==================== design 1
===== config.mk =====
export PLATFORM = sky130hd
export DESIGN_NAME = uart_cfg_regbank
export DESIGN_NICKNAME = d
export VERILOG_FILES = /design/src/rtl/mawg_cfg_pkg.sv /design/src/rtl/byte_strobe.sv /design/src/rtl/uart_cfg_regbank.sv
export SDC_FILE = /design/constraint.sdc
export NUM_CORES = 1
export LEC_CHECK = 0
export CAP_MARGIN = 5
export CORE_MARGIN = 5
export CORE_UTILIZATION = 36
export DETAILED_ROUTE_END_ITERATION = 12
export HOLD_SLACK_MARGIN = 0.06
export SYNTH_ARGS = -nofsm -noshare
export SYNTH_HDL_FRONTEND = slang
export SYNTH_SLANG_ARGS = --single-unit
export TNS_END_PERCENT = 20

===== constraint.sdc =====
create_clock -name clk -period 2.2 [get_ports clk]
set_input_delay 0.33 -clock clk [delete_from_list [all_inputs] [get_ports clk]]
set_output_delay 0.33 -clock clk [all_outputs]
set_load 0.1 [all_outputs]

===== src/rtl/mawg_cfg_pkg.sv =====
`default_nettype none
// ============================================================================
// Module      : mawg_cfg_pkg
// Description : Shared definitions for the waveform generator configuration
//               path: decoder state encoding, default clear command and the
//               register index map used by the waveform generator.
// Revision    : 1.0 - initial release
// ============================================================================
package mawg_cfg_pkg;

   // Frame decoder states
   typedef enum logic [1:0] {
      ST_IDLE  = 2'd0,
      ST_DATA  = 2'd1,
      ST_CKSUM = 2'd2
   } cfg_state_t;

   // Command byte that zeroes the whole bank
   localparam logic [7:0] C_CLEAR_CMD_DEFAULT = 8'hFF;

   // Register index map
   localparam logic [7:0] C_CMD_OUT_SEL     = 8'd0;
   localparam logic [7:0] C_CMD_WAVE_SEL    = 8'd1;
   localparam logic [7:0] C_CMD_FREQ        = 8'd2;
   localparam logic [7:0] C_CMD_CHIRP_DIR   = 8'd3;
   localparam logic [7:0] C_CMD_CHIRP_DELAY = 8'd4;
   localparam logic [7:0] C_CMD_CHIRP_MIN   = 8'd5;
   localparam logic [7:0] C_CMD_CHIRP_MAX   = 8'd6;
   localparam logic [7:0] C_CMD_CHIRP_DIV   = 8'd7;
   localparam logic [7:0] C_CMD_CHIRP_INC   = 8'd8;
   localparam logic [7:0] C_CMD_DUTY        = 8'd9;
   localparam logic [7:0] C_CMD_FM_CTR      = 8'd10;
   localparam logic [7:0] C_CMD_FM_DEV      = 8'd11;
   localparam logic [7:0] C_CMD_FM_DEMOD    = 8'd12;

endpackage
`default_nettype wire


===== src/rtl/byte_strobe.sv =====
`default_nettype none
// ============================================================================
// Module      : byte_strobe
// Description : Falling-edge detector on the UART receiver busy flag. The
//               accept pulse is combinational so the byte is sampled at the
//               same edge that sees the fall.
// Revision    : 1.0 - initial release
// ============================================================================
module byte_strobe (
   input  logic clk,
   input  logic rst_n,
   input  logic busy,
   output logic accept
);

   logic r_busy_q;

   // Delayed copy of busy; reset to 0 so a high busy at reset release never
   // produces a phantom accept
   always_ff @(posedge clk or negedge rst_n) begin
      if (!rst_n) r_busy_q <= 1'b0;
      else        r_busy_q <= busy;
   end

   assign accept = r_busy_q & ~busy;

endmodule
`default_nettype wire


===== src/rtl/uart_cfg_regbank.sv =====
`default_nettype none
// ============================================================================
// Module      : uart_cfg_regbank
// Description : Decodes checksummed write frames from the UART byte stream
//               into a bank of NUM_REGS registers of REG_BYTES bytes each,
//               with inter-byte timeout, address checking and strobes.
// Revision    : 1.0 - initial release
// ============================================================================
module uart_cfg_regbank
   import mawg_cfg_pkg::*;
#(
   parameter int         NUM_REGS       = 16,
   parameter int         REG_BYTES      = 4,
   parameter int         TIMEOUT_CYCLES = 2000,
   parameter logic [7:0] CLEAR_CMD      = C_CLEAR_CMD_DEFAULT
) (
   input  logic                            clk,
   input  logic                            rst_n,
   input  logic                            rx_busy,
   input  logic [7:0]                      rx_data,
   output logic [NUM_REGS*8*REG_BYTES-1:0] regs,
   output logic                            wr_stb,
   output logic [7:0]                      wr_addr,
   output logic                            err_cksum,
   output logic                            err_addr,
   output logic                            err_timeout
);

   localparam int W     = 8 * REG_BYTES;
   localparam int CNT_W = $clog2(REG_BYTES) + 1;
   localparam int TMR_W = $clog2(TIMEOUT_CYCLES);
   localparam logic [CNT_W-1:0] C_CNT_LAST = CNT_W'(REG_BYTES - 1);
   localparam logic [TMR_W-1:0] C_TMR_LAST = TMR_W'(TIMEOUT_CYCLES - 1);

   cfg_state_t       r_state;
   cfg_state_t       w_state_next;
   logic             w_accept;
   logic [7:0]       r_cmd;
   logic [7:0]       r_acc;
   logic [W-1:0]     r_shift;
   logic [W-1:0]     w_shift_next;
   logic [CNT_W-1:0] r_cnt;
   logic [TMR_W-1:0] r_tmr;
   logic             w_resolve;
   logic             w_cksum_bad;
   logic             w_clear;
   logic             w_addr_bad;
   logic             w_write;
   logic             w_timeout;

   byte_strobe u_byte_strobe (
      .clk    (clk),
      .rst_n  (rst_n),
      .busy   (rx_busy),
      .accept (w_accept)
   );

   // Data bytes arrive MSB first, so each new byte enters at the bottom
   if (REG_BYTES == 1) begin : g_shift_single
      assign w_shift_next = rx_data;
   end else begin : g_shift_multi
      assign w_shift_next = {r_shift[W-9:0], rx_data};
   end

   // State register
   always_ff @(posedge clk or negedge rst_n) begin
      if (!rst_n) r_state <= ST_IDLE;
      else        r_state <= w_state_next;
   end

   // Next-state logic; an accept always takes priority over a timeout
   always_comb begin
      w_state_next = r_state;
      case (r_state)
         ST_IDLE: begin
            if (w_accept) w_state_next = ST_DATA;
         end
         ST_DATA: begin
            if (w_accept) begin
               if (r_cnt == C_CNT_LAST) w_state_next = ST_CKSUM;
            end else if (w_timeout) begin
               w_state_next = ST_IDLE;
            end
         end
         ST_CKSUM: begin
            if (w_accept || w_timeout) w_state_next = ST_IDLE;
         end
         default: w_state_next = ST_IDLE;
      endcase
   end

   // Frame resolution and timeout decode, in checksum > clear > address order
   always_comb begin
      w_resolve   = w_accept && (r_state == ST_CKSUM);
      w_cksum_bad = w_resolve && (rx_data != r_acc);
      w_clear     = w_resolve && !w_cksum_bad && (r_cmd == CLEAR_CMD);
      w_addr_bad  = w_resolve && !w_cksum_bad && !w_clear &&
                    ({24'd0, r_cmd} >= 32'(NUM_REGS));
      w_write     = w_resolve && !w_cksum_bad && !w_clear && !w_addr_bad;
      w_timeout   = (r_state != ST_IDLE) && !w_accept && (r_tmr == C_TMR_LAST);
   end

   // Frame datapath: command latch, checksum accumulator, byte counter, timer
   always_ff @(posedge clk or negedge rst_n) begin
      if (!rst_n) begin
         r_cmd   <= 8'd0;
         r_acc   <= 8'd0;
         r_shift <= '0;
         r_cnt   <= '0;
         r_tmr   <= '0;
      end else begin
         if (w_accept) begin
            if (r_state == ST_IDLE) begin
               r_cmd <= rx_data;
               r_acc <= rx_data;
               r_cnt <= '0;
            end else if (r_state == ST_DATA) begin
               r_shift <= w_shift_next;
               r_acc   <= r_acc ^ rx_data;
               r_cnt   <= r_cnt + 1'b1;
            end
         end
         if (w_accept || (r_state == ST_IDLE) || w_timeout) r_tmr <= '0;
         else                                              r_tmr <= r_tmr + 1'b1;
      end
   end

   // Registered strobes and last committed address
   always_ff @(posedge clk or negedge rst_n) begin
      if (!rst_n) begin
         wr_stb      <= 1'b0;
         wr_addr     <= 8'd0;
         err_cksum   <= 1'b0;
         err_addr    <= 1'b0;
         err_timeout <= 1'b0;
      end else begin
         wr_stb      <= w_write || w_clear;
         err_cksum   <= w_cksum_bad;
         err_addr    <= w_addr_bad;
         err_timeout <= w_timeout;
         if (w_write || w_clear) wr_addr <= r_cmd;
      end
   end

   // Register array, one slice per index
   for (genvar gi = 0; gi < NUM_REGS; gi++) begin : g_reg
      logic [W-1:0] r_reg;

      // Clear wins over a write; only the addressed register loads
      always_ff @(posedge clk or negedge rst_n) begin
         if (!rst_n)                                 r_reg <= '0;
         else if (w_clear)                           r_reg <= '0;
         else if (w_write && (r_cmd == 8'(gi)))      r_reg <= r_shift;
      end

      assign regs[gi*W +: W] = r_reg;
   end

endmodule
`default_nettype wire


**Design 1: placed cells, one colour a class**

(1 px per um)
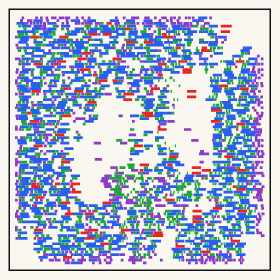
- red: clock drivers and dummy loads (cells 118; share of their area 7.8%)
- blue: registers (cells 589; share of their area 50%)
- purple: remaining buffers and delay cells (cells 644; share of their area 18%)
- green: remaining logic cells (cells 1044; share of their area 24%)
post-route cell area: 30700 um^2
core area: 61700 um^2
final core utilization: 49.7%

**Design 1: the metal 3 layer**

(1.5 px per um)
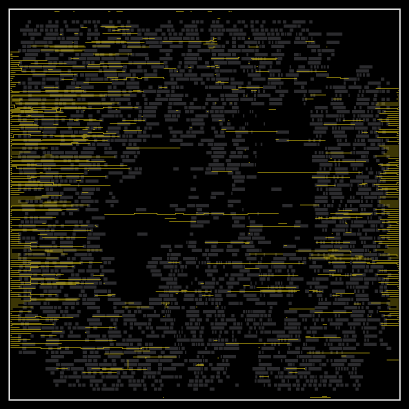
- nets with wire on the layer: 396
- wire length on this layer: 7600 um
- main direction: horizontal
- longest straight run: 87.6 um
met3 Usage GRT: 7.92%
DR vias: 17.6k
Total Wirelength: 86500 um

==> results_slide.txt <==
Key Metrics from the Run

Layout
  – # fillers: roughly 5.5k
  – Comb gates: 1008
  – Ant diodes: 1
  – Buffering overhead: about 18%
  – Max reg flops: roughly 510
  – Top class by area: registers
  – Non-clk bufs: 644
  – Layout cells sized above 1: around 34%

Place
  – DPL Wire Length: ~57000 um
  – Buffers on Ports: around 530
  – DP Area: 28100 um^2

Global route
  – Total Routing Usage GR: 24.9%
  – Initial antenna violation count: 1
  – GR Layer Usage met2: 38.8%
  – Grt peak-use layer: met2

Synthesis
  – Dominant cell type by area after synthesis: dfrtp_1
  – Ys cells: between 1.5k and 2k
  – Count of warnings emitted by yosys: 0
  – AO/OA Area Share: around 22%
  – Synth Register Bits: about 600
  – Adder Area Share: less than 1%
  – Count leader, synth: dfrtp_1

Run status
  – Violated checks: setup timing
  – Status: finished with violations

Final timing
  – Fin Setup TNS: -66360 ps
  – Finish-stage setup viols: between 400 and 500
  – Fmax: 414 MHz
  – Final WS setup: -213 ps
  – Final worst path period share: 110%

Floorplanning
  – Floorplan utilization: approximately 36%
  – IO Pins: approximately 540
  – Die X: 260 um
  – DIE AREA: ~67000 um^2

Clocking
  – CTS root buf: clkbuf_16
  – CTS max path bufs: 3
  – Clock-pin slew on the worst setup and hold paths: ~60 ps
  – CTS tree: yes
  – CTS Buf Count: ~66

Detailed routing
  – Met2 WL: between 40000 and 50000 um
  – Vias per Instance: roughly 5.4
  – Wire per inst: ~27 um

Critical path
  – Reg2Reg Depth: 7
  – Crit-path max cell delay: roughly 560 ps
  – Worst path top cell family by delay: simple AND/OR/NAND/NOR gates
  – CP startpoint: r_cmd[7]
**Design 1: routed clock nets over the placement**

(2 px per um)
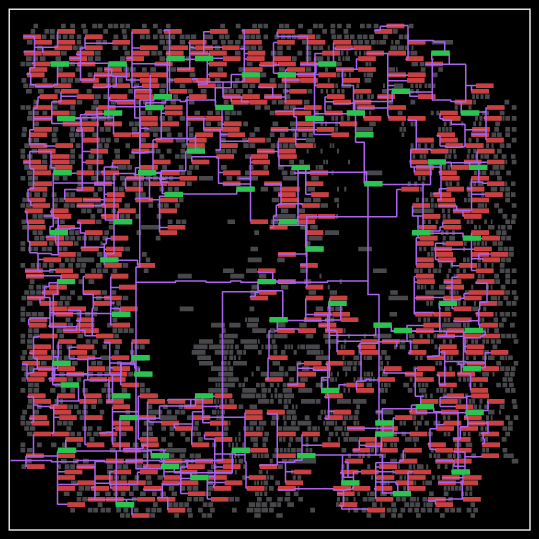
- purple: clock wires (length 7550 um)
- green: clock-net drivers (count 66)
- red: flip-flops (count 589)
- flops lie: widely spread
- routed clock nets: 67
clk_skew: 20.9 ps
Clock Latency Late Sink: 590 ps

## power breakdown
group	switching [mW]	internal [mW]	leakage (nW)
Clock	4.48	7.18	1.14
Combinational	2.08	0.774	7.06
Sequential	1.83	11.2	7.96
## worst min-delay path by stage
stage                     start  slack [ps]                  to  cells past startpoint
after CTS                 rst_n         180  g_reg[3].r_reg[31]                      2
final                     rst_n         210   g_reg[2].r_reg[2]                      2
after floorplan           rst_n          30            err_addr                      0
after detailed placement  rst_n         220  g_reg[3].r_reg[31]                      1
after global routing      rst_n         220  g_reg[3].r_reg[31]                      2
after global placement    rst_n         210   g_reg[2].r_reg[2]                      1

==================== design 2
**Design 2: wires at chosen ports, followed through buffers**

(8 px per um)
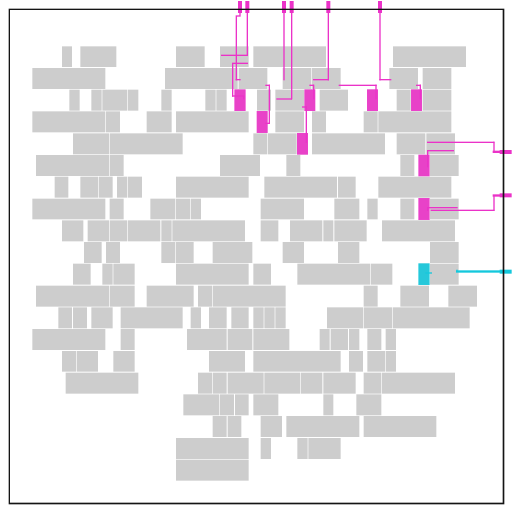
`config.mk`:
```
export PLATFORM = sky130hd
export DESIGN_NAME = uart_tx_param_flat
export DESIGN_NICKNAME = d
export VERILOG_FILES = /design/src/rtl/uart_pkg.sv /design/src/rtl/uart_tx_param_if.sv /design/src/rtl/uart_baud_tick.sv /design/src/rtl/uart_tx_param.sv /design/src/flat_wrapper.sv
export SDC_FILE = /design/constraint.sdc
export NUM_CORES = 1
export LEC_CHECK = 0
export CORE_MARGIN = 2
export CORE_UTILIZATION = 45
export CTS_BUF_LIST = sky130_fd_sc_hd__clkbuf_8
export CTS_CLUSTER_SIZE = 24
export DETAILED_ROUTE_END_ITERATION = 8
export GPL_ROUTABILITY_DRIVEN = 1
export GPL_TIMING_DRIVEN = 0
export MAX_ROUTING_LAYER = met4
export PLACE_DENSITY = 0.65
export RECOVER_POWER = 25
export SYNTH_ARGS = -nofsm -noshare
export SYNTH_HDL_FRONTEND = slang
export SYNTH_HIERARCHICAL = 1
export SYNTH_SLANG_ARGS = --single-unit
```
`constraint.sdc`:
```
create_clock -name CLK -period 2.27 [get_ports CLK]
set_input_delay 0.3405 -clock CLK [delete_from_list [all_inputs] [get_ports CLK]]
set_output_delay 0.3405 -clock CLK [all_outputs]
set_load 0.01 [all_outputs]
```
`src/rtl/uart_pkg.sv`:
```
// uart_pkg: shared constants, tx state encoding and baud divider helper
// for the parametrised UART transmitter.
package uart_pkg;

  localparam int PARITY_NONE = 0;
  localparam int PARITY_ODD  = 1;
  localparam int PARITY_EVEN = 2;

  typedef enum logic [2:0] {
    S_IDLE,
    S_START,
    S_DATA,
    S_PARITY,
    S_STOP
  } tx_state_t;

  function automatic int calc_div(input int clk_hz, input int baud);
    return (clk_hz + baud / 2) / baud;
  endfunction

endpackage

```
`src/rtl/uart_tx_param_if.sv`:
```
// uart_tx_param_if: valid/ready word handshake between a host producer
// and the UART transmitter.
interface uart_tx_param_if #(
  parameter int DATA_BITS = 8
);
  logic [DATA_BITS-1:0] TX_DATA;
  logic                 TX_VALID;
  logic                 TX_READY;

  modport master (
    output TX_DATA,
    output TX_VALID,
    input  TX_READY
  );

  modport slave (
    input  TX_DATA,
    input  TX_VALID,
    output TX_READY
  );
endinterface

```
`src/rtl/uart_baud_tick.sv`:
```
// uart_baud_tick: free-running 0..DIV-1 counter with synchronous clear;
// TICK pulses for one cycle on the last count of each bit slot.
module uart_baud_tick #(
  parameter int DIV = 16
) (
  input  logic CLK,
  input  logic RST,
  input  logic CLR,
  output logic TICK
);
  localparam int CW = (DIV > 1) ? $clog2(DIV) : 1;

  logic [CW-1:0] cnt;

  assign TICK = (cnt == CW'(DIV - 1));

  always_ff @(posedge CLK or posedge RST) begin
    if (RST) begin
      cnt <= '0;
    end else if (CLR || TICK) begin
      cnt <= '0;
    end else begin
      cnt <= cnt + 1'b1;
    end
  end
endmodule

```
`src/rtl/uart_tx_param.sv`:
```
// uart_tx_param: parametrised UART transmitter, one word per frame,
// LSB first, bit timing from an internal baud-tick enable.
module uart_tx_param
  import uart_pkg::*;
#(
  parameter int CLK_HZ    = 12_000_000,
  parameter int BAUD      = 9600,
  parameter int DATA_BITS = 8,
  parameter int PARITY    = 0,
  parameter int STOP_BITS = 1
) (
  input  logic           CLK,
  input  logic           RST,
  uart_tx_param_if.slave host,
  output logic           TX,
  output logic           BUSY
);
  localparam int DIV = calc_div(CLK_HZ, BAUD);
  localparam int BW  = $clog2(DATA_BITS + 1);
  localparam bit HAS_PAR = (PARITY != PARITY_NONE);

  if (DIV < 2 || DATA_BITS < 5 || DATA_BITS > 9 ||
      PARITY < 0 || PARITY > 2 ||
      (STOP_BITS != 1 && STOP_BITS != 2)) begin : g_bad_cfg
    $error("uart_tx_param: illegal frame configuration");
  end

  tx_state_t            st_q;
  tx_state_t            st_d;
  logic [DATA_BITS-1:0] shreg;
  logic [BW-1:0]        bit_cnt;
  logic                 par_acc;
  logic                 tick;
  logic                 clr;
  logic                 ready;
  logic                 busy;
  logic                 tx_d;
  logic                 accept;
  logic                 last_bit;
  logic                 last_stop;

  assign accept        = host.TX_VALID & ready;
  assign host.TX_READY = ready;
  assign BUSY          = busy;
  assign clr           = (st_q == S_IDLE);
  assign last_bit      = (bit_cnt == BW'(DATA_BITS - 1));
  assign last_stop     = (bit_cnt == BW'(STOP_BITS - 1));

  uart_baud_tick #(
    .DIV (DIV)
  ) u_tick (
    .CLK  (CLK),
    .RST  (RST),
    .CLR  (clr),
    .TICK (tick)
  );

  always_ff @(posedge CLK or posedge RST) begin
    if (RST) begin
      st_q <= S_IDLE;
    end else begin
      st_q <= st_d;
    end
  end

  always_comb begin
    st_d = st_q;
    unique case (st_q)
      S_IDLE:   if (accept) st_d = S_START;
      S_START:  if (tick) st_d = S_DATA;
      S_DATA:   if (tick && last_bit)
                  st_d = HAS_PAR ? S_PARITY : S_STOP;
      S_PARITY: if (tick) st_d = S_STOP;
      S_STOP:   if (tick && last_stop) st_d = S_IDLE;
      default:  st_d = S_IDLE;
    endcase
  end

  always_comb begin
    ready = 1'b0;
    busy  = 1'b1;
    tx_d  = 1'b1;
    unique case (st_q)
      S_IDLE: begin
        ready = 1'b1;
        busy  = 1'b0;
      end
      S_START:  tx_d = 1'b0;
      S_DATA:   tx_d = shreg[0];
      S_PARITY: tx_d = par_acc;
      S_STOP:   tx_d = 1'b1;
      default:  tx_d = 1'b1;
    endcase
  end

  // Bit counter is shared by data slots and stop slots; it restarts on
  // every state change so it never has to wrap on its own.
  always_ff @(posedge CLK or posedge RST) begin
    if (RST) begin
      shreg   <= '0;
      bit_cnt <= '0;
      par_acc <= 1'b0;
    end else if (accept) begin
      shreg   <= host.TX_DATA;
      bit_cnt <= '0;
      par_acc <= (PARITY == PARITY_ODD);
    end else if (tick) begin
      if (st_q == S_DATA) begin
        shreg   <= shreg >> 1;
        par_acc <= par_acc ^ shreg[0];
      end
      if (st_d != st_q) begin
        bit_cnt <= '0;
      end else begin
        bit_cnt <= bit_cnt + 1'b1;
      end
    end
  end

  always_ff @(posedge CLK or posedge RST) begin
    if (RST) begin
      TX <= 1'b1;
    end else begin
      TX <= tx_d;
    end
  end
endmodule

```
`src/flat_wrapper.sv`:
```
// flat-port wrapper written by rule: the top's interface ports become plain ports
module uart_tx_param_flat import uart_pkg::*;
#(
  parameter int CLK_HZ    = 12_000_000,
  parameter int BAUD      = 9600,
  parameter int DATA_BITS = 8,
  parameter int PARITY    = 0,
  parameter int STOP_BITS = 1
)
  (CLK, RST, TX, BUSY, host_TX_DATA, host_TX_VALID, host_TX_READY);
  uart_tx_param_if #(.DATA_BITS(DATA_BITS)) host_i ();
  input  logic CLK;
  input  logic RST;
  output logic TX;
  output logic BUSY;
  input wire logic [$bits(host_i.TX_DATA)-1:0] host_TX_DATA;
  input wire logic [$bits(host_i.TX_VALID)-1:0] host_TX_VALID;
  output wire logic [$bits(host_i.TX_READY)-1:0] host_TX_READY;
  assign host_i.TX_DATA = host_TX_DATA;
  assign host_i.TX_VALID = host_TX_VALID;
  assign host_TX_READY = host_i.TX_READY;
  uart_tx_param #(.CLK_HZ(CLK_HZ), .BAUD(BAUD), .DATA_BITS(DATA_BITS), .PARITY(PARITY), .STOP_BITS(STOP_BITS)) u_core (.CLK(CLK), .RST(RST), .host(host_i), .TX(TX), .BUSY(BUSY));
endmodule
```
==> results_slide.txt <==
Key Metrics from the Run

Run status
  – Status: finished, final reports clean

Layout
  – Flop share of the area: between 30% and 40%
  – Ant diodes: 0

Synthesis
  – Adder Area Share: roughly 3.4%
  – Chip Area, Yosys: 1490 um^2
  – Synthesized Nets: approximately 160
  – Synth cell types: ~40
  – Dominant cell type by area after synthesis: dfrtp_1

Critical path
  – Critical path fanouts, max: 8
  – Worst setup SP type: register

Place
  – Post-Place Cells: 205

Global route
  – Met3 Usage GRT: 2.73%
  – Vias in the first global route: approximately 1.1k

Power and ir drop
  – Clk pwr share: 29.5%

Floorplanning
  – Core area: 3100 um^2

Final timing
  – Finish-stage setup viols: 0

Detailed routing
  – DR vias: around 1.1k
Notes on 'wires at chosen ports, followed through buffers' of design 2 above:
- cyan: BUSY (direction output; edge right; end cells 1; buffers 1; wire 6.20 um)
- magenta: host_TX_DATA (direction input; edge 6 top, 2 right; end cells 8; buffers 8; wire 118 um)
Buffers on Ports: 13
IO Pins: 14

==> power groups by stage <==
| stage | clock network, mW | logic, mW | registers (mW) |
|---|---|---|---|
| after global routing | 0.423 | 0.298 | 0.689 |
| after global placement | 0 | 0.244 | 0.679 |
| final | 0.388 | 0.256 | 0.674 |
| after CTS | 0.402 | 0.259 | 0.674 |
| after detailed placement | 0 | 0.257 | 0.683 |
| after floorplan | 0 | 0.187 | 0.663 |
==> state kept, by name, indices dropped and copies added (netlist names) <==
signal,flops
u_core/par_acc,1
u_core/st_q,3
u_core/TX,1
u_core/bit_cnt,4
u_core/u_tick/cnt,11
u_core/shreg,8

==================== design 3
File: src/rtl/wb_writeback_unit.sv
// Writeback stage: selects the result source, extends/aligns load data and drives the register-file write port.
// Holds off execute (ex_ready_out=0) while a data-memory read is outstanding, aborting after LOAD_TIMEOUT cycles.
module wb_writeback_unit #(
  parameter int unsigned XLEN         = 32,
  parameter int unsigned LOAD_TIMEOUT = 16
) (
  input  logic            clk_in,
  input  logic            rst_in,
  input  logic            ex_valid_in,
  output logic            ex_ready_out,
  input  logic            wb_en_in,
  input  logic [1:0]      wb_sel_in,
  input  logic [4:0]      rd_addr_in,
  input  logic [XLEN-1:0] alu_res_in,
  input  logic [XLEN-1:0] pc_in,
  input  logic [XLEN-1:0] imm_in,
  input  logic [2:0]      funct3_in,
  input  logic            dmem_rvalid_in,
  input  logic [XLEN-1:0] dmem_rdata_in,
  output logic [4:0]      rd_addr_out,
  output logic [XLEN-1:0] rd_data_out,
  output logic            wr_en_out,
  output logic            retire_out,
  output logic [1:0]      err_out
);

  localparam int unsigned TW = $clog2(LOAD_TIMEOUT + 1);

  localparam logic [1:0] SEL_ALU  = 2'b00;
  localparam logic [1:0] SEL_LOAD = 2'b01;
  localparam logic [1:0] SEL_PC4  = 2'b10;

  localparam logic [1:0] ERR_NONE    = 2'b00;
  localparam logic [1:0] ERR_MISALGN = 2'b01;
  localparam logic [1:0] ERR_TIMEOUT = 2'b10;
  localparam logic [1:0] ERR_ILLEGAL = 2'b11;

  localparam logic [2:0] F3_LB  = 3'b000;
  localparam logic [2:0] F3_LH  = 3'b001;
  localparam logic [2:0] F3_LW  = 3'b010;
  localparam logic [2:0] F3_LBU = 3'b100;
  localparam logic [2:0] F3_LHU = 3'b101;

  typedef enum logic {S_IDLE, S_WAIT_LD} state_e;

  state_e          state_q, state_d;
  logic [TW-1:0]   timer_q, timer_d;
  logic [4:0]      ld_rd_q, ld_rd_d;
  logic [2:0]      ld_f3_q, ld_f3_d;
  logic [1:0]      ld_off_q, ld_off_d;
  logic            ld_wben_q, ld_wben_d;
  logic            ready_q, ready_d;
  logic            wr_en_q, wr_en_d;
  logic            retire_q, retire_d;
  logic [1:0]      err_q, err_d;
  logic [4:0]      rd_addr_q, rd_addr_d;
  logic [XLEN-1:0] rd_data_q, rd_data_d;

  logic            accept;
  logic [1:0]      ld_chk_err;
  logic [XLEN-1:0] nonload_res;
  logic [XLEN-1:0] ld_word_sh;
  logic [XLEN-1:0] ld_half_sh;
  logic [XLEN-1:0] ld_ext;

  assign accept = ex_valid_in && ready_q;

  // Early load screening: illegal encodings and misaligned addresses never wait on memory.
  always_comb begin
    ld_chk_err = ERR_NONE;
    unique case (funct3_in)
      F3_LB, F3_LBU: ld_chk_err = ERR_NONE;
      F3_LH, F3_LHU: ld_chk_err = alu_res_in[0] ? ERR_MISALGN : ERR_NONE;
      F3_LW:         ld_chk_err = (alu_res_in[1:0] != 2'b00) ? ERR_MISALGN : ERR_NONE;
      default:       ld_chk_err = ERR_ILLEGAL;
    endcase
  end

  always_comb begin
    nonload_res = imm_in;
    if (wb_sel_in == SEL_ALU)      nonload_res = alu_res_in;
    else if (wb_sel_in == SEL_PC4) nonload_res = pc_in + XLEN'(4);
  end

  // Byte/half lane extraction from the aligned word, then sign/zero extension.
  always_comb begin
    ld_word_sh = dmem_rdata_in >> {ld_off_q, 3'b000};
    ld_half_sh = dmem_rdata_in >> {ld_off_q[1], 4'b0000};
    ld_ext     = dmem_rdata_in;
    unique case (ld_f3_q)
      F3_LB:   ld_ext = {{(XLEN-8){ld_word_sh[7]}}, ld_word_sh[7:0]};
      F3_LBU:  ld_ext = {{(XLEN-8){1'b0}}, ld_word_sh[7:0]};
      F3_LH:   ld_ext = {{(XLEN-16){ld_half_sh[15]}}, ld_half_sh[15:0]};
      F3_LHU:  ld_ext = {{(XLEN-16){1'b0}}, ld_half_sh[15:0]};
      default: ld_ext = dmem_rdata_in;
    endcase
  end

  always_comb begin
    state_d   = state_q;
    timer_d   = timer_q;
    ld_rd_d   = ld_rd_q;
    ld_f3_d   = ld_f3_q;
    ld_off_d  = ld_off_q;
    ld_wben_d = ld_wben_q;
    ready_d   = ready_q;
    wr_en_d   = 1'b0;
    retire_d  = 1'b0;
    err_d     = ERR_NONE;
    rd_addr_d = rd_addr_q;
    rd_data_d = rd_data_q;
    unique case (state_q)
      S_IDLE: begin
        ready_d = 1'b1;
        if (accept) begin
          if (wb_sel_in != SEL_LOAD) begin
            rd_addr_d = rd_addr_in;
            rd_data_d = nonload_res;
            retire_d  = 1'b1;
            wr_en_d   = wb_en_in && (rd_addr_in != 5'd0);
          end else if (ld_chk_err != ERR_NONE) begin
            rd_addr_d = rd_addr_in;
            rd_data_d = '0;
            retire_d  = 1'b1;
            err_d     = ld_chk_err;
          end else begin
            state_d   = S_WAIT_LD;
            ready_d   = 1'b0;
            timer_d   = '0;
            ld_rd_d   = rd_addr_in;
            ld_f3_d   = funct3_in;
            ld_off_d  = alu_res_in[1:0];
            ld_wben_d = wb_en_in;
          end
        end
      end
      S_WAIT_LD: begin
        ready_d = 1'b0;
        timer_d = timer_q + TW'(1);
        // Data arriving on the last permitted cycle still completes normally.
        if (dmem_rvalid_in) begin
          state_d   = S_IDLE;
          ready_d   = 1'b1;
          retire_d  = 1'b1;
          rd_addr_d = ld_rd_q;
          rd_data_d = ld_ext;
          wr_en_d   = ld_wben_q && (ld_rd_q != 5'd0);
        end else if (timer_q == TW'(LOAD_TIMEOUT - 1)) begin
          state_d   = S_IDLE;
          ready_d   = 1'b1;
          retire_d  = 1'b1;
          err_d     = ERR_TIMEOUT;
          rd_addr_d = ld_rd_q;
        end
      end
      default: state_d = S_IDLE;
    endcase
  end

  always_ff @(posedge clk_in) begin
    if (!rst_in) begin
      state_q   <= S_IDLE;
      timer_q   <= '0;
      ld_rd_q   <= '0;
      ld_f3_q   <= '0;
      ld_off_q  <= '0;
      ld_wben_q <= 1'b0;
      ready_q   <= 1'b0;
      wr_en_q   <= 1'b0;
      retire_q  <= 1'b0;
      err_q     <= ERR_NONE;
      rd_addr_q <= '0;
      rd_data_q <= '0;
    end else begin
      state_q   <= state_d;
      timer_q   <= timer_d;
      ld_rd_q   <= ld_rd_d;
      ld_f3_q   <= ld_f3_d;
      ld_off_q  <= ld_off_d;
      ld_wben_q <= ld_wben_d;
      ready_q   <= ready_d;
      wr_en_q   <= wr_en_d;
      retire_q  <= retire_d;
      err_q     <= err_d;
      rd_addr_q <= rd_addr_d;
      rd_data_q <= rd_data_d;
    end
  end

  assign ex_ready_out = ready_q;
  assign wr_en_out    = wr_en_q;
  assign retire_out   = retire_q;
  assign err_out      = err_q;
  assign rd_addr_out  = rd_addr_q;
  assign rd_data_out  = rd_data_q;

endmodule

File: config.mk
export PLATFORM = sky130hd
export DESIGN_NAME = wb_writeback_unit
export DESIGN_NICKNAME = d
export VERILOG_FILES = /design/src/rtl/wb_writeback_unit.sv
export SDC_FILE = /design/constraint.sdc
export NUM_CORES = 1
export LEC_CHECK = 0
export CAP_MARGIN = 30
export CORE_ASPECT_RATIO = 0.7
export CORE_MARGIN = 1
export CORE_UTILIZATION = 30
export DETAILED_ROUTE_END_ITERATION = 8
export SLEW_MARGIN = 20
export SYNTH_ARGS = -nofsm -noshare
export SYNTH_HDL_FRONTEND = slang
export SYNTH_SLANG_ARGS = --single-unit
File: constraint.sdc
create_clock -name clk_in -period 7.05 [get_ports clk_in]
set_input_delay 1.7625 -clock clk_in [delete_from_list [all_inputs] [get_ports clk_in]]
set_output_delay 1.7625 -clock clk_in [all_outputs]
set_load 0.03 [all_outputs]
**Design 3: the metal 3 layer**

(2 px per um)
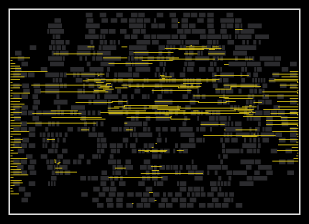
- nets with wire on the layer: 161
- longest straight run: 69.9 um
- wire length on this layer: 1960 um
DR vias: 5307
Total Wirelength: 19300 um
met3 Usage GRT: 6.15%

**Design 3: the clock network**

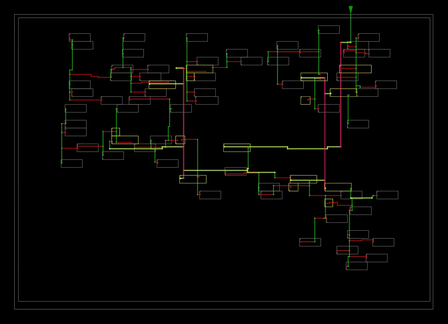
seq_cells: 59
clkbuf count: 9
clk_skew: 7.79 ps
# clock sinks: 59
Clock Power: 0.445 mW

## flip-flops by register name, summed over array words and instances, names as in the netlist
name / cells
ld_off_q: 2
rd_data_out: 32
state_q: 1
wr_en_out: 1
ld_f3_q: 3
rd_addr_out: 5
ld_wben_q: 1
err_out: 2
ld_rd_q: 5
timer_q: 5
retire_out: 1
ex_ready_out: 1
## cell type report
class                      instances  area, um^2
clock inverter                     7        78.8
fill                            1386        7360
tap                              190         238
inverter                          11        41.3
clock buffer                       9         225
sequential                        59        1180
multi-input combinational        470        2870
timing repair buffer             195        1920
==> results_slide.txt <==
Key Metrics from the Run

Run status
  – Status: finished, final reports clean

Layout
  – Final std cells w/o fill: between 900 and 1k
  – Most frequent cells in the layout: clkdlybuf4s50_1, nand2_1, a21oi_1
  – Most numerous logic cell after layout: clkdlybuf4s50_1

Power and ir drop
  – Seq. pwr: 0.359 mW
  – Power Density: ~170 nW/um^2
  – Part of the power in registers: about a third
  – Comb pwr share: a little over a quarter
  – P_int: 0.760 mW

Critical path
  – R2r setup slk: 4730 ps
  – Setup crit end: rd_data_out[25]
  – Critical path fanouts, max: 22
  – Worst path top cell family by delay: AND-OR/OR-AND gates
  – WP data required: a little over 7000 ps
  – CP arrival: around 4800 ps
  – Reg2Reg Depth: 5

Floorplanning
  – Chip height: slightly above 100 um
  – DIE AREA: 14700 um^2
  – IO Pins: 185
  – Floorplan utilization: 30.7%

Final timing
  – Unrepaired setup endpoints after global routing: no
  – Tmin final: between 4000 and 5000 ps
  – Finish-stage setup viols: 0
  – Final hold viol count: 0

Detailed routing
  – Routed length on met3: 1960 um
  – 1st-iter DRT viols: between 500 and 600

Global route
  – GR Layer Usage met2: a little under two fifths
  – Total Routing Usage GR: 26.1%
  – Largest net degree at the start of global routing: between 50 and 60
  – First-pass GRT wire length: between 20000 and 30000 um
  – Vias in the first global route: roughly 4.9k

Synthesis
  – Post-Synthesis Cells: between 500 and 600
  – Synthesized Nets: 729
  – Xor/xnor share: about 5.1%
  – Chip Area, Yosys: about 4300 um^2
  – Synth cell types: roughly 60
  – Count leader, synth: nand2_1
  – Ys cells: around 580

Place
  – GPL Wtd Cong: around 0.96

Worst hold path
  – Hold_sp: rd_data_out[10]

==================== design 4
===== config.mk =====
export PLATFORM = sky130hd
export DESIGN_NAME = alu_arbiter
export DESIGN_NICKNAME = d
export VERILOG_FILES = /design/src/rtl/alu_pkg.sv /design/src/rtl/alu_arbiter_rr.sv /design/src/rtl/alu_arbiter.sv
export SDC_FILE = /design/constraint.sdc
export NUM_CORES = 1
export LEC_CHECK = 0
export CAP_MARGIN = 10
export CORE_AREA = 2 2 208 210
export CTS_CLUSTER_DIAMETER = 150
export DETAILED_ROUTE_END_ITERATION = 8
export DIE_AREA = 0 0 210 212
export PLACE_DENSITY = 0.54
export SLEW_MARGIN = 0
export SYNTH_ARGS = -nofsm -noshare
export SYNTH_HDL_FRONTEND = slang
export SYNTH_SLANG_ARGS = --single-unit

===== constraint.sdc =====
create_clock -name clk -period 2.47 [get_ports clk]
set_clock_uncertainty 0.1 [all_clocks]
set_input_delay 0.741 -clock clk [delete_from_list [all_inputs] [get_ports clk]]
set_output_delay 0.741 -clock clk [all_outputs]
set_load 0.02 [all_outputs]

===== src/rtl/alu_pkg.sv =====
// Shared ALU opcode constants and arbiter FSM state encoding.
package alu_pkg;

    localparam logic [3:0] ALU_AND = 4'd0;
    localparam logic [3:0] ALU_OR  = 4'd1;
    localparam logic [3:0] ALU_ADD = 4'd2;
    localparam logic [3:0] ALU_SUB = 4'd3;

    typedef enum logic [1:0] {
        IDLE,
        EXEC,
        RESP
    } state_t;

endpackage


===== src/rtl/alu_arbiter_rr.sv =====
// rr_arbiter: combinational round-robin pick of the first request at/after ptr, wrapping.
module rr_arbiter
    import alu_pkg::*;
#(
    parameter int unsigned NUM_REQ = 2,
    parameter int unsigned IDW     = $clog2(NUM_REQ)
) (
    input  logic [NUM_REQ-1:0] req,
    input  logic [IDW-1:0]     ptr,
    output logic [NUM_REQ-1:0] grant,
    output logic [IDW-1:0]     idx,
    output logic               any
);

    int unsigned     k;
    logic [IDW-1:0]  kidx;

    always_comb begin
        grant = '0;
        idx   = '0;
        any   = 1'b0;
        k     = 0;
        kidx  = '0;
        for (int unsigned i = 0; i < NUM_REQ; i++) begin
            k = 32'(ptr) + i;
            if (k >= NUM_REQ) k = k - NUM_REQ;
            kidx = IDW'(k);
            if (!any && req[kidx]) begin
                grant[kidx] = 1'b1;
                idx         = kidx;
                any         = 1'b1;
            end
        end
    end

endmodule


===== src/rtl/alu_arbiter.sv =====
// alu_arbiter: round-robin sharing of one ALU, one op in flight, held response.
// Optional feature: define ALU_OVF_STICKY_EN to enable the sticky overflow flag.
module alu_arbiter
    import alu_pkg::*;
#(
    parameter int unsigned NUM_REQ = 2,
    parameter int unsigned WIDTH   = 64
) (
    input  logic                       clk,
    input  logic                       rst,
    input  logic [NUM_REQ-1:0]         req_valid,
    output logic [NUM_REQ-1:0]         req_ready,
    input  logic [NUM_REQ*WIDTH-1:0]   req_src1,
    input  logic [NUM_REQ*WIDTH-1:0]   req_src2,
    input  logic [NUM_REQ*4-1:0]       req_code,
    output logic [WIDTH-1:0]           alu_source_1,
    output logic [WIDTH-1:0]           alu_source_2,
    output logic [3:0]                 alu_code,
    input  logic [WIDTH-1:0]           alu_result,
    input  logic                       alu_overflow,
    input  logic                       alu_zero,
    output logic                       rsp_valid,
    input  logic                       rsp_ready,
    output logic [$clog2(NUM_REQ)-1:0] rsp_id,
    output logic [WIDTH-1:0]           rsp_result,
    output logic                       rsp_overflow,
    output logic                       rsp_zero,
    output logic                       ovf_sticky,
    input  logic                       ovf_clear
);

    localparam int unsigned IDW = $clog2(NUM_REQ);

    state_t               state, state_nxt;
    logic [IDW-1:0]       rr_ptr;
    logic [NUM_REQ-1:0]   grant;
    logic [IDW-1:0]       grant_idx;
    logic                 grant_any;
    logic [WIDTH-1:0]     sel_src1, sel_src2;
    logic [3:0]           sel_code;
    logic                 rsp_fire;

    rr_arbiter #(.NUM_REQ(NUM_REQ), .IDW(IDW)) u_rr (
        .req   (req_valid),
        .ptr   (rr_ptr),
        .grant (grant),
        .idx   (grant_idx),
        .any   (grant_any)
    );

    always_comb begin
        sel_src1 = '0;
        sel_src2 = '0;
        sel_code = '0;
        for (int unsigned i = 0; i < NUM_REQ; i++) begin
            if (grant[i]) begin
                sel_src1 = req_src1[i*WIDTH +: WIDTH];
                sel_src2 = req_src2[i*WIDTH +: WIDTH];
                sel_code = req_code[i*4 +: 4];
            end
        end
    end

    always_ff @(posedge clk) begin
        if (rst) state <= IDLE;
        else     state <= state_nxt;
    end

    always_comb begin
        state_nxt = state;
        case (state)
            IDLE:    if (grant_any) state_nxt = EXEC;
            EXEC:    state_nxt = RESP;
            RESP:    if (rsp_ready) state_nxt = IDLE;
            default: state_nxt = IDLE;
        endcase
    end

    // Grant is gated by rst so nothing is accepted while reset is held.
    always_comb begin
        req_ready = '0;
        if (!rst && state == IDLE) req_ready = grant;
        rsp_valid = (state == RESP);
    end

    assign rsp_fire = rsp_valid && rsp_ready;

    always_ff @(posedge clk) begin
        if (rst) begin
            alu_source_1 <= '0;
            alu_source_2 <= '0;
            alu_code     <= '0;
            rsp_id       <= '0;
            rsp_result   <= '0;
            rsp_overflow <= 1'b0;
            rsp_zero     <= 1'b0;
            rr_ptr       <= '0;
        end else begin
            if (state == IDLE && grant_any) begin
                alu_source_1 <= sel_src1;
                alu_source_2 <= sel_src2;
                alu_code     <= sel_code;
                rsp_id       <= grant_idx;
            end
            if (state == EXEC) begin
                rsp_result   <= alu_result;
                rsp_overflow <= alu_overflow;
                rsp_zero     <= alu_zero;
            end
            if (rsp_fire) begin
                rr_ptr <= (rsp_id == IDW'(NUM_REQ - 1)) ? '0 : rsp_id + 1'b1;
            end
        end
    end

`ifdef ALU_OVF_STICKY_EN
    always_ff @(posedge clk) begin
        if (rst)                            ovf_sticky <= 1'b0;
        else if (rsp_fire && rsp_overflow)  ovf_sticky <= 1'b1;
        else if (ovf_clear)                 ovf_sticky <= 1'b0;
    end
`else
    logic unused_ovf_clear;
    assign unused_ovf_clear = ovf_clear;
    assign ovf_sticky       = 1'b0;
`endif

endmodule


==> results_slide.txt <==
Key Metrics from the Run

Run status
  – Status: finished, final reports clean

Synthesis
  – Syn Area/Cell: 7.87 um^2
  – Post-Synthesis Cells: 1088
  – Synthesized cell area: 8560 um^2
  – Synth async-reset ratio: 0%

Power and ir drop
  – VDD IR max: 0.336 mV
  – Clk pwr share: roughly 35%

Detailed routing
  – Total Wirelength: 41600 um
  – DR vias: ~11k

Global route
  – Met3 Usage GRT: under 10%
  – Initial antenna violation count: 2

Critical path
  – R2r setup slk: 500 ps
  – Crit end category: output pin
  – Crit path cell chain: buf_4 > buf_4 > a21boi_4 > nand2_2 > nor2_4 > buf_6

Layout
  – Non-clk bufs: 567
  – Nets: ~1.9k

Flow run
  – # Max-Cap Violations: 0

Worst hold path
  – Hold WC Path Type: register to register

Clocking
  – # hold bufs at CTS: 0
  – Cts repair resizes: 17
  – # H-tree levels: 1

Final timing
  – Fin Setup TNS: 0 ps

Floorplanning
  – DIE AREA: 44500 um^2
## worst max path at each step
stage,from,end,slack [ps],cells after the start
global placement,req_valid[0],req_ready[1],-690,5
detailed placement,req_valid[0],req_ready[1],-690,5
global route,rsp_result[44],rsp_result[44],7,1
floorplan,req_valid[1],req_ready[0],1,6
CTS,req_valid[0],req_ready[0],2,6
finish,req_valid[0],req_ready[0],60,6
## cell families (layout without fill, tap and decap cells)
kind of cell,count (synthesis),in the layout,synth area share (%)
flops,202,202,47.2
other cells,1,3,0.0438
buf+inv,140,609,6.97
compound gates,336,336,21.7
simple gates,409,409,24.0
**Design 4: wires at chosen ports, followed through buffers**

(2 px per um)
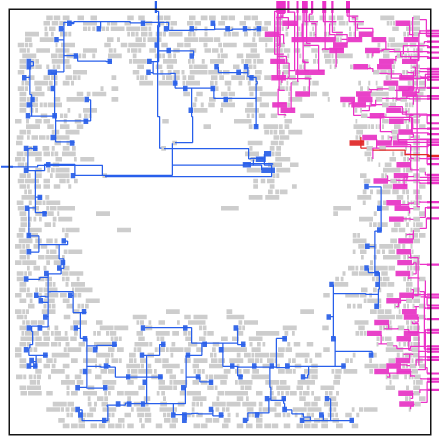
- red: rsp_zero (direction output; edge right; end cells 1; buffers 1; wire 40.3 um)
- blue: req_valid (direction input; edge 1 top, 1 left; end cells 136; buffers 5; wire 1970 um)
- magenta: rsp_result (direction output; edge 48 right, 16 top; end cells 64; buffers 64; wire 1690 um)
IO Pins: 539
Buffers on Ports: 536


==================== design 5
**Design 5: placed cells, one colour a class**

(2 px per um)
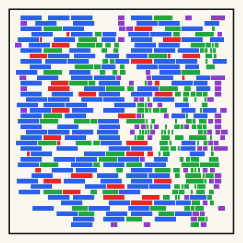
[src/rtl/fifo_sync_param.sv]
// Parametrised single-clock FIFO with handshakes, occupancy count, almost flags and error pulses.
// Define FIFO_PEEK_EN to add the random-access peek port (read_address/peek_data/peek_valid).
module fifo_sync_param #(
  parameter int DATA_W   = 8,
  parameter int DEPTH    = 16,
  parameter int AF_LEVEL = 12,
  parameter int AE_LEVEL = 2,
  localparam int AW      = $clog2(DEPTH)
) (
  input  logic              clk,
  input  logic              rst,
  input  logic              wr_en,
  input  logic [DATA_W-1:0] data_in,
  input  logic              rd_en,
  output logic [DATA_W-1:0] data_out,
  output logic              rd_valid,
  output logic              full,
  output logic              empty,
  output logic              almost_full,
  output logic              almost_empty,
  output logic [AW:0]       count,
  output logic              overflow,
`ifdef FIFO_PEEK_EN
  input  logic [AW-1:0]     read_address,
  output logic [DATA_W-1:0] peek_data,
  output logic              peek_valid,
`endif
  output logic              underflow
);

  localparam int CW = AW + 1;

  logic [DATA_W-1:0] mem_q [DEPTH];

  logic [AW-1:0]     wr_ptr_q, wr_ptr_d;
  logic [AW-1:0]     rd_ptr_q, rd_ptr_d;
  logic [CW-1:0]     count_q, count_d;
  logic [DATA_W-1:0] data_out_q, data_out_d;
  logic              rd_valid_q, rd_valid_d;
  logic              overflow_q, overflow_d;
  logic              underflow_q, underflow_d;

  logic rd_acc;
  logic wr_acc;

  // Full/empty come from the occupancy count, so pointers never need an extra wrap bit.
  assign full         = (count_q == CW'(DEPTH));
  assign empty        = (count_q == '0);
  assign almost_full  = (count_q >= CW'(AF_LEVEL));
  assign almost_empty = (count_q <= CW'(AE_LEVEL));

  always_comb begin
    rd_acc      = rd_en & ~empty;
    wr_acc      = wr_en & (~full | rd_acc);
    wr_ptr_d    = wr_acc ? wr_ptr_q + AW'(1) : wr_ptr_q;
    rd_ptr_d    = rd_acc ? rd_ptr_q + AW'(1) : rd_ptr_q;
    count_d     = count_q + CW'(wr_acc) - CW'(rd_acc);
    data_out_d  = rd_acc ? mem_q[rd_ptr_q] : data_out_q;
    rd_valid_d  = rd_acc;
    overflow_d  = wr_en & full & ~rd_acc;
    underflow_d = rd_en & empty;
  end

  always_ff @(posedge clk) begin
    if (rst) begin
      wr_ptr_q    <= '0;
      rd_ptr_q    <= '0;
      count_q     <= '0;
      data_out_q  <= '0;
      rd_valid_q  <= 1'b0;
      overflow_q  <= 1'b0;
      underflow_q <= 1'b0;
    end else begin
      wr_ptr_q    <= wr_ptr_d;
      rd_ptr_q    <= rd_ptr_d;
      count_q     <= count_d;
      data_out_q  <= data_out_d;
      rd_valid_q  <= rd_valid_d;
      overflow_q  <= overflow_d;
      underflow_q <= underflow_d;
    end
  end

  // Storage is deliberately left out of reset; only the pointers and count define validity.
  always_ff @(posedge clk) begin
    if (!rst && wr_acc) begin
      mem_q[wr_ptr_q] <= data_in;
    end
  end

`ifdef FIFO_PEEK_EN
  logic [AW-1:0] peek_ptr;

  assign peek_ptr   = rd_ptr_q + read_address;
  assign peek_data  = mem_q[peek_ptr];
  assign peek_valid = ({1'b0, read_address} < count_q);
`endif

  assign data_out  = data_out_q;
  assign rd_valid  = rd_valid_q;
  assign count     = count_q;
  assign overflow  = overflow_q;
  assign underflow = underflow_q;

endmodule
[config.mk]
export PLATFORM = sky130hd
export DESIGN_NAME = fifo_sync_param
export DESIGN_NICKNAME = d
export VERILOG_FILES = /design/src/rtl/fifo_sync_param.sv
export SDC_FILE = /design/constraint.sdc
export NUM_CORES = 1
export LEC_CHECK = 0
export ABC_CLOCK_PERIOD_IN_PS = 2520
export CORE_MARGIN = 2
export CORE_UTILIZATION = 54
export CTS_CLUSTER_DIAMETER = 80
export CTS_CLUSTER_SIZE = 40
export DETAILED_ROUTE_END_ITERATION = 10
export PLACE_DENSITY_LB_ADDON = 0.05
export SLEW_MARGIN = 20
export SYNTH_ARGS = -nofsm -noshare
export SYNTH_HDL_FRONTEND = slang
export SYNTH_SLANG_ARGS = --single-unit
[constraint.sdc]
create_clock -name clk -period 2.52 [get_ports clk]
set_input_delay 0.504 -clock clk [delete_from_list [all_inputs] [get_ports clk]]
set_output_delay 0.504 -clock clk [all_outputs]
set_load 0.05 [all_outputs]
==> results_slide.txt <==
Key Metrics from the Run

Global route
  – First-pass GRT wire length: between 15000 and 20000 um
  – Total Routing Usage GR: between 10% and 20%
  – Routing usage on met1: between 20% and 30%
  – Grt peak-use layer: met2
  – Largest net degree at the start of global routing: 36

Place
  – GPL Wtd Cong: about 0.77
  – Post-Place Cells: about 530

Final timing
  – Tmin final: 2490 ps
  – Final hold viol count: 0
  – Unrepaired setup endpoints after global routing: yes
  – Finish-stage setup viols: 0

Critical path
  – R2r startpoint: count[2]
  – Crit end category: register
  – R2r setup slk: approximately 34 ps
  – Setup crit end: count[4]

Synthesis
  – Synth Register Bits: roughly 150
  – Count leader, synth: edfxtp_1
  – Top cell area share: 61.7%
  – Synthesized Nets: about 360
  – Top comb family, area: multiplexers
  – Ys cells: roughly 340

Floorplanning
  – Chip height: between 100 and 150 um

Layout
  – Nets: between 400 and 500
  – Ant diodes: 0
  – Logic cell area: between 1500 and 2000 um^2
  – Most frequent cells in the layout: edfxtp_1, buf_4, clkdlybuf4s50_1
  – Clkbuf count: 18

Detailed routing
  – Routed length on met3: around 370 um
  – 1st-iter DRT viols: a little under 300

Power and ir drop
  – Switching pwr: between 2 and 2.5 mW
  – VDD IR max: about 0.90 mV
  – Clk pwr share: ~36%
  – P_int: between 5 and 6 mW
  – Seq. pwr: 2.95 mW

Flow run
  – Log Warnings: 35

Run status
  – Status: finished, final reports clean
## Picture notes: 'placed cells, one colour a class' of design 5
- purple: remaining buffers and delay cells (cells 67; share of their area 8.2%)
- green: remaining logic cells (cells 167; share of their area 25%)
- red: clock drivers and dummy loads (cells 32; share of their area 8.8%)
- blue: registers (cells 152; share of their area 58%)
core area: 11300 um^2
flop share of the area: 56.7%
post-route cell area: 7650 um^2
final core utilization: 67.6%

timing repair:
item                                    in CTS  in global routing
endpoints found under the setup margin       3                  1
pin swaps                                    1                  6
setup buffers                                1                  3
gates resized                                2                  2
worst max-delay path, stage by stage (launching register included):
cell and delay [ps]:
dfxtp_4 350, inv_4 70, ha_4 130, or4b_4 480, nand2_4 100, inv_4 40, ha_4 210, inv_4 50
ha_4 120, inv_2 30, fa_2 330, o21bai_1 190, a21oi_2 80, xnor2_1 150, nor2_1 50

==================== design 6
**Design 6: routed clock nets over the placement**

(2 px per um)
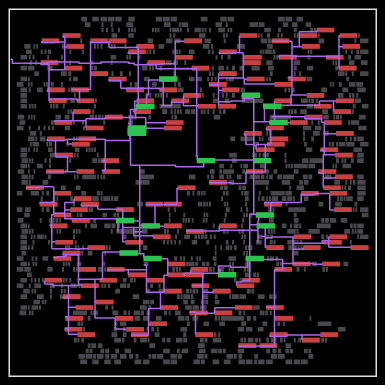
**Design 6: the metal 3 layer**

(2 px per um)
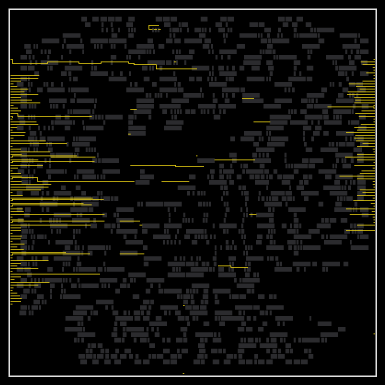
### src/rtl/axi4_lite_req_arbiter_if.sv
// rtl/axi4_lite_req_arbiter_if.sv - requester and AXI4-Lite master command bus for the arbiter
interface axi4_lite_req_arbiter_if;
    logic [1:0]       req_valid;
    logic [1:0]       req_write;
    logic [1:0][31:0] req_addr;
    logic [1:0][31:0] req_wdata;
    logic [1:0]       req_ready;
    logic [1:0]       rsp_valid;
    logic [31:0]      rsp_rdata;
    logic             rsp_err;
    logic             start_write;
    logic             start_read;
    logic [31:0]      write_address;
    logic [31:0]      write_data;
    logic [31:0]      read_address;
    logic [31:0]      read_data;
    logic             write_done;
    logic             read_done;

    modport slave (
        input  req_valid, req_write, req_addr, req_wdata, read_data, write_done, read_done,
        output req_ready, rsp_valid, rsp_rdata, rsp_err, start_write, start_read,
               write_address, write_data, read_address
    );

    modport master (
        output req_valid, req_write, req_addr, req_wdata, read_data, write_done, read_done,
        input  req_ready, rsp_valid, rsp_rdata, rsp_err, start_write, start_read,
               write_address, write_data, read_address
    );
endinterface

### src/rtl/axi4_lite_req_arbiter.sv
// rtl/axi4_lite_req_arbiter.sv - two-requester round-robin front end for one AXI4-Lite master
module axi4_lite_req_arbiter #(
    parameter int unsigned TIMEOUT_CYCLES = 256
) (
    input  logic                         clk,
    input  logic                         rst_n,
    axi4_lite_req_arbiter_if.slave       bus
);
    typedef enum logic [1:0] {IDLE, ISSUE, WAIT, RESP} state_t;

    localparam logic [15:0] TIMEOUT_LAST = 16'(TIMEOUT_CYCLES - 1);

    state_t      state_q;
    logic        last_grant_q;
    logic        owner_q;
    logic        is_write_q;
    logic [15:0] timeout_cnt_q;
    logic        start_write_q;
    logic        start_read_q;
    logic [31:0] write_address_q;
    logic [31:0] write_data_q;
    logic [31:0] read_address_q;
    logic [1:0]  rsp_valid_q;
    logic [31:0] rsp_rdata_q;
    logic        rsp_err_q;

    logic        winner;
    logic [1:0]  grant;
    logic        match_done;

    // On a tie the requester that did not win last time goes next.
    always_comb begin
        winner = 1'b0;
        case (bus.req_valid)
            2'b10:   winner = 1'b1;
            2'b11:   winner = ~last_grant_q;
            default: winner = 1'b0;
        endcase
        grant = 2'b00;
        if (rst_n && (state_q == IDLE) && (|bus.req_valid)) begin
            grant = winner ? 2'b10 : 2'b01;
        end
    end

    assign match_done = is_write_q ? bus.write_done : bus.read_done;

    always_ff @(posedge clk or negedge rst_n) begin
        if (!rst_n) begin
            state_q         <= IDLE;
            last_grant_q    <= 1'b1;
            owner_q         <= 1'b0;
            is_write_q      <= 1'b0;
            timeout_cnt_q   <= '0;
            start_write_q   <= 1'b0;
            start_read_q    <= 1'b0;
            write_address_q <= '0;
            write_data_q    <= '0;
            read_address_q  <= '0;
            rsp_valid_q     <= 2'b00;
            rsp_rdata_q     <= '0;
            rsp_err_q       <= 1'b0;
        end else begin
            start_write_q <= 1'b0;
            start_read_q  <= 1'b0;
            rsp_valid_q   <= 2'b00;
            case (state_q)
                IDLE: begin
                    if (|bus.req_valid) begin
                        owner_q      <= winner;
                        last_grant_q <= winner;
                        is_write_q   <= bus.req_write[winner];
                        if (bus.req_write[winner]) begin
                            write_address_q <= bus.req_addr[winner];
                            write_data_q    <= bus.req_wdata[winner];
                            start_write_q   <= 1'b1;
                        end else begin
                            read_address_q  <= bus.req_addr[winner];
                            start_read_q    <= 1'b1;
                        end
                        state_q <= ISSUE;
                    end
                end
                ISSUE: begin
                    timeout_cnt_q <= '0;
                    state_q       <= WAIT;
                end
                WAIT: begin
                    // A matching done wins over the timeout threshold in the same cycle.
                    if (match_done) begin
                        rsp_valid_q <= owner_q ? 2'b10 : 2'b01;
                        rsp_err_q   <= 1'b0;
                        rsp_rdata_q <= is_write_q ? 32'h0 : bus.read_data;
                        state_q     <= RESP;
                    end else if (timeout_cnt_q == TIMEOUT_LAST) begin
                        rsp_valid_q <= owner_q ? 2'b10 : 2'b01;
                        rsp_err_q   <= 1'b1;
                        rsp_rdata_q <= 32'h0;
                        state_q     <= RESP;
                    end else begin
                        timeout_cnt_q <= timeout_cnt_q + 16'd1;
                    end
                end
                RESP: begin
                    state_q <= IDLE;
                end
                default: begin
                    state_q <= IDLE;
                end
            endcase
        end
    end

    assign bus.req_ready     = grant;
    assign bus.rsp_valid     = rsp_valid_q;
    assign bus.rsp_rdata     = rsp_rdata_q;
    assign bus.rsp_err       = rsp_err_q;
    assign bus.start_write   = start_write_q;
    assign bus.start_read    = start_read_q;
    assign bus.write_address = write_address_q;
    assign bus.write_data    = write_data_q;
    assign bus.read_address  = read_address_q;
endmodule

### src/flat_wrapper.sv
// flat-port wrapper written by rule: the top's interface ports become plain ports
module axi4_lite_req_arbiter_flat 
#(
    parameter int unsigned TIMEOUT_CYCLES = 256
)
  (clk, rst_n, bus_req_valid, bus_req_write, bus_req_addr, bus_req_wdata, bus_read_data, bus_write_done, bus_read_done, bus_req_ready, bus_rsp_valid, bus_rsp_rdata, bus_rsp_err, bus_start_write, bus_start_read, bus_write_address, bus_write_data, bus_read_address);
  axi4_lite_req_arbiter_if bus_i ();
  input  logic clk;
  input  logic rst_n;
  input wire logic [$bits(bus_i.req_valid)-1:0] bus_req_valid;
  input wire logic [$bits(bus_i.req_write)-1:0] bus_req_write;
  input wire logic [$bits(bus_i.req_addr)-1:0] bus_req_addr;
  input wire logic [$bits(bus_i.req_wdata)-1:0] bus_req_wdata;
  input wire logic [$bits(bus_i.read_data)-1:0] bus_read_data;
  input wire logic [$bits(bus_i.write_done)-1:0] bus_write_done;
  input wire logic [$bits(bus_i.read_done)-1:0] bus_read_done;
  output wire logic [$bits(bus_i.req_ready)-1:0] bus_req_ready;
  output wire logic [$bits(bus_i.rsp_valid)-1:0] bus_rsp_valid;
  output wire logic [$bits(bus_i.rsp_rdata)-1:0] bus_rsp_rdata;
  output wire logic [$bits(bus_i.rsp_err)-1:0] bus_rsp_err;
  output wire logic [$bits(bus_i.start_write)-1:0] bus_start_write;
  output wire logic [$bits(bus_i.start_read)-1:0] bus_start_read;
  output wire logic [$bits(bus_i.write_address)-1:0] bus_write_address;
  output wire logic [$bits(bus_i.write_data)-1:0] bus_write_data;
  output wire logic [$bits(bus_i.read_address)-1:0] bus_read_address;
  assign bus_i.req_valid = bus_req_valid;
  assign bus_i.req_write = bus_req_write;
  assign bus_i.req_addr = bus_req_addr;
  assign bus_i.req_wdata = bus_req_wdata;
  assign bus_i.read_data = bus_read_data;
  assign bus_i.write_done = bus_write_done;
  assign bus_i.read_done = bus_read_done;
  assign bus_req_ready = bus_i.req_ready;
  assign bus_rsp_valid = bus_i.rsp_valid;
  assign bus_rsp_rdata = bus_i.rsp_rdata;
  assign bus_rsp_err = bus_i.rsp_err;
  assign bus_start_write = bus_i.start_write;
  assign bus_start_read = bus_i.start_read;
  assign bus_write_address = bus_i.write_address;
  assign bus_write_data = bus_i.write_data;
  assign bus_read_address = bus_i.read_address;
  axi4_lite_req_arbiter #(.TIMEOUT_CYCLES(TIMEOUT_CYCLES)) u_core (.clk(clk), .rst_n(rst_n), .bus(bus_i));
endmodule
### config.mk
export PLATFORM = sky130hd
export DESIGN_NAME = axi4_lite_req_arbiter_flat
export DESIGN_NICKNAME = d
export VERILOG_FILES = /design/src/rtl/axi4_lite_req_arbiter_if.sv /design/src/rtl/axi4_lite_req_arbiter.sv /design/src/flat_wrapper.sv
export SDC_FILE = /design/constraint.sdc
export NUM_CORES = 1
export LEC_CHECK = 0
export ABC_AREA = 1
export CAP_MARGIN = 20
export CELL_PAD_IN_SITES_DETAIL_PLACEMENT = 0
export CELL_PAD_IN_SITES_GLOBAL_PLACEMENT = 2
export CORE_MARGIN = 3
export CORE_UTILIZATION = 23
export CTS_CLUSTER_DIAMETER = 60
export CTS_CLUSTER_SIZE = 30
export DETAILED_ROUTE_END_ITERATION = 6
export PLACE_DENSITY_LB_ADDON = 0.25
export SLEW_MARGIN = 20
export SYNTH_ARGS = -nofsm -noshare
export SYNTH_HDL_FRONTEND = slang
export SYNTH_SLANG_ARGS = --single-unit
export TNS_END_PERCENT = 1
### constraint.sdc
create_clock -name clk -period 2 [get_ports clk]
set_input_delay 0.4 -clock clk [delete_from_list [all_inputs] [get_ports clk]]
set_output_delay 0.4 -clock clk [all_outputs]
set_load 0.05 [all_outputs]
==> results_slide.txt <==
Key Metrics from the Run

Floorplanning
  – Chip height: approximately 180 um
  – Core area: 30700 um^2
  – Die X: approximately 180 um
  – Cell row count: between 60 and 70

Final timing
  – Final slew viol count: 0
  – Clk_skew: roughly 16 ps
  – Tmin final: about 2000 ps
  – Max transition margin: 35.0%

Layout
  – Layout area overhead: 58.3%
  – Layout cells sized above 1: 14.0%
  – Post-route cell area: between 10000 and 15000 um^2
  – Final std cells w/o fill: 1617

Critical path
  – Worst path top cell family by delay: buffers and inverters
  – R2r startpoint: u_core.last_grant_q
  – Critical path's slowest cell: clkdlybuf4s50_1
  – Critical path fanouts, max: 1
  – Crit-path max cell delay: 820 ps
  – R2r setup slk: ~250 ps
  – Worst flop-to-flop path endpoint: u_core.bus.read_address[3]
  – Critical path class: register to output pin
  – CP arrival: roughly 1600 ps
  – Worst setup SP type: register
  – CP startpoint: u_core.bus.rsp_valid[0]
  – Setup crit end: bus_rsp_valid[0]
  – WP data required: approximately 1600 ps
  – Levels on crit path: 1

Detailed routing
  – Post-route ant nets: 0
  – First drt pass iteration count: 6
  – Top sig layer: met5
  – Vias per Instance: slightly above 4
  – Wire per inst: about 16 um
  – 1st-iter DRT viols: between 300 and 400

Flow run
  – Log Warnings: 33
  – # Max-Cap Violations: 0

Synthesis
  – Syn Area/Cell: 7.94 um^2
  – Count of warnings emitted by yosys: 0
  – Chip Area, Yosys: between 7000 and 8000 um^2
  – Yosys simple share: a little under a third
  – Synthesized Nets: 1077
  – Number of enable flip-flop cells: 0
  – Count leader, synth: nand2_1
  – Post-Synthesis Cells: between 900 and 1k
  – Synth cell types: 31
  – Xor/xnor share: less than 1%
  – Post-synth area hogs: dfrtp_1, nand2_1, o21ai_0
  – Top cell area share: a little over half
  – Proportion of synthesized area in mux cells: 0%
  – Dominant cell type by area after synthesis: dfrtp_1

Clocking
  – # hold bufs at CTS: 0
  – Cts repair resizes: 73
  – CTS tree: yes
  – CTS max path bufs: 2
  – # clock sinks: about 150

Global route
  – Grt peak-use layer: met2
  – Largest net degree at the start of global routing: about 160
  – GR Overflow Total: 0
  – Routing usage on met1: around a fifth
  – First-pass GRT wire length: roughly 40000 um
  – Initial antenna violation count: 1

Power and ir drop
  – VDD IR max: ~0.61 mV
  – P_int: roughly 9 mW
  – Sw frac: ~48%
  – Comb pwr share: a little over half

Place
  – DP Area: between 10000 and 15000 um^2
  – Buffers on Ports: ~300
  – Place WS: -142 ps

Run status
  – Status: finished, final reports clean
About 'routed clock nets over the placement' of design 6:
- green: clock-net drivers (count 17)
- red: flip-flops (count 154)
- purple: clock wires (length 2430 um)
- routed clock nets: 18
Clk pwr share: 19.7%
Clock Latency Late Sink: 420 ps
Clock Power: 3.49 mW

About 'the metal 3 layer' of design 6:
- nets with wire on the layer: 157
- wire length on this layer: 1770 um
DR vias: 6725
met3 Usage GRT: 4.76%
Total Wirelength: 25500 um

## layout make-up
type	instances	area, um^2	area share [%]
clock inverters	13	193	1.69
repair buffers	337	3310	29.1
clock buffers	17	425	3.74
well taps	396	495	4.36
inverters	25	100	0.880
flip-flops and latches	154	3850	33.9
multi-input cells	675	3000	26.4
## power groups by stage
stage	Sequential, mW	Combinational (mW)	Clock, mW
after floorplan	8.62	2.35	0
after global routing	5.03	10.1	3.76
after CTS	4.88	9.51	3.61
final	4.86	9.36	3.49
after global placement	4.91	9.77	0
after detailed placement	4.92	9.76	0

==================== design 7
**Design 7: wires at chosen ports, followed through buffers**

(8 px per um)
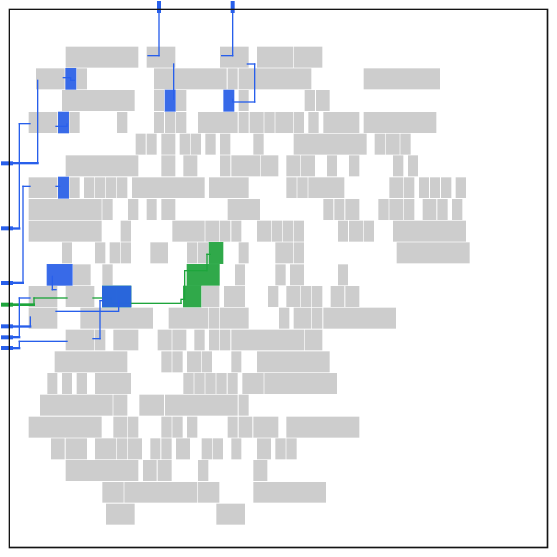
**Design 7: the metal 3 layer**

(6 px per um)
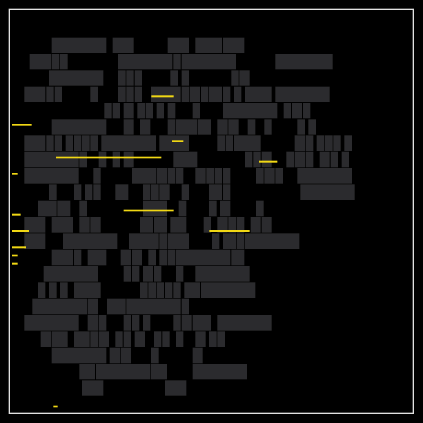
**Design 7: the clock network**

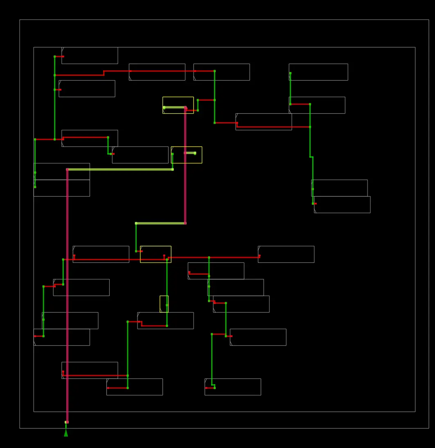
### config.mk
export PLATFORM = sky130hd
export DESIGN_NAME = uart_tx
export DESIGN_NICKNAME = d
export VERILOG_FILES = /design/src/rtl/uart_pkg.sv /design/src/rtl/uart_baud_gen.sv /design/src/rtl/uart_tx.sv
export SDC_FILE = /design/constraint.sdc
export NUM_CORES = 1
export LEC_CHECK = 0
export ABC_AREA = 1
export ABC_CLOCK_PERIOD_IN_PS = 3300
export CAP_MARGIN = 10
export CORE_MARGIN = 2
export CORE_UTILIZATION = 37
export DETAILED_ROUTE_END_ITERATION = 8
export PLACE_DENSITY = 0.67
export REMOVE_ABC_BUFFERS = 1
export SLEW_MARGIN = 20
export SYNTH_ARGS = -nofsm -noshare
export SYNTH_HDL_FRONTEND = slang
export SYNTH_SLANG_ARGS = --single-unit
### constraint.sdc
create_clock -name clk -period 3.3 [get_ports clk]
set_clock_uncertainty 0.2 [all_clocks]
set_input_delay 0.825 -clock clk [delete_from_list [all_inputs] [get_ports clk]]
set_output_delay 0.825 -clock clk [all_outputs]
set_load 0.05 [all_outputs]
### src/rtl/uart_pkg.sv
// Shared UART definitions: FSM state encoding, parity modes and default bit timing.
// The future receiver imports this package as well.
package uart_pkg;

   typedef enum logic [2:0] {IDLE, START, DATA, PARITY, STOP} uart_tx_state_e;

   localparam bit PAR_EVEN = 1'b0;
   localparam bit PAR_ODD  = 1'b1;

   // 100 MHz / 115200 baud
   localparam int DEFAULT_CLKS_PER_BIT = 868;

   // Narrower words are zero-extended, which leaves the XOR unchanged.
   function automatic logic parity_of(input logic [8:0] d, input bit mode);
      return (^d) ^ mode;
   endfunction

endpackage

### src/rtl/uart_baud_gen.sv
// Bit-period counter: runs 0..CLKS_PER_BIT-1 and flags the terminal count.
module uart_baud_gen
   import uart_pkg::*;
#(
   parameter int CLKS_PER_BIT = DEFAULT_CLKS_PER_BIT
) (
   input  logic clk,
   input  logic rstn,
   input  logic clr,
   input  logic en,
   output logic tick
);

   localparam int CW = (CLKS_PER_BIT > 1) ? $clog2(CLKS_PER_BIT) : 1;

   logic [CW-1:0] cnt;

   assign tick = en && (cnt == CW'(CLKS_PER_BIT - 1));

   always_ff @(posedge clk or negedge rstn) begin
      if (!rstn)
         cnt <= '0;
      else if (clr)
         cnt <= '0;
      else if (en)
         cnt <= tick ? '0 : cnt + 1'b1;
   end

endmodule

### src/rtl/uart_tx.sv
// UART transmitter: drains one word per handshake into a start/data/parity/stop frame.
// Ready reopens in the last stop cycle so a held valid gives gap-free back-to-back frames.
module uart_tx
   import uart_pkg::*;
#(
   parameter int UART_DLEN    = 8,
   parameter int CLKS_PER_BIT = DEFAULT_CLKS_PER_BIT,
   parameter int PARITY_EN    = 0,
   parameter int PARITY_ODD   = 0,
   parameter int STOP_BITS    = 1
) (
   input  logic                 clk,
   input  logic                 rstn,
   input  logic                 i_txb_tvalid,
   output logic                 o_txb_tready,
   input  logic [UART_DLEN-1:0] i_txb_tdata,
   output logic                 o_tx,
   output logic                 o_busy,
   output logic                 o_done
);

   if (CLKS_PER_BIT < 2) begin : g_bad_cpb
      $error("uart_tx: CLKS_PER_BIT must be >= 2");
   end
   if (UART_DLEN < 5 || UART_DLEN > 9) begin : g_bad_dlen
      $error("uart_tx: UART_DLEN must be 5..9");
   end
   if (STOP_BITS != 1 && STOP_BITS != 2) begin : g_bad_stop
      $error("uart_tx: STOP_BITS must be 1 or 2");
   end

   localparam bit PAR_MODE = (PARITY_ODD != 0) ? PAR_ODD : PAR_EVEN;

   uart_tx_state_e       state;
   logic [UART_DLEN-1:0] shreg;
   logic                 par;
   logic [3:0]           bit_cnt;
   logic                 tick;
   logic                 last_stop;
   logic                 hs;

   // Counter idles at zero, so every frame starts on a fresh bit period.
   uart_baud_gen #(.CLKS_PER_BIT(CLKS_PER_BIT)) u_baud (
      .clk  (clk),
      .rstn (rstn),
      .clr  (state == IDLE),
      .en   (1'b1),
      .tick (tick)
   );

   assign last_stop    = (state == STOP) && tick && (bit_cnt == 4'(STOP_BITS - 1));
   assign o_txb_tready = (state == IDLE) || last_stop;
   assign hs           = i_txb_tvalid && o_txb_tready;
   assign o_done       = last_stop;
   assign o_busy       = (state != IDLE);

   always_ff @(posedge clk or negedge rstn) begin
      if (!rstn) begin
         state   <= IDLE;
         o_tx    <= 1'b1;
         shreg   <= '0;
         par     <= 1'b0;
         bit_cnt <= '0;
      end else if (hs) begin
         // hs is only possible in IDLE or the final stop cycle
         state   <= START;
         o_tx    <= 1'b0;
         shreg   <= i_txb_tdata;
         par     <= parity_of(9'(i_txb_tdata), PAR_MODE);
         bit_cnt <= '0;
      end else begin
         case (state)
            IDLE: o_tx <= 1'b1;
            START:
               if (tick) begin
                  state   <= DATA;
                  o_tx    <= shreg[0];
                  bit_cnt <= '0;
               end
            DATA:
               if (tick) begin
                  if (bit_cnt == 4'(UART_DLEN - 1)) begin
                     bit_cnt <= '0;
                     if (PARITY_EN != 0) begin
                        state <= PARITY;
                        o_tx  <= par;
                     end else begin
                        state <= STOP;
                        o_tx  <= 1'b1;
                     end
                  end else begin
                     bit_cnt <= bit_cnt + 4'd1;
                     shreg   <= shreg >> 1;
                     o_tx    <= shreg[1];
                  end
               end
            PARITY:
               if (tick) begin
                  state   <= STOP;
                  o_tx    <= 1'b1;
                  bit_cnt <= '0;
               end
            STOP:
               if (tick) begin
                  if (last_stop) begin
                     state <= IDLE;
                     o_tx  <= 1'b1;
                  end else begin
                     bit_cnt <= bit_cnt + 4'd1;
                  end
               end
            default: begin
               state <= IDLE;
               o_tx  <= 1'b1;
            end
         endcase
      end
   end

endmodule

==> results_slide.txt <==
Key Metrics from the Run

Floorplanning
  – Cell row count: 22
  – Floorplan utilization: 39.3%
  – Die X: approximately 67 um
  – DIE AREA: 4500 um^2
  – Tapcell Cnt: 48

Flow run
  – Log Warnings: 26
  – # Max-Cap Violations: 0

Detailed routing
  – First drt pass iteration count: 4

Clocking
  – # hold bufs at CTS: 0
  – CTS tree: yes
  – Post CTS Setup Buffer Count: 0
  – CTS Buf Count: 3
  – CTS root buf: clkbuf_8
  – Clock Latency Late Sink: 270 ps

Power and ir drop
  – VDD IR max: about 0.35 mV
  – P_int: 0.686 mW
  – Max power group: combinational logic
  – Total power: 1.25 mW
  – Power Density: just over 700 nW/um^2
  – Leakage power: 0.852 nW
  – Clk pwr share: around 15%
  – Part of the power in registers: a little under two fifths
  – Sw frac: between 40% and 50%

Critical path
  – Crit end category: output pin
  – Worst setup SP type: register
  – R2r setup slk: 1370 ps
  – Worst Path Buf+Inv: 1
  – R2r startpoint: u_baud.cnt[0]
  – Critical path's slowest cell: clkdlybuf4s50_1
  – CP arrival: around 1800 ps
  – Crit-path max cell delay: around 850 ps
  – CP startpoint: state[1]

Layout
  – Inverters, non-clock: 29
  – Final std cells w/o fill: 265
  – Final core utilization: a little under half
  – Nets: 232
  – Fraction of area in multi-input gates: 40.9%
  – Ant diodes: 0
  – Buffering overhead: ~8.6%
  – # fillers: 386

Synthesis
  – Commonest flop: dfrtp_1
  – Count leader, synth: nand2_1
  – Post-synth area hogs: dfrtp_1, nand2_1, nor2_1
  – Yosys simple share: 34.7%
  – Syn Area/Cell: 7.40 um^2
  – Number of enable flip-flop cells: 0
  – Post-Synthesis Cells: ~200
  – Xor/xnor share: 1.78%
  – Top cell area share: a little over two fifths

Final timing
  – Tmin final: 2860 ps
  – Final WS setup: 445 ps
  – Max transition margin: about 54%
  – Final slew viol count: 0
  – Unrepaired setup endpoints after global routing: no
  – Final worst path period share: 86.5%
  – Finish-stage setup viols: 0

Global route
  – GR Overflow Total: 0
  – Largest net degree at the start of global routing: 17
  – Total Routing Usage GR: between 15 and 20%
  – Vias in the first global route: 1252

Run status
  – Status: finished, final reports clean

Place
  – Post-Place Cells: around 260
Notes on 'wires at chosen ports, followed through buffers' of design 7 above:
- blue: i_txb_tdata (direction input; edge 6 left, 2 top; end cells 8; buffers 8; wire 109 um)
- green: i_txb_tvalid (direction input; edge left; end cells 5; buffers 1; wire 29.4 um)
IO Pins: 15
Buffers on Ports: 14

Notes on 'the metal 3 layer' of design 7 above:
- nets with wire on the layer: 11
- main direction: horizontal
- wire length on this layer: 50.6 um
Total Wirelength: 2810 um
met3 Usage GRT: 2.03%
DR vias: 1223

Notes on 'the clock network' of design 7 above:
clkbuf count: 4
seq_cells: 26
# clock sinks: 26

==> per-layer routing <==
| metal | global-route usage, % | part of all wire (%) | up-vias |
|---|---|---|---|
| met3 | 2.03 | 1.8 | 5 |
| met2 | 23.8 | 43 | 16 |
| met1 | 21.6 | 53 | 541 |
| met4 | 6.89 | 2.1 | 0 |
| li1 | - | - | 661 |
| met5 | 0 | 0 | - |
==> registers in the layout, indices dropped and copies added (netlist names) <==
signal,cells
bit_cnt,4
state,3
u_baud.cnt,10
shreg,8
o_tx,1

==================== design 8
`config.mk`:
```
export PLATFORM = sky130hd
export DESIGN_NAME = dcsk_mod_core
export DESIGN_NICKNAME = d
export VERILOG_FILES = /design/src/rtl/dcsk_mod_core.sv
export SDC_FILE = /design/constraint.sdc
export NUM_CORES = 1
export LEC_CHECK = 0
export ABC_AREA = 1
export CAP_MARGIN = 5
export CORE_UTILIZATION = 56
export CTS_BUF_LIST = sky130_fd_sc_hd__clkbuf_16
export CTS_CLUSTER_SIZE = 20
export DETAILED_ROUTE_END_ITERATION = 16
export GPL_TIMING_DRIVEN = 0
export PLACE_DENSITY = 0.83
export SYNTH_ARGS = -nofsm -noshare
export SYNTH_HDL_FRONTEND = slang
export SYNTH_SLANG_ARGS = --single-unit
```
`constraint.sdc`:
```
create_clock -name i_clk -period 2 [get_ports i_clk]
set_input_delay 0.2 -clock i_clk [delete_from_list [all_inputs] [get_ports i_clk]]
set_output_delay 0.2 -clock i_clk [all_outputs]
set_load 0.03 [all_outputs]
```
`src/rtl/dcsk_mod_core.sv`:
```
`default_nettype none
// ============================================================================
// Module   : dcsk_mod_core
// Purpose  : DCSK modulator. Serialises a whole message word into
//            reference/data chip pairs with its own chip sequencing, a
//            run-time spreading factor, valid/ready intake and chip-enable
//            pacing.
// Revision : 1.0 - initial release
// ============================================================================
module dcsk_mod_core #(
  parameter int MSG_WIDTH   = 32,
  parameter int MAX_SF_LOG2 = 5,
  localparam int SFW = $clog2(MAX_SF_LOG2 + 1),
  localparam int BW  = $clog2(MSG_WIDTH)
) (
  input  logic                 i_clk,
  input  logic                 i_arst_n,
  input  logic                 i_en,
  input  logic                 i_chaos_bit,
  input  logic [SFW-1:0]       i_sf_log2,
  input  logic [MSG_WIDTH-1:0] i_msg,
  input  logic                 i_msg_valid,
  output logic                 o_msg_ready,
  output logic                 o_serial,
  output logic                 o_chip_valid,
  output logic                 o_phase,
  output logic [BW-1:0]        o_bit_idx,
  output logic                 o_done
);

  localparam int C_DL = 1 << MAX_SF_LOG2;

  typedef enum logic [1:0] {
    S_IDLE = 2'd0,
    S_REF  = 2'd1,
    S_DATA = 2'd2
  } state_t;

  state_t                 state_q, state_d;
  logic [MSG_WIDTH-1:0]   msg_q, msg_d;
  logic [SFW-1:0]         sf_q, sf_d;
  logic [MAX_SF_LOG2-1:0] chip_cnt_q, chip_cnt_d;
  logic [BW-1:0]          bit_cnt_q, bit_cnt_d;
  logic [C_DL-1:0]        delay_q;
  logic                   serial_q, serial_d;
  logic                   valid_q, valid_d;
  logic                   phase_q, phase_d;
  logic [BW-1:0]          idx_q, idx_d;
  logic                   done_q, done_d;

  logic [SFW-1:0]         sf_acc;
  logic [MAX_SF_LOG2-1:0] sf_m1;
  logic                   chip_last;
  logic                   tap;

  // Clamp the requested spreading factor into the supported SF2..SFmax range.
  always_comb begin
    sf_acc = i_sf_log2;
    if (i_sf_log2 == '0) begin
      sf_acc = SFW'(1);
    end else if (i_sf_log2 > SFW'(MAX_SF_LOG2)) begin
      sf_acc = SFW'(MAX_SF_LOG2);
    end
  end

  // SF-1 as a mask of sf_q ones: terminal chip count and delay-line tap index.
  always_comb begin
    sf_m1 = '0;
    for (int k = 0; k < MAX_SF_LOG2; k++) begin
      if (k < int'(sf_q)) sf_m1[k] = 1'b1;
    end
  end

  assign chip_last   = (chip_cnt_q == sf_m1);
  // delay_q[k] holds the chip from k+1 strobes ago, so index SF-1 is SF back.
  assign tap         = delay_q[sf_m1];
  assign o_msg_ready = (state_q == S_IDLE);

  // Chaos history: shifts on every strobe regardless of frame state.
  always_ff @(posedge i_clk or negedge i_arst_n) begin
    if (!i_arst_n) begin
      delay_q <= '0;
    end else if (i_en) begin
      delay_q <= {delay_q[C_DL-2:0], i_chaos_bit};
    end
  end

  // State, counters and registered chip outputs.
  always_ff @(posedge i_clk or negedge i_arst_n) begin
    if (!i_arst_n) begin
      state_q    <= S_IDLE;
      msg_q      <= '0;
      sf_q       <= '0;
      chip_cnt_q <= '0;
      bit_cnt_q  <= '0;
      serial_q   <= 1'b0;
      valid_q    <= 1'b0;
      phase_q    <= 1'b0;
      idx_q      <= '0;
      done_q     <= 1'b0;
    end else begin
      state_q    <= state_d;
      msg_q      <= msg_d;
      sf_q       <= sf_d;
      chip_cnt_q <= chip_cnt_d;
      bit_cnt_q  <= bit_cnt_d;
      serial_q   <= serial_d;
      valid_q    <= valid_d;
      phase_q    <= phase_d;
      idx_q      <= idx_d;
      done_q     <= done_d;
    end
  end

  // Next-state: intake in IDLE, reference half in REF, modulated half in DATA.
  always_comb begin
    state_d    = state_q;
    msg_d      = msg_q;
    sf_d       = sf_q;
    chip_cnt_d = chip_cnt_q;
    bit_cnt_d  = bit_cnt_q;
    serial_d   = serial_q;
    valid_d    = 1'b0;
    phase_d    = phase_q;
    idx_d      = idx_q;
    done_d     = 1'b0;
    unique case (state_q)
      S_IDLE: begin
        // A strobe in the accept cycle only feeds the delay line.
        if (i_msg_valid) begin
          msg_d      = i_msg;
          sf_d       = sf_acc;
          chip_cnt_d = '0;
          bit_cnt_d  = BW'(MSG_WIDTH - 1);
          state_d    = S_REF;
        end
      end
      S_REF: begin
        if (i_en) begin
          serial_d = i_chaos_bit;
          valid_d  = 1'b1;
          phase_d  = 1'b0;
          idx_d    = bit_cnt_q;
          if (chip_last) begin
            chip_cnt_d = '0;
            state_d    = S_DATA;
          end else begin
            chip_cnt_d = chip_cnt_q + 1'b1;
          end
        end
      end
      S_DATA: begin
        if (i_en) begin
          // Bit 1 repeats the reference chip, bit 0 inverts it.
          serial_d = tap ^ ~msg_q[MSG_WIDTH-1];
          valid_d  = 1'b1;
          phase_d  = 1'b1;
          idx_d    = bit_cnt_q;
          if (chip_last) begin
            chip_cnt_d = '0;
            if (bit_cnt_q == '0) begin
              done_d  = 1'b1;
              state_d = S_IDLE;
            end else begin
              bit_cnt_d = bit_cnt_q - 1'b1;
              msg_d     = {msg_q[MSG_WIDTH-2:0], 1'b0};
              state_d   = S_REF;
            end
          end else begin
            chip_cnt_d = chip_cnt_q + 1'b1;
          end
        end
      end
      default: state_d = S_IDLE;
    endcase
  end

  assign o_serial     = serial_q;
  assign o_chip_valid = valid_q;
  assign o_phase      = phase_q;
  assign o_bit_idx    = idx_q;
  assign o_done       = done_q;

endmodule
`default_nettype wire

```
**Design 8: the clock network**

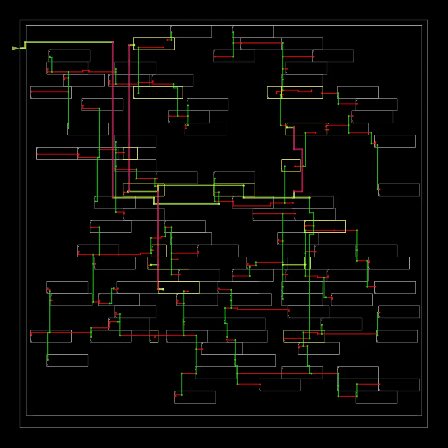
# clock sinks: 88
clk_skew: 6.10 ps

==> results_slide.txt <==
Key Metrics from the Run

Global route
  – Vias in the first global route: about 3.8k
  – First-pass GRT wire length: 16600 um
  – GR Layer Usage met2: 43.8%
  – Initial antenna violation count: 0
  – Largest net degree at the start of global routing: 67
  – Routing usage on met1: approximately a third

Power and ir drop
  – Clk pwr share: 22.0%
  – P_int: about 4.6 mW
  – Switching pwr: ~3.1 mW

Synthesis
  – Post-synth area hogs: dfrtp_1, nand2_1, nand3_2
  – AO/OA Area Share: 5.87%
  – Commonest flop: dfrtp_1
  – Synth async-reset ratio: 100%
  – Chip Area, Yosys: approximately 4400 um^2
  – Syn Area/Cell: ~8 um^2
  – Proportion of synthesized area in mux cells: less than 1%
  – Post-synthesis sequential area ratio: between 40 and 50%
  – Xor/xnor share: 0.395%
  – Count of warnings emitted by yosys: 0
  – Synthesized cell area: about 4400 um^2
  – Synth Register Bits: about 90
  – Number of enable flip-flop cells: 0
  – Synthesized Nets: between 500 and 600

Worst hold path
  – Hold WC Path Type: input port to asynchronous set/reset pin

Final timing
  – Tmin final: about 1800 ps
  – Finish-stage setup viols: 0
  – Max transition margin: roughly 67%
  – Hold WS: 299 ps
  – Fin Setup TNS: 0 ps

Layout
  – Post-route cell area: ~5400 um^2
  – Clkbuf count: 9
  – Most frequent cells in the layout: nand2_1, dfrtp_1, clkdlybuf4s50_1
  – Nets: 661
  – Fraction of area in multi-input gates: between 30 and 40%
  – Buffering overhead: 12.9%
  – Inverters, non-clock: 43
  – Final std cells w/o fill: 721
  – Most numerous logic cell after layout: nand2_1
  – Top class by area: registers

Critical path
  – Most used cell, CP: inv_1
  – Critical path's slowest cell: dfrtp_1
  – Worst setup SP type: register
  – Critical path class: register to register
  – Reg2Reg Depth: 9
  – WP data required: roughly 2200 ps
  – R2r setup slk: between 150 and 200 ps
  – Crit end category: register

Detailed routing
  – DR vias: 3737
  – Post-route ant nets: 0
  – Met2 WL: 4790 um
  – Wire per inst: between 10 and 15 um
  – Routed length on met3: 481 um
  – First drt pass iteration count: 4

Clocking
  – CTS root buf: clkbuf_16
  – # hold bufs at CTS: 1
  – CTS Buf Count: 9
  – Cts repair resizes: 2
  – Post CTS Setup Buffer Count: 0
  – CTS tree: yes
  – CTS max path bufs: 2

Floorplanning
  – Floorplan utilization: 57.7%
  – IO Pins: about 50
  – Cell row count: 32

Flow run
  – Log Warnings: 30

Run status
  – Status: finished, final reports clean

Place
  – DP Area: slightly above 5000 um^2
  – Place WS: -25.9 ps
[how the worst max path moves through the flow]
stage	startpoint	end	slack, ps	cells after the start
4_1_cts	state_q[0]	msg_q[29]	40	9
6_report	state_q[1]	msg_q[29]	150	9
2_1_floorplan	state_q[0]	bit_cnt_q[2]	100	9
5_1_grt	state_q[0]	msg_q[29]	10	12
3_5_place_dp	state_q[0]	msg_q[2]	-30	9
3_3_place_gp	i_arst_n	msg_q[27]	-2370	1

==================== design 9
**Design 9: wires at chosen ports, followed through buffers**

(3 px per um)
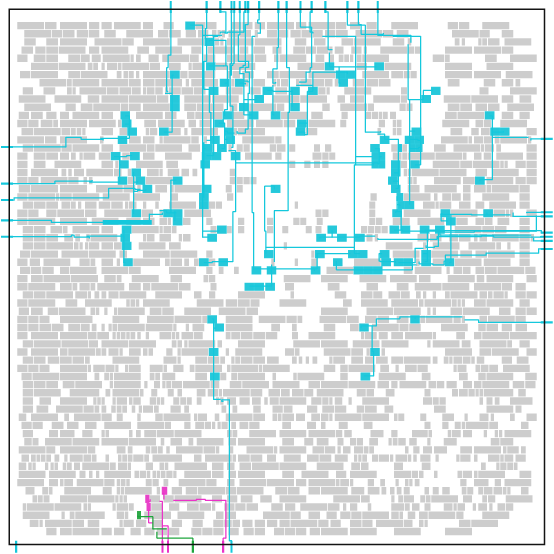
**Design 9: routed clock nets over the placement**

(3 px per um)
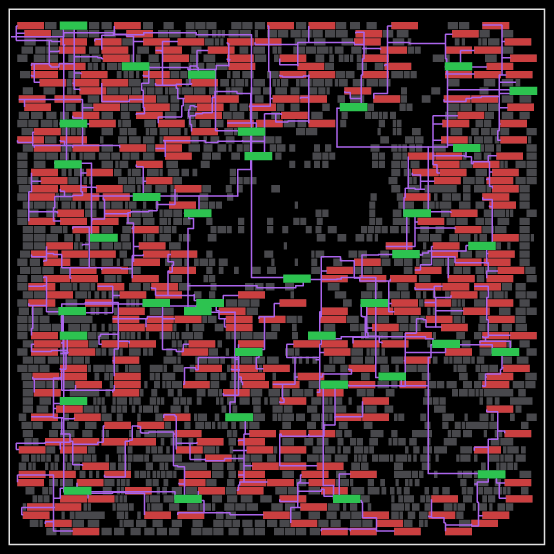
$ cat src/rtl/debug_pkg.sv
// Shared types and constants for the debug controller: FSM states, register map, command codes.
// Latency/backpressure: n/a (definitions only).
package debug_pkg;

    typedef enum logic [2:0] {
        IDLE   = 3'd0,
        RUN    = 3'd1,
        HALTED = 3'd2,
        STEP   = 3'd3,
        XFER   = 3'd4
    } dbg_state_e;

    localparam int REG_CTRL      = 0;
    localparam int REG_ADDR      = 1;
    localparam int REG_WDATA     = 2;
    localparam int REG_RDATA     = 3;
    localparam int REG_STATUS    = 4;
    localparam int REG_STEP_TGT  = 5;
    localparam int REG_STEP_CNT  = 6;
    localparam int REG_BKPT_BASE = 8;

    localparam logic [2:0] CMD_RD_EXT   = 3'b001;
    localparam logic [2:0] CMD_RD_INSTR = 3'b010;
    localparam logic [2:0] CMD_LOCAL_A  = 3'b011;
    localparam logic [2:0] CMD_LOCAL_B  = 3'b100;
    localparam logic [2:0] CMD_WR_A     = 3'b101;
    localparam logic [2:0] CMD_WR_B     = 3'b110;

    localparam int CTRL_DBG_EN     = 0;
    localparam int CTRL_HALT_REQ   = 1;
    localparam int CTRL_GO         = 2;
    localparam int CTRL_STEP_MODE  = 3;
    localparam int CTRL_CMD_LSB    = 4;
    localparam int CTRL_XFER_START = 7;
    localparam int CTRL_CLR        = 8;

    localparam int STAT_XFER_DONE = 0;
    localparam int STAT_XFER_ERR  = 1;
    localparam int STAT_BKPT_HIT  = 2;

    function automatic logic is_xfer_cmd(input logic [2:0] cmd);
        return cmd inside {CMD_RD_EXT, CMD_RD_INSTR, CMD_WR_A, CMD_WR_B};
    endfunction

endpackage

$ cat src/rtl/debug_bkpt_match.sv
// PC breakpoint comparators with lowest-index priority encoding.
// Latency: combinational. Backpressure: none.
module debug_bkpt_match
    import debug_pkg::*;
#(
    parameter int NUM_BKPT = 4
) (
    input  logic [30:0] pc_hw,
    input  logic [31:0] bkpt [NUM_BKPT],
    output logic        hit,
    output logic [7:0]  idx
);

    // Scan downwards so the lowest matching comparator is the last one written.
    always_comb begin
        hit = 1'b0;
        idx = '0;
        for (int i = NUM_BKPT - 1; i >= 0; i--) begin
            if (bkpt[i][0] && (bkpt[i][31:1] == pc_hw)) begin
                hit = 1'b1;
                idx = 8'(i);
            end
        end
    end

endmodule

$ cat src/rtl/debug_ctrl_bp.sv
// Debug controller: Avalon-MM registers driving pipeline enables, breakpoints, stepping, bridged transfers.
// Latency: reads return one cycle after read&chipselect; FSM acts on CTRL one cycle after the write.
// Backpressure: none on the slave; a bridged transfer holds tx_flag until its ack or the timeout.
module debug_ctrl_bp
    import debug_pkg::*;
#(
    parameter int NUM_BKPT     = 4,
    parameter int NUM_STAGES   = 4,
    parameter int STEP_W       = 16,
    parameter int XFER_TIMEOUT = 1024,
    parameter int ADDR_W       = 4
) (
    input  logic                  CLK,
    input  logic                  RST,
    input  logic                  chipselect_debug,
    input  logic                  write_debug,
    input  logic                  read_debug,
    input  logic [ADDR_W-1:0]     adress_debug,
    input  logic [31:0]           writedata_debug,
    output logic [31:0]           readdata_debug,
    input  logic [31:0]           pc,
    input  logic                  enableStep,
    output logic                  debug,
    output logic                  enable_pc_ext,
    output logic [NUM_STAGES-1:0] enable_ext,
    output logic [NUM_STAGES-1:0] clr_ext,
    output logic [2:0]            mode,
    output logic                  tx_flag,
    output logic [31:0]           address_bridged,
    output logic [31:0]           data_bridged,
    input  logic [31:0]           data_internal,
    input  logic                  doneSending,
    input  logic                  doneInstr,
    input  logic                  doneExt
);

    localparam int XCNT_W = $clog2(XFER_TIMEOUT + 1);
    localparam logic [ADDR_W-1:0] A_CTRL     = ADDR_W'(REG_CTRL);
    localparam logic [ADDR_W-1:0] A_ADDR     = ADDR_W'(REG_ADDR);
    localparam logic [ADDR_W-1:0] A_WDATA    = ADDR_W'(REG_WDATA);
    localparam logic [ADDR_W-1:0] A_RDATA    = ADDR_W'(REG_RDATA);
    localparam logic [ADDR_W-1:0] A_STATUS   = ADDR_W'(REG_STATUS);
    localparam logic [ADDR_W-1:0] A_STEP_TGT = ADDR_W'(REG_STEP_TGT);
    localparam logic [ADDR_W-1:0] A_STEP_CNT = ADDR_W'(REG_STEP_CNT);

    dbg_state_e        state_q, state_d;
    logic [8:0]        ctrl;
    logic [31:0]       addr_q, wdata_q, rdata_q;
    logic [31:0]       bkpt [NUM_BKPT];
    logic [STEP_W-1:0] step_tgt, step_cnt, step_cnt_nxt;
    logic [XCNT_W-1:0] xfer_cnt;
    logic [2:0]        xfer_cmd;
    logic              xfer_done, xfer_err, bkpt_hit;
    logic [7:0]        hit_idx, match_idx;
    logic              match_hit, bkpt_take, xfer_ack, xfer_ok, xfer_to;
    logic              wr_en, rd_en;
    logic [31:0]       rd_mux;

    wire       dbg_en     = ctrl[CTRL_DBG_EN];
    wire [2:0] ctrl_cmd   = ctrl[CTRL_CMD_LSB +: 3];

    assign wr_en           = chipselect_debug & write_debug;
    assign rd_en           = chipselect_debug & read_debug;
    assign debug           = dbg_en;
    assign clr_ext         = ctrl[CTRL_CLR] ? '1 : '0;
    assign address_bridged = addr_q;
    assign data_bridged    = wdata_q;

    debug_bkpt_match #(.NUM_BKPT(NUM_BKPT)) u_bkpt_match (
        .pc_hw (pc[31:1]),
        .bkpt  (bkpt),
        .hit   (match_hit),
        .idx   (match_idx)
    );

    assign bkpt_take    = dbg_en && enableStep && match_hit && (state_q == RUN || state_q == STEP);
    assign step_cnt_nxt = (enableStep && step_cnt != '1) ? step_cnt + STEP_W'(1) : step_cnt;

    always_comb begin
        case (xfer_cmd)
            CMD_RD_EXT:   xfer_ack = doneExt;
            CMD_RD_INSTR: xfer_ack = doneInstr;
            default:      xfer_ack = doneSending;
        endcase
    end

    // Losing dbg_en aborts a transfer silently, so completion/timeout are gated by it.
    assign xfer_ok = dbg_en && (state_q == XFER) && xfer_ack;
    assign xfer_to = dbg_en && (state_q == XFER) && !xfer_ack && (xfer_cnt == XCNT_W'(XFER_TIMEOUT - 1));

    always_ff @(posedge CLK or posedge RST) begin
        if (RST) begin
            ctrl     <= '0;
            addr_q   <= '0;
            wdata_q  <= '0;
            step_tgt <= '0;
            for (int i = 0; i < NUM_BKPT; i++) bkpt[i] <= '0;
        end else begin
            ctrl[CTRL_GO]         <= 1'b0;
            ctrl[CTRL_XFER_START] <= 1'b0;
            if (wr_en) begin
                case (adress_debug)
                    A_CTRL:     ctrl     <= writedata_debug[8:0];
                    A_ADDR:     addr_q   <= writedata_debug;
                    A_WDATA:    wdata_q  <= writedata_debug;
                    A_STEP_TGT: step_tgt <= writedata_debug[STEP_W-1:0];
                    default: ;
                endcase
                for (int i = 0; i < NUM_BKPT; i++)
                    if (adress_debug == ADDR_W'(REG_BKPT_BASE + i)) bkpt[i] <= writedata_debug;
            end
        end
    end

    always_ff @(posedge CLK or posedge RST) begin
        if (RST) state_q <= IDLE;
        else     state_q <= state_d;
    end

    always_comb begin
        state_d = state_q;
        if (!dbg_en) begin
            state_d = IDLE;
        end else begin
            case (state_q)
                IDLE:   state_d = ctrl[CTRL_HALT_REQ] ? HALTED : RUN;
                RUN:    if (bkpt_take || ctrl[CTRL_HALT_REQ]) state_d = HALTED;
                HALTED: begin
                    if (ctrl[CTRL_GO])
                        state_d = ctrl[CTRL_STEP_MODE] ? STEP : RUN;
                    else if (ctrl[CTRL_XFER_START] && is_xfer_cmd(ctrl_cmd))
                        state_d = XFER;
                end
                STEP:   if (bkpt_take || ctrl[CTRL_HALT_REQ] || step_cnt_nxt == step_tgt) state_d = HALTED;
                XFER:   if (xfer_ok || xfer_to) state_d = HALTED;
                default: state_d = IDLE;
            endcase
        end
    end

    always_comb begin
        enable_pc_ext = 1'b1;
        enable_ext    = '1;
        mode          = 3'b000;
        tx_flag       = 1'b0;
        case (state_q)
            HALTED: begin
                enable_pc_ext = 1'b0;
                enable_ext    = '0;
                if (ctrl_cmd == CMD_LOCAL_A || ctrl_cmd == CMD_LOCAL_B) mode = ctrl_cmd;
            end
            XFER: begin
                enable_pc_ext = 1'b0;
                enable_ext    = '0;
                mode          = xfer_cmd;
                tx_flag       = 1'b1;
            end
            default: ;
        endcase
    end

    // Status write-1-clear is applied first so a same-cycle set event overrides it.
    always_ff @(posedge CLK or posedge RST) begin
        if (RST) begin
            xfer_done <= 1'b0;
            xfer_err  <= 1'b0;
            bkpt_hit  <= 1'b0;
            hit_idx   <= '0;
            rdata_q   <= '0;
            step_cnt  <= '0;
            xfer_cnt  <= '0;
            xfer_cmd  <= '0;
        end else begin
            if (wr_en && adress_debug == A_STATUS) begin
                if (writedata_debug[STAT_XFER_DONE]) xfer_done <= 1'b0;
                if (writedata_debug[STAT_XFER_ERR])  xfer_err  <= 1'b0;
                if (writedata_debug[STAT_BKPT_HIT])  bkpt_hit  <= 1'b0;
            end
            if (bkpt_take) begin
                bkpt_hit <= 1'b1;
                hit_idx  <= match_idx;
            end
            if (xfer_ok) xfer_done <= 1'b1;
            if (xfer_to) xfer_err  <= 1'b1;
            if (xfer_ok && (xfer_cmd == CMD_RD_EXT || xfer_cmd == CMD_RD_INSTR)) rdata_q <= data_internal;

            if (state_q == IDLE || (state_q == HALTED && state_d == STEP)) step_cnt <= '0;
            else if (state_q == STEP)                                     step_cnt <= step_cnt_nxt;

            if (state_q == XFER) xfer_cnt <= xfer_cnt + XCNT_W'(1);
            else                 xfer_cnt <= '0;
            if (state_q != XFER) xfer_cmd <= ctrl_cmd;
        end
    end

    always_comb begin
        rd_mux = '0;
        case (adress_debug)
            A_CTRL:     rd_mux = {23'd0, ctrl};
            A_ADDR:     rd_mux = addr_q;
            A_WDATA:    rd_mux = wdata_q;
            A_RDATA:    rd_mux = rdata_q;
            A_STATUS:   rd_mux = {16'd0, hit_idx, 1'b0, state_q, 1'b0, bkpt_hit, xfer_err, xfer_done};
            A_STEP_TGT: rd_mux = 32'(step_tgt);
            A_STEP_CNT: rd_mux = 32'(step_cnt);
            default: ;
        endcase
        for (int i = 0; i < NUM_BKPT; i++)
            if (adress_debug == ADDR_W'(REG_BKPT_BASE + i)) rd_mux = bkpt[i];
    end

    always_ff @(posedge CLK or posedge RST) begin
        if (RST)        readdata_debug <= '0;
        else if (rd_en) readdata_debug <= rd_mux;
    end

endmodule

$ cat config.mk
export PLATFORM = sky130hd
export DESIGN_NAME = debug_ctrl_bp
export DESIGN_NICKNAME = d
export VERILOG_FILES = /design/src/rtl/debug_pkg.sv /design/src/rtl/debug_bkpt_match.sv /design/src/rtl/debug_ctrl_bp.sv
export SDC_FILE = /design/constraint.sdc
export NUM_CORES = 1
export LEC_CHECK = 0
export CAP_MARGIN = 15
export CORE_MARGIN = 2
export CORE_UTILIZATION = 56
export DETAILED_ROUTE_END_ITERATION = 6
export GPL_TIMING_DRIVEN = 0
export PLACE_DENSITY = 0.81
export SETUP_SLACK_MARGIN = 0.05
export SYNTH_ARGS = -nofsm -noshare
export SYNTH_HDL_FRONTEND = slang
export SYNTH_SLANG_ARGS = --single-unit
$ cat constraint.sdc
create_clock -name CLK -period 12.5 [get_ports CLK]
set_clock_uncertainty 0.15 [all_clocks]
set_input_delay 2.5 -clock CLK [delete_from_list [all_inputs] [get_ports CLK]]
set_output_delay 2.5 -clock CLK [all_outputs]
set_load 0.01 [all_outputs]
==> results_slide.txt <==
Key Metrics from the Run

Detailed routing
  – First drt pass iteration count: 6
  – Routed length on met3: between 5000 and 6000 um
  – 1st-iter DRT viols: roughly 1.7k
  – DR vias: around 14k
  – Post-route ant nets: 0
  – Vias per Instance: 6.51

Power and ir drop
  – Combinational Power: 0.724 mW
  – Comb pwr share: between 20% and 30%
  – Switching pwr: about 0.97 mW
  – P_int: approximately 2.2 mW
  – VDD IR max: 0.140 mV

Final timing
  – Final slew viol count: 0
  – Finish-stage setup viols: 0
  – Worst-margin pin slew: 1020 ps

Layout
  – Non-clk bufs: 307
  – Inverters, non-clock: 13
  – Layout cells sized above 1: about 22%
  – Logic cell area: approximately 8300 um^2
  – Clkbuf count: approximately 47
  – Top class by area: combinational gates
  – Seq_cells: 319

Global route
  – GR Overflow Total: 0
  – First-pass GRT wire length: around 87000 um
  – Met3 Usage GRT: 7.20%
  – GR Layer Usage met2: about three fifths
  – Vias in the first global route: about 14k
  – Initial antenna violation count: 3
  – Largest net degree at the start of global routing: 132
  – Total Routing Usage GR: between 30% and 40%

Critical path
  – Critical path class: register to output pin
  – Setup crit end: enable_ext[0]
  – Worst flop-to-flop path endpoint: state_q[0]
  – Crit-path max cell delay: about 530 ps
  – Critical path fanouts, max: 10
  – R2r setup slk: slightly above 9000 ps
  – Reg2Reg Depth: 8

Clocking
  – CTS root buf: clkbuf_16
  – CTS Buf Count: 36
  – Cts repair resizes: 0
  – CTS tree: yes

Synthesis
  – Synthesized Nets: approximately 1.6k
  – Chip Area, Yosys: 16900 um^2
  – Count of warnings emitted by yosys: 0
  – Synth cell types: 78
  – Top cell area share: a little under half
  – Commonest flop: dfrtp_1

Place
  – Place WS: just over 7000 ps
  – Post-Place Cells: 2090
  – DP Area: 19400 um^2
  – GPL Wtd Cong: between 1 and 1.5

Floorplanning
  – Chip height: approximately 180 um
  – Cell row count: 63

Run status
  – Status: finished, final reports clean

Flow run
  – # Max-Cap Violations: 0
## Picture notes: 'wires at chosen ports, followed through buffers' of design 9
- green: doneInstr (direction input; edge bottom; end cells 1; buffers 1; wire 29.6 um)
- cyan: pc (direction input; edge 17 top, 8 right, 5 left, 2 bottom; end cells 131; buffers 31; wire 2360 um)
- magenta: mode (direction output; edge bottom; end cells 3; buffers 3; wire 64.8 um)
Buffers on Ports: 187
IO Pins: 219

## Picture notes: 'routed clock nets over the placement' of design 9
- purple: clock wires (length 4050 um)
- green: clock-net drivers (count 36)
- red: flip-flops (count 319)
- routed clock nets: 37
Clk pwr share: 34.1%
Clock Power: 1.08 mW
Clock Latency Late Sink: 520 ps

kinds of logic after synthesis:
logic type / count (synthesis) / synth area share [%]
mux: 269 / 17.8
compound gates: 246 / 10.8
fa+ha+maj: 2 / 0.148
simple gates: 391 / 12.3
xor+xnor: 153 / 7.96
flops: 319 / 47.1
buf+inv: 131 / 3.75
flip-flops by register name, summed over array words and instances (netlist names):
name,count
address_bridged,32
bkpt,128
bkpt_hit,1
ctrl,9
data_bridged,32
hit_idx,2
rdata_q,32
readdata_debug,32
state_q,3
step_cnt,16
step_tgt,16
xfer_cmd,3
xfer_cnt,11
xfer_done,1
xfer_err,1

==================== design 10
**Design 10: the clock network**

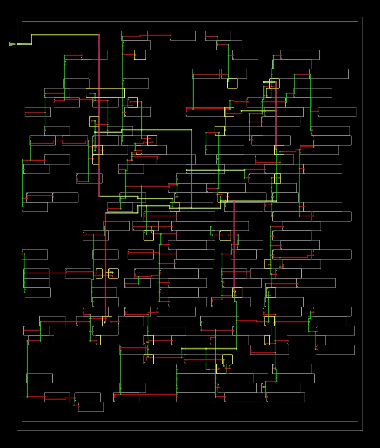
**Design 10: routed clock nets over the placement**

(4 px per um)
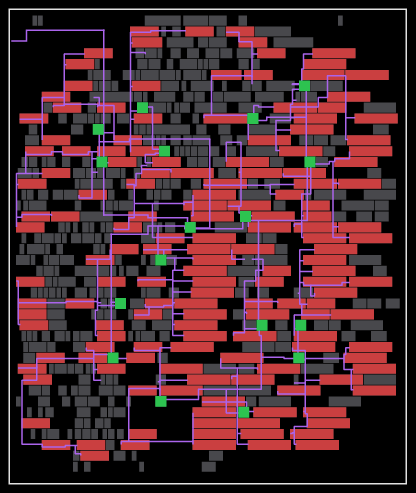
--- config.mk ---
export PLATFORM = sky130hd
export DESIGN_NAME = ps2_keyboard_rx
export DESIGN_NICKNAME = d
export VERILOG_FILES = /design/src/rtl/ps2_pkg.sv /design/src/rtl/ps2_keyboard_rx_sync_fifo.sv /design/src/rtl/ps2_keyboard_rx.sv
export SDC_FILE = /design/constraint.sdc
export NUM_CORES = 1
export LEC_CHECK = 0
export CAP_MARGIN = 20
export CORE_ASPECT_RATIO = 1.2
export CORE_MARGIN = 1
export CORE_UTILIZATION = 57
export CTS_BUF_LIST = sky130_fd_sc_hd__clkbuf_4
export DETAILED_ROUTE_END_ITERATION = 7
export GPL_ROUTABILITY_DRIVEN = 0
export GPL_TIMING_DRIVEN = 1
export PLACE_DENSITY = 0.79
export SLEW_MARGIN = 5
export SYNTH_ARGS = -nofsm -noshare
export SYNTH_HDL_FRONTEND = slang
export SYNTH_SLANG_ARGS = --single-unit
--- constraint.sdc ---
create_clock -name clk -period 2.6 [get_ports clk]
set_input_delay 0.65 -clock clk [delete_from_list [all_inputs] [get_ports clk]]
set_output_delay 0.65 -clock clk [all_outputs]
set_load 0.02 [all_outputs]
--- src/rtl/ps2_pkg.sv ---
// Shared types and constants for the PS/2 keyboard receiver.
// Frame FSM states, scan-code prefixes and the bit positions of the prefix flags in dout.
package ps2_pkg;

    typedef enum logic [1:0] {
        IDLE,
        DATA,
        PARITY,
        STOP
    } rx_state_t;

    localparam logic [7:0] PS2_PREFIX_EXT = 8'hE0;
    localparam logic [7:0] PS2_PREFIX_BRK = 8'hF0;

    localparam int EXT_BIT = 9;
    localparam int BRK_BIT = 8;

endpackage

--- src/rtl/ps2_keyboard_rx_sync_fifo.sv ---
// Synchronous FIFO with a registered head word that always shows the oldest entry.
// The head keeps its last value when the FIFO drains; a push into a full FIFO is accepted only alongside a pop.
module sync_fifo #(
    parameter int WIDTH = 10,
    parameter int DEPTH = 8
) (
    input  logic                     clk,
    input  logic                     rst,
    input  logic                     push,
    input  logic                     pop,
    input  logic [WIDTH-1:0]         din,
    output logic [WIDTH-1:0]         head,
    output logic                     full,
    output logic                     empty,
    output logic [$clog2(DEPTH):0]   count
);

    localparam int AW = $clog2(DEPTH);
    localparam int CW = AW + 1;

    logic [WIDTH-1:0] r_mem [DEPTH];
    logic [AW-1:0]    r_rd;
    logic [AW-1:0]    r_wr;
    logic [CW-1:0]    r_count;
    logic [WIDTH-1:0] r_head;

    logic             w_do_push;
    logic             w_do_pop;
    logic [AW-1:0]    w_rd_next;
    logic [CW-1:0]    w_count_next;

    assign full  = (r_count == CW'(DEPTH));
    assign empty = (r_count == '0);
    assign count = r_count;
    assign head  = r_head;

    always_comb begin
        w_do_pop     = pop && !empty;
        w_do_push    = push && (!full || w_do_pop);
        w_rd_next    = r_rd + AW'(w_do_pop);
        w_count_next = r_count + CW'(w_do_push) - CW'(w_do_pop);
    end

    always_ff @(posedge clk) begin
        if (w_do_push) begin
            r_mem[r_wr] <= din;
        end
    end

    // The incoming word becomes the head directly when it lands in the slot the read pointer moves to.
    always_ff @(posedge clk) begin
        if (rst) begin
            r_rd    <= '0;
            r_wr    <= '0;
            r_count <= '0;
            r_head  <= '0;
        end else begin
            r_rd    <= w_rd_next;
            r_count <= w_count_next;
            if (w_do_push) begin
                r_wr <= r_wr + 1'b1;
            end
            if (w_count_next != '0) begin
                r_head <= (w_do_push && (w_rd_next == r_wr)) ? din : r_mem[w_rd_next];
            end
        end
    end

endmodule

--- src/rtl/ps2_keyboard_rx.sv ---
// PS/2 device-to-host receiver: synchronisers, clock glitch filter, 11-bit frame FSM,
// E0/F0 prefix decoding and a scan-code FIFO popped by rising edges of the CPU ack level.
module ps2_keyboard_rx
    import ps2_pkg::*;
#(
    parameter int FIFO_DEPTH     = 8,
    parameter int FILTER_LEN     = 8,
    parameter int TIMEOUT_CYCLES = 50000
) (
    input  logic        clk,
    input  logic        rst,
    input  logic        ps2c,
    input  logic        ps2d,
    input  logic        ack,
    output logic [15:0] dout,
    output logic        valid,
    output logic        IRQ_keyboard,
    output logic        overflow,
    output logic        frame_err
);

    localparam int FC_W = $clog2(FILTER_LEN + 1);
    localparam int WD_W = $clog2(TIMEOUT_CYCLES + 1);

    logic            r_c_s1, r_c_s2, r_d_s1, r_d_s2;
    logic            r_filt, r_filt_d;
    logic [FC_W-1:0] r_filt_cnt;
    rx_state_t       r_state;
    logic [2:0]      r_bit_cnt;
    logic [7:0]      r_shift;
    logic            r_par;
    logic [WD_W-1:0] r_wd;
    logic [7:0]      r_byte;
    logic            r_byte_ok;
    logic            r_frame_err;
    logic            r_ext, r_brk;
    logic            r_ack_q, r_ack_prev;
    logic            r_overflow;

    logic            w_strobe;
    logic            w_push;
    logic [9:0]      w_push_data;
    logic            w_pop;
    logic [9:0]      w_head;
    logic            w_full;
    logic            w_empty;
    logic [$clog2(FIFO_DEPTH):0] w_count;

    always_ff @(posedge clk) begin
        if (rst) begin
            r_c_s1 <= 1'b1;
            r_c_s2 <= 1'b1;
            r_d_s1 <= 1'b1;
            r_d_s2 <= 1'b1;
        end else begin
            r_c_s1 <= ps2c;
            r_c_s2 <= r_c_s1;
            r_d_s1 <= ps2d;
            r_d_s2 <= r_d_s1;
        end
    end

    // The filtered clock flips only after FILTER_LEN consecutive samples disagree with it.
    always_ff @(posedge clk) begin
        if (rst) begin
            r_filt     <= 1'b1;
            r_filt_d   <= 1'b1;
            r_filt_cnt <= '0;
        end else begin
            r_filt_d <= r_filt;
            if (r_c_s2 == r_filt) begin
                r_filt_cnt <= '0;
            end else if (r_filt_cnt == FC_W'(FILTER_LEN - 1)) begin
                r_filt     <= r_c_s2;
                r_filt_cnt <= '0;
            end else begin
                r_filt_cnt <= r_filt_cnt + 1'b1;
            end
        end
    end

    assign w_strobe = r_filt_d & ~r_filt;

    always_ff @(posedge clk) begin
        if (rst) begin
            r_state     <= IDLE;
            r_bit_cnt   <= '0;
            r_shift     <= '0;
            r_par       <= 1'b0;
            r_wd        <= '0;
            r_byte      <= '0;
            r_byte_ok   <= 1'b0;
            r_frame_err <= 1'b0;
        end else begin
            r_byte_ok   <= 1'b0;
            r_frame_err <= 1'b0;
            if (w_strobe) begin
                r_wd <= '0;
                case (r_state)
                    IDLE: begin
                        if (!r_d_s2) begin
                            r_state   <= DATA;
                            r_bit_cnt <= '0;
                        end
                    end
                    DATA: begin
                        r_shift <= {r_d_s2, r_shift[7:1]};
                        if (r_bit_cnt == 3'd7) begin
                            r_state <= PARITY;
                        end else begin
                            r_bit_cnt <= r_bit_cnt + 1'b1;
                        end
                    end
                    PARITY: begin
                        r_par   <= r_d_s2;
                        r_state <= STOP;
                    end
                    STOP: begin
                        if (r_d_s2 && (^{r_shift, r_par})) begin
                            r_byte    <= r_shift;
                            r_byte_ok <= 1'b1;
                        end else begin
                            r_frame_err <= 1'b1;
                        end
                        r_state <= IDLE;
                    end
                    default: r_state <= IDLE;
                endcase
            end else if (r_state != IDLE) begin
                // A stalled partial frame is dropped silently.
                if (r_wd == WD_W'(TIMEOUT_CYCLES - 1)) begin
                    r_state <= IDLE;
                    r_wd    <= '0;
                end else begin
                    r_wd <= r_wd + 1'b1;
                end
            end else begin
                r_wd <= '0;
            end
        end
    end

    always_ff @(posedge clk) begin
        if (rst) begin
            r_ext <= 1'b0;
            r_brk <= 1'b0;
        end else if (r_byte_ok) begin
            if (r_byte == PS2_PREFIX_EXT) begin
                r_ext <= 1'b1;
            end else if (r_byte == PS2_PREFIX_BRK) begin
                r_brk <= 1'b1;
            end else begin
                r_ext <= 1'b0;
                r_brk <= 1'b0;
            end
        end
    end

    assign w_push = r_byte_ok && (r_byte != PS2_PREFIX_EXT) && (r_byte != PS2_PREFIX_BRK);

    always_comb begin
        w_push_data          = '0;
        w_push_data[EXT_BIT] = r_ext;
        w_push_data[BRK_BIT] = r_brk;
        w_push_data[7:0]     = r_byte;
    end

    always_ff @(posedge clk) begin
        if (rst) begin
            r_ack_q    <= 1'b0;
            r_ack_prev <= 1'b0;
        end else begin
            r_ack_q    <= ack;
            r_ack_prev <= r_ack_q;
        end
    end

    assign w_pop = r_ack_q && !r_ack_prev && (w_count != '0);

    always_ff @(posedge clk) begin
        if (rst) begin
            r_overflow <= 1'b0;
        end else if (w_push && w_full && !w_pop) begin
            r_overflow <= 1'b1;
        end
    end

    sync_fifo #(
        .WIDTH (10),
        .DEPTH (FIFO_DEPTH)
    ) u_fifo (
        .clk   (clk),
        .rst   (rst),
        .push  (w_push),
        .pop   (w_pop),
        .din   (w_push_data),
        .head  (w_head),
        .full  (w_full),
        .empty (w_empty),
        .count (w_count)
    );

    assign dout         = {6'b0, w_head};
    assign valid        = !w_empty;
    assign IRQ_keyboard = !w_empty;
    assign overflow     = r_overflow;
    assign frame_err    = r_frame_err;

endmodule
==> results_slide.txt <==
Key Metrics from the Run

Run status
  – Status: finished with violations
  – Violated checks: setup timing

Critical path
  – Critical path class: register to register
  – WP data required: approximately 3000 ps
  – Levels on crit path: 13
  – CP startpoint: u_fifo.count[2]
  – Worst path top cell family by delay: adder cells

Clocking
  – Cts repair resizes: 4
  – Post CTS Setup Buffer Count: 0
  – # H-tree levels: 4
  – CTS max path bufs: 2
  – CTS tree: yes
  – Clock-pin slew on the worst setup and hold paths: approximately 120 ps

Synthesis
  – Synth cell types: approximately 52
  – Yosys simple share: between 10 and 15%
  – Commonest flop: edfxtp_1
  – Synth Register Bits: 155
  – Post-synthesis sequential area ratio: 60.8%
  – Dominant cell type by area after synthesis: edfxtp_1
  – Synth async-reset ratio: 0%
  – Post-synth area hogs: edfxtp_1, dfxtp_1, mux4_2
  – Number of enable flip-flop cells: about 80
  – Xor/xnor share: under 10%

Floorplanning
  – Chip height: between 100 and 150 um
  – Die X: 98.9 um
  – DIE AREA: between 10000 and 15000 um^2
  – Core area: 11000 um^2
  – IO Pins: 25

Worst hold path
  – Hold depth: 1

Place
  – Buffers on Ports: 18
  – Place WS: -99.2 ps

Detailed routing
  – Wire per inst: roughly 17 um
  – DR vias: roughly 3.8k
  – First drt pass iteration count: 4
  – Post-route ant nets: 0
  – Drt drc: 0
  – Met1 WL: between 4000 and 5000 um
  – 1st-iter DRT viols: 206

Global route
  – Routing usage on met1: about a quarter
  – Met3 Usage GRT: about 4.3%
  – GR Layer Usage met2: 36.6%

Final timing
  – Finish-stage setup viols: 10
  – Tmin final: 2680 ps
  – Final slew viol count: 0
  – Final WS setup: -80.1 ps

Layout
  – # fillers: ~800
  – Logic cell area: between 2000 and 2500 um^2
  – Final core utilization: ~66%
  – Seq_cells: 155
  – Inverters, non-clock: 14
  – ClkCell Share: under 10%
  – Top class by area: registers
  – Most numerous logic cell after layout: edfxtp_1

Power and ir drop
  – Part of the power in registers: between 50% and 60%
  – Leakage power: 2.56 nW
  – Comb pwr share: 23.5%
## Picture notes: 'the clock network' of design 10
CTS Buf Count: 17
Clock Power: 1.26 mW
# clock sinks: 155

## Picture notes: 'routed clock nets over the placement' of design 10
- green: clock-net drivers (count 17)
- purple: clock wires (length 1530 um)
- red: flip-flops (count 155)
- flops lie: widely spread
Clock Latency Late Sink: 540 ps
Clk pwr share: 24.2%
clk_skew: 12.8 ps

-- power by group through the flow --
stage               Sequential (mW)  Combinational, mW  Clock (mW)
CTS                            2.71               1.22        1.28
detailed placement             2.77               1.21           0
global route                   2.73               1.32        1.36
global placement               2.76               1.17           0
floorplan                      2.81              0.713           0
finish                         2.72               1.22        1.26
-- kinds of logic after synthesis --
kind of cell               count (synthesis)
AOI/OAI and AO/OA                         45
xor gates and xnor gates                  28
adders and majority gates                 18
buffers and inverters                     42
DFF                                      155
muxes                                     51
other                                      1
and+or+nand+nor                          143

==================== design 11
**Design 11: the metal 3 layer**

(6 px per um)
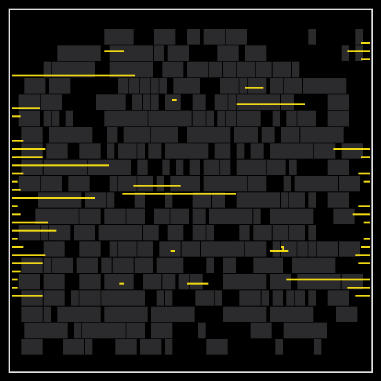
**Design 11: placed cells, one colour a class**

(4 px per um)
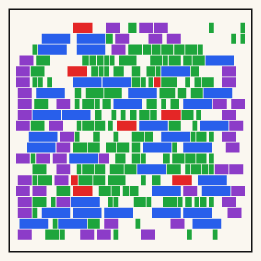
## src/rtl/alu_slice_bist.sv

```systemverilog
// Self-test engine for the 1-bit ALU slice: walks a ROM of stimulus/expected vectors,
// counts mismatches and flags failing op groups. Optional first-fail logging: ALU_BIST_LOG_EN.
`default_nettype none

module alu_slice_bist #(
    parameter int NUM_VEC = 60,
    parameter int VEC_W   = 12,
    parameter int ADDR_W  = 6,
    parameter int ERR_W   = 8,
    parameter int GRP_SZ  = 8
) (
    input  logic              clk,
    input  logic              rst,
    input  logic              start,
    output logic [ADDR_W-1:0] vec_addr,
    input  logic [VEC_W-1:0]  vec_data,
    output logic [2:0]        ALUcontrol,
    output logic              SrcA,
    output logic              SrcB,
    output logic              cin,
    output logic              addSubSignal,
    output logic              less,
    input  logic              set,
    input  logic              ALUresult,
    input  logic              cout,
    output logic              busy,
    output logic              done,
    output logic              pass,
    output logic [ERR_W-1:0]  err_count,
    output logic [7:0]        grp_fail,
    output logic [ADDR_W-1:0] first_fail,
    output logic [2:0]        first_resp
);

    typedef enum logic [2:0] {S_IDLE, S_FETCH, S_APPLY, S_CHECK, S_DONE} state_t;

    state_t            state, state_nxt;
    logic [ADDR_W-1:0] idx;
    logic [2:0]        exp_p1;
    logic [2:0]        resp;
    logic [2:0]        grp_sel;
    logic              last_vec;
    logic              launch;
    logic              mismatch;
    logic              unused_rom_bits;

    function automatic logic [ERR_W-1:0] sat_inc(input logic [ERR_W-1:0] v);
        return (&v) ? v : v + 1'b1;
    endfunction

    assign resp            = {set, ALUresult, cout};
    assign last_vec        = (idx == ADDR_W'(NUM_VEC - 1));
    assign launch          = start && (state == S_IDLE || state == S_DONE);
    // Case inequality so an X/Z response from the slice is always a failure.
    assign mismatch        = (state == S_CHECK) && (resp !== exp_p1);
    assign grp_sel         = 3'(idx / ADDR_W'(GRP_SZ));
    assign unused_rom_bits = ^vec_data[VEC_W-1:11];

    assign vec_addr = idx;
    assign busy     = (state == S_FETCH) || (state == S_APPLY) || (state == S_CHECK);
    assign done     = (state == S_DONE);
    assign pass     = done && (err_count == '0);

    always_ff @(posedge clk) begin
        if (!rst) state <= S_IDLE;
        else      state <= state_nxt;
    end

    always_comb begin
        state_nxt = state;
        case (state)
            S_IDLE:  if (start) state_nxt = S_FETCH;
            S_FETCH: state_nxt = S_APPLY;
            S_APPLY: state_nxt = S_CHECK;
            S_CHECK: state_nxt = last_vec ? S_DONE : S_FETCH;
            S_DONE:  if (start) state_nxt = S_FETCH;
            default: state_nxt = S_IDLE;
        endcase
    end

    // APPLY -> CHECK: ROM word registered onto the slice drives plus the expected response
    always_ff @(posedge clk) begin
        if (!rst) begin
            idx          <= '0;
            ALUcontrol   <= '0;
            SrcA         <= 1'b0;
            SrcB         <= 1'b0;
            cin          <= 1'b0;
            addSubSignal <= 1'b0;
            less         <= 1'b0;
            exp_p1       <= '0;
            err_count    <= '0;
            grp_fail     <= '0;
        end else begin
            if (launch) begin
                idx       <= '0;
                err_count <= '0;
                grp_fail  <= '0;
            end else if (state == S_CHECK && !last_vec) begin
                idx <= idx + 1'b1;
            end
            if (state == S_APPLY) begin
                ALUcontrol   <= vec_data[10:8];
                SrcA         <= vec_data[7];
                SrcB         <= vec_data[6];
                cin          <= vec_data[5];
                addSubSignal <= vec_data[4];
                less         <= vec_data[3];
                exp_p1       <= vec_data[2:0];
            end
            if (mismatch) begin
                err_count         <= sat_inc(err_count);
                grp_fail[grp_sel] <= 1'b1;
            end
        end
    end

`ifdef ALU_BIST_LOG_EN
    logic logged;

    // CHECK: first mismatch of the run is latched, later ones ignored until the next start
    always_ff @(posedge clk) begin
        if (!rst) begin
            first_fail <= '0;
            first_resp <= '0;
            logged     <= 1'b0;
        end else if (launch) begin
            first_fail <= '0;
            first_resp <= '0;
            logged     <= 1'b0;
        end else if (mismatch && !logged) begin
            first_fail <= idx;
            first_resp <= resp;
            logged     <= 1'b1;
        end
    end
`else
    assign first_fail = '0;
    assign first_resp = '0;
`endif

endmodule

`default_nettype wire
```

## config.mk

```make
export PLATFORM = sky130hd
export DESIGN_NAME = alu_slice_bist
export DESIGN_NICKNAME = d
export VERILOG_FILES = /design/src/rtl/alu_slice_bist.sv
export SDC_FILE = /design/constraint.sdc
export NUM_CORES = 1
export LEC_CHECK = 0
export CORE_UTILIZATION = 50
export CTS_BUF_LIST = sky130_fd_sc_hd__clkbuf_8
export DETAILED_ROUTE_END_ITERATION = 6
export PLACE_DENSITY = 0.88
export SLEW_MARGIN = 20
export SYNTH_ARGS = -nofsm -noshare
export SYNTH_HDL_FRONTEND = slang
export SYNTH_SLANG_ARGS = --single-unit
```

## constraint.sdc

```tcl
create_clock -name clk -period 4.8 [get_ports clk]
set_clock_uncertainty 0.1 [all_clocks]
set_input_delay 0.48 -clock clk [delete_from_list [all_inputs] [get_ports clk]]
set_output_delay 0.48 -clock clk [all_outputs]
set_load 0.005 [all_outputs]
```

==> results_slide.txt <==
Key Metrics from the Run

Place
  – DPL Wire Length: approximately 2600 um
  – Buffers on Ports: 49
  – DP Area: approximately 2200 um^2
  – Place WS: roughly 2200 ps

Critical path
  – CP arrival: approximately 1800 ps
  – Worst flop-to-flop path endpoint: grp_fail[0]
  – Crit path cell chain: nor2_1 > and2_1 > nand4_1 > nor4_1 > clkdlybuf4s50_1
  – R2r setup slk: approximately 2800 ps
  – R2r startpoint: state[0]
  – Critical path fanouts, max: 5
  – Crit-path max cell delay: roughly 550 ps
  – Setup crit end: pass

Synthesis
  – Yosys simple share: 22.3%
  – Ys cells: between 150 and 200
  – Post-synth area hogs: dfxtp_1, mux2i_1, nor2_1
  – Top comb family, area: simple AND/OR/NAND/NOR gates
  – Top cells by count: dfxtp_1, nor2_1, mux2i_1
  – AO/OA Area Share: approximately 12%
  – Synth cell types: roughly 42
  – Chip Area, Yosys: 1700 um^2
  – Synth async-reset ratio: 0%
  – Syn Area/Cell: 8.97 um^2
  – Post-synthesis sequential area ratio: a little over two fifths
  – Synth Register Bits: 36
  – Top cell area share: about 43%
  – Count of warnings emitted by yosys: 0
  – Commonest flop: dfxtp_1

Worst hold path
  – Hold WC Path Type: register to register

Layout
  – Nets: 255
  – Most frequent cells in the layout: clkdlybuf4s50_1, dfxtp_1, nor2_1
  – # fillers: approximately 250
  – Ant diodes: 0
  – Layout cells sized above 1: roughly 5.1%
  – Most numerous logic cell after layout: clkdlybuf4s50_1

Floorplanning
  – DIE AREA: between 3000 and 4000 um^2
  – Cell row count: 20

Detailed routing
  – Top sig layer: met4
  – Vias per Instance: between 5 and 6
  – Drt drc: 0
  – Met1 WL: approximately 1600 um
  – Wire per inst: between 10 and 15 um

Clocking
  – # hold bufs at CTS: 0
  – Cts repair resizes: 0
  – Clock Latency Late Sink: ~290 ps
  – # clock sinks: 36
  – Post CTS Setup Buffer Count: 0
  – CTS Buf Count: 5

Power and ir drop
  – Sw frac: 26.3%
  – Switching pwr: around 0.18 mW
  – Leakage power: approximately 0.81 nW
  – P_int: around 0.49 mW
  – Total power: approximately 0.66 mW
  – Clk pwr share: between 30% and 40%
  – VDD IR max: slightly below 0.2 mV

Final timing
  – Unrepaired setup endpoints after global routing: no
  – Final hold viol count: 0
  – Max transition margin: roughly a quarter
  – Tmin final: between 2000 and 2500 ps
  – Final slew viol count: 0
  – Final worst path period share: between 50% and 60%
  – Fin Setup TNS: 0 ps

Flow run
  – Log Warnings: 28

Global route
  – First-pass GRT wire length: approximately 6000 um
  – Routing usage on met1: between 20% and 30%
  – GR Overflow Total: 0

Run status
  – Status: finished, final reports clean
## Picture notes: 'the metal 3 layer' of design 11
- main direction: horizontal
- nets with wire on the layer: 46
- wire length on this layer: 200 um
- share of all routed wire: 5.5%
met3 Usage GRT: 5.84%
Total Wirelength: 3670 um
DR vias: 1490

## Picture notes: 'placed cells, one colour a class' of design 11
- green: remaining logic cells (cells 141; share of their area 40%)
- red: clock drivers and dummy loads (cells 8; share of their area 4.2%)
- purple: remaining buffers and delay cells (cells 50; share of their area 23%)
- blue: registers (cells 36; share of their area 33%)
final core utilization: 72.0%
flop share of the area: 32.0%
post-route cell area: 2250 um^2
core area: 3130 um^2

cell type report:
type                    count  area (um^2)  share of cell area (%)
flip-flops and latches     36          721                    32.0
multi-input cells         136          867                    38.5
clock inverters             2         10.0                   0.444
well taps                  44         55.1                    2.44
clock buffers               6         82.6                    3.67
inverters                   5         18.8                   0.833
repair buffers             50          498                    22.1
power groups by stage:
stage | clock network (mW) | registers [mW] | logic [mW]
finish | 0.221 | 0.326 | 0.117
global placement | 0 | 0.332 | 0.114
detailed placement | 0 | 0.333 | 0.117
global route | 0.237 | 0.329 | 0.128
CTS | 0.224 | 0.326 | 0.118
floorplan | 0 | 0.331 | 0.0734

==================== design 12
**Design 12: placed cells, one colour a class**

(1 px per um)
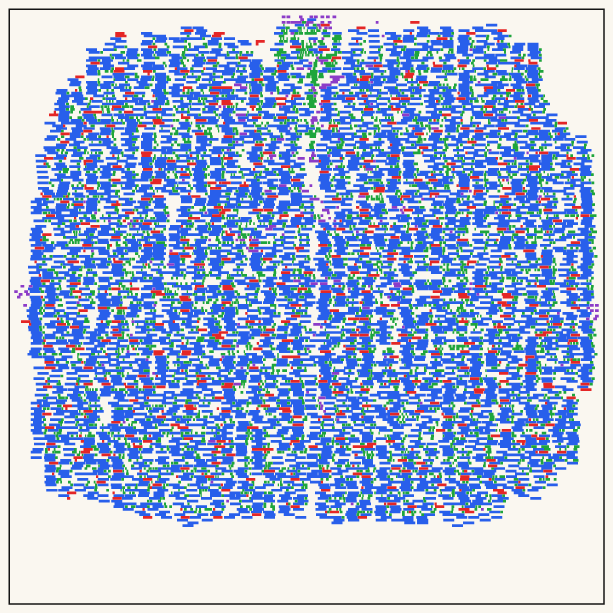
**Design 12: the metal 3 layer**

(1 px per um)
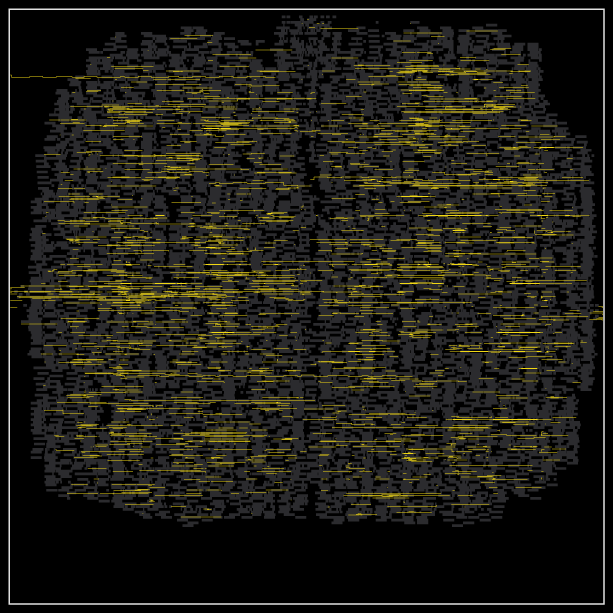
$ cat src/rtl/lc3b_mem_responder.sv
// LC-3b style memory responder: one request in flight, a fixed response
// latency counted by a down-counter, byte-masked writes and read data held
// until the next completed read.
//
// state | meaning
// ------+---------------------------------------------------------------
// IDLE  | no request in flight; accept a read or write on any edge
// BUSY  | request captured; counting down to the response edge
// RESP  | one-cycle mem_resp pulse; unconditionally back to IDLE
module lc3b_mem_responder #(
  parameter int DEPTH_WORDS = 256,
  parameter int LATENCY     = 3
) (
  input  logic        clk,
  input  logic        rst_n,
  input  logic        mem_read,
  input  logic        mem_write,
  input  logic [1:0]  mem_byte_enable,
  input  logic [15:0] mem_address,
  input  logic [15:0] mem_wdata,
  output logic [15:0] mem_rdata,
  output logic        mem_resp
);

  localparam int AW = $clog2(DEPTH_WORDS);

  typedef enum logic [1:0] {IDLE, BUSY, RESP} state_t;

  state_t state, state_nxt;

  logic [3:0]    cnt;
  logic [AW-1:0] idx_q;
  logic [15:0]   wdata_q;
  logic [1:0]    be_q;
  logic          is_wr_q;

  logic [15:0]   mem [DEPTH_WORDS];

  // Word index drops the byte bit; upper address bits alias.
  logic [AW-1:0] addr_idx;
  assign addr_idx = AW'(mem_address >> 1);

  logic accept;
  logic strobe_ok;
  logic enter_resp;
  assign accept     = (state == IDLE) && (mem_read || mem_write);
  assign strobe_ok  = is_wr_q ? mem_write : mem_read;
  assign enter_resp = (state != RESP) && (state_nxt == RESP);

  // With LATENCY=1 the response is entered on the accepting edge, so the
  // live request fields are used instead of the not-yet-captured copies.
  logic [AW-1:0] idx_sel;
  logic [15:0]   wd_sel;
  logic [1:0]    be_sel;
  logic          wr_sel;
  assign idx_sel = (state == IDLE) ? addr_idx        : idx_q;
  assign wd_sel  = (state == IDLE) ? mem_wdata       : wdata_q;
  assign be_sel  = (state == IDLE) ? mem_byte_enable : be_q;
  assign wr_sel  = (state == IDLE) ? mem_write       : is_wr_q;

  logic mem_we;
  assign mem_we = enter_resp && wr_sel && rst_n;

  // State register.
  always_ff @(posedge clk or negedge rst_n) begin
    if (!rst_n) state <= IDLE;
    else        state <= state_nxt;
  end

  // Next-state logic; a dropped strobe in BUSY aborts the request.
  always_comb begin
    state_nxt = state;
    case (state)
      IDLE: if (accept) state_nxt = (LATENCY == 1) ? RESP : BUSY;
      BUSY: begin
        if (!strobe_ok)       state_nxt = IDLE;
        else if (cnt == 4'd1) state_nxt = RESP;
      end
      RESP:    state_nxt = IDLE;
      default: state_nxt = IDLE;
    endcase
  end

  // Output logic.
  always_comb begin
    mem_resp = (state == RESP);
  end

  // Request capture, latency counter and read-data register.
  always_ff @(posedge clk or negedge rst_n) begin
    if (!rst_n) begin
      cnt       <= 4'd0;
      idx_q     <= '0;
      wdata_q   <= 16'h0000;
      be_q      <= 2'b00;
      is_wr_q   <= 1'b0;
      mem_rdata <= 16'h0000;
    end else begin
      if (accept) begin
        cnt     <= 4'(LATENCY - 1);
        idx_q   <= addr_idx;
        wdata_q <= mem_wdata;
        be_q    <= mem_byte_enable;
        is_wr_q <= mem_write;
      end else if (state == BUSY) begin
        cnt <= strobe_ok ? cnt - 4'd1 : 4'd0;
      end
      if (enter_resp && !wr_sel) mem_rdata <= mem[idx_sel];
    end
  end

  // Storage array, byte-lane writes on the edge entering RESP; not reset.
  always_ff @(posedge clk) begin
    if (mem_we) begin
      if (be_sel[0]) mem[idx_sel][7:0]  <= wd_sel[7:0];
      if (be_sel[1]) mem[idx_sel][15:8] <= wd_sel[15:8];
    end
  end

endmodule

$ cat config.mk
export PLATFORM = sky130hd
export DESIGN_NAME = lc3b_mem_responder
export DESIGN_NICKNAME = d
export VERILOG_FILES = /design/src/rtl/lc3b_mem_responder.sv
export SDC_FILE = /design/constraint.sdc
export NUM_CORES = 2
export LEC_CHECK = 0
export CAP_MARGIN = 20
export CORE_MARGIN = 4
export CORE_UTILIZATION = 45
export CTS_CLUSTER_DIAMETER = 200
export DETAILED_ROUTE_END_ITERATION = 10
export GPL_TIMING_DRIVEN = 1
export REMOVE_ABC_BUFFERS = 1
export SYNTH_ARGS = -nofsm -noshare
export SYNTH_HDL_FRONTEND = slang
export SYNTH_SLANG_ARGS = --single-unit
$ cat constraint.sdc
create_clock -name clk -period 8.3 [get_ports clk]
set_input_delay 0.83 -clock clk [delete_from_list [all_inputs] [get_ports clk]]
set_output_delay 0.83 -clock clk [all_outputs]
set_load 0.05 [all_outputs]
==> results_slide.txt <==
Key Metrics from the Run

Layout
  – Nets: a little under 9k
  – Reg area: 124000 um^2
  – Clkbuf count: 500
  – Non-clk bufs: 229
  – Inverters, non-clock: 7
  – Fraction of area in multi-input gates: 15.7%
  – Layout area overhead: 12.0%
  – Most frequent cells in the layout: edfxtp_1, a22oi_1, a21oi_1
  – Layout cells sized above 1: 9.22%
  – Ant diodes: 5

Detailed routing
  – 1st-iter DRT viols: roughly 10k
  – Post-route ant nets: 0
  – Routed length on met3: 33300 um
  – Drt drc: 0

Critical path
  – Critical path class: register to register
  – WP data required: approximately 9000 ps
  – Levels on crit path: 11
  – Worst setup SP type: register
  – Reg2Reg Depth: 11
  – Crit path cell chain: or2_1 > buf_4 > o21ai_4 > buf_12 > buf_4 > a22oi_1 > a21oi_1 > o41ai_1 > nand4_1 > a21oi_1 > a31oi_1

Power and ir drop
  – Seq. pwr: ~27 mW
  – Max power group: registers
  – Clk pwr share: between 20% and 30%
  – P_int: 42.1 mW
  – Power Density: between 300 and 400 nW/um^2
  – Leakage power: a little over 50 nW
  – Comb pwr share: between 20 and 30%

Global route
  – First-pass GRT wire length: around 600000 um
  – Total Routing Usage GR: between 20 and 25%
  – Grt peak-use layer: met2
  – Initial antenna violation count: 8
  – Largest net degree at the start of global routing: a little under 200

Final timing
  – Worst-margin pin slew: about 1300 ps
  – Max transition margin: approximately an eighth
  – Clk_skew: 41.4 ps
  – Final slew viol count: 0
  – Fmax: approximately 200 MHz
  – Fin Setup TNS: 0 ps
  – Final worst path period share: approximately 60%
  – Final hold viol count: 0

Floorplanning
  – Die X: 593 um
  – IO Pins: 55
  – Chip height: between 500 and 600 um
  – Floorplan utilization: a little under half
  – DIE AREA: roughly 350000 um^2

Synthesis
  – Synth async-reset ratio: 1.18%
  – Synthesized cell area: 154000 um^2
  – Top cell area share: about four fifths
  – AO/OA Area Share: between 15 and 20%
  – Syn Area/Cell: about 17 um^2
  – Top cells by count: edfxtp_1, a22oi_1, a21oi_1
  – Xor/xnor share: 0%
  – Post-synth area hogs: edfxtp_1, a22oi_1, a21oi_1

Clocking
  – Cts repair resizes: 0
  – CTS tree: yes
  – Clock-pin slew on the worst setup and hold paths: roughly 60 ps

Worst hold path
  – Hold WC Path Type: input port to asynchronous set/reset pin

Run status
  – Status: finished, final reports clean
About 'placed cells, one colour a class' of design 12:
- purple: remaining buffers and delay cells (cells 229; share of their area 1.5%)
- green: remaining logic cells (cells 4123; share of their area 16%)
- blue: registers (cells 4145; share of their area 74%)
- red: clock drivers and dummy loads (cells 740; share of their area 7.9%)
post-route cell area: 173000 um^2
final core utilization: 50.7%
flop share of the area: 72.0%

About 'the metal 3 layer' of design 12:
- share of all routed wire: 8.2%
- nets with wire on the layer: 767
- main direction: horizontal
- wire length on this layer: 33.3 mm
- longest straight run: 184 um
DR vias: 86.0k
Total Wirelength: 407000 um
met3 Usage GRT: 3.57%

worst max path at each step:
stage | slack, ps | startpoint | to
floorplan | -36810 | state[0] | mem[192][0]
global placement | 2830 | mem_address[2] | mem_rdata[15]
detailed placement | 2820 | mem_address[2] | mem_rdata[15]
CTS | 3190 | state[1] | mem_rdata[8]
global route | 3010 | state[0] | mem_rdata[5]
finish | 3190 | state[1] | mem_rdata[8]
state kept, by name, summed over array words and instances (netlist names):
| name | cells |
|---|---|
| is_wr_q | 1 |
| state | 2 |
| idx_q | 8 |
| mem_rdata | 16 |
| cnt | 4 |
| wdata_q | 16 |
| mem | 4096 |
| be_q | 2 |

==================== design 13
**Design 13: the clock network**

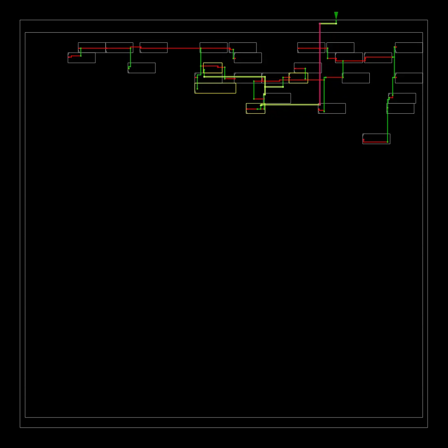
**Design 13: placed cells, one colour a class**

(2 px per um)
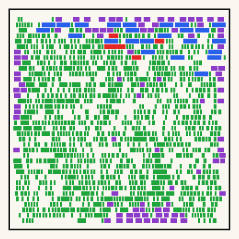
===== src/rtl/prco_alu_mc.sv =====
// prco execute-stage ALU: single-cycle logic/arith/shift ops plus an optional
// iterative shift-add multiplier, enabled by defining PRCO_ALU_MUL_EN.

// Default opcode encodings; an external ISA header defining these first takes precedence.
`ifndef PRCO_OP_NOP
`define PRCO_OP_NOP  5'h00
`endif
`ifndef PRCO_OP_ADD
`define PRCO_OP_ADD  5'h01
`endif
`ifndef PRCO_OP_SUB
`define PRCO_OP_SUB  5'h02
`endif
`ifndef PRCO_OP_CMP
`define PRCO_OP_CMP  5'h03
`endif
`ifndef PRCO_OP_AND
`define PRCO_OP_AND  5'h04
`endif
`ifndef PRCO_OP_OR
`define PRCO_OP_OR   5'h05
`endif
`ifndef PRCO_OP_XOR
`define PRCO_OP_XOR  5'h06
`endif
`ifndef PRCO_OP_SHL
`define PRCO_OP_SHL  5'h07
`endif
`ifndef PRCO_OP_SHR
`define PRCO_OP_SHR  5'h08
`endif
`ifndef PRCO_OP_ASR
`define PRCO_OP_ASR  5'h09
`endif
`ifndef PRCO_OP_MOV
`define PRCO_OP_MOV  5'h0A
`endif
`ifndef PRCO_OP_MOVI
`define PRCO_OP_MOVI 5'h0B
`endif
`ifndef PRCO_OP_LW
`define PRCO_OP_LW   5'h0C
`endif
`ifndef PRCO_OP_SW
`define PRCO_OP_SW   5'h0D
`endif
`ifndef PRCO_OP_MUL
`define PRCO_OP_MUL  5'h0E
`endif

module prco_alu_mc #(
   parameter int unsigned DATA_W = 16,
   parameter int unsigned IMM_W  = 8,
   parameter int unsigned SIMM_W = 5,
   parameter int unsigned OP_W   = 5
) (
   input  logic              i_clk,
   input  logic              i_rst,
   input  logic              i_ce,
   input  logic              i_dec_req_ram,
   input  logic [OP_W-1:0]   i_op,
   input  logic [DATA_W-1:0] i_data,
   input  logic [DATA_W-1:0] i_datb,
   input  logic [IMM_W-1:0]  i_imm8,
   input  logic [SIMM_W-1:0] i_simm5,
   output logic [DATA_W-1:0] q_result,
   output logic [3:0]        q_flags,
   output logic              q_ce_reg,
   output logic              q_ce_ram,
   output logic              q_done,
   output logic              q_busy,
   output logic              q_err
);

   localparam int unsigned SH_W  = $clog2(DATA_W);
   localparam int unsigned MSB   = DATA_W - 1;

   localparam logic [OP_W-1:0] OP_NOP  = OP_W'(`PRCO_OP_NOP);
   localparam logic [OP_W-1:0] OP_ADD  = OP_W'(`PRCO_OP_ADD);
   localparam logic [OP_W-1:0] OP_SUB  = OP_W'(`PRCO_OP_SUB);
   localparam logic [OP_W-1:0] OP_CMP  = OP_W'(`PRCO_OP_CMP);
   localparam logic [OP_W-1:0] OP_AND  = OP_W'(`PRCO_OP_AND);
   localparam logic [OP_W-1:0] OP_OR   = OP_W'(`PRCO_OP_OR);
   localparam logic [OP_W-1:0] OP_XOR  = OP_W'(`PRCO_OP_XOR);
   localparam logic [OP_W-1:0] OP_SHL  = OP_W'(`PRCO_OP_SHL);
   localparam logic [OP_W-1:0] OP_SHR  = OP_W'(`PRCO_OP_SHR);
   localparam logic [OP_W-1:0] OP_ASR  = OP_W'(`PRCO_OP_ASR);
   localparam logic [OP_W-1:0] OP_MOV  = OP_W'(`PRCO_OP_MOV);
   localparam logic [OP_W-1:0] OP_MOVI = OP_W'(`PRCO_OP_MOVI);
   localparam logic [OP_W-1:0] OP_LW   = OP_W'(`PRCO_OP_LW);
   localparam logic [OP_W-1:0] OP_SW   = OP_W'(`PRCO_OP_SW);

   typedef enum logic {
      S_IDLE = 1'b0,
      S_MUL  = 1'b1
   } state_t;

   state_t state, state_nxt;

   logic [DATA_W-1:0] res_nxt;
   logic [3:0]        flags_nxt;
   logic              ce_reg_nxt, ce_ram_nxt, done_nxt, busy_nxt, err_nxt;

   // Single-cycle datapath
   logic [DATA_W:0]   add_w, sub_w;
   logic [SH_W-1:0]   sh_amt;
   logic [DATA_W-1:0] simm_ext, imm_ext;
   logic [DATA_W-1:0] alu_res;
   logic              alu_c, alu_v, alu_wr_res, alu_wr_flags, alu_err, alu_no_wb;
   logic [3:0]        alu_flags;

   assign add_w    = {1'b0, i_data} + {1'b0, i_datb};
   assign sub_w    = {1'b0, i_data} - {1'b0, i_datb};
   assign sh_amt   = i_datb[SH_W-1:0];
   assign simm_ext = {{(DATA_W-SIMM_W){i_simm5[SIMM_W-1]}}, i_simm5};
   assign imm_ext  = {{(DATA_W-IMM_W){1'b0}}, i_imm8};

   always_comb begin
      alu_res      = '0;
      alu_c        = 1'b0;
      alu_v        = 1'b0;
      alu_wr_res   = 1'b1;
      alu_wr_flags = 1'b0;
      alu_err      = 1'b0;
      alu_no_wb    = 1'b0;
      case (i_op)
         OP_LW, OP_SW: alu_res = i_datb + simm_ext;
         OP_MOVI:      alu_res = imm_ext;
         OP_MOV:       alu_res = i_datb;
         OP_ADD: begin
            alu_res      = add_w[MSB:0];
            alu_wr_flags = 1'b1;
            alu_c        = add_w[DATA_W];
            alu_v        = (i_data[MSB] == i_datb[MSB]) && (add_w[MSB] != i_data[MSB]);
         end
         OP_SUB, OP_CMP: begin
            // CMP shares the subtractor but leaves the result register alone
            alu_res      = sub_w[MSB:0];
            alu_wr_flags = 1'b1;
            alu_c        = ~sub_w[DATA_W];
            alu_v        = (i_data[MSB] != i_datb[MSB]) && (sub_w[MSB] != i_data[MSB]);
            alu_wr_res   = (i_op == OP_SUB);
            alu_no_wb    = (i_op == OP_CMP);
         end
         OP_AND: begin
            alu_res      = i_data & i_datb;
            alu_wr_flags = 1'b1;
         end
         OP_OR: begin
            alu_res      = i_data | i_datb;
            alu_wr_flags = 1'b1;
         end
         OP_XOR: begin
            alu_res      = i_data ^ i_datb;
            alu_wr_flags = 1'b1;
         end
         OP_SHL:  alu_res = i_data << sh_amt;
         OP_SHR:  alu_res = i_data >> sh_amt;
         OP_ASR:  alu_res = $signed(i_data) >>> sh_amt;
         OP_NOP:  alu_no_wb = 1'b1;
         default: alu_err = 1'b1;
      endcase
   end

   assign alu_flags = {alu_res[MSB], (alu_res == '0), alu_c, alu_v};

`ifdef PRCO_ALU_MUL_EN
   localparam int unsigned     CNT_W  = SH_W + 1;
   localparam logic [OP_W-1:0] OP_MUL = OP_W'(`PRCO_OP_MUL);

   // Shift-add multiplier state; one partial product is folded in per cycle
   logic [DATA_W-1:0] acc, acc_nxt, acc_step;
   logic [DATA_W-1:0] mcand, mcand_nxt;
   logic [DATA_W-1:0] mplier, mplier_nxt;
   logic [CNT_W-1:0]  cnt, cnt_nxt;
   logic              mul_ram, mul_ram_nxt;

   assign acc_step = mplier[0] ? (acc + mcand) : acc;
`endif

   // Next-state and registered-output logic
   always_comb begin
      state_nxt  = state;
      res_nxt    = q_result;
      flags_nxt  = q_flags;
      ce_reg_nxt = 1'b0;
      ce_ram_nxt = 1'b0;
      done_nxt   = 1'b0;
      err_nxt    = 1'b0;
      busy_nxt   = q_busy;
`ifdef PRCO_ALU_MUL_EN
      acc_nxt     = acc;
      mcand_nxt   = mcand;
      mplier_nxt  = mplier;
      cnt_nxt     = cnt;
      mul_ram_nxt = mul_ram;
`endif
      case (state)
         S_IDLE: begin
            if (i_ce) begin
`ifdef PRCO_ALU_MUL_EN
               if (i_op == OP_MUL) begin
                  state_nxt   = S_MUL;
                  busy_nxt    = 1'b1;
                  acc_nxt     = '0;
                  mcand_nxt   = i_data;
                  mplier_nxt  = i_datb;
                  cnt_nxt     = '0;
                  mul_ram_nxt = i_dec_req_ram;
               end else begin
`else
               begin
`endif
                  if (alu_wr_res)   res_nxt   = alu_res;
                  if (alu_wr_flags) flags_nxt = alu_flags;
                  done_nxt = 1'b1;
                  err_nxt  = alu_err;
                  if (!alu_no_wb) begin
                     ce_ram_nxt = i_dec_req_ram;
                     ce_reg_nxt = !i_dec_req_ram;
                  end
               end
            end
         end
`ifdef PRCO_ALU_MUL_EN
         S_MUL: begin
            acc_nxt    = acc_step;
            mcand_nxt  = mcand << 1;
            mplier_nxt = mplier >> 1;
            cnt_nxt    = cnt + CNT_W'(1);
            if (cnt == CNT_W'(DATA_W - 1)) begin
               state_nxt  = S_IDLE;
               busy_nxt   = 1'b0;
               res_nxt    = acc_step;
               done_nxt   = 1'b1;
               ce_ram_nxt = mul_ram;
               ce_reg_nxt = !mul_ram;
            end
         end
`endif
         default: state_nxt = S_IDLE;
      endcase
   end

   always_ff @(posedge i_clk) begin
      if (i_rst) begin
         state    <= S_IDLE;
         q_result <= '0;
         q_flags  <= '0;
         q_ce_reg <= 1'b0;
         q_ce_ram <= 1'b0;
         q_done   <= 1'b0;
         q_busy   <= 1'b0;
         q_err    <= 1'b0;
`ifdef PRCO_ALU_MUL_EN
         acc      <= '0;
         mcand    <= '0;
         mplier   <= '0;
         cnt      <= '0;
         mul_ram  <= 1'b0;
`endif
      end else begin
         state    <= state_nxt;
         q_result <= res_nxt;
         q_flags  <= flags_nxt;
         q_ce_reg <= ce_reg_nxt;
         q_ce_ram <= ce_ram_nxt;
         q_done   <= done_nxt;
         q_busy   <= busy_nxt;
         q_err    <= err_nxt;
`ifdef PRCO_ALU_MUL_EN
         acc      <= acc_nxt;
         mcand    <= mcand_nxt;
         mplier   <= mplier_nxt;
         cnt      <= cnt_nxt;
         mul_ram  <= mul_ram_nxt;
`endif
      end
   end

endmodule


===== config.mk =====
export PLATFORM = sky130hd
export DESIGN_NAME = prco_alu_mc
export DESIGN_NICKNAME = d
export VERILOG_FILES = /design/src/rtl/prco_alu_mc.sv
export SDC_FILE = /design/constraint.sdc
export NUM_CORES = 1
export LEC_CHECK = 0
export ABC_AREA = 1
export CORE_UTILIZATION = 55
export CTS_BUF_LIST = sky130_fd_sc_hd__clkbuf_8
export DETAILED_ROUTE_END_ITERATION = 6
export PLACE_DENSITY = 0.79
export SLEW_MARGIN = 20
export SYNTH_ARGS = -nofsm -noshare
export SYNTH_HDL_FRONTEND = slang
export SYNTH_SLANG_ARGS = --single-unit

===== constraint.sdc =====
create_clock -name i_clk -period 4.75 [get_ports i_clk]
set_input_delay 0.95 -clock i_clk [delete_from_list [all_inputs] [get_ports i_clk]]
set_output_delay 0.95 -clock i_clk [all_outputs]
set_load 0.05 [all_outputs]

==> results_slide.txt <==
Key Metrics from the Run

Synthesis
  – Top cell area share: between 20% and 30%
  – Yosys simple share: 54.3%
  – Post-Synthesis Cells: between 1k and 1.5k
  – Synth async-reset ratio: 0%
  – Dominant cell type by area after synthesis: nand2_1
  – AO/OA Area Share: under 10%

Global route
  – GR Overflow Total: 0
  – Largest net degree at the start of global routing: 35
  – Total Routing Usage GR: a little over two fifths
  – Grt peak-use layer: met2

Final timing
  – Tmin final: 3790 ps
  – Final hold viol count: 0
  – Max transition margin: 37.9%
  – Fmax: about 260 MHz
  – Finish-stage setup viols: 0

Layout
  – Biggest register: q_result
  – Layout area overhead: 14.3%
  – Most numerous logic cell after layout: nand2_1
  – Final std cells w/o fill: about 1.4k
  – Largest registers: q_result: 16 flops, q_flags: 4 flops

Run status
  – Status: finished, final reports clean

Power and ir drop
  – Leakage power: just over 4 nW

Clocking
  – # clock sinks: 24
  – CTS max path bufs: 2
  – Cts repair resizes: 0

Critical path
  – Levels on crit path: 16
  – CP startpoint: i_datb[0]
  – Critical path's slowest cell: clkdlybuf4s50_1
  – Crit path cell chain: clkdlybuf4s50_1 > buf_4 > inv_4 > nand2_1 > nand3_1 > nand3_1 > nand2_1 > nand2_1 > nand2_1 > o21ai_0 > nand4_1 > nor2_1 > nand2_1 > nor2_1 > nand2_1 > a21oi_2
  – Crit end category: register
  – R2r setup slk: 3990 ps
  – Reg2Reg Depth: 4

Place
  – DPL Wire Length: 20500 um
  – Post-Place Cells: ~1.4k
  – Buffers on Ports: roughly 77

Detailed routing
  – Wire per inst: approximately 18 um
  – Top sig layer: met4

Flow run
  – Log Warnings: about 62

Floorplanning
  – DIE AREA: 12000 um^2
  – IO Pins: between 70 and 80
## Picture notes: 'the clock network' of design 13
seq_cells: 24
Clock Latency Late Sink: 260 ps
clkbuf count: 3
CTS Buf Count: 3
clk_skew: 0 ps

## Picture notes: 'placed cells, one colour a class' of design 13
- purple: remaining buffers and delay cells (cells 92; share of their area 12%)
- green: remaining logic cells (cells 1173; share of their area 80%)
- blue: registers (cells 24; share of their area 6.8%)
- red: clock drivers and dummy loads (cells 4; share of their area 1.0%)
core area: 11000 um^2
final core utilization: 65.8%
flop share of the area: 6.62%
cell row count: 38

-- power by group --
part / internal [mW] / switching [mW] / total [mW]
Combinational: 0.236 / 0.490 / 0.726
Sequential: 0.214 / 0.00621 / 0.221
Clock: 0.113 / 0.0667 / 0.179
-- cell type report --
class	count	area (um^2)	share of cell area, %
multi-input combinational	1002	5000	68.9
clock buffer	3	41.3	0.569
inverter	171	644	8.88
timing repair buffer	92	883	12.2
sequential	24	480	6.62
tap	140	175	2.41
clock inverter	1	30.0	0.414

==================== design 14
**Design 14: placed cells, one colour a class**

(4 px per um)
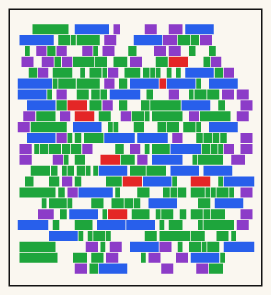
**Design 14: the clock network**

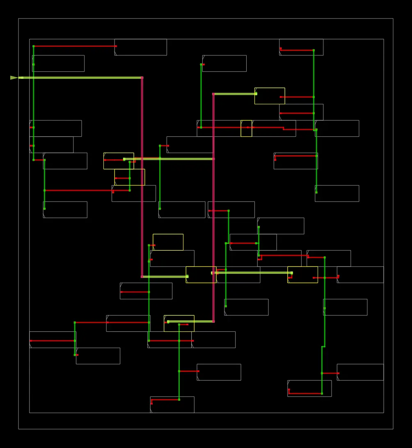
**Design 14: routed clock nets over the placement**

(6 px per um)
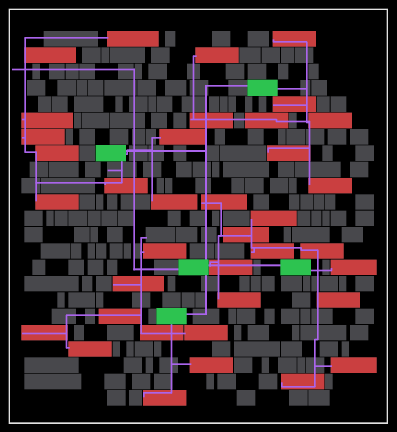
<file path="src/rtl/qeciphy_frame_scheduler.sv">
// qeciphy_frame_scheduler
// Generates the TX framing strobes (FAW / CRC / data) for the CRC engine and
// checks that crc_valid_i comes back CRC_LAT cycles after each CRC slot.
// Frame layout: slot 0 is FAW, followed by CRC_GROUPS groups of DATA_PER_CRC
// data slots, each group closed by one CRC slot.
module qeciphy_frame_scheduler #(
  parameter int DATA_PER_CRC = 6,
  parameter int CRC_GROUPS   = 9,
  parameter int CRC_LAT      = 1,
  localparam int FRAME_LEN   = 1 + CRC_GROUPS * (DATA_PER_CRC + 1),
  localparam int SW          = $clog2(FRAME_LEN)
) (
  input  logic          clk_i,
  input  logic          rst_i,
  input  logic          enable_i,
  input  logic          crc_valid_i,
  input  logic          clr_err_i,
  output logic          faw_boundary_o,
  output logic          crc_boundary_o,
  output logic          data_slot_o,
  output logic [SW-1:0] slot_idx_o,
  output logic [3:0]    group_idx_o,
  output logic          running_o,
  output logic [15:0]   frame_count_o,
  output logic          crc_align_err_o
);

  localparam int KW = $clog2(DATA_PER_CRC + 1);
  localparam logic [SW-1:0] LAST_SLOT = SW'(FRAME_LEN - 1);
  localparam logic [KW-1:0] K_CRC     = KW'(DATA_PER_CRC);

  typedef enum logic [1:0] {
    IDLE  = 2'd0,
    RUN   = 2'd1,
    DRAIN = 2'd2
  } state_t;

  state_t              state_q, state_n;
  logic [SW-1:0]       slot_q, slot_n;
  logic [KW-1:0]       k_q, k_n;       // position inside current CRC group
  logic [3:0]          grp_q, grp_n;
  logic [15:0]         fcnt_q, fcnt_n;
  logic                faw_q, faw_n;
  logic                crc_q, crc_n;
  logic                data_q, data_n;
  logic                run_q, run_n;
  logic [CRC_LAT-1:0]  pipe_q, pipe_n;
  logic                err_q, err_n;
  logic                wrap;
  logic                advance;
  logic                mismatch;

  // Next-state, slot counters and registered-strobe precomputation
  always_comb begin
    state_n = state_q;
    slot_n  = '0;
    k_n     = '0;
    grp_n   = '0;
    fcnt_n  = fcnt_q;
    advance = 1'b0;
    wrap    = (slot_q == LAST_SLOT);

    case (state_q)
      IDLE: begin
        if (enable_i) state_n = RUN;
      end
      RUN: begin
        advance = 1'b1;
        if (wrap)           state_n = enable_i ? RUN : IDLE;
        else if (!enable_i) state_n = DRAIN;
      end
      DRAIN: begin
        advance = 1'b1;
        if (wrap)          state_n = enable_i ? RUN : IDLE;
        else if (enable_i) state_n = RUN;
      end
      default: state_n = IDLE;
    endcase

    // Group/sub-slot counters track the slot index so no divider is needed;
    // a wrap leaves all counters at zero, which is both the FAW slot and IDLE.
    if (advance && !wrap) begin
      slot_n = slot_q + 1'b1;
      if (slot_q == '0) begin
        k_n   = '0;
        grp_n = '0;
      end else if (k_q == K_CRC) begin
        k_n   = '0;
        grp_n = grp_q + 4'd1;
      end else begin
        k_n   = k_q + 1'b1;
        grp_n = grp_q;
      end
    end
    if (advance && wrap) fcnt_n = fcnt_q + 16'd1;

    run_n  = (state_n != IDLE);
    faw_n  = run_n && (slot_n == '0);
    crc_n  = run_n && (slot_n != '0) && (k_n == K_CRC);
    data_n = run_n && !faw_n && !crc_n;
  end

  // Alignment checker: expected crc_valid is crc_boundary delayed CRC_LAT cycles
  always_comb begin
    pipe_n   = CRC_LAT'({pipe_q, crc_q});
    mismatch = (crc_valid_i != pipe_q[CRC_LAT-1]);
    err_n    = mismatch | (err_q & ~clr_err_i);
  end

  // State, counters, strobes and sticky error registers
  always_ff @(posedge clk_i) begin
    if (rst_i) begin
      state_q <= IDLE;
      slot_q  <= '0;
      k_q     <= '0;
      grp_q   <= '0;
      fcnt_q  <= '0;
      faw_q   <= 1'b0;
      crc_q   <= 1'b0;
      data_q  <= 1'b0;
      run_q   <= 1'b0;
      pipe_q  <= '0;
      err_q   <= 1'b0;
    end else begin
      state_q <= state_n;
      slot_q  <= slot_n;
      k_q     <= k_n;
      grp_q   <= grp_n;
      fcnt_q  <= fcnt_n;
      faw_q   <= faw_n;
      crc_q   <= crc_n;
      data_q  <= data_n;
      run_q   <= run_n;
      pipe_q  <= pipe_n;
      err_q   <= err_n;
    end
  end

  assign faw_boundary_o  = faw_q;
  assign crc_boundary_o  = crc_q;
  assign data_slot_o     = data_q;
  assign slot_idx_o      = slot_q;
  assign group_idx_o     = grp_q;
  assign running_o       = run_q;
  assign frame_count_o   = fcnt_q;
  assign crc_align_err_o = err_q;

endmodule
</file>
<file path="config.mk">
export PLATFORM = sky130hd
export DESIGN_NAME = qeciphy_frame_scheduler
export DESIGN_NICKNAME = d
export VERILOG_FILES = /design/src/rtl/qeciphy_frame_scheduler.sv
export SDC_FILE = /design/constraint.sdc
export NUM_CORES = 1
export LEC_CHECK = 0
export CORE_ASPECT_RATIO = 1.1
export CORE_MARGIN = 1.5
export CORE_UTILIZATION = 46
export CTS_CLUSTER_DIAMETER = 150
export CTS_CLUSTER_SIZE = 12
export DETAILED_ROUTE_END_ITERATION = 10
export PLACE_DENSITY_LB_ADDON = 0.15
export SETUP_SLACK_MARGIN = 0.2
export SLEW_MARGIN = 20
export SYNTH_ARGS = -nofsm -noshare
export SYNTH_HDL_FRONTEND = slang
export SYNTH_SLANG_ARGS = --single-unit
</file>
<file path="constraint.sdc">
create_clock -name clk_i -period 1.65 [get_ports clk_i]
set_input_delay 0.33 -clock clk_i [delete_from_list [all_inputs] [get_ports clk_i]]
set_output_delay 0.33 -clock clk_i [all_outputs]
set_load 0.01 [all_outputs]
</file>
==> results_slide.txt <==
Key Metrics from the Run

Run status
  – Violated checks: setup timing
  – Status: finished with violations

Detailed routing
  – First drt pass iteration count: 4
  – Vias per Instance: between 5 and 6

Global route
  – Vias in the first global route: 1481

Layout
  – Buffering overhead: between 10% and 20%
  – Top class by area: combinational gates

Power and ir drop
  – Power Density: between 700 and 800 nW/um^2
  – Switching pwr: roughly 0.48 mW
  – Max power group: registers

Final timing
  – Finish-stage setup viols: 3
  – Final WS setup: -57.6 ps

Worst hold path
  – Hold WC Path Type: register to register

Critical path
  – Crit path cell chain: inv_4 > ha_4 > or4b_4 > a21oi_4 > a311oi_2 > o21ai_2 > nor2b_4
  – Levels on crit path: 7
  – Critical path class: register to register
  – Worst setup SP type: register

Synthesis
  – Adder Area Share: about 5.5%
  – AO/OA Area Share: 9.42%
  – Chip Area, Yosys: about 1800 um^2

Place
  – DP Area: between 2000 and 2500 um^2
  – DPL Wire Length: 2790 um

Clocking
  – CTS Buf Count: 5

Flow run
  – Log Warnings: 33
About 'placed cells, one colour a class' of design 14:
- blue: registers (cells 37; share of their area 29%)
- red: clock drivers and dummy loads (cells 8; share of their area 3.9%)
- green: remaining logic cells (cells 158; share of their area 48%)
- purple: remaining buffers and delay cells (cells 60; share of their area 19%)
flop share of the area: 28.7%
post-route cell area: 2670 um^2
cell row count: 23
core area: 3710 um^2
final core utilization: 71.8%

About 'the clock network' of design 14:
Clock Power: 0.693 mW
seq_cells: 37
clkbuf count: 7
# clock sinks: 37

About 'routed clock nets over the placement' of design 14:
- green: clock-net drivers (count 5)
- red: flip-flops (count 37)
- purple: clock wires (length 470 um)
- flops lie: widely spread
Clock Latency Late Sink: 290 ps
clk_skew: 2.77 ps
Clk pwr share: 36.2%

metal layers:
layer	routed length, um	vias to the layer above	track usage [%]	share of wire [%]
met5	0	-	0	0
met4	85	0	10.0	2.0
met3	161	8	5.03	3.8
met2	2140	35	38.2	50
met1	1870	748	24.7	44
li1	-	814	-	-
worst register-to-register path: cells and delay by family (launching register included):
family          cells  cell delay [ps]
compound gates      3              360
flops               1              380
buf+inv             1               40
simple gates        2              650
fa+ha+maj           1              230

==================== design 15
**Design 15: wires at chosen ports, followed through buffers**

(4 px per um)
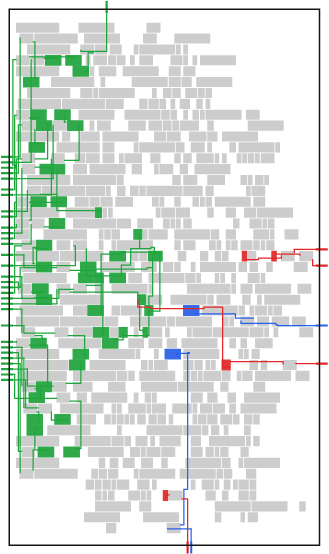
**Design 15: routed clock nets over the placement**

(4 px per um)
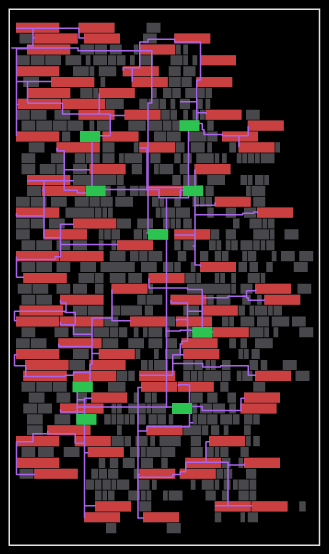
[src/rtl/config_chain_sequencer_pkg.sv]
// Shared encodings and default sizing for the configuration chain sequencer.
package cfg_seq_pkg;

  localparam int DEF_NUM_COLS   = 4;
  localparam int DEF_WORD_W     = 32;
  localparam int DEF_CHAIN_BITS = 1024;

  typedef enum logic [1:0] {
    OP_SHIFT = 2'b00,
    OP_SET   = 2'b01,
    OP_CLEAR = 2'b10,
    OP_RSVD  = 2'b11
  } op_e;

  typedef enum logic [1:0] {
    ST_IDLE  = 2'b00,
    ST_SHIFT = 2'b01,
    ST_SET   = 2'b10
  } state_e;

endpackage

[src/rtl/config_chain_sequencer_if.sv]
// Command handshake between the Wishbone front end and the chain sequencer.
interface config_chain_sequencer_if #(
  parameter int COL_W  = 2,
  parameter int WORD_W = 32
);
  logic              cmd_valid;
  logic              cmd_ready;
  logic [1:0]        cmd_op;
  logic [COL_W-1:0]  cmd_col;
  logic [WORD_W-1:0] cmd_data;

  modport master (output cmd_valid, cmd_op, cmd_col, cmd_data, input cmd_ready);
  modport slave  (input cmd_valid, cmd_op, cmd_col, cmd_data, output cmd_ready);
endinterface

[src/rtl/config_chain_sequencer_piso.sv]
// Parallel-in serial-out word register, LSB first, with a bit index that flags the last bit.
module config_shift_piso #(
  parameter int WORD_W = 32
) (
  input  logic              clk,
  input  logic              rst_n,
  input  logic              load,
  input  logic              step,
  input  logic [WORD_W-1:0] data_i,
  output logic              bit_o,
  output logic              last
);
  localparam int IDX_W = $clog2(WORD_W);

  logic [WORD_W-1:0] sr_q, sr_d;
  logic [IDX_W-1:0]  idx_q, idx_d;

  always_comb begin
    sr_d  = sr_q;
    idx_d = idx_q;
    if (load) begin
      sr_d  = data_i;
      idx_d = '0;
    end else if (step) begin
      sr_d  = sr_q >> 1;
      idx_d = idx_q + 1'b1;
    end
  end

  // Only the index is control; the word contents are gated downstream by state.
  always_ff @(posedge clk or negedge rst_n) begin
    if (!rst_n) idx_q <= '0;
    else        idx_q <= idx_d;
  end

  always_ff @(posedge clk) begin
    sr_q <= sr_d;
  end

  assign bit_o = sr_q[0];
  assign last  = (idx_q == IDX_W'(WORD_W - 1));

endmodule

[src/rtl/config_chain_sequencer.sv]
// Serialises configuration words into per-column shift chains, issues latch pulses
// and tracks per-column bit counts so software can confirm every chain is complete.
module config_chain_sequencer
  import cfg_seq_pkg::*;
#(
  parameter int NUM_COLS   = DEF_NUM_COLS,
  parameter int WORD_W     = DEF_WORD_W,
  parameter int COL_W      = $clog2(NUM_COLS),
  parameter int CHAIN_BITS = DEF_CHAIN_BITS,
  parameter int CNT_W      = $clog2(CHAIN_BITS + 1)
) (
  input  logic                  clk,
  input  logic                  rst_n,
  config_chain_sequencer_if.slave cmd,
  output logic                  cen,
  output logic                  cfg_data,
  output logic [NUM_COLS-1:0]   shift_out,
  output logic [NUM_COLS-1:0]   set_out,
  output logic [NUM_COLS-1:0]   col_full,
  output logic                  busy,
  output logic                  err
);
  localparam logic [CNT_W-1:0] FULL = CNT_W'(CHAIN_BITS);

  state_e              state_q, state_d;
  logic [COL_W-1:0]    col_q, col_d;
  logic [NUM_COLS-1:0] mask_q, mask_d;
  logic                err_q, err_d;
  logic [CNT_W-1:0]    cnt_q [NUM_COLS];
  logic [CNT_W-1:0]    cnt_d [NUM_COLS];

  logic                accept, piso_load, piso_step, piso_bit, piso_last;
  logic [NUM_COLS-1:0] col_sel, cmd_mask;

  assign cmd.cmd_ready = (state_q == ST_IDLE);
  assign accept        = cmd.cmd_valid && cmd.cmd_ready;
  assign cmd_mask      = cmd.cmd_data[NUM_COLS-1:0];
  assign piso_load     = accept && (op_e'(cmd.cmd_op) == OP_SHIFT);
  assign piso_step     = (state_q == ST_SHIFT);

  // An out-of-range column selects nothing, so its SHIFT strobes no chain.
  always_comb begin
    for (int i = 0; i < NUM_COLS; i++) begin
      col_sel[i]  = (int'(col_q) == i);
      col_full[i] = (cnt_q[i] == FULL);
    end
  end

  config_shift_piso #(.WORD_W(WORD_W)) u_piso (
    .clk    (clk),
    .rst_n  (rst_n),
    .load   (piso_load),
    .step   (piso_step),
    .data_i (cmd.cmd_data),
    .bit_o  (piso_bit),
    .last   (piso_last)
  );

  always_comb begin
    state_d = state_q;
    col_d   = col_q;
    mask_d  = mask_q;
    err_d   = err_q;
    cnt_d   = cnt_q;
    case (state_q)
      ST_IDLE: begin
        if (accept) begin
          case (op_e'(cmd.cmd_op))
            OP_SHIFT: begin
              state_d = ST_SHIFT;
              col_d   = cmd.cmd_col;
              if (int'(cmd.cmd_col) >= NUM_COLS) err_d = 1'b1;
            end
            OP_SET: begin
              if (cmd_mask == '0) begin
                err_d = 1'b1;
              end else begin
                state_d = ST_SET;
                mask_d  = cmd_mask;
                if ((cmd_mask & ~col_full) != '0) err_d = 1'b1;
              end
            end
            OP_CLEAR: begin
              for (int i = 0; i < NUM_COLS; i++)
                if (cmd_mask[i]) cnt_d[i] = '0;
              if (cmd.cmd_data[WORD_W-1]) err_d = 1'b0;
            end
            default: err_d = 1'b1;
          endcase
        end
      end
      ST_SHIFT: begin
        // Overflowing bits are still shifted; the count saturates and err flags it.
        for (int i = 0; i < NUM_COLS; i++) begin
          if (col_sel[i]) begin
            if (col_full[i]) err_d = 1'b1;
            else             cnt_d[i] = cnt_q[i] + 1'b1;
          end
        end
        if (piso_last) state_d = ST_IDLE;
      end
      ST_SET: begin
        for (int i = 0; i < NUM_COLS; i++)
          if (mask_q[i]) cnt_d[i] = '0;
        state_d = ST_IDLE;
      end
      default: state_d = ST_IDLE;
    endcase
  end

  always_ff @(posedge clk or negedge rst_n) begin
    if (!rst_n) begin
      state_q <= ST_IDLE;
      col_q   <= '0;
      mask_q  <= '0;
      err_q   <= 1'b0;
      for (int i = 0; i < NUM_COLS; i++) cnt_q[i] <= '0;
    end else begin
      state_q <= state_d;
      col_q   <= col_d;
      mask_q  <= mask_d;
      err_q   <= err_d;
      cnt_q   <= cnt_d;
    end
  end

  assign busy      = (state_q != ST_IDLE);
  assign cen       = (state_q == ST_SHIFT) || (state_q == ST_SET);
  assign cfg_data  = (state_q == ST_SHIFT) && piso_bit;
  assign shift_out = (state_q == ST_SHIFT) ? col_sel : '0;
  assign set_out   = (state_q == ST_SET)   ? mask_q  : '0;
  assign err       = err_q;

endmodule

[src/flat_wrapper.sv]
// flat-port wrapper written by rule: the top's interface ports become plain ports
module config_chain_sequencer_flat import cfg_seq_pkg::*;
#(
  parameter int NUM_COLS   = DEF_NUM_COLS,
  parameter int WORD_W     = DEF_WORD_W,
  parameter int COL_W      = $clog2(NUM_COLS),
  parameter int CHAIN_BITS = DEF_CHAIN_BITS,
  parameter int CNT_W      = $clog2(CHAIN_BITS + 1)
)
  (clk, rst_n, cen, cfg_data, shift_out, set_out, col_full, busy, err, cmd_cmd_valid, cmd_cmd_op, cmd_cmd_col, cmd_cmd_data, cmd_cmd_ready);
  config_chain_sequencer_if #(.COL_W(COL_W), .WORD_W(WORD_W)) cmd_i ();
  input  logic clk;
  input  logic rst_n;
  output logic cen;
  output logic cfg_data;
  output logic [NUM_COLS-1:0] shift_out;
  output logic [NUM_COLS-1:0] set_out;
  output logic [NUM_COLS-1:0] col_full;
  output logic busy;
  output logic err;
  input wire logic [$bits(cmd_i.cmd_valid)-1:0] cmd_cmd_valid;
  input wire logic [$bits(cmd_i.cmd_op)-1:0] cmd_cmd_op;
  input wire logic [$bits(cmd_i.cmd_col)-1:0] cmd_cmd_col;
  input wire logic [$bits(cmd_i.cmd_data)-1:0] cmd_cmd_data;
  output wire logic [$bits(cmd_i.cmd_ready)-1:0] cmd_cmd_ready;
  assign cmd_i.cmd_valid = cmd_cmd_valid;
  assign cmd_i.cmd_op = cmd_cmd_op;
  assign cmd_i.cmd_col = cmd_cmd_col;
  assign cmd_i.cmd_data = cmd_cmd_data;
  assign cmd_cmd_ready = cmd_i.cmd_ready;
  config_chain_sequencer #(.NUM_COLS(NUM_COLS), .WORD_W(WORD_W), .COL_W(COL_W), .CHAIN_BITS(CHAIN_BITS), .CNT_W(CNT_W)) u_core (.clk(clk), .rst_n(rst_n), .cmd(cmd_i), .cen(cen), .cfg_data(cfg_data), .shift_out(shift_out), .set_out(set_out), .col_full(col_full), .busy(busy), .err(err));
endmodule
[config.mk]
export PLATFORM = sky130hd
export DESIGN_NAME = config_chain_sequencer_flat
export DESIGN_NICKNAME = d
export VERILOG_FILES = /design/src/rtl/config_chain_sequencer_pkg.sv /design/src/rtl/config_chain_sequencer_if.sv /design/src/rtl/config_chain_sequencer_piso.sv /design/src/rtl/config_chain_sequencer.sv /design/src/flat_wrapper.sv
export SDC_FILE = /design/constraint.sdc
export NUM_CORES = 1
export LEC_CHECK = 0
export CORE_ASPECT_RATIO = 1.75
export CORE_MARGIN = 1
export CORE_UTILIZATION = 50
export CTS_BUF_LIST = sky130_fd_sc_hd__clkbuf_4 sky130_fd_sc_hd__clkbuf_8
export CTS_CLUSTER_SIZE = 20
export DETAILED_ROUTE_END_ITERATION = 8
export HOLD_SLACK_MARGIN = 0.15
export PLACE_DENSITY = 0.75
export SYNTH_ARGS = -nofsm -noshare
export SYNTH_HDL_FRONTEND = slang
export SYNTH_SLANG_ARGS = --single-unit
[constraint.sdc]
create_clock -name clk -period 3.4 [get_ports clk]
set_input_delay 0.68 -clock clk [delete_from_list [all_inputs] [get_ports clk]]
set_output_delay 0.68 -clock clk [all_outputs]
set_load 0.005 [all_outputs]
==> results_slide.txt <==
Key Metrics from the Run

Synthesis
  – Top cells by count: dfrtp_1, nand2_1, nor2_1
  – Xor/xnor share: about 2.5%
  – AO/OA Area Share: between 10% and 20%
  – Top cell area share: about 30%
  – Chip Area, Yosys: 4950 um^2
  – Number of enable flip-flop cells: 32
  – Post-synth area hogs: dfrtp_1, edfxtp_1, mux2_2
  – Adder Area Share: around 3.3%
  – Synthesized Nets: ~530
  – Synth cell types: between 50 and 60
  – Proportion of synthesized area in mux cells: between 10% and 20%
  – Post-Synthesis Cells: approximately 470
  – Synthesized cell area: about 4900 um^2
  – Count of warnings emitted by yosys: 0
  – Synth Register Bits: around 90

Global route
  – Grt peak-use layer: met2
  – Total Routing Usage GR: between 20 and 25%
  – GR Overflow Total: 0
  – Initial antenna violation count: 0
  – Largest net degree at the start of global routing: 40

Layout
  – Ant diodes: 0
  – Post-route cell area: 5870 um^2
  – Most numerous logic cell after layout: dfrtp_1
  – Final core utilization: approximately 62%
  – Biggest register: u_core.cnt_q

Final timing
  – Final slew viol count: 0
  – Unrepaired setup endpoints after global routing: no
  – Tmin final: around 3100 ps
  – Finish-stage setup viols: 0
  – Worst-margin pin slew: 731 ps
  – Max transition margin: about half
  – Final hold viol count: 0
  – Hold WS: about 360 ps
  – Fin Setup TNS: 0 ps

Critical path
  – R2r startpoint: u_core.state_q[0]
  – Critical path fanouts, max: 12
  – Crit end category: output pin
  – CP startpoint: u_core.state_q[1]
  – Reg2Reg Depth: 8
  – R2r setup slk: 570 ps
  – CP arrival: 2370 ps
  – WP data required: between 2000 and 3000 ps

Clocking
  – Cts repair resizes: 0
  – CTS max path bufs: 2
  – # hold bufs at CTS: 0
  – # H-tree levels: 3
  – # clock sinks: approximately 90

Detailed routing
  – Wire per inst: around 17 um
  – Routed length on met3: slightly below 500 um
  – Post-route ant nets: 0
  – Top sig layer: met4
  – Met1 WL: ~4400 um
  – DR vias: just under 4k
  – Drt drc: 0
  – Total Wirelength: 11000 um

Flow run
  – Log Warnings: 32

Place
  – DPL Wire Length: ~8000 um
  – DP Area: between 5000 and 6000 um^2
  – GPL Wtd Cong: about 0.84
  – Post-Place Cells: 638

Worst hold path
  – Hold WC Path Type: input port to asynchronous set/reset pin

Run status
  – Status: finished, final reports clean

Power and ir drop
  – VDD IR max: approximately 0.42 mV
  – Power Density: approximately 710 nW/um^2
  – Leakage power: 2.34 nW

Floorplanning
  – Die X: ~77 um
About 'wires at chosen ports, followed through buffers' of design 15:
- red: col_full (direction output; edge 3 right, 1 bottom; end cells 4; buffers 4; wire 99.1 um)
- green: cmd_cmd_data (direction input; edge 31 left, 1 top; end cells 43; buffers 32; wire 915 um)
- blue: cmd_cmd_col (direction input; edge 1 bottom, 1 right; end cells 2; buffers 2; wire 95.0 um)
Buffers on Ports: 55
IO Pins: 56

About 'routed clock nets over the placement' of design 15:
- green: clock-net drivers (count 9)
- purple: clock wires (length 1070 um)
- red: flip-flops (count 90)
- routed clock nets: 10
- flops lie: widely spread
Clk pwr share: 19.8%
Clock Power: 0.819 mW
clk_skew: 13.2 ps
Clock Latency Late Sink: 360 ps

==> cell type report <==
type	count	area [um^2]
Fill cell	816	3660
Sequential cell	90	2410
Multi-Input combinational cell	342	2380
Timing Repair Buffer	62	611
Tap cell	122	153
Clock buffer	10	138
Clock inverter	6	87.6
Inverter	22	82.6
==> power by group <==
part / switching (mW) / internal, mW
logic: 0.878 / 0.693
registers: 0.260 / 1.49
clock network: 0.384 / 0.434
==> worst max-delay path, cell delays in order (launching register included) <==
cell and delay (ps):
dfrtp_1 420, inv_1 90, ha_1 520, inv_1 220, nor3_1 220, clkdlybuf4s50_1 540

==================== design 16
**Design 16: wires at chosen ports, followed through buffers**

(8 px per um)
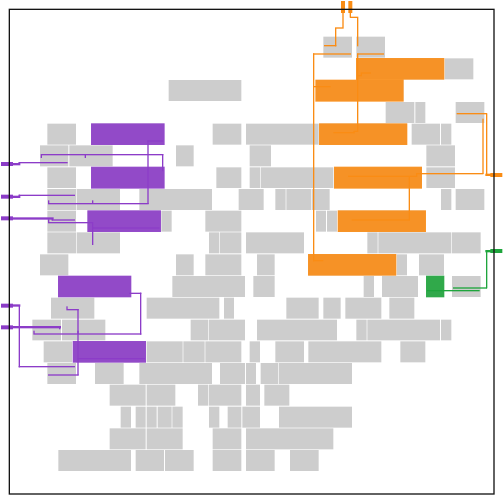
**Design 16: the clock network**

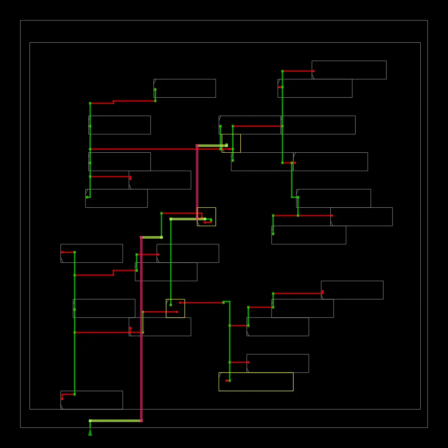
## src/rtl/bnn_conv_seq.sv

```systemverilog
// bnn_conv_seq: window sequencer feeding the binary conv datapath and buffering kernel-sign results.
module bnn_conv_seq #(
  parameter int FRAME_W        = 5,
  parameter int N_KERNEL       = 3,
  parameter int FRAMES_PER_WIN = 6,
  parameter int CONV_LAT       = 1,
  parameter int OUT_DEPTH      = 2
) (
  input  logic                clk,
  input  logic                rst_n,
  input  logic                start,
  input  logic                abort,
  input  logic                in_valid,
  input  logic [FRAME_W-1:0]  in_data,
  output logic                in_ready,
  output logic                conv_en,
  output logic [FRAME_W-1:0]  conv_data,
  input  logic [N_KERNEL-1:0] conv_res,
  output logic                out_valid,
  output logic [N_KERNEL-1:0] out_data,
  input  logic                out_ready,
  output logic                busy,
  output logic                win_done
);
  localparam int FCW = $clog2(FRAMES_PER_WIN + 1);
  localparam int CW  = $clog2(OUT_DEPTH + 1);
  localparam int PW  = OUT_DEPTH > 1 ? $clog2(OUT_DEPTH) : 1;
  typedef enum logic [1:0] {IDLE, RUN, DRAIN, DONE} state_t;
  state_t              state_q, state_d;
  logic [FCW-1:0]      frame_cnt_q, frame_cnt_d;
  logic [CW-1:0]       fifo_cnt_q, fifo_cnt_d, inflight_q, inflight_d;
  logic [PW-1:0]       rd_ptr_q, rd_ptr_d, wr_ptr_q, wr_ptr_d;
  logic [CONV_LAT-1:0] pipe_q, pipe_d;
  logic [CONV_LAT:0]   sh;
  logic                conv_en_q, conv_en_d;
  logic [FRAME_W-1:0]  conv_data_q, conv_data_d;
  logic [N_KERNEL-1:0] mem_q [OUT_DEPTH];
  logic [N_KERNEL-1:0] mem_d [OUT_DEPTH];
  logic [CW:0]         used;
  logic                accept, push, pop;
  function automatic logic [PW-1:0] nxt(input logic [PW-1:0] p);
    return p == PW'(OUT_DEPTH - 1) ? '0 : p + 1'b1;
  endfunction
  assign out_valid = fifo_cnt_q != '0;
  assign out_data  = out_valid ? mem_q[rd_ptr_q] : '0;
  assign conv_en   = conv_en_q;
  assign conv_data = conv_data_q;
  assign busy      = state_q != IDLE;
  assign win_done  = state_q == DONE;
  always_comb begin
    // credits come from registered counts only; a same-cycle pop frees nothing yet
    used        = (CW+1)'(fifo_cnt_q) + (CW+1)'(inflight_q);
    in_ready    = state_q == RUN && frame_cnt_q < FCW'(FRAMES_PER_WIN) && used < (CW+1)'(OUT_DEPTH);
    accept      = in_valid && in_ready;
    push        = pipe_q[CONV_LAT-1];
    pop         = out_valid && out_ready;
    sh          = {pipe_q, conv_en_q};
    state_d     = state_q;
    frame_cnt_d = frame_cnt_q + FCW'(accept);
    conv_en_d   = accept;
    conv_data_d = accept ? in_data : conv_data_q;
    pipe_d      = sh[CONV_LAT-1:0];
    inflight_d  = inflight_q + CW'(accept) - CW'(push);
    fifo_cnt_d  = fifo_cnt_q + CW'(push) - CW'(pop);
    wr_ptr_d    = push ? nxt(wr_ptr_q) : wr_ptr_q;
    rd_ptr_d    = pop ? nxt(rd_ptr_q) : rd_ptr_q;
    mem_d       = mem_q;
    if (push) mem_d[wr_ptr_q] = conv_res;
    case (state_q)
      IDLE: if (start) begin
        state_d     = RUN;
        frame_cnt_d = '0;
      end
      RUN:     if (frame_cnt_d == FCW'(FRAMES_PER_WIN)) state_d = DRAIN;
      DRAIN:   if (inflight_q == '0 && fifo_cnt_q == '0) state_d = DONE;
      default: state_d = IDLE;
    endcase
    if (abort) begin
      state_d     = IDLE;
      frame_cnt_d = '0;
      conv_en_d   = 1'b0;
      pipe_d      = '0;
      inflight_d  = '0;
      fifo_cnt_d  = '0;
      wr_ptr_d    = '0;
      rd_ptr_d    = '0;
    end
  end
  always_ff @(posedge clk or negedge rst_n) begin
    if (!rst_n) begin
      state_q     <= IDLE;
      frame_cnt_q <= '0;
      fifo_cnt_q  <= '0;
      inflight_q  <= '0;
      rd_ptr_q    <= '0;
      wr_ptr_q    <= '0;
      pipe_q      <= '0;
      conv_en_q   <= 1'b0;
      conv_data_q <= '0;
    end else begin
      state_q     <= state_d;
      frame_cnt_q <= frame_cnt_d;
      fifo_cnt_q  <= fifo_cnt_d;
      inflight_q  <= inflight_d;
      rd_ptr_q    <= rd_ptr_d;
      wr_ptr_q    <= wr_ptr_d;
      pipe_q      <= pipe_d;
      conv_en_q   <= conv_en_d;
      conv_data_q <= conv_data_d;
    end
  end
  always_ff @(posedge clk) mem_q <= mem_d;
  always_ff @(posedge clk) if (rst_n && !abort) assert (!(push && !pop && fifo_cnt_q == CW'(OUT_DEPTH)));
endmodule

```

## config.mk

```make
export PLATFORM = sky130hd
export DESIGN_NAME = bnn_conv_seq
export DESIGN_NICKNAME = d
export VERILOG_FILES = /design/src/rtl/bnn_conv_seq.sv
export SDC_FILE = /design/constraint.sdc
export NUM_CORES = 1
export LEC_CHECK = 0
export ABC_CLOCK_PERIOD_IN_PS = 3900
export CAP_MARGIN = 20
export CORE_UTILIZATION = 35
export DETAILED_ROUTE_END_ITERATION = 6
export PLACE_DENSITY = 0.7
export SLEW_MARGIN = 10
export SYNTH_ARGS = -nofsm -noshare
export SYNTH_HDL_FRONTEND = slang
export SYNTH_SLANG_ARGS = --single-unit
```

## constraint.sdc

```tcl
create_clock -name clk -period 3.9 [get_ports clk]
set_input_delay 0.585 -clock clk [delete_from_list [all_inputs] [get_ports clk]]
set_output_delay 0.585 -clock clk [all_outputs]
set_load 0.005 [all_outputs]
```

==> results_slide.txt <==
Key Metrics from the Run

Critical path
  – Crit-path max cell delay: around 580 ps
  – Levels on crit path: 4
  – WP data required: ~3300 ps
  – Critical path's slowest cell: clkdlybuf4s50_1
  – Critical path fanouts, max: 4
  – Reg2Reg Depth: 11
  – CP arrival: roughly 2400 ps
  – CP startpoint: fifo_cnt_q[0]

Clocking
  – Post CTS Setup Buffer Count: 0
  – CTS max path bufs: 2
  – # hold bufs at CTS: 0
  – CTS tree: yes

Global route
  – Vias in the first global route: approximately 860
  – Grt peak-use layer: met2
  – Routing usage on met1: between 10% and 20%
  – First-pass GRT wire length: 3540 um

Synthesis
  – Count leader, synth: dfrtp_1
  – Ys cells: roughly 94
  – Synthesized Nets: around 120
  – Proportion of synthesized area in mux cells: about a tenth
  – Number of enable flip-flop cells: 6
  – Post-synthesis sequential area ratio: 52.8%

Power and ir drop
  – VDD IR max: about 0.33 mV
  – Power Density: 624 nW/um^2

Run status
  – Status: finished, final reports clean

Final timing
  – Fin Setup TNS: 0 ps
  – Unrepaired setup endpoints after global routing: no
  – Final worst path period share: between 70% and 80%
  – Finish-stage setup viols: 0
  – Worst-margin pin slew: slightly above 800 ps

Floorplanning
  – Cell row count: 20
  – Floorplan utilization: between 30% and 40%
  – Tapcell Cnt: 44

Detailed routing
  – Vias per Instance: around 4.5
  – Routed length on met3: 58 um
  – Met2 WL: 1040 um
  – First drt pass iteration count: 3

Flow run
  – # Max-Cap Violations: 0

Layout
  – Flop share of the area: between 40% and 50%
  – Buffering overhead: roughly 17%
  – ClkCell Share: 3.38%
  – Final std cells w/o fill: about 170
  – Reg area: roughly 630 um^2

Place
  – Post-Place Cells: ~160
  – GPL Wtd Cong: about 0.8
About 'wires at chosen ports, followed through buffers' of design 16:
- orange: conv_res (direction input; edge 2 top, 1 right; end cells 6; buffers 3; wire 112 um)
- purple: conv_data (direction output; edge left; end cells 5; buffers 5; wire 143 um)
- green: out_ready (direction input; edge right; end cells 1; buffers 1; wire 15.6 um)
Buffers on Ports: 26
IO Pins: 27

About 'the clock network' of design 16:
CTS Buf Count: 3
Clock Power: 0.181 mW
# clock sinks: 24
clk_skew: 0.802 ps
seq_cells: 24

==> sequential cells by signal, summed over array words and instances, names as in the netlist <==
name / cells
wr_ptr_q: 1
state_q: 2
frame_cnt_q: 3
pipe_q: 1
fifo_cnt_q: 2
rd_ptr_q: 1
conv_en: 1
inflight_q: 2
conv_data: 5
mem_q: 6
==> power by group <==
part | switching [mW] | internal, mW
clock network | 0.0773 | 0.104
logic | 0.162 | 0.260
registers | 0.0488 | 0.318

==================== design 17
**Design 17: routed clock nets over the placement**

(4 px per um)
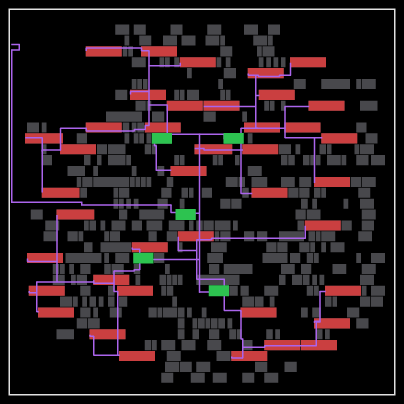
**Design 17: the metal 3 layer**

(4 px per um)
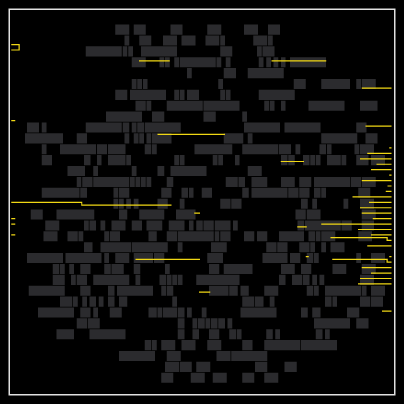
[src/rtl/sram_arbiter_if.sv]
// Requester-side bus of the two-port SRAM arbiter: per-port command/handshake,
// shared read data and the memory-clear busy flag.
interface sram_arbiter_if #(
  parameter int ADDRESS_BITS = 5,
  parameter int DATA_WIDTH   = 8
);
  logic                    req0;
  logic                    we0;
  logic [ADDRESS_BITS-1:0] addr0;
  logic [DATA_WIDTH-1:0]   wdata0;
  logic                    ack0;
  logic                    rvalid0;
  logic                    req1;
  logic                    we1;
  logic [ADDRESS_BITS-1:0] addr1;
  logic [DATA_WIDTH-1:0]   wdata1;
  logic                    ack1;
  logic                    rvalid1;
  logic [DATA_WIDTH-1:0]   rdata;
  logic                    busy;

  modport master (
    output req0, we0, addr0, wdata0, req1, we1, addr1, wdata1,
    input  ack0, rvalid0, ack1, rvalid1, rdata, busy
  );

  modport slave (
    input  req0, we0, addr0, wdata0, req1, we1, addr1, wdata1,
    output ack0, rvalid0, ack1, rvalid1, rdata, busy
  );
endinterface

[src/rtl/sram_arbiter.sv]
// Two-port arbiter owning a single-port SRAM: clears memory after reset, then
// serves one request at a time. Define SRAM_ARB_FIXED_PRI_EN for fixed port-0 priority.
module sram_arbiter #(
  parameter int ADDRESS_BITS = 5,
  parameter int DATA_WIDTH   = 8,
  parameter int NUM_REG      = 32
) (
  input  logic                    clk,
  input  logic                    reset,
  sram_arbiter_if.slave           bus,
  output logic                    mem_cs,
  output logic                    mem_we,
  output logic                    mem_rd,
  output logic [ADDRESS_BITS-1:0] mem_addr,
  output logic [DATA_WIDTH-1:0]   mem_wr_data,
  input  logic [DATA_WIDTH-1:0]   mem_rd_data
);

  localparam int CNT_W = ADDRESS_BITS + 1;

  typedef enum logic [1:0] {INIT, IDLE, ACCESS, RDATA} state_e;

  state_e                  state_q, state_d;
  logic [CNT_W-1:0]        cnt_q, cnt_d;
  logic                    last_q, last_d;
  logic                    gnt_q, gnt_d;
  logic                    wr_q, wr_d;
  logic                    cs_q, cs_d;
  logic                    we_q, we_d;
  logic                    rd_q, rd_d;
  logic [ADDRESS_BITS-1:0] addr_q, addr_d;
  logic [DATA_WIDTH-1:0]   wdat_q, wdat_d;
  logic                    ack0_q, ack0_d, ack1_q, ack1_d;
  logic                    rv0_q, rv0_d, rv1_q, rv1_d;
  logic [DATA_WIDTH-1:0]   rdata_q, rdata_d;
  logic                    busy_q, busy_d;

  logic                    gnt_any, gnt_sel, init_done;

  assign init_done = (cnt_q == CNT_W'(NUM_REG));

  always_comb begin
    gnt_any = bus.req0 | bus.req1;
`ifdef SRAM_ARB_FIXED_PRI_EN
    gnt_sel = ~bus.req0;
`else
    gnt_sel = (bus.req0 & bus.req1) ? ~last_q : bus.req1;
`endif
  end

  always_ff @(posedge clk or posedge reset) begin
    if (reset) begin
      state_q <= INIT;
      cnt_q   <= '0;
      last_q  <= 1'b1;
      gnt_q   <= 1'b0;
      wr_q    <= 1'b0;
      cs_q    <= 1'b0;
      we_q    <= 1'b0;
      rd_q    <= 1'b1;
      addr_q  <= '0;
      wdat_q  <= '0;
      ack0_q  <= 1'b0;
      ack1_q  <= 1'b0;
      rv0_q   <= 1'b0;
      rv1_q   <= 1'b0;
      rdata_q <= '0;
      busy_q  <= 1'b1;
    end else begin
      state_q <= state_d;
      cnt_q   <= cnt_d;
      last_q  <= last_d;
      gnt_q   <= gnt_d;
      wr_q    <= wr_d;
      cs_q    <= cs_d;
      we_q    <= we_d;
      rd_q    <= rd_d;
      addr_q  <= addr_d;
      wdat_q  <= wdat_d;
      ack0_q  <= ack0_d;
      ack1_q  <= ack1_d;
      rv0_q   <= rv0_d;
      rv1_q   <= rv1_d;
      rdata_q <= rdata_d;
      busy_q  <= busy_d;
    end
  end

  always_comb begin
    state_d = state_q;
    case (state_q)
      INIT:    if (init_done) state_d = IDLE;
      IDLE:    if (gnt_any) state_d = ACCESS;
      ACCESS:  state_d = wr_q ? IDLE : RDATA;
      RDATA:   state_d = IDLE;
      default: state_d = INIT;
    endcase
  end

  // Registered outputs: ack/rvalid are single-cycle pulses, the rest hold.
  always_comb begin
    cnt_d   = cnt_q;
    last_d  = last_q;
    gnt_d   = gnt_q;
    wr_d    = wr_q;
    cs_d    = cs_q;
    we_d    = we_q;
    rd_d    = rd_q;
    addr_d  = addr_q;
    wdat_d  = wdat_q;
    ack0_d  = 1'b0;
    ack1_d  = 1'b0;
    rv0_d   = 1'b0;
    rv1_d   = 1'b0;
    rdata_d = rdata_q;
    busy_d  = busy_q;
    case (state_q)
      INIT: begin
        if (init_done) begin
          cs_d   = 1'b0;
          we_d   = 1'b0;
          busy_d = 1'b0;
        end else begin
          cs_d   = 1'b1;
          we_d   = 1'b1;
          rd_d   = 1'b1;
          addr_d = cnt_q[ADDRESS_BITS-1:0];
          wdat_d = '0;
          cnt_d  = cnt_q + 1'b1;
        end
      end
      IDLE: begin
        if (gnt_any) begin
          cs_d   = 1'b1;
          we_d   = gnt_sel ? bus.we1 : bus.we0;
          rd_d   = gnt_sel ? bus.we1 : bus.we0;
          addr_d = gnt_sel ? bus.addr1 : bus.addr0;
          wdat_d = gnt_sel ? bus.wdata1 : bus.wdata0;
          ack0_d = ~gnt_sel;
          ack1_d = gnt_sel;
          last_d = gnt_sel;
          gnt_d  = gnt_sel;
          wr_d   = gnt_sel ? bus.we1 : bus.we0;
        end
      end
      ACCESS: begin
        cs_d = 1'b0;
        we_d = 1'b0;
        rd_d = 1'b1;
      end
      RDATA: begin
        rdata_d = mem_rd_data;
        rv0_d   = ~gnt_q;
        rv1_d   = gnt_q;
      end
      default: ;
    endcase
  end

  assign mem_cs      = cs_q;
  assign mem_we      = we_q;
  assign mem_rd      = rd_q;
  assign mem_addr    = addr_q;
  assign mem_wr_data = wdat_q;
  assign bus.ack0    = ack0_q;
  assign bus.ack1    = ack1_q;
  assign bus.rvalid0 = rv0_q;
  assign bus.rvalid1 = rv1_q;
  assign bus.rdata   = rdata_q;
  assign bus.busy    = busy_q;

endmodule

[src/flat_wrapper.sv]
// flat-port wrapper written by rule: the top's interface ports become plain ports
module sram_arbiter_flat 
#(
  parameter int ADDRESS_BITS = 5,
  parameter int DATA_WIDTH   = 8,
  parameter int NUM_REG      = 32
)
  (clk, reset, mem_cs, mem_we, mem_rd, mem_addr, mem_wr_data, mem_rd_data, bus_req0, bus_we0, bus_addr0, bus_wdata0, bus_req1, bus_we1, bus_addr1, bus_wdata1, bus_ack0, bus_rvalid0, bus_ack1, bus_rvalid1, bus_rdata, bus_busy);
  sram_arbiter_if #(.ADDRESS_BITS(ADDRESS_BITS), .DATA_WIDTH(DATA_WIDTH)) bus_i ();
  input  logic clk;
  input  logic reset;
  output logic mem_cs;
  output logic mem_we;
  output logic mem_rd;
  output logic [ADDRESS_BITS-1:0] mem_addr;
  output logic [DATA_WIDTH-1:0] mem_wr_data;
  input  logic [DATA_WIDTH-1:0] mem_rd_data;
  input wire logic [$bits(bus_i.req0)-1:0] bus_req0;
  input wire logic [$bits(bus_i.we0)-1:0] bus_we0;
  input wire logic [$bits(bus_i.addr0)-1:0] bus_addr0;
  input wire logic [$bits(bus_i.wdata0)-1:0] bus_wdata0;
  input wire logic [$bits(bus_i.req1)-1:0] bus_req1;
  input wire logic [$bits(bus_i.we1)-1:0] bus_we1;
  input wire logic [$bits(bus_i.addr1)-1:0] bus_addr1;
  input wire logic [$bits(bus_i.wdata1)-1:0] bus_wdata1;
  output wire logic [$bits(bus_i.ack0)-1:0] bus_ack0;
  output wire logic [$bits(bus_i.rvalid0)-1:0] bus_rvalid0;
  output wire logic [$bits(bus_i.ack1)-1:0] bus_ack1;
  output wire logic [$bits(bus_i.rvalid1)-1:0] bus_rvalid1;
  output wire logic [$bits(bus_i.rdata)-1:0] bus_rdata;
  output wire logic [$bits(bus_i.busy)-1:0] bus_busy;
  assign bus_i.req0 = bus_req0;
  assign bus_i.we0 = bus_we0;
  assign bus_i.addr0 = bus_addr0;
  assign bus_i.wdata0 = bus_wdata0;
  assign bus_i.req1 = bus_req1;
  assign bus_i.we1 = bus_we1;
  assign bus_i.addr1 = bus_addr1;
  assign bus_i.wdata1 = bus_wdata1;
  assign bus_ack0 = bus_i.ack0;
  assign bus_rvalid0 = bus_i.rvalid0;
  assign bus_ack1 = bus_i.ack1;
  assign bus_rvalid1 = bus_i.rvalid1;
  assign bus_rdata = bus_i.rdata;
  assign bus_busy = bus_i.busy;
  sram_arbiter #(.ADDRESS_BITS(ADDRESS_BITS), .DATA_WIDTH(DATA_WIDTH), .NUM_REG(NUM_REG)) u_core (.clk(clk), .reset(reset), .bus(bus_i), .mem_cs(mem_cs), .mem_we(mem_we), .mem_rd(mem_rd), .mem_addr(mem_addr), .mem_wr_data(mem_wr_data), .mem_rd_data(mem_rd_data));
endmodule
[config.mk]
export PLATFORM = sky130hd
export DESIGN_NAME = sram_arbiter_flat
export DESIGN_NICKNAME = d
export VERILOG_FILES = /design/src/rtl/sram_arbiter_if.sv /design/src/rtl/sram_arbiter.sv /design/src/flat_wrapper.sv
export SDC_FILE = /design/constraint.sdc
export NUM_CORES = 1
export LEC_CHECK = 0
export ABC_AREA = 1
export CAP_MARGIN = 20
export CORE_MARGIN = 2
export CORE_UTILIZATION = 25
export CTS_CLUSTER_SIZE = 30
export DETAILED_ROUTE_END_ITERATION = 6
export MAX_ROUTING_LAYER = met4
export PLACE_DENSITY_LB_ADDON = 0.12
export SKIP_LAST_GASP = 1
export SLEW_MARGIN = 40
export SYNTH_ARGS = -nofsm -noshare
export SYNTH_HDL_FRONTEND = slang
export SYNTH_SLANG_ARGS = --single-unit
[constraint.sdc]
create_clock -name clk -period 1.6 [get_ports clk]
set_clock_uncertainty 0.15 [all_clocks]
set_input_delay 0.32 -clock clk [delete_from_list [all_inputs] [get_ports clk]]
set_output_delay 0.32 -clock clk [all_outputs]
set_load 0.005 [all_outputs]
==> results_slide.txt <==
Key Metrics from the Run

Critical path
  – Crit-path max cell delay: about 530 ps
  – CP arrival: between 1000 and 1500 ps
  – Critical path class: register to output pin
  – Worst setup SP type: register
  – Critical path's slowest cell: dfstp_2
  – Critical path fanouts, max: 2

Layout
  – Layout area overhead: 56.1%
  – Non-clk bufs: between 100 and 150
  – # fillers: 849
  – Ant diodes: 0
  – Post-route cell area: 3310 um^2
  – Nets: around 400

Clocking
  – # clock sinks: 40
  – CTS Buf Count: 5
  – Post CTS Setup Buffer Count: 5

Worst hold path
  – Hold WC Path Type: input port to asynchronous set/reset pin

Floorplanning
  – Core area: between 8000 and 9000 um^2
  – Floorplan utilization: between 20% and 30%

Global route
  – Grt peak-use layer: met2
  – Routing usage on met1: between 10% and 20%
  – Largest net degree at the start of global routing: 41
  – GR Overflow Total: 0
  – Initial antenna violation count: 0

Place
  – Buffers on Ports: 68

Power and ir drop
  – Comb pwr share: between 50% and 60%
  – Leakage power: around 1.7 nW
  – Part of the power in registers: between 30 and 40%
  – P_int: 3.07 mW
  – Max power group: combinational logic

Run status
  – Status: finished, final reports clean

Detailed routing
  – Drt drc: 0

Final timing
  – Final worst path period share: 95.6%

Synthesis
  – Top cell area share: approximately 44%

Flow run
  – # Max-Cap Violations: 0
About 'routed clock nets over the placement' of design 17:
- green: clock-net drivers (count 5)
- red: flip-flops (count 40)
- purple: clock wires (length 642 um)
- routed clock nets: 6
- flops lie: widely spread
Clk pwr share: 16.7%
Clock Power: 0.838 mW
Clock Latency Late Sink: 300 ps

About 'the metal 3 layer' of design 17:
- wire length on this layer: 288 um
- main direction: horizontal
- share of all routed wire: 4.7%
- longest straight run: 22.3 um
- nets with wire on the layer: 37
Total Wirelength: 6130 um
DR vias: 1927
met3 Usage GRT: 2.82%

==> final timing paths <==
check                           slack, ps             endpoint
worst max-delay path                   70             bus_busy
worst min-delay path                  240  u_core.bus.rdata[1]
worst max register to register         70          u_core.wr_q
worst min register to register        300      u_core.bus.busy
max in group asynchronous             800        u_core.mem_rd
min in group clk                      300      u_core.bus.busy
==> cell families after synthesis <==
group / count (synthesis) / synth area share (%)
buffers and inverters: 36 / 9.69
adders and majority gates: 7 / 4.14
xor gates and xnor gates: 5 / 2.07
DFF: 40 / 47.5
AOI/OAI and AO/OA: 23 / 5.79
and+or+nand+nor: 136 / 30.9

==================== design 18
**Design 18: the metal 3 layer**

(3 px per um)
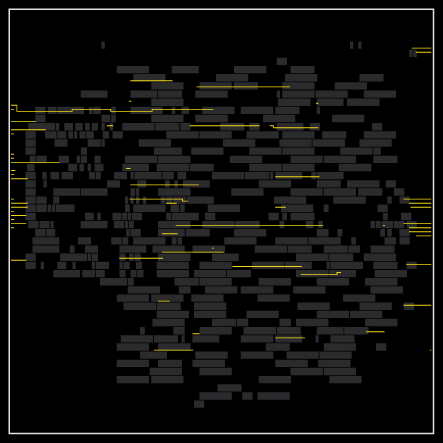
**config.mk**
```make
export PLATFORM = sky130hd
export DESIGN_NAME = fifo_sync_param_flat
export DESIGN_NICKNAME = d
export VERILOG_FILES = /design/src/rtl/fifo_sync_param_if.sv /design/src/rtl/fifo_sync_param.sv /design/src/flat_wrapper.sv
export SDC_FILE = /design/constraint.sdc
export NUM_CORES = 1
export LEC_CHECK = 0
export ABC_CLOCK_PERIOD_IN_PS = 5900
export CORE_MARGIN = 5
export CORE_UTILIZATION = 35
export CTS_CLUSTER_SIZE = 28
export DETAILED_ROUTE_END_ITERATION = 10
export PLACE_DENSITY = 0.55
export REMOVE_ABC_BUFFERS = 1
export SYNTH_ARGS = -nofsm -noshare
export SYNTH_HDL_FRONTEND = slang
export SYNTH_SLANG_ARGS = --single-unit
```
**constraint.sdc**
```tcl
create_clock -name clk -period 5.9 [get_ports clk]
set_clock_uncertainty 0.2 [all_clocks]
set_input_delay 0.59 -clock clk [delete_from_list [all_inputs] [get_ports clk]]
set_output_delay 0.59 -clock clk [all_outputs]
set_load 0.05 [all_outputs]
```
**src/rtl/fifo_sync_param_if.sv**
```systemverilog
// Handshake and status bundle for fifo_sync_param.
// master drives data/requests, slave is the FIFO.
interface fifo_sync_param_if #(
  parameter int DATA_W = 8,
  parameter int ADDR_W = 4
);
  logic [DATA_W-1:0] data_in;
  logic              write;
  logic              read;
  logic              clr_err;
  logic [DATA_W-1:0] data_out;
  logic              full;
  logic              half_full;
  logic              almost_full;
  logic              almost_empty;
  logic              data_present;
  logic [ADDR_W:0]   count;
  logic              overflow;
  logic              underflow;
  logic [ADDR_W:0]   peak;

  modport master (
    output data_in, write, read, clr_err,
    input  data_out, full, half_full, almost_full,
    input  almost_empty, data_present, count,
    input  overflow, underflow, peak
  );

  modport slave (
    input  data_in, write, read, clr_err,
    output data_out, full, half_full, almost_full,
    output almost_empty, data_present, count,
    output overflow, underflow, peak
  );
endinterface

```
**src/rtl/fifo_sync_param.sv**
```systemverilog
// Parametrised FWFT synchronous FIFO with count, level flags, sticky errors.
// Define FIFO_PEAK_EN to build the peak-occupancy register.
module fifo_sync_param #(
  parameter int DATA_W   = 8,
  parameter int ADDR_W   = 4,
  parameter int AF_LEVEL = 14,
  parameter int AE_LEVEL = 2
) (
  input logic             clk,
  input logic             rst,
  fifo_sync_param_if.slave bus
);

  localparam int DEPTH = 1 << ADDR_W;
  localparam logic [ADDR_W:0] DEPTH_C = (ADDR_W+1)'(DEPTH);
  localparam logic [ADDR_W:0] HALF_C  = (ADDR_W+1)'(DEPTH / 2);
  localparam logic [ADDR_W:0] AF_C    = (ADDR_W+1)'(AF_LEVEL);
  localparam logic [ADDR_W:0] AE_C    = (ADDR_W+1)'(AE_LEVEL);

  if (AF_LEVEL < 1 || AF_LEVEL > DEPTH ||
      AE_LEVEL < 0 || AE_LEVEL > DEPTH - 1) begin : g_bad_cfg
    $error("fifo_sync_param: AF_LEVEL/AE_LEVEL out of range");
  end

  logic [DATA_W-1:0] mem_q [DEPTH];
  logic [ADDR_W-1:0] wr_ptr_q, wr_ptr_d;
  logic [ADDR_W-1:0] rd_ptr_q, rd_ptr_d;
  logic [ADDR_W:0]   count_q, count_d;
  logic              ovf_q, ovf_d;
  logic              unf_q, unf_d;
  logic              full, present;
  logic              wr_acc, rd_acc;

  assign full    = (count_q == DEPTH_C);
  assign present = (count_q != '0);
  // A read frees a slot in the same edge, so full+read+write is legal.
  assign wr_acc  = bus.write & (~full | bus.read);
  assign rd_acc  = bus.read & present;

  always_comb begin
    wr_ptr_d = wr_ptr_q;
    rd_ptr_d = rd_ptr_q;
    count_d  = count_q;
    if (wr_acc) wr_ptr_d = wr_ptr_q + 1'b1;
    if (rd_acc) rd_ptr_d = rd_ptr_q + 1'b1;
    unique case ({wr_acc, rd_acc})
      2'b10:   count_d = count_q + 1'b1;
      2'b01:   count_d = count_q - 1'b1;
      default: count_d = count_q;
    endcase
    ovf_d = (bus.write & full & ~bus.read) |
            (ovf_q & ~bus.clr_err);
    unf_d = (bus.read & ~present) |
            (unf_q & ~bus.clr_err);
  end

  always_ff @(posedge clk or posedge rst) begin
    if (rst) begin
      wr_ptr_q <= '0;
      rd_ptr_q <= '0;
      count_q  <= '0;
      ovf_q    <= 1'b0;
      unf_q    <= 1'b0;
    end else begin
      wr_ptr_q <= wr_ptr_d;
      rd_ptr_q <= rd_ptr_d;
      count_q  <= count_d;
      ovf_q    <= ovf_d;
      unf_q    <= unf_d;
    end
  end

  always_ff @(posedge clk) begin
    if (wr_acc) mem_q[wr_ptr_q] <= bus.data_in;
  end

`ifdef FIFO_PEAK_EN
  logic [ADDR_W:0] peak_q, peak_d, peak_base;

  always_comb begin
    peak_base = bus.clr_err ? count_q : peak_q;
    peak_d    = (count_d > peak_base) ? count_d : peak_base;
  end

  always_ff @(posedge clk or posedge rst) begin
    if (rst) peak_q <= '0;
    else     peak_q <= peak_d;
  end

  assign bus.peak = peak_q;
`else
  assign bus.peak = '0;
`endif

  assign bus.data_out     = present ? mem_q[rd_ptr_q] : '0;
  assign bus.full         = full;
  assign bus.half_full    = (count_q >= HALF_C);
  assign bus.almost_full  = (count_q >= AF_C);
  assign bus.almost_empty = (count_q <= AE_C);
  assign bus.data_present = present;
  assign bus.count        = count_q;
  assign bus.overflow     = ovf_q;
  assign bus.underflow    = unf_q;

endmodule

```
**src/flat_wrapper.sv**
```systemverilog
// flat-port wrapper written by rule: the top's interface ports become plain ports
module fifo_sync_param_flat 
#(
  parameter int DATA_W   = 8,
  parameter int ADDR_W   = 4,
  parameter int AF_LEVEL = 14,
  parameter int AE_LEVEL = 2
)
  (clk, rst, bus_data_in, bus_write, bus_read, bus_clr_err, bus_data_out, bus_full, bus_half_full, bus_almost_full, bus_almost_empty, bus_data_present, bus_count, bus_overflow, bus_underflow, bus_peak);
  fifo_sync_param_if #(.DATA_W(DATA_W), .ADDR_W(ADDR_W)) bus_i ();
  input logic clk;
  input logic rst;
  input wire logic [$bits(bus_i.data_in)-1:0] bus_data_in;
  input wire logic [$bits(bus_i.write)-1:0] bus_write;
  input wire logic [$bits(bus_i.read)-1:0] bus_read;
  input wire logic [$bits(bus_i.clr_err)-1:0] bus_clr_err;
  output wire logic [$bits(bus_i.data_out)-1:0] bus_data_out;
  output wire logic [$bits(bus_i.full)-1:0] bus_full;
  output wire logic [$bits(bus_i.half_full)-1:0] bus_half_full;
  output wire logic [$bits(bus_i.almost_full)-1:0] bus_almost_full;
  output wire logic [$bits(bus_i.almost_empty)-1:0] bus_almost_empty;
  output wire logic [$bits(bus_i.data_present)-1:0] bus_data_present;
  output wire logic [$bits(bus_i.count)-1:0] bus_count;
  output wire logic [$bits(bus_i.overflow)-1:0] bus_overflow;
  output wire logic [$bits(bus_i.underflow)-1:0] bus_underflow;
  output wire logic [$bits(bus_i.peak)-1:0] bus_peak;
  assign bus_i.data_in = bus_data_in;
  assign bus_i.write = bus_write;
  assign bus_i.read = bus_read;
  assign bus_i.clr_err = bus_clr_err;
  assign bus_data_out = bus_i.data_out;
  assign bus_full = bus_i.full;
  assign bus_half_full = bus_i.half_full;
  assign bus_almost_full = bus_i.almost_full;
  assign bus_almost_empty = bus_i.almost_empty;
  assign bus_data_present = bus_i.data_present;
  assign bus_count = bus_i.count;
  assign bus_overflow = bus_i.overflow;
  assign bus_underflow = bus_i.underflow;
  assign bus_peak = bus_i.peak;
  fifo_sync_param #(.DATA_W(DATA_W), .ADDR_W(ADDR_W), .AF_LEVEL(AF_LEVEL), .AE_LEVEL(AE_LEVEL)) u_core (.clk(clk), .rst(rst), .bus(bus_i));
endmodule
```
==> results_slide.txt <==
Key Metrics from the Run

Run status
  – Status: finished, final reports clean

Final timing
  – Final slew viol count: 0
  – Worst-margin pin slew: between 1000 and 1500 ps
  – Tmin final: just over 4000 ps

Layout
  – Most frequent cells in the layout: edfxtp_1, mux4_2, clkdlybuf4s50_1
  – Buffering overhead: 4.85%

Power and ir drop
  – Comb pwr share: 34.4%
  – Combinational Power: ~1.3 mW
  – Sw frac: between 30% and 40%

Critical path
  – Critical path fanouts, max: 20
  – Setup crit end: bus_data_out[1]
  – R2r startpoint: u_core.bus.count[2]
  – Worst setup SP type: register

Synthesis
  – Proportion of synthesized area in mux cells: 15.2%
  – Adder Area Share: about 1.9%
  – Top cell area share: about 64%
  – Post-synth area hogs: edfxtp_1, mux4_2, dfrtp_1

Floorplanning
  – Die X: around 140 um
  – IO Pins: 38
  – Cell row count: 47

Detailed routing
  – 1st-iter DRT viols: around 170
  – Post-route ant nets: 0
  – Drt drc: 0

Place
  – Post-Place Cells: around 570
  – DP Area: approximately 6500 um^2

Clocking
  – Clock-pin slew on the worst setup and hold paths: about 60 ps

Global route
  – Largest net degree at the start of global routing: 23
  – Initial antenna violation count: 0
## Picture notes: 'the metal 3 layer' of design 18
- wire length on this layer: 533 um
- nets with wire on the layer: 42
met3 Usage GRT: 3.52%
DR vias: 2993
Total Wirelength: 12000 um

per-layer routing:
layer,GRT usage [%],routed length (um),share of wire (%)
met1,17.6,5570,47
met5,0,0,0
met3,3.52,532,4.4
met4,5.20,231,1.9
met2,19.9,5620,47
cell usage after synthesis (8+ instances only):
cell and n:
nor2_1 10, edfxtp_1 128, mux2_2 10, nand2_1 9
mux4_2 32, o21ai_0 11, ha_1 9, mux2i_1 8
buf_4 8, a21oi_1 10, dfrtp_1 15, nand3_1 9
clkbuf_1 9

==================== design 19
**Design 19: the clock network**

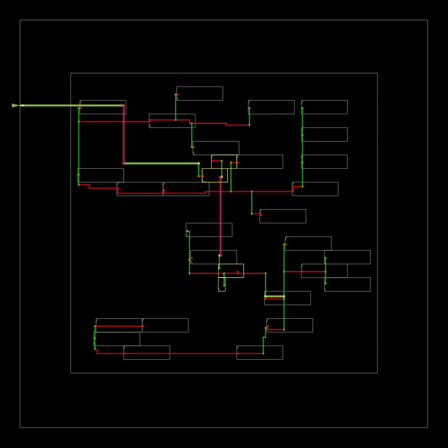
**Design 19: placed cells, one colour a class**

(3 px per um)
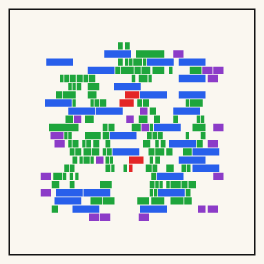
**Design 19: routed clock nets over the placement**

(6 px per um)
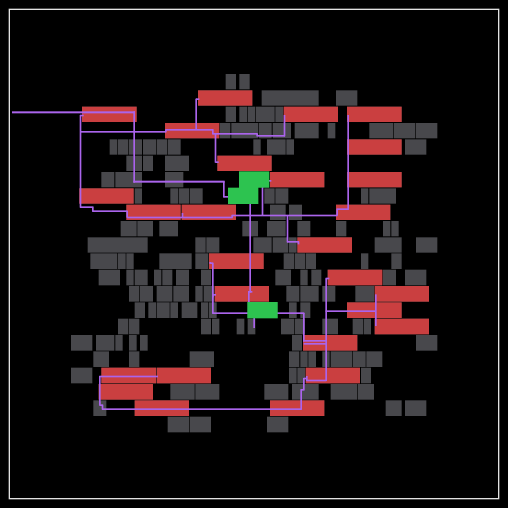
File: config.mk
export PLATFORM = sky130hd
export DESIGN_NAME = oscan1_host_encoder
export DESIGN_NICKNAME = d
export VERILOG_FILES = /design/src/rtl/oscan1_host_encoder.sv
export SDC_FILE = /design/constraint.sdc
export NUM_CORES = 1
export LEC_CHECK = 0
export CAP_MARGIN = 5
export CORE_MARGIN = 10
export CORE_UTILIZATION = 40
export CTS_CLUSTER_DIAMETER = 30
export DETAILED_ROUTE_END_ITERATION = 10
export PLACE_DENSITY_LB_ADDON = 0.05
export SYNTH_ARGS = -nofsm -noshare
export SYNTH_HDL_FRONTEND = slang
export SYNTH_SLANG_ARGS = --single-unit
export TNS_END_PERCENT = 50
File: constraint.sdc
create_clock -name clk -period 2.4 [get_ports clk]
set_clock_uncertainty 0.1 [all_clocks]
set_input_delay 0.36 -clock clk [delete_from_list [all_inputs] [get_ports clk]]
set_output_delay 0.36 -clock clk [all_outputs]
set_load 0.02 [all_outputs]
File: src/rtl/oscan1_host_encoder.sv
// ---------------------------------------------------------------------------
// oscan1_host_encoder
// Host-side cJTAG OScan1 encoder. Brings the link up with an Online
// Activation Code (OAC) followed by a JScan OSCAN_ON command, then serialises
// JTAG bits as SF0 frames (TMS, TDI, TDO turnaround). A stop request sends
// OAC + JScan OSCAN_OFF and returns the link to IDLE.
//
// Ports
//   clk, rst_n             block clock (rising edge), async active-low reset
//   start, stop            single-cycle link up / link down requests
//   bit_valid, bit_ready   JTAG bit handshake (transfer when both high)
//   bit_tms, bit_tdi       TMS/TDI values of the offered bit
//   tdo_valid, tdo_data    one-cycle pulse with the captured TDO
//   tckc                   cJTAG clock to the target
//   tmsc_out, tmsc_oen     TMSC pad drive value and active-low output enable
//   tmsc_in                TMSC pad input
//   link_active, busy      OScan1 SF0 link up / sequence or bit in progress
//
// State table
//   IDLE    | link down, waiting for start
//   OAC     | 16 tckc toggles with tmsc low
//   JSCAN   | 4 command bits LSB first plus one pad bit, one per tckc cycle
//   ACTIVE  | link up, waiting for a bit or a stop
//   SF0_TMS | low phase drives TMS, ends with tckc rising
//   SF0_TDI | high phase drives TDI, ends with tckc falling
//   SF0_TDO | TMSC released for turnaround, TDO captured at window end
// ---------------------------------------------------------------------------
module oscan1_host_encoder #(
    parameter int HALF_PERIOD = 4,
    parameter int TDO_WINDOW  = 8
) (
    input  logic clk,
    input  logic rst_n,
    input  logic start,
    input  logic stop,
    input  logic bit_valid,
    output logic bit_ready,
    input  logic bit_tms,
    input  logic bit_tdi,
    output logic tdo_valid,
    output logic tdo_data,
    output logic tckc,
    output logic tmsc_out,
    output logic tmsc_oen,
    input  logic tmsc_in,
    output logic link_active,
    output logic busy
);

    localparam int DW = (HALF_PERIOD > 2) ? $clog2(HALF_PERIOD) : 1;
    localparam int WW = $clog2(TDO_WINDOW + 1);
    localparam logic [DW-1:0] DIV_LOAD = DW'(HALF_PERIOD - 1);
    localparam logic [DW-1:0] DIV_MID  = DW'(HALF_PERIOD / 2);
    localparam logic [WW-1:0] WIN_LOAD = WW'(TDO_WINDOW);

    typedef enum logic [2:0] {
        IDLE, OAC, JSCAN, ACTIVE, SF0_TMS, SF0_TDI, SF0_TDO
    } state_t;

    state_t        state, state_nxt;
    logic [DW-1:0] div_cnt, div_nxt;
    logic [3:0]    tog_cnt, tog_nxt;
    logic [3:0]    bit_cnt, bit_nxt;
    logic [WW-1:0] win_cnt, win_nxt;
    logic [3:0]    cmd, cmd_nxt;
    logic          tms_q, tms_nxt, tdi_q, tdi_nxt;
    logic          stop_pend, stop_pend_nxt;
    logic          tckc_nxt, tmsc_out_nxt, tmsc_oen_nxt;
    logic          tdo_valid_nxt, tdo_data_nxt, link_nxt;
    logic          phase_end, phase_mid;

    // Divider counts down once per clk; the midpoint is HALF_PERIOD/2 cycles
    // into a phase and the terminal count is the phase boundary.
    assign phase_end = (div_cnt == '0);
    assign phase_mid = (div_cnt == DIV_MID);

    // A stop in the same cycle blocks acceptance so stop always wins.
    assign bit_ready = (state == ACTIVE) && !stop_pend && !stop;
    assign busy      = (state != IDLE) && (state != ACTIVE);

    always_ff @(posedge clk or negedge rst_n) begin
        if (!rst_n) begin
            state       <= IDLE;
            div_cnt     <= '0;
            tog_cnt     <= '0;
            bit_cnt     <= '0;
            win_cnt     <= '0;
            cmd         <= '0;
            tms_q       <= 1'b0;
            tdi_q       <= 1'b0;
            stop_pend   <= 1'b0;
            tckc        <= 1'b0;
            tmsc_out    <= 1'b0;
            tmsc_oen    <= 1'b0;
            tdo_valid   <= 1'b0;
            tdo_data    <= 1'b0;
            link_active <= 1'b0;
        end else begin
            state       <= state_nxt;
            div_cnt     <= div_nxt;
            tog_cnt     <= tog_nxt;
            bit_cnt     <= bit_nxt;
            win_cnt     <= win_nxt;
            cmd         <= cmd_nxt;
            tms_q       <= tms_nxt;
            tdi_q       <= tdi_nxt;
            stop_pend   <= stop_pend_nxt;
            tckc        <= tckc_nxt;
            tmsc_out    <= tmsc_out_nxt;
            tmsc_oen    <= tmsc_oen_nxt;
            tdo_valid   <= tdo_valid_nxt;
            tdo_data    <= tdo_data_nxt;
            link_active <= link_nxt;
        end
    end

    always_comb begin
        state_nxt     = state;
        div_nxt       = phase_end ? DIV_LOAD : div_cnt - 1'b1;
        tog_nxt       = tog_cnt;
        bit_nxt       = bit_cnt;
        win_nxt       = win_cnt;
        cmd_nxt       = cmd;
        tms_nxt       = tms_q;
        tdi_nxt       = tdi_q;
        stop_pend_nxt = stop_pend;
        tckc_nxt      = tckc;
        tmsc_out_nxt  = tmsc_out;
        tmsc_oen_nxt  = tmsc_oen;
        tdo_valid_nxt = 1'b0;
        tdo_data_nxt  = tdo_data;
        link_nxt      = link_active;

        case (state)
            IDLE: begin
                div_nxt = DIV_LOAD;
                if (start && !stop) begin
                    state_nxt = OAC;
                    cmd_nxt   = 4'h1;
                    tog_nxt   = 4'd15;
                end
            end
            ACTIVE: begin
                div_nxt = DIV_LOAD;
                if (stop || stop_pend) begin
                    state_nxt     = OAC;
                    cmd_nxt       = 4'h0;
                    tog_nxt       = 4'd15;
                    stop_pend_nxt = 1'b0;
                end else if (bit_valid) begin
                    state_nxt = SF0_TMS;
                    tms_nxt   = bit_tms;
                    tdi_nxt   = bit_tdi;
                end
            end
            OAC: begin
                if (phase_mid) tmsc_out_nxt = 1'b0;
                if (phase_end) begin
                    tckc_nxt = ~tckc;
                    if (tog_cnt == 4'd0) begin
                        state_nxt = JSCAN;
                        bit_nxt   = 4'd0;
                    end else begin
                        tog_nxt = tog_cnt - 4'd1;
                    end
                end
            end
            JSCAN: begin
                // bit_cnt == 5 marks the cycle after the 5th falling toggle.
                if (bit_cnt == 4'd5) begin
                    if (cmd == 4'h1) begin
                        state_nxt = ACTIVE;
                        link_nxt  = 1'b1;
                    end else begin
                        state_nxt = IDLE;
                        link_nxt  = 1'b0;
                    end
                end else begin
                    if (phase_mid && !tckc)
                        tmsc_out_nxt = (bit_cnt < 4'd4) ? cmd[bit_cnt[1:0]] : 1'b0;
                    if (phase_end) begin
                        tckc_nxt = ~tckc;
                        if (tckc) bit_nxt = bit_cnt + 4'd1;
                    end
                end
            end
            SF0_TMS: begin
                if (stop) stop_pend_nxt = 1'b1;
                if (phase_mid) tmsc_out_nxt = tms_q;
                if (phase_end) begin
                    tckc_nxt  = 1'b1;
                    state_nxt = SF0_TDI;
                end
            end
            SF0_TDI: begin
                if (stop) stop_pend_nxt = 1'b1;
                if (phase_mid) tmsc_out_nxt = tdi_q;
                if (phase_end) begin
                    tckc_nxt  = 1'b0;
                    state_nxt = SF0_TDO;
                    win_nxt   = WIN_LOAD;
                end
            end
            SF0_TDO: begin
                if (stop) stop_pend_nxt = 1'b1;
                if (win_cnt == '0) begin
                    tdo_valid_nxt = 1'b1;
                    tdo_data_nxt  = tmsc_in;
                    tmsc_oen_nxt  = 1'b0;
                    state_nxt     = ACTIVE;
                end else begin
                    // Release one cycle after the falling edge of tckc.
                    if (win_cnt == WIN_LOAD) tmsc_oen_nxt = 1'b1;
                    win_nxt = win_cnt - 1'b1;
                end
            end
            default: state_nxt = IDLE;
        endcase
    end

endmodule

==> results_slide.txt <==
Key Metrics from the Run

Synthesis
  – Syn Area/Cell: about 9.6 um^2
  – Post-synth area hogs: dfrtp_1, ha_1, mux2_2
  – Synth async-reset ratio: 100%

Global route
  – First-pass GRT wire length: roughly 5300 um
  – GR Layer Usage met2: 15.2%

Layout
  – Inverters, non-clock: 11
  – Nets: around 190
  – Comb gates: 114
  – Most frequent cells in the layout: dfrtp_1, nor2_1, clkdlybuf4s50_1

Power and ir drop
  – Switching pwr: 0.840 mW
  – Combinational Power: 1.03 mW
  – VDD IR max: approximately 0.43 mV

Detailed routing
  – First drt pass iteration count: 4
  – Wire per inst: around 14 um
  – 1st-iter DRT viols: 41
  – DR vias: 1187
  – Met1 WL: 1500 um
  – Routed length on met3: about 160 um

Critical path
  – Levels on crit path: 3
  – R2r setup slk: 240 ps

Clocking
  – # clock sinks: 27

Final timing
  – Final slew viol count: 0
  – Final hold viol count: 0

Run status
  – Status: finished, final reports clean

Place
  – Post-Place Cells: roughly 220

Floorplanning
  – Chip height: approximately 81 um
About 'the clock network' of design 19:
clkbuf count: 4
Clock Power: 0.258 mW
Clock Latency Late Sink: 270 ps

About 'placed cells, one colour a class' of design 19:
- red: clock drivers and dummy loads (cells 4; share of their area 2.6%)
- green: remaining logic cells (cells 125; share of their area 47%)
- blue: registers (cells 27; share of their area 39%)
- purple: remaining buffers and delay cells (cells 21; share of their area 11%)
final core utilization: 48.8%
core area: 3660 um^2
cell row count: 22
post-route cell area: 1790 um^2

About 'routed clock nets over the placement' of design 19:
- green: clock-net drivers (count 3)
- purple: clock wires (length 346 um)
- red: flip-flops (count 27)
- routed clock nets: 4
Clk pwr share: 12.9%

[logic make-up after synthesis]
group | after synthesis
compound gates | 38
xor+xnor | 2
fa+ha+maj | 6
buf+inv | 15
flops | 27
mux | 7
simple gates | 61
[synthesized netlist by cell type, types with 2 or more instances]
cell      count
dfrtp_1      27
nor2_1       17
inv_1        11
nand2_1      10
o21ai_0      10
a21oi_1       8
nand3_1       7
ha_1          6
mux2_2        6
a31oi_1       5
nand2b_1      5
nor2b_1       3
nor3_1        3
nor3b_1       3
o21ai_1       3
a21o_1        2
buf_2         2
nor4_1        2
o31ai_1       2
or3_1         2
xnor2_1       2

==================== design 20
**Design 20: wires at chosen ports, followed through buffers**

(6 px per um)
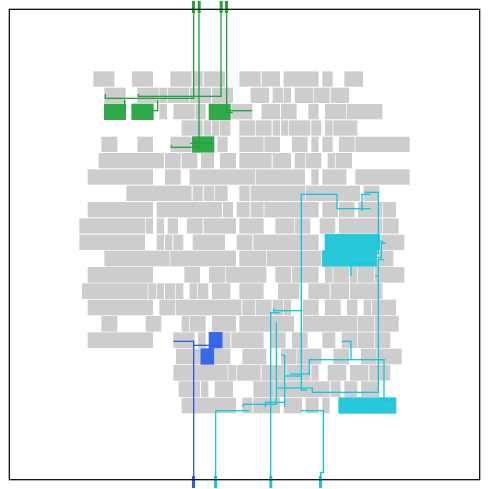
**Design 20: the metal 3 layer**

(4 px per um)
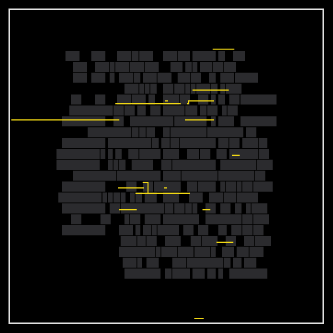
$ cat src/rtl/cpu_flags_pkg.sv
// cpu_flags_pkg
//   Shared definitions for the CPU status/flags register and its
//   condition-code evaluator.
//   - FLAG_Z/N/C/V : bit positions of the architectural flags in the flag word
//   - cond_code_e  : 4-bit condition selector used by conditional branches
package cpu_flags_pkg;

  localparam int FLAG_Z = 0;
  localparam int FLAG_N = 1;
  localparam int FLAG_C = 2;
  localparam int FLAG_V = 3;

  typedef enum logic [3:0] {
    COND_EQ = 4'd0,
    COND_NE = 4'd1,
    COND_CS = 4'd2,
    COND_CC = 4'd3,
    COND_MI = 4'd4,
    COND_PL = 4'd5,
    COND_VS = 4'd6,
    COND_VC = 4'd7,
    COND_HI = 4'd8,
    COND_LS = 4'd9,
    COND_GE = 4'd10,
    COND_LT = 4'd11,
    COND_GT = 4'd12,
    COND_LE = 4'd13,
    COND_AL = 4'd14,
    COND_NV = 4'd15
  } cond_code_e;

endpackage

$ cat src/rtl/flags_cond_eval.sv
// flags_cond_eval
//   Purely combinational condition-code evaluator for conditional branches.
//   Ports:
//     flags     in  [3:0]  architectural flags {V, C, N, Z}
//     cond_code in  [3:0]  condition selector (cond_code_e encoding)
//     cond_true out        1 when the selected condition holds
module flags_cond_eval
  import cpu_flags_pkg::*;
(
  input  logic [3:0] flags,
  input  logic [3:0] cond_code,
  output logic       cond_true
);

  logic z, n, c, v;

  assign z = flags[FLAG_Z];
  assign n = flags[FLAG_N];
  assign c = flags[FLAG_C];
  assign v = flags[FLAG_V];

  always_comb begin
    cond_true = 1'b0;
    case (cond_code_e'(cond_code))
      COND_EQ: cond_true = z;
      COND_NE: cond_true = ~z;
      COND_CS: cond_true = c;
      COND_CC: cond_true = ~c;
      COND_MI: cond_true = n;
      COND_PL: cond_true = ~n;
      COND_VS: cond_true = v;
      COND_VC: cond_true = ~v;
      COND_HI: cond_true = c & ~z;
      COND_LS: cond_true = ~c | z;
      COND_GE: cond_true = n ~^ v;
      COND_LT: cond_true = n ^ v;
      COND_GT: cond_true = ~z & (n ~^ v);
      COND_LE: cond_true = z | (n ^ v);
      COND_AL: cond_true = 1'b1;
      COND_NV: cond_true = 1'b0;
      default: cond_true = 1'b0;
    endcase
  end

endmodule

$ cat src/rtl/status_flags_stack.sv
// status_flags_stack
//   CPU status/flags register with per-bit ALU update masks, a software
//   write port, a LIFO save/restore stack for interrupt entry/return with
//   sticky overflow/underflow errors, and a condition-code evaluator.
//   Ports:
//     clk, reset          clock; asynchronous active-high reset
//     alu_flags           new flag values from the ALU
//     alu_upd_mask        per-bit update enable for alu_flags
//     sw_wr_en/sw_wr_data software write of the whole flag word
//     push / pop          save / restore flags (interrupt entry / return)
//     err_clr             clear both sticky error bits
//     cond_code           condition selector
//     flags               registered flag word
//     cond_true           condition result, combinational from flags
//     depth               number of valid stack entries
//     stack_full/empty    depth == STACK_DEPTH / depth == 0
//     err_overflow        sticky: push attempted while full
//     err_underflow       sticky: pop attempted while empty
module status_flags_stack
  import cpu_flags_pkg::*;
#(
  parameter int NUM_FLAGS   = 4,
  parameter int STACK_DEPTH = 4,
  parameter int DCNT_W      = $clog2(STACK_DEPTH + 1)
) (
  input  logic                 clk,
  input  logic                 reset,
  input  logic [NUM_FLAGS-1:0] alu_flags,
  input  logic [NUM_FLAGS-1:0] alu_upd_mask,
  input  logic                 sw_wr_en,
  input  logic [NUM_FLAGS-1:0] sw_wr_data,
  input  logic                 push,
  input  logic                 pop,
  input  logic                 err_clr,
  input  logic [3:0]           cond_code,
  output logic [NUM_FLAGS-1:0] flags,
  output logic                 cond_true,
  output logic [DCNT_W-1:0]    depth,
  output logic                 stack_full,
  output logic                 stack_empty,
  output logic                 err_overflow,
  output logic                 err_underflow
);

  localparam logic [DCNT_W-1:0] DEPTH_MAX = DCNT_W'(STACK_DEPTH);

  logic [NUM_FLAGS-1:0]   flags_reg, flags_next;
  logic [NUM_FLAGS-1:0]   alu_merge;
  logic [NUM_FLAGS-1:0]   pop_data;
  logic [DCNT_W-1:0]      depth_reg, depth_next;
  logic                   err_ovf_reg, err_ovf_next;
  logic                   err_unf_reg, err_unf_next;
  logic [NUM_FLAGS-1:0]   stack_reg [STACK_DEPTH];
  logic [STACK_DEPTH-1:0] top_hit;
  logic                   full, empty;
  logic                   push_only, pop_only;
  logic                   push_ok, pop_ok;

  assign full  = (depth_reg == DEPTH_MAX);
  assign empty = (depth_reg == '0);

  // push and pop together cancel out: neither touches the stack nor errors.
  assign push_only = push & ~pop;
  assign pop_only  = pop & ~push;
  assign push_ok   = push_only & ~full;
  assign pop_ok    = pop_only & ~empty;

  // Per-bit masked ALU merge.
  genvar gi;
  generate
    for (gi = 0; gi < NUM_FLAGS; gi++) begin : g_alu_merge
      assign alu_merge[gi] = alu_upd_mask[gi] ? alu_flags[gi] : flags_reg[gi];
    end
  endgenerate

  // Top-of-stack select: entry gi is the top when depth == gi+1.
  generate
    for (gi = 0; gi < STACK_DEPTH; gi++) begin : g_top_hit
      assign top_hit[gi] = (depth_reg == DCNT_W'(gi + 1));
    end
  endgenerate

  always_comb begin
    pop_data = '0;
    for (int i = 0; i < STACK_DEPTH; i++) begin
      if (top_hit[i]) begin
        pop_data = stack_reg[i];
      end
    end
  end

  // Restore beats software write, which beats the ALU.
  always_comb begin
    flags_next = alu_merge;
    if (sw_wr_en) begin
      flags_next = sw_wr_data;
    end
    if (pop_ok) begin
      flags_next = pop_data;
    end
  end

  always_comb begin
    depth_next = depth_reg;
    if (push_ok) begin
      depth_next = depth_reg + DCNT_W'(1);
    end else if (pop_ok) begin
      depth_next = depth_reg - DCNT_W'(1);
    end
  end

  // A fresh error in the same cycle as err_clr keeps the bit set.
  assign err_ovf_next = (push_only & full) | (err_ovf_reg & ~err_clr);
  assign err_unf_next = (pop_only & empty) | (err_unf_reg & ~err_clr);

  always_ff @(posedge clk or posedge reset) begin
    if (reset) begin
      flags_reg   <= '0;
      depth_reg   <= '0;
      err_ovf_reg <= 1'b0;
      err_unf_reg <= 1'b0;
    end else begin
      flags_reg   <= flags_next;
      depth_reg   <= depth_next;
      err_ovf_reg <= err_ovf_next;
      err_unf_reg <= err_unf_next;
    end
  end

  // Stack contents need no reset; depth alone marks which entries are valid.
  // The saved word is the pre-update flag value.
  always_ff @(posedge clk) begin
    for (int i = 0; i < STACK_DEPTH; i++) begin
      if (push_ok && (depth_reg == DCNT_W'(i))) begin
        stack_reg[i] <= flags_reg;
      end
    end
  end

  flags_cond_eval u_cond_eval (
    .flags     (flags_reg[FLAG_V:FLAG_Z]),
    .cond_code (cond_code),
    .cond_true (cond_true)
  );

  assign flags         = flags_reg;
  assign depth         = depth_reg;
  assign stack_full    = full;
  assign stack_empty   = empty;
  assign err_overflow  = err_ovf_reg;
  assign err_underflow = err_unf_reg;

endmodule

$ cat config.mk
export PLATFORM = sky130hd
export DESIGN_NAME = status_flags_stack
export DESIGN_NICKNAME = d
export VERILOG_FILES = /design/src/rtl/cpu_flags_pkg.sv /design/src/rtl/flags_cond_eval.sv /design/src/rtl/status_flags_stack.sv
export SDC_FILE = /design/constraint.sdc
export NUM_CORES = 1
export LEC_CHECK = 0
export CAP_MARGIN = 5
export CORE_MARGIN = 10
export CORE_UTILIZATION = 40
export DETAILED_ROUTE_END_ITERATION = 10
export HOLD_SLACK_MARGIN = 0.02
export PLACE_DENSITY = 0.7
export SLEW_MARGIN = 20
export SYNTH_ARGS = -nofsm -noshare
export SYNTH_HDL_FRONTEND = slang
export SYNTH_SLANG_ARGS = --single-unit
$ cat constraint.sdc
create_clock -name clk -period 1.6 [get_ports clk]
set_input_delay 0.4 -clock clk [delete_from_list [all_inputs] [get_ports clk]]
set_output_delay 0.4 -clock clk [all_outputs]
set_load 0.005 [all_outputs]
==> results_slide.txt <==
Key Metrics from the Run

Synthesis
  – Commonest flop: edfxtp_1
  – Synth Register Bits: 25
  – Number of enable flip-flop cells: 16
  – Adder Area Share: under 10%
  – Synth async-reset ratio: between 30% and 40%
  – Top cells by count: edfxtp_1, nand2_1, nor2_1
  – Post-synthesis sequential area ratio: between 50% and 60%
  – Synth cell types: 32
  – Chip Area, Yosys: about 1400 um^2
  – Proportion of synthesized area in mux cells: approximately 5.6%
  – Post-Synthesis Cells: 128

Power and ir drop
  – Leakage power: approximately 1 nW
  – VDD IR max: between 0.7 and 0.8 mV
  – Power Density: 1530 nW/um^2

Layout
  – Final core utilization: 70.4%
  – Fraction of area in multi-input gates: 32.3%
  – Inverters, non-clock: 11
  – Most numerous logic cell after layout: buf_4
  – # fillers: between 200 and 250
  – Non-clk bufs: approximately 84
  – Layout area overhead: 72.2%

Global route
  – First-pass GRT wire length: 6980 um
  – Vias in the first global route: around 1.4k
  – Total Routing Usage GR: between 10% and 20%
  – Grt peak-use layer: met2

Final timing
  – Unrepaired setup endpoints after global routing: yes
  – Final hold viol count: 0
  – Max transition margin: 74.2%
  – Final WS setup: -616 ps
  – Final slew viol count: 0
  – Worst-margin pin slew: between 300 and 400 ps
  – Finish-stage setup viols: 8

Clocking
  – CTS max path bufs: 2
  – # hold bufs at CTS: 0
  – CTS root buf: clkbuf_4

Run status
  – Violated checks: setup timing
  – Status: finished with violations

Floorplanning
  – Chip height: 78.2 um
  – Tapcell Cnt: roughly 46
  – Die X: slightly below 80 um

Worst hold path
  – Hold WC Path Type: input port to asynchronous set/reset pin

Critical path
  – Worst path top cell family by delay: multiplexers
  – Crit path cell chain: mux4_2 > xnor2_2 > nor2_1 > a41oi_1 > buf_2
  – Reg2Reg Depth: 10
  – CP arrival: 1820 ps
  – Worst Path Buf+Inv: 1

Place
  – GPL Wtd Cong: 0.885
  – DPL Wire Length: 3150 um

Detailed routing
  – Wire per inst: 17.2 um

Flow run
  – Log Warnings: 33
Notes on 'wires at chosen ports, followed through buffers' of design 20 above:
- blue: err_clr (direction input; edge bottom; end cells 2; buffers 1; wire 33.8 um)
- green: alu_upd_mask (direction input; edge top; end cells 4; buffers 4; wire 115 um)
- cyan: depth (direction output; edge bottom; end cells 3; buffers 7; wire 248 um)
Buffers on Ports: 33
IO Pins: 34

Notes on 'the metal 3 layer' of design 20 above:
- main direction: horizontal
- longest straight run: 26.7 um
- share of all routed wire: 2.4%
- nets with wire on the layer: 10
Total Wirelength: 4420 um
met3 Usage GRT: 3.08%

power by group:
group          total, mW  leakage (nW)  switching, mW  internal, mW
logic               2.35         0.731           1.07          1.28
clock network      0.309        0.0183          0.207         0.102
registers          0.912         0.258         0.0749         0.838
final timing paths:
kind / startpoint / slack (ps) / to
setup / recovery: flags[3] / -620 / cond_true
hold / removal: reset / 320 / depth[2]
setup reg to reg: depth[1] / -80 / depth[1]
hold reg to reg: err_underflow / 550 / err_underflow
max in group asynchronous: reset / 990 / depth[2]
min in group clk: err_underflow / 550 / err_underflow

==================== design 21
<file path="config.mk">
export PLATFORM = sky130hd
export DESIGN_NAME = ps2_scan_receiver
export DESIGN_NICKNAME = d
export VERILOG_FILES = /design/src/rtl/ps2_scan_receiver.sv
export SDC_FILE = /design/constraint.sdc
export NUM_CORES = 1
export LEC_CHECK = 0
export CAP_MARGIN = 30
export CORE_ASPECT_RATIO = 0.8
export CORE_MARGIN = 1
export CORE_UTILIZATION = 50
export CTS_BUF_LIST = sky130_fd_sc_hd__clkbuf_4 sky130_fd_sc_hd__clkbuf_8 sky130_fd_sc_hd__clkbuf_16
export CTS_CLUSTER_DIAMETER = 120
export DETAILED_ROUTE_END_ITERATION = 10
export GPL_ROUTABILITY_DRIVEN = 0
export PLACE_DENSITY = 0.8
export SETUP_SLACK_MARGIN = 0.05
export SYNTH_ARGS = -nofsm -noshare
export SYNTH_HDL_FRONTEND = slang
export SYNTH_SLANG_ARGS = --single-unit
</file>
<file path="constraint.sdc">
create_clock -name clk -period 3.4 [get_ports clk]
set_input_delay 0.34 -clock clk [delete_from_list [all_inputs] [get_ports clk]]
set_output_delay 0.34 -clock clk [all_outputs]
set_load 0.05 [all_outputs]
</file>
<file path="src/rtl/ps2_scan_receiver.sv">
// PS/2 keyboard receiver: glitch-filtered clock, framed byte checking,
// bit watchdog, E0/F0 prefix tagging and a show-ahead scan-code FIFO.
module ps2_scan_receiver #(
  parameter int FILTER_LEN  = 8,
  parameter int FIFO_DEPTH  = 16,
  parameter int TIMEOUT_CYC = 50000
) (
  input  logic                          clk,
  input  logic                          reset,
  input  logic                          ps2d,
  input  logic                          ps2c,
  input  logic                          rx_en,
  input  logic                          rd_en,
  output logic [9:0]                    dout,
  output logic                          empty,
  output logic                          full,
  output logic [$clog2(FIFO_DEPTH):0]   count,
  output logic                          parity_err,
  output logic                          frame_err,
  output logic                          overflow
);

  localparam int AW = $clog2(FIFO_DEPTH);
  localparam int CW = AW + 1;
  localparam int TW = $clog2(TIMEOUT_CYC + 1);
  localparam logic [TW-1:0] TMAX  = TW'(TIMEOUT_CYC);
  localparam logic [CW-1:0] DEPTH = CW'(FIFO_DEPTH);

  typedef enum logic [1:0] {
    IDLE,
    RECV,
    CHECK
  } state_t;

  state_t            state, state_n;
  logic [FILTER_LEN-1:0] filt;
  logic              f, f_next, fall;
  logic [10:0]       b;
  logic [3:0]        bcnt;
  logic [TW-1:0]     tcnt;
  logic              ext_pend, brk_pend;
  logic              push, pop, wr, timeout;
  logic              bad_frame, bad_par;
  logic [7:0]        code;
  logic [9:0]        mem [FIFO_DEPTH];
  logic [AW-1:0]     wptr, rptr;

  assign code = b[8:1];

  // Filtered clock only moves when every sample agrees
  always_comb begin
    f_next = f;
    if (&filt)
      f_next = 1'b1;
    else if (~|filt)
      f_next = 1'b0;
  end

  assign fall = f & ~f_next;

  // Sample ps2c and hold the filtered level
  always_ff @(posedge clk or posedge reset) begin
    if (reset) begin
      filt <= '0;
      f    <= 1'b0;
    end else begin
      filt <= {filt[FILTER_LEN-2:0], ps2c};
      f    <= f_next;
    end
  end

  // State register
  always_ff @(posedge clk or posedge reset) begin
    if (reset)
      state <= IDLE;
    else
      state <= state_n;
  end

  // Next state, frame checks and error pulses
  always_comb begin
    state_n    = state;
    timeout    = 1'b0;
    bad_frame  = b[0] | ~b[10];
    bad_par    = ~^b[9:1];
    frame_err  = 1'b0;
    parity_err = 1'b0;
    push       = 1'b0;
    unique case (state)
      IDLE: begin
        if (fall && rx_en)
          state_n = RECV;
      end
      RECV: begin
        if (fall) begin
          if (bcnt == 4'd0)
            state_n = CHECK;
        end else if (tcnt == TMAX) begin
          state_n   = IDLE;
          timeout   = 1'b1;
          frame_err = 1'b1;
        end
      end
      CHECK: begin
        state_n    = IDLE;
        frame_err  = bad_frame;
        parity_err = bad_par;
        push = ~bad_frame & ~bad_par &
               (code != 8'hE0) & (code != 8'hF0);
      end
      default: state_n = IDLE;
    endcase
  end

  // Shift register, bit counter and watchdog counter
  always_ff @(posedge clk or posedge reset) begin
    if (reset) begin
      b    <= '0;
      bcnt <= '0;
      tcnt <= '0;
    end else begin
      if (state == IDLE && fall && rx_en) begin
        b    <= {ps2d, b[10:1]};
        bcnt <= 4'd9;
        tcnt <= '0;
      end else if (state == RECV) begin
        if (fall) begin
          b    <= {ps2d, b[10:1]};
          tcnt <= '0;
          if (bcnt != 4'd0)
            bcnt <= bcnt - 4'd1;
        end else begin
          tcnt <= tcnt + 1'b1;
        end
      end
    end
  end

  // Prefix flags: set by E0/F0, cleared by any other outcome
  always_ff @(posedge clk or posedge reset) begin
    if (reset) begin
      ext_pend <= 1'b0;
      brk_pend <= 1'b0;
    end else if (timeout) begin
      ext_pend <= 1'b0;
      brk_pend <= 1'b0;
    end else if (state == CHECK) begin
      if (bad_frame || bad_par) begin
        ext_pend <= 1'b0;
        brk_pend <= 1'b0;
      end else if (code == 8'hE0) begin
        ext_pend <= 1'b1;
      end else if (code == 8'hF0) begin
        brk_pend <= 1'b1;
      end else begin
        ext_pend <= 1'b0;
        brk_pend <= 1'b0;
      end
    end
  end

  assign empty    = (count == '0);
  assign full     = (count == DEPTH);
  assign pop      = rd_en & ~empty;
  assign wr       = push & (~full | pop);
  assign overflow = push & full & ~pop;
  assign dout     = empty ? 10'd0 : mem[rptr];

  // FIFO storage
  always_ff @(posedge clk) begin
    if (wr)
      mem[wptr] <= {brk_pend, ext_pend, code};
  end

  // FIFO pointers and occupancy
  always_ff @(posedge clk or posedge reset) begin
    if (reset) begin
      wptr  <= '0;
      rptr  <= '0;
      count <= '0;
    end else begin
      if (wr)
        wptr <= wptr + 1'b1;
      if (pop)
        rptr <= rptr + 1'b1;
      if (wr && !pop)
        count <= count + 1'b1;
      else if (!wr && pop)
        count <= count - 1'b1;
    end
  end

endmodule

</file>
**Design 21: wires at chosen ports, followed through buffers**

(3 px per um)
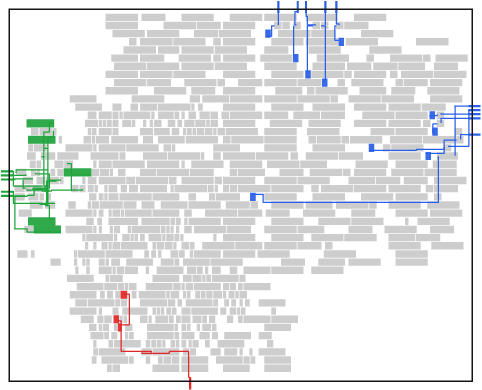
- green: count (direction output; edge left; end cells 5; buffers 5; wire 241 um)
- blue: dout (direction output; edge 5 top, 5 right; end cells 10; buffers 10; wire 283 um)
- red: rx_en (direction input; edge bottom; end cells 3; buffers 1; wire 63.2 um)
IO Pins: 26
Buffers on Ports: 25

==> results_slide.txt <==
Key Metrics from the Run

Power and ir drop
  – Comb pwr share: roughly 28%
  – Power Density: between 700 and 800 nW/um^2
  – Leakage power: 3.58 nW
  – Clk pwr share: a little over 30%
  – Switching pwr: about 2.4 mW
  – Clock Power: 2.32 mW

Synthesis
  – Synth async-reset ratio: approximately a quarter
  – Yosys simple share: between 9 and 10%
  – Count of warnings emitted by yosys: 0
  – Synth cell types: about 52
  – Proportion of synthesized area in mux cells: around a tenth
  – Top comb family, area: multiplexers

Final timing
  – Final worst path period share: 93.7%
  – Final WS setup: roughly 220 ps
  – Finish-stage setup viols: 0
  – Max transition margin: 45.4%

Clocking
  – # hold bufs at CTS: 0
  – Post CTS Setup Buffer Count: 0

Layout
  – Most frequent cells in the layout: edfxtp_1, nand2_1, dfrtp_1
  – # fillers: between 1k and 1.5k
  – Clkbuf count: 30
  – Flop share of the area: between 50% and 60%
  – Inverters, non-clock: 23

Critical path
  – R2r startpoint: b[1]
  – Crit path cell chain: inv_1 > ha_1 > xnor3_2 > xnor2_4 > nand4_4 > inv_4 > ha_4 > inv_2 > ha_1 > nor2b_1 > o21a_1 > or3_1 > a21oi_2 > xor2_1
  – Critical path fanouts, max: 6
  – Crit-path max cell delay: between 400 and 500 ps
  – Worst Path Buf+Inv: 3
  – WP data required: 3830 ps
  – Reg2Reg Depth: 14

Floorplanning
  – Cell row count: about 44
  – Die X: between 150 and 200 um

Run status
  – Status: finished, final reports clean

Place
  – DP Area: between 9000 and 10000 um^2

Detailed routing
  – Wire per inst: around 22 um

Flow run
  – # Max-Cap Violations: 0
**Design 21: the clock network**

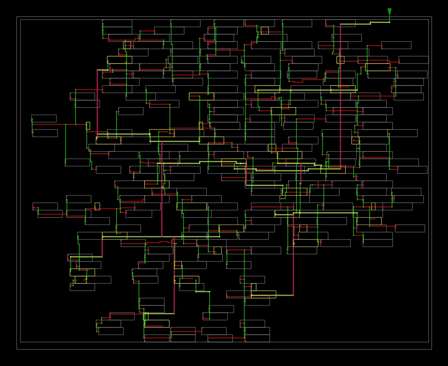
# clock sinks: 217
seq_cells: 217
Clock Latency Late Sink: 500 ps

==> metal layers <==
layer	vias to the layer above	GRT usage [%]	part of all wire (%)
met5	-	0	0
met1	2810	29.6	42
li1	2392	-	-
met4	0	6.31	1.9
met2	227	36.6	49
met3	33	3.47	7.4
==> worst register-to-register path, cell delays in order (launching register included) <==
cell and delay [ps]:
dfrtp_1 350, inv_1 70, ha_1 330, xnor3_2 440
xnor2_4 220, nand4_4 140, inv_4 120, ha_4 160
inv_2 60, ha_1 280, nor2b_1 140, o21a_1 180
or3_1 330, a21oi_2 150, xor2_1 150

==================== design 22
--- config.mk ---
export PLATFORM = sky130hd
export DESIGN_NAME = neuron_acc_stream_flat
export DESIGN_NICKNAME = d
export VERILOG_FILES = /design/src/rtl/neuron_acc_stream_if.sv /design/src/rtl/neuron_acc_stream.sv /design/src/flat_wrapper.sv
export SDC_FILE = /design/constraint.sdc
export NUM_CORES = 1
export LEC_CHECK = 0
export CAP_MARGIN = 40
export CORE_UTILIZATION = 48
export CTS_CLUSTER_SIZE = 25
export DETAILED_ROUTE_END_ITERATION = 8
export PLACE_DENSITY = 0.81
export SETUP_SLACK_MARGIN = 0.15
export SLEW_MARGIN = 20
export SYNTH_ARGS = -nofsm -noshare
export SYNTH_HDL_FRONTEND = slang
export SYNTH_SLANG_ARGS = --single-unit
--- constraint.sdc ---
create_clock -name clk -period 2.95 [get_ports clk]
set_input_delay 0.59 -clock clk [delete_from_list [all_inputs] [get_ports clk]]
set_output_delay 0.59 -clock clk [all_outputs]
set_load 0.005 [all_outputs]
--- src/rtl/neuron_acc_stream_if.sv ---
// Handshake bundle for neuron_acc_stream: product stream in, one group sum out.
// The master modport is the producer/consumer side; the slave modport is the accumulator.
interface neuron_acc_stream_if #(
  parameter int IN_W   = 20,
  parameter int BIAS_W = 22,
  parameter int ACC_W  = 22,
  parameter int CNT_W  = 10
);
  logic                     in_valid;
  logic                     in_ready;
  logic signed [IN_W-1:0]   in_data;
  logic                     in_last;
  logic signed [BIAS_W-1:0] bias;
  logic                     out_valid;
  logic                     out_ready;
  logic signed [ACC_W-1:0]  out_data;
  logic [CNT_W-1:0]         out_count;
  logic                     out_ovf;
  logic                     out_trunc;

  modport master (
    output in_valid, in_data, in_last, bias, out_ready,
    input  in_ready, out_valid, out_data, out_count, out_ovf, out_trunc
  );

  modport slave (
    input  in_valid, in_data, in_last, bias, out_ready,
    output in_ready, out_valid, out_data, out_count, out_ovf, out_trunc
  );
endinterface

--- src/rtl/neuron_acc_stream.sv ---
// Streaming signed accumulator: bias + sum of products per group, one registered result per group.
// Latency: end beat at cycle N -> out_valid at N+1. Backpressure: in_ready low while a result waits.
// Build option ACC_SAT_EN: clamp on overflow instead of two's-complement wrap.
module neuron_acc_stream #(
  parameter int IN_W    = 20,
  parameter int BIAS_W  = 22,
  parameter int ACC_W   = 22,
  parameter int MAX_LEN = 784,
  parameter int CNT_W   = 10
) (
  input  logic               clk,
  input  logic               rst,
  neuron_acc_stream_if.slave bus
);
  typedef enum logic {S_ACCUM = 1'b0, S_DRAIN = 1'b1} state_t;

  localparam logic [CNT_W-1:0] MAX_CNT = CNT_W'(MAX_LEN);

  state_t                  r_state;
  state_t                  w_state_nxt;
  logic signed [ACC_W-1:0] r_acc;
  logic [CNT_W-1:0]        r_cnt;
  logic                    r_first;
  logic                    r_ovf;
  logic                    r_out_valid;
  logic signed [ACC_W-1:0] r_out_data;
  logic [CNT_W-1:0]        r_out_count;
  logic                    r_out_ovf;
  logic                    r_out_trunc;

  logic                    w_accept;
  logic                    w_end;
  logic                    w_out_fire;
  logic [CNT_W-1:0]        w_cnt_inc;
  logic signed [ACC_W:0]   w_base;
  logic signed [ACC_W:0]   w_raw;
  logic                    w_ovf_beat;
  logic signed [ACC_W-1:0] w_result;

  assign w_accept   = bus.in_valid & (r_state == S_ACCUM);
  assign w_cnt_inc  = r_cnt + CNT_W'(1);
  assign w_end      = w_accept & (bus.in_last | (w_cnt_inc == MAX_CNT));
  assign w_out_fire = r_out_valid & bus.out_ready;

  // One guard bit above ACC_W makes signed overflow a simple top-two-bit disagreement.
  always_comb begin
    w_base = r_first ? {{(ACC_W+1-BIAS_W){bus.bias[BIAS_W-1]}}, bus.bias}
                     : {r_acc[ACC_W-1], r_acc};
    w_raw      = w_base + {{(ACC_W+1-IN_W){bus.in_data[IN_W-1]}}, bus.in_data};
    w_ovf_beat = w_raw[ACC_W] ^ w_raw[ACC_W-1];
    w_result   = w_raw[ACC_W-1:0];
`ifdef ACC_SAT_EN
    if (w_ovf_beat) begin
      w_result = w_raw[ACC_W] ? {1'b1, {(ACC_W-1){1'b0}}} : {1'b0, {(ACC_W-1){1'b1}}};
    end
`endif
  end

  always_comb begin
    w_state_nxt = r_state;
    case (r_state)
      S_ACCUM: if (w_end)      w_state_nxt = S_DRAIN;
      S_DRAIN: if (w_out_fire) w_state_nxt = S_ACCUM;
    endcase
  end

  always_ff @(posedge clk) begin
    if (rst) begin
      r_state     <= S_ACCUM;
      r_acc       <= '0;
      r_cnt       <= '0;
      r_first     <= 1'b1;
      r_ovf       <= 1'b0;
      r_out_valid <= 1'b0;
      r_out_data  <= '0;
      r_out_count <= '0;
      r_out_ovf   <= 1'b0;
      r_out_trunc <= 1'b0;
    end else begin
      r_state <= w_state_nxt;
      if (w_end) begin
        r_acc       <= '0;
        r_cnt       <= '0;
        r_first     <= 1'b1;
        r_ovf       <= 1'b0;
        r_out_valid <= 1'b1;
        r_out_data  <= w_result;
        r_out_count <= w_cnt_inc;
        r_out_ovf   <= r_ovf | w_ovf_beat;
        r_out_trunc <= ~bus.in_last;
      end else if (w_accept) begin
        r_acc   <= w_result;
        r_cnt   <= w_cnt_inc;
        r_first <= 1'b0;
        r_ovf   <= r_ovf | w_ovf_beat;
      end
      if (w_out_fire) r_out_valid <= 1'b0;
    end
  end

  assign bus.in_ready  = (r_state == S_ACCUM);
  assign bus.out_valid = r_out_valid;
  assign bus.out_data  = r_out_data;
  assign bus.out_count = r_out_count;
  assign bus.out_ovf   = r_out_ovf;
  assign bus.out_trunc = r_out_trunc;
endmodule
--- src/flat_wrapper.sv ---
// flat-port wrapper written by rule: the top's interface ports become plain ports
module neuron_acc_stream_flat 
#(
  parameter int IN_W    = 20,
  parameter int BIAS_W  = 22,
  parameter int ACC_W   = 22,
  parameter int MAX_LEN = 784,
  parameter int CNT_W   = 10
)
  (clk, rst, bus_in_valid, bus_in_data, bus_in_last, bus_bias, bus_out_ready, bus_in_ready, bus_out_valid, bus_out_data, bus_out_count, bus_out_ovf, bus_out_trunc);
  neuron_acc_stream_if #(.IN_W(IN_W), .BIAS_W(BIAS_W), .ACC_W(ACC_W), .CNT_W(CNT_W)) bus_i ();
  input  logic clk;
  input  logic rst;
  input wire logic [$bits(bus_i.in_valid)-1:0] bus_in_valid;
  input wire logic [$bits(bus_i.in_data)-1:0] bus_in_data;
  input wire logic [$bits(bus_i.in_last)-1:0] bus_in_last;
  input wire logic [$bits(bus_i.bias)-1:0] bus_bias;
  input wire logic [$bits(bus_i.out_ready)-1:0] bus_out_ready;
  output wire logic [$bits(bus_i.in_ready)-1:0] bus_in_ready;
  output wire logic [$bits(bus_i.out_valid)-1:0] bus_out_valid;
  output wire logic [$bits(bus_i.out_data)-1:0] bus_out_data;
  output wire logic [$bits(bus_i.out_count)-1:0] bus_out_count;
  output wire logic [$bits(bus_i.out_ovf)-1:0] bus_out_ovf;
  output wire logic [$bits(bus_i.out_trunc)-1:0] bus_out_trunc;
  assign bus_i.in_valid = bus_in_valid;
  assign bus_i.in_data = bus_in_data;
  assign bus_i.in_last = bus_in_last;
  assign bus_i.bias = bus_bias;
  assign bus_i.out_ready = bus_out_ready;
  assign bus_in_ready = bus_i.in_ready;
  assign bus_out_valid = bus_i.out_valid;
  assign bus_out_data = bus_i.out_data;
  assign bus_out_count = bus_i.out_count;
  assign bus_out_ovf = bus_i.out_ovf;
  assign bus_out_trunc = bus_i.out_trunc;
  neuron_acc_stream #(.IN_W(IN_W), .BIAS_W(BIAS_W), .ACC_W(ACC_W), .MAX_LEN(MAX_LEN), .CNT_W(CNT_W)) u_core (.clk(clk), .rst(rst), .bus(bus_i));
endmodule
==> results_slide.txt <==
Key Metrics from the Run

Synthesis
  – Count leader, synth: nand2_1
  – Yosys simple share: between 20% and 30%
  – Ys cells: approximately 520
  – Post-synth area hogs: dfxtp_1, nand2_1, ha_1
  – Post-synthesis sequential area ratio: about a third
  – Syn Area/Cell: ~8.3 um^2
  – Adder Area Share: 7.12%
  – Synth Register Bits: about 70
  – Synth async-reset ratio: 0%

Clocking
  – Post CTS Setup Buffer Count: 6
  – Clock-pin slew on the worst setup and hold paths: 80 ps
  – CTS max path bufs: 2
  – Cts repair resizes: 19
  – CTS tree: yes

Detailed routing
  – Met2 WL: about 7000 um
  – Post-route ant nets: 0
  – Routed length on met3: ~930 um
  – Vias per Instance: around 6

Final timing
  – Max transition margin: between 40% and 50%
  – Hold WS: between 400 and 500 ps
  – Clk_skew: between 7 and 8 ps

Place
  – DPL Wire Length: around 9600 um
  – Place WS: -419 ps

Layout
  – Flop share of the area: 22.1%
  – Ant diodes: 0
  – Buffering overhead: between 20% and 30%
  – Post-route cell area: approximately 6400 um^2
  – Layout area overhead: 47.0%
  – Comb gates: 406
  – Inverters, non-clock: 10
  – Final std cells w/o fill: between 700 and 800
  – Logic cell area: around 3000 um^2
  – Reg area: roughly 1400 um^2

Global route
  – Initial antenna violation count: 0
  – GR Layer Usage met2: between 40% and 50%
  – First-pass GRT wire length: 21400 um
  – Routing usage on met1: approximately 33%

Critical path
  – Critical path's slowest cell: clkdlybuf4s50_1
  – Crit end category: register
  – CP startpoint: bus_bias[2]
  – Worst setup SP type: input port
  – Reg2Reg Depth: 13

Power and ir drop
  – Clk pwr share: a little over a quarter
  – Leakage power: around 2.6 nW

Floorplanning
  – Chip height: just under 100 um
  – IO Pins: between 80 and 90
  – Floorplan utilization: slightly below 50%

Worst hold path
  – Hold depth: 2

Run status
  – Status: finished, final reports clean
[power groups by stage]
| stage | Sequential, mW | Clock [mW] | Combinational, mW |
|---|---|---|---|
| final | 1.07 | 0.840 | 1.19 |
| after global routing | 1.07 | 0.883 | 1.27 |
| after CTS | 1.06 | 0.848 | 1.07 |
| after detailed placement | 1.08 | 0 | 1.01 |
| after global placement | 1.08 | 0 | 0.985 |
| after floorplan | 1.08 | 0 | 0.568 |
**Design 22: placed cells, one colour a class**

(3 px per um)
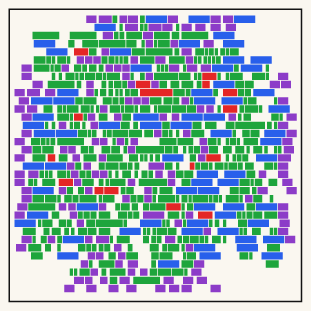
- green: remaining logic cells (cells 416; share of their area 50%)
- red: clock drivers and dummy loads (cells 16; share of their area 3.3%)
- blue: registers (cells 70; share of their area 23%)
- purple: remaining buffers and delay cells (cells 170; share of their area 24%)
cell row count: 34
core area: 8720 um^2

**Design 22: the clock network**

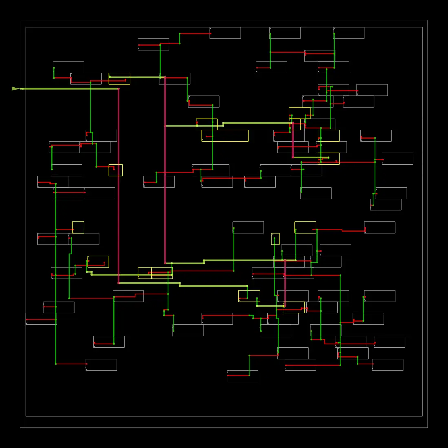
CTS Buf Count: 9
clkbuf count: 10
Clock Latency Late Sink: 360 ps
seq_cells: 70



==> screenshots <==
The metal 3 layer.
panel A
(3 px per um)
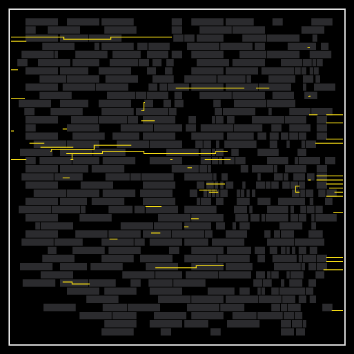
panel B
(4 px per um)
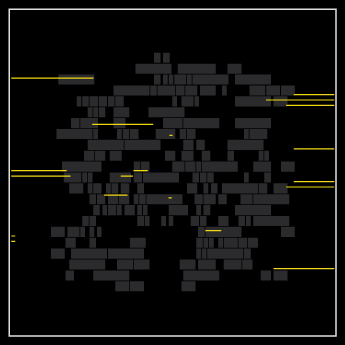
panel C
(4 px per um)
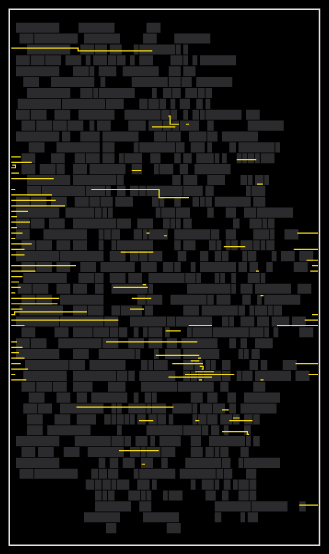
panel D
(6 px per um)
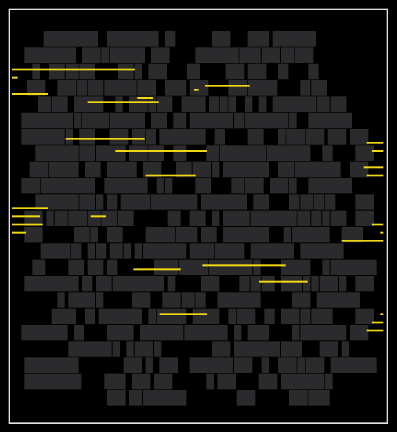
panel E
(2 px per um)
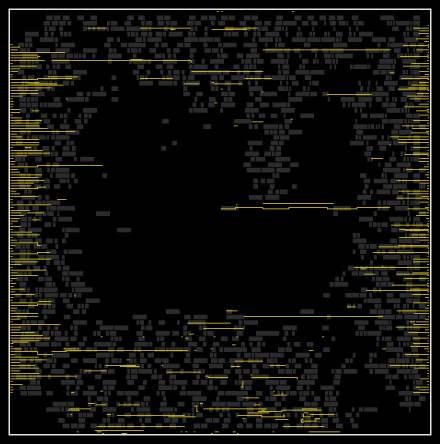
panel F
(3 px per um)
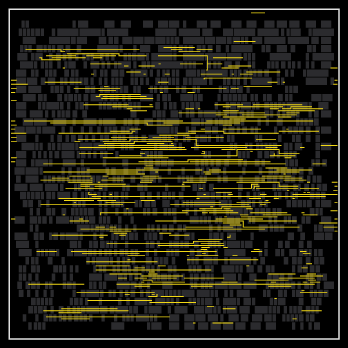
Of these, smallest die: panel D
Panel A comes from design 5.
Panel C comes from design 15.
Panel D comes from design 14.
Panel F comes from design 13.
Panel B comes from design 19.
Panel E comes from design 4.

Key to panel C:
- main direction: horizontal
- wire length on this layer: 487 um
- share of all routed wire: 4.4%


## Gallery

Routed clock nets over the placement.
Plate I
(3 px per um)
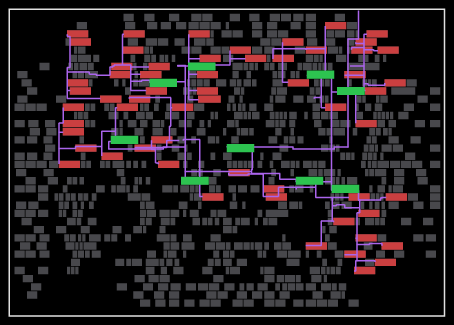
Plate II
(8 px per um)
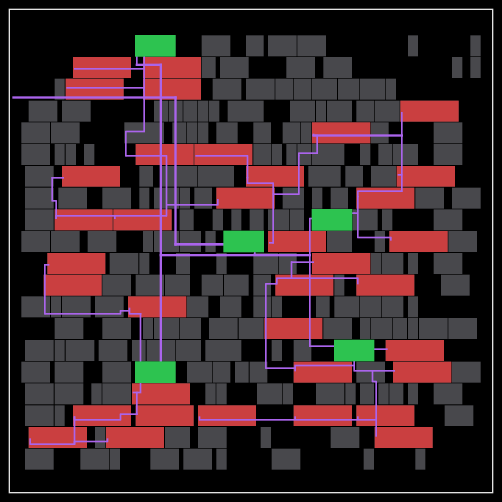
Plate III
(4 px per um)
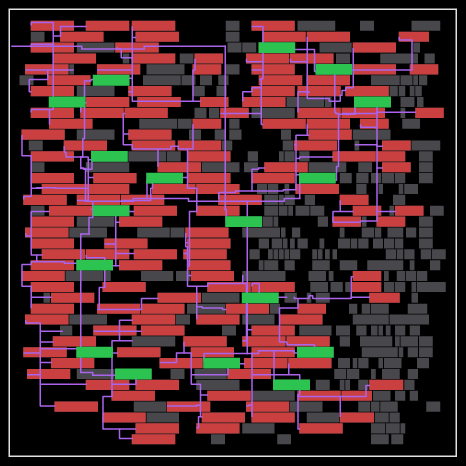
Plate IV
(4 px per um)
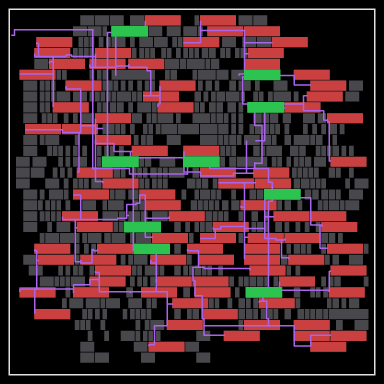
Plate V
(3 px per um)
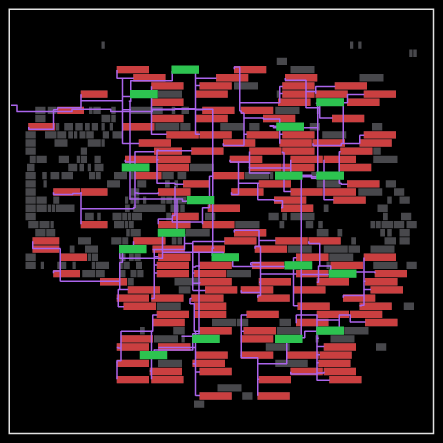
Plate VI
(4 px per um)
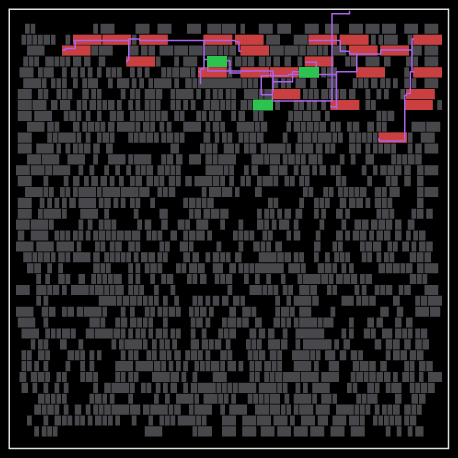
design 18 -> Plate V
design 11 -> Plate II
design 5 -> Plate III
design 8 -> Plate IV
design 13 -> Plate VI
design 3 -> Plate I
The one with the fewest sequential cells is Plate VI.
The one with the largest die is Plate V.

Power and IR drop assume default switching activity.
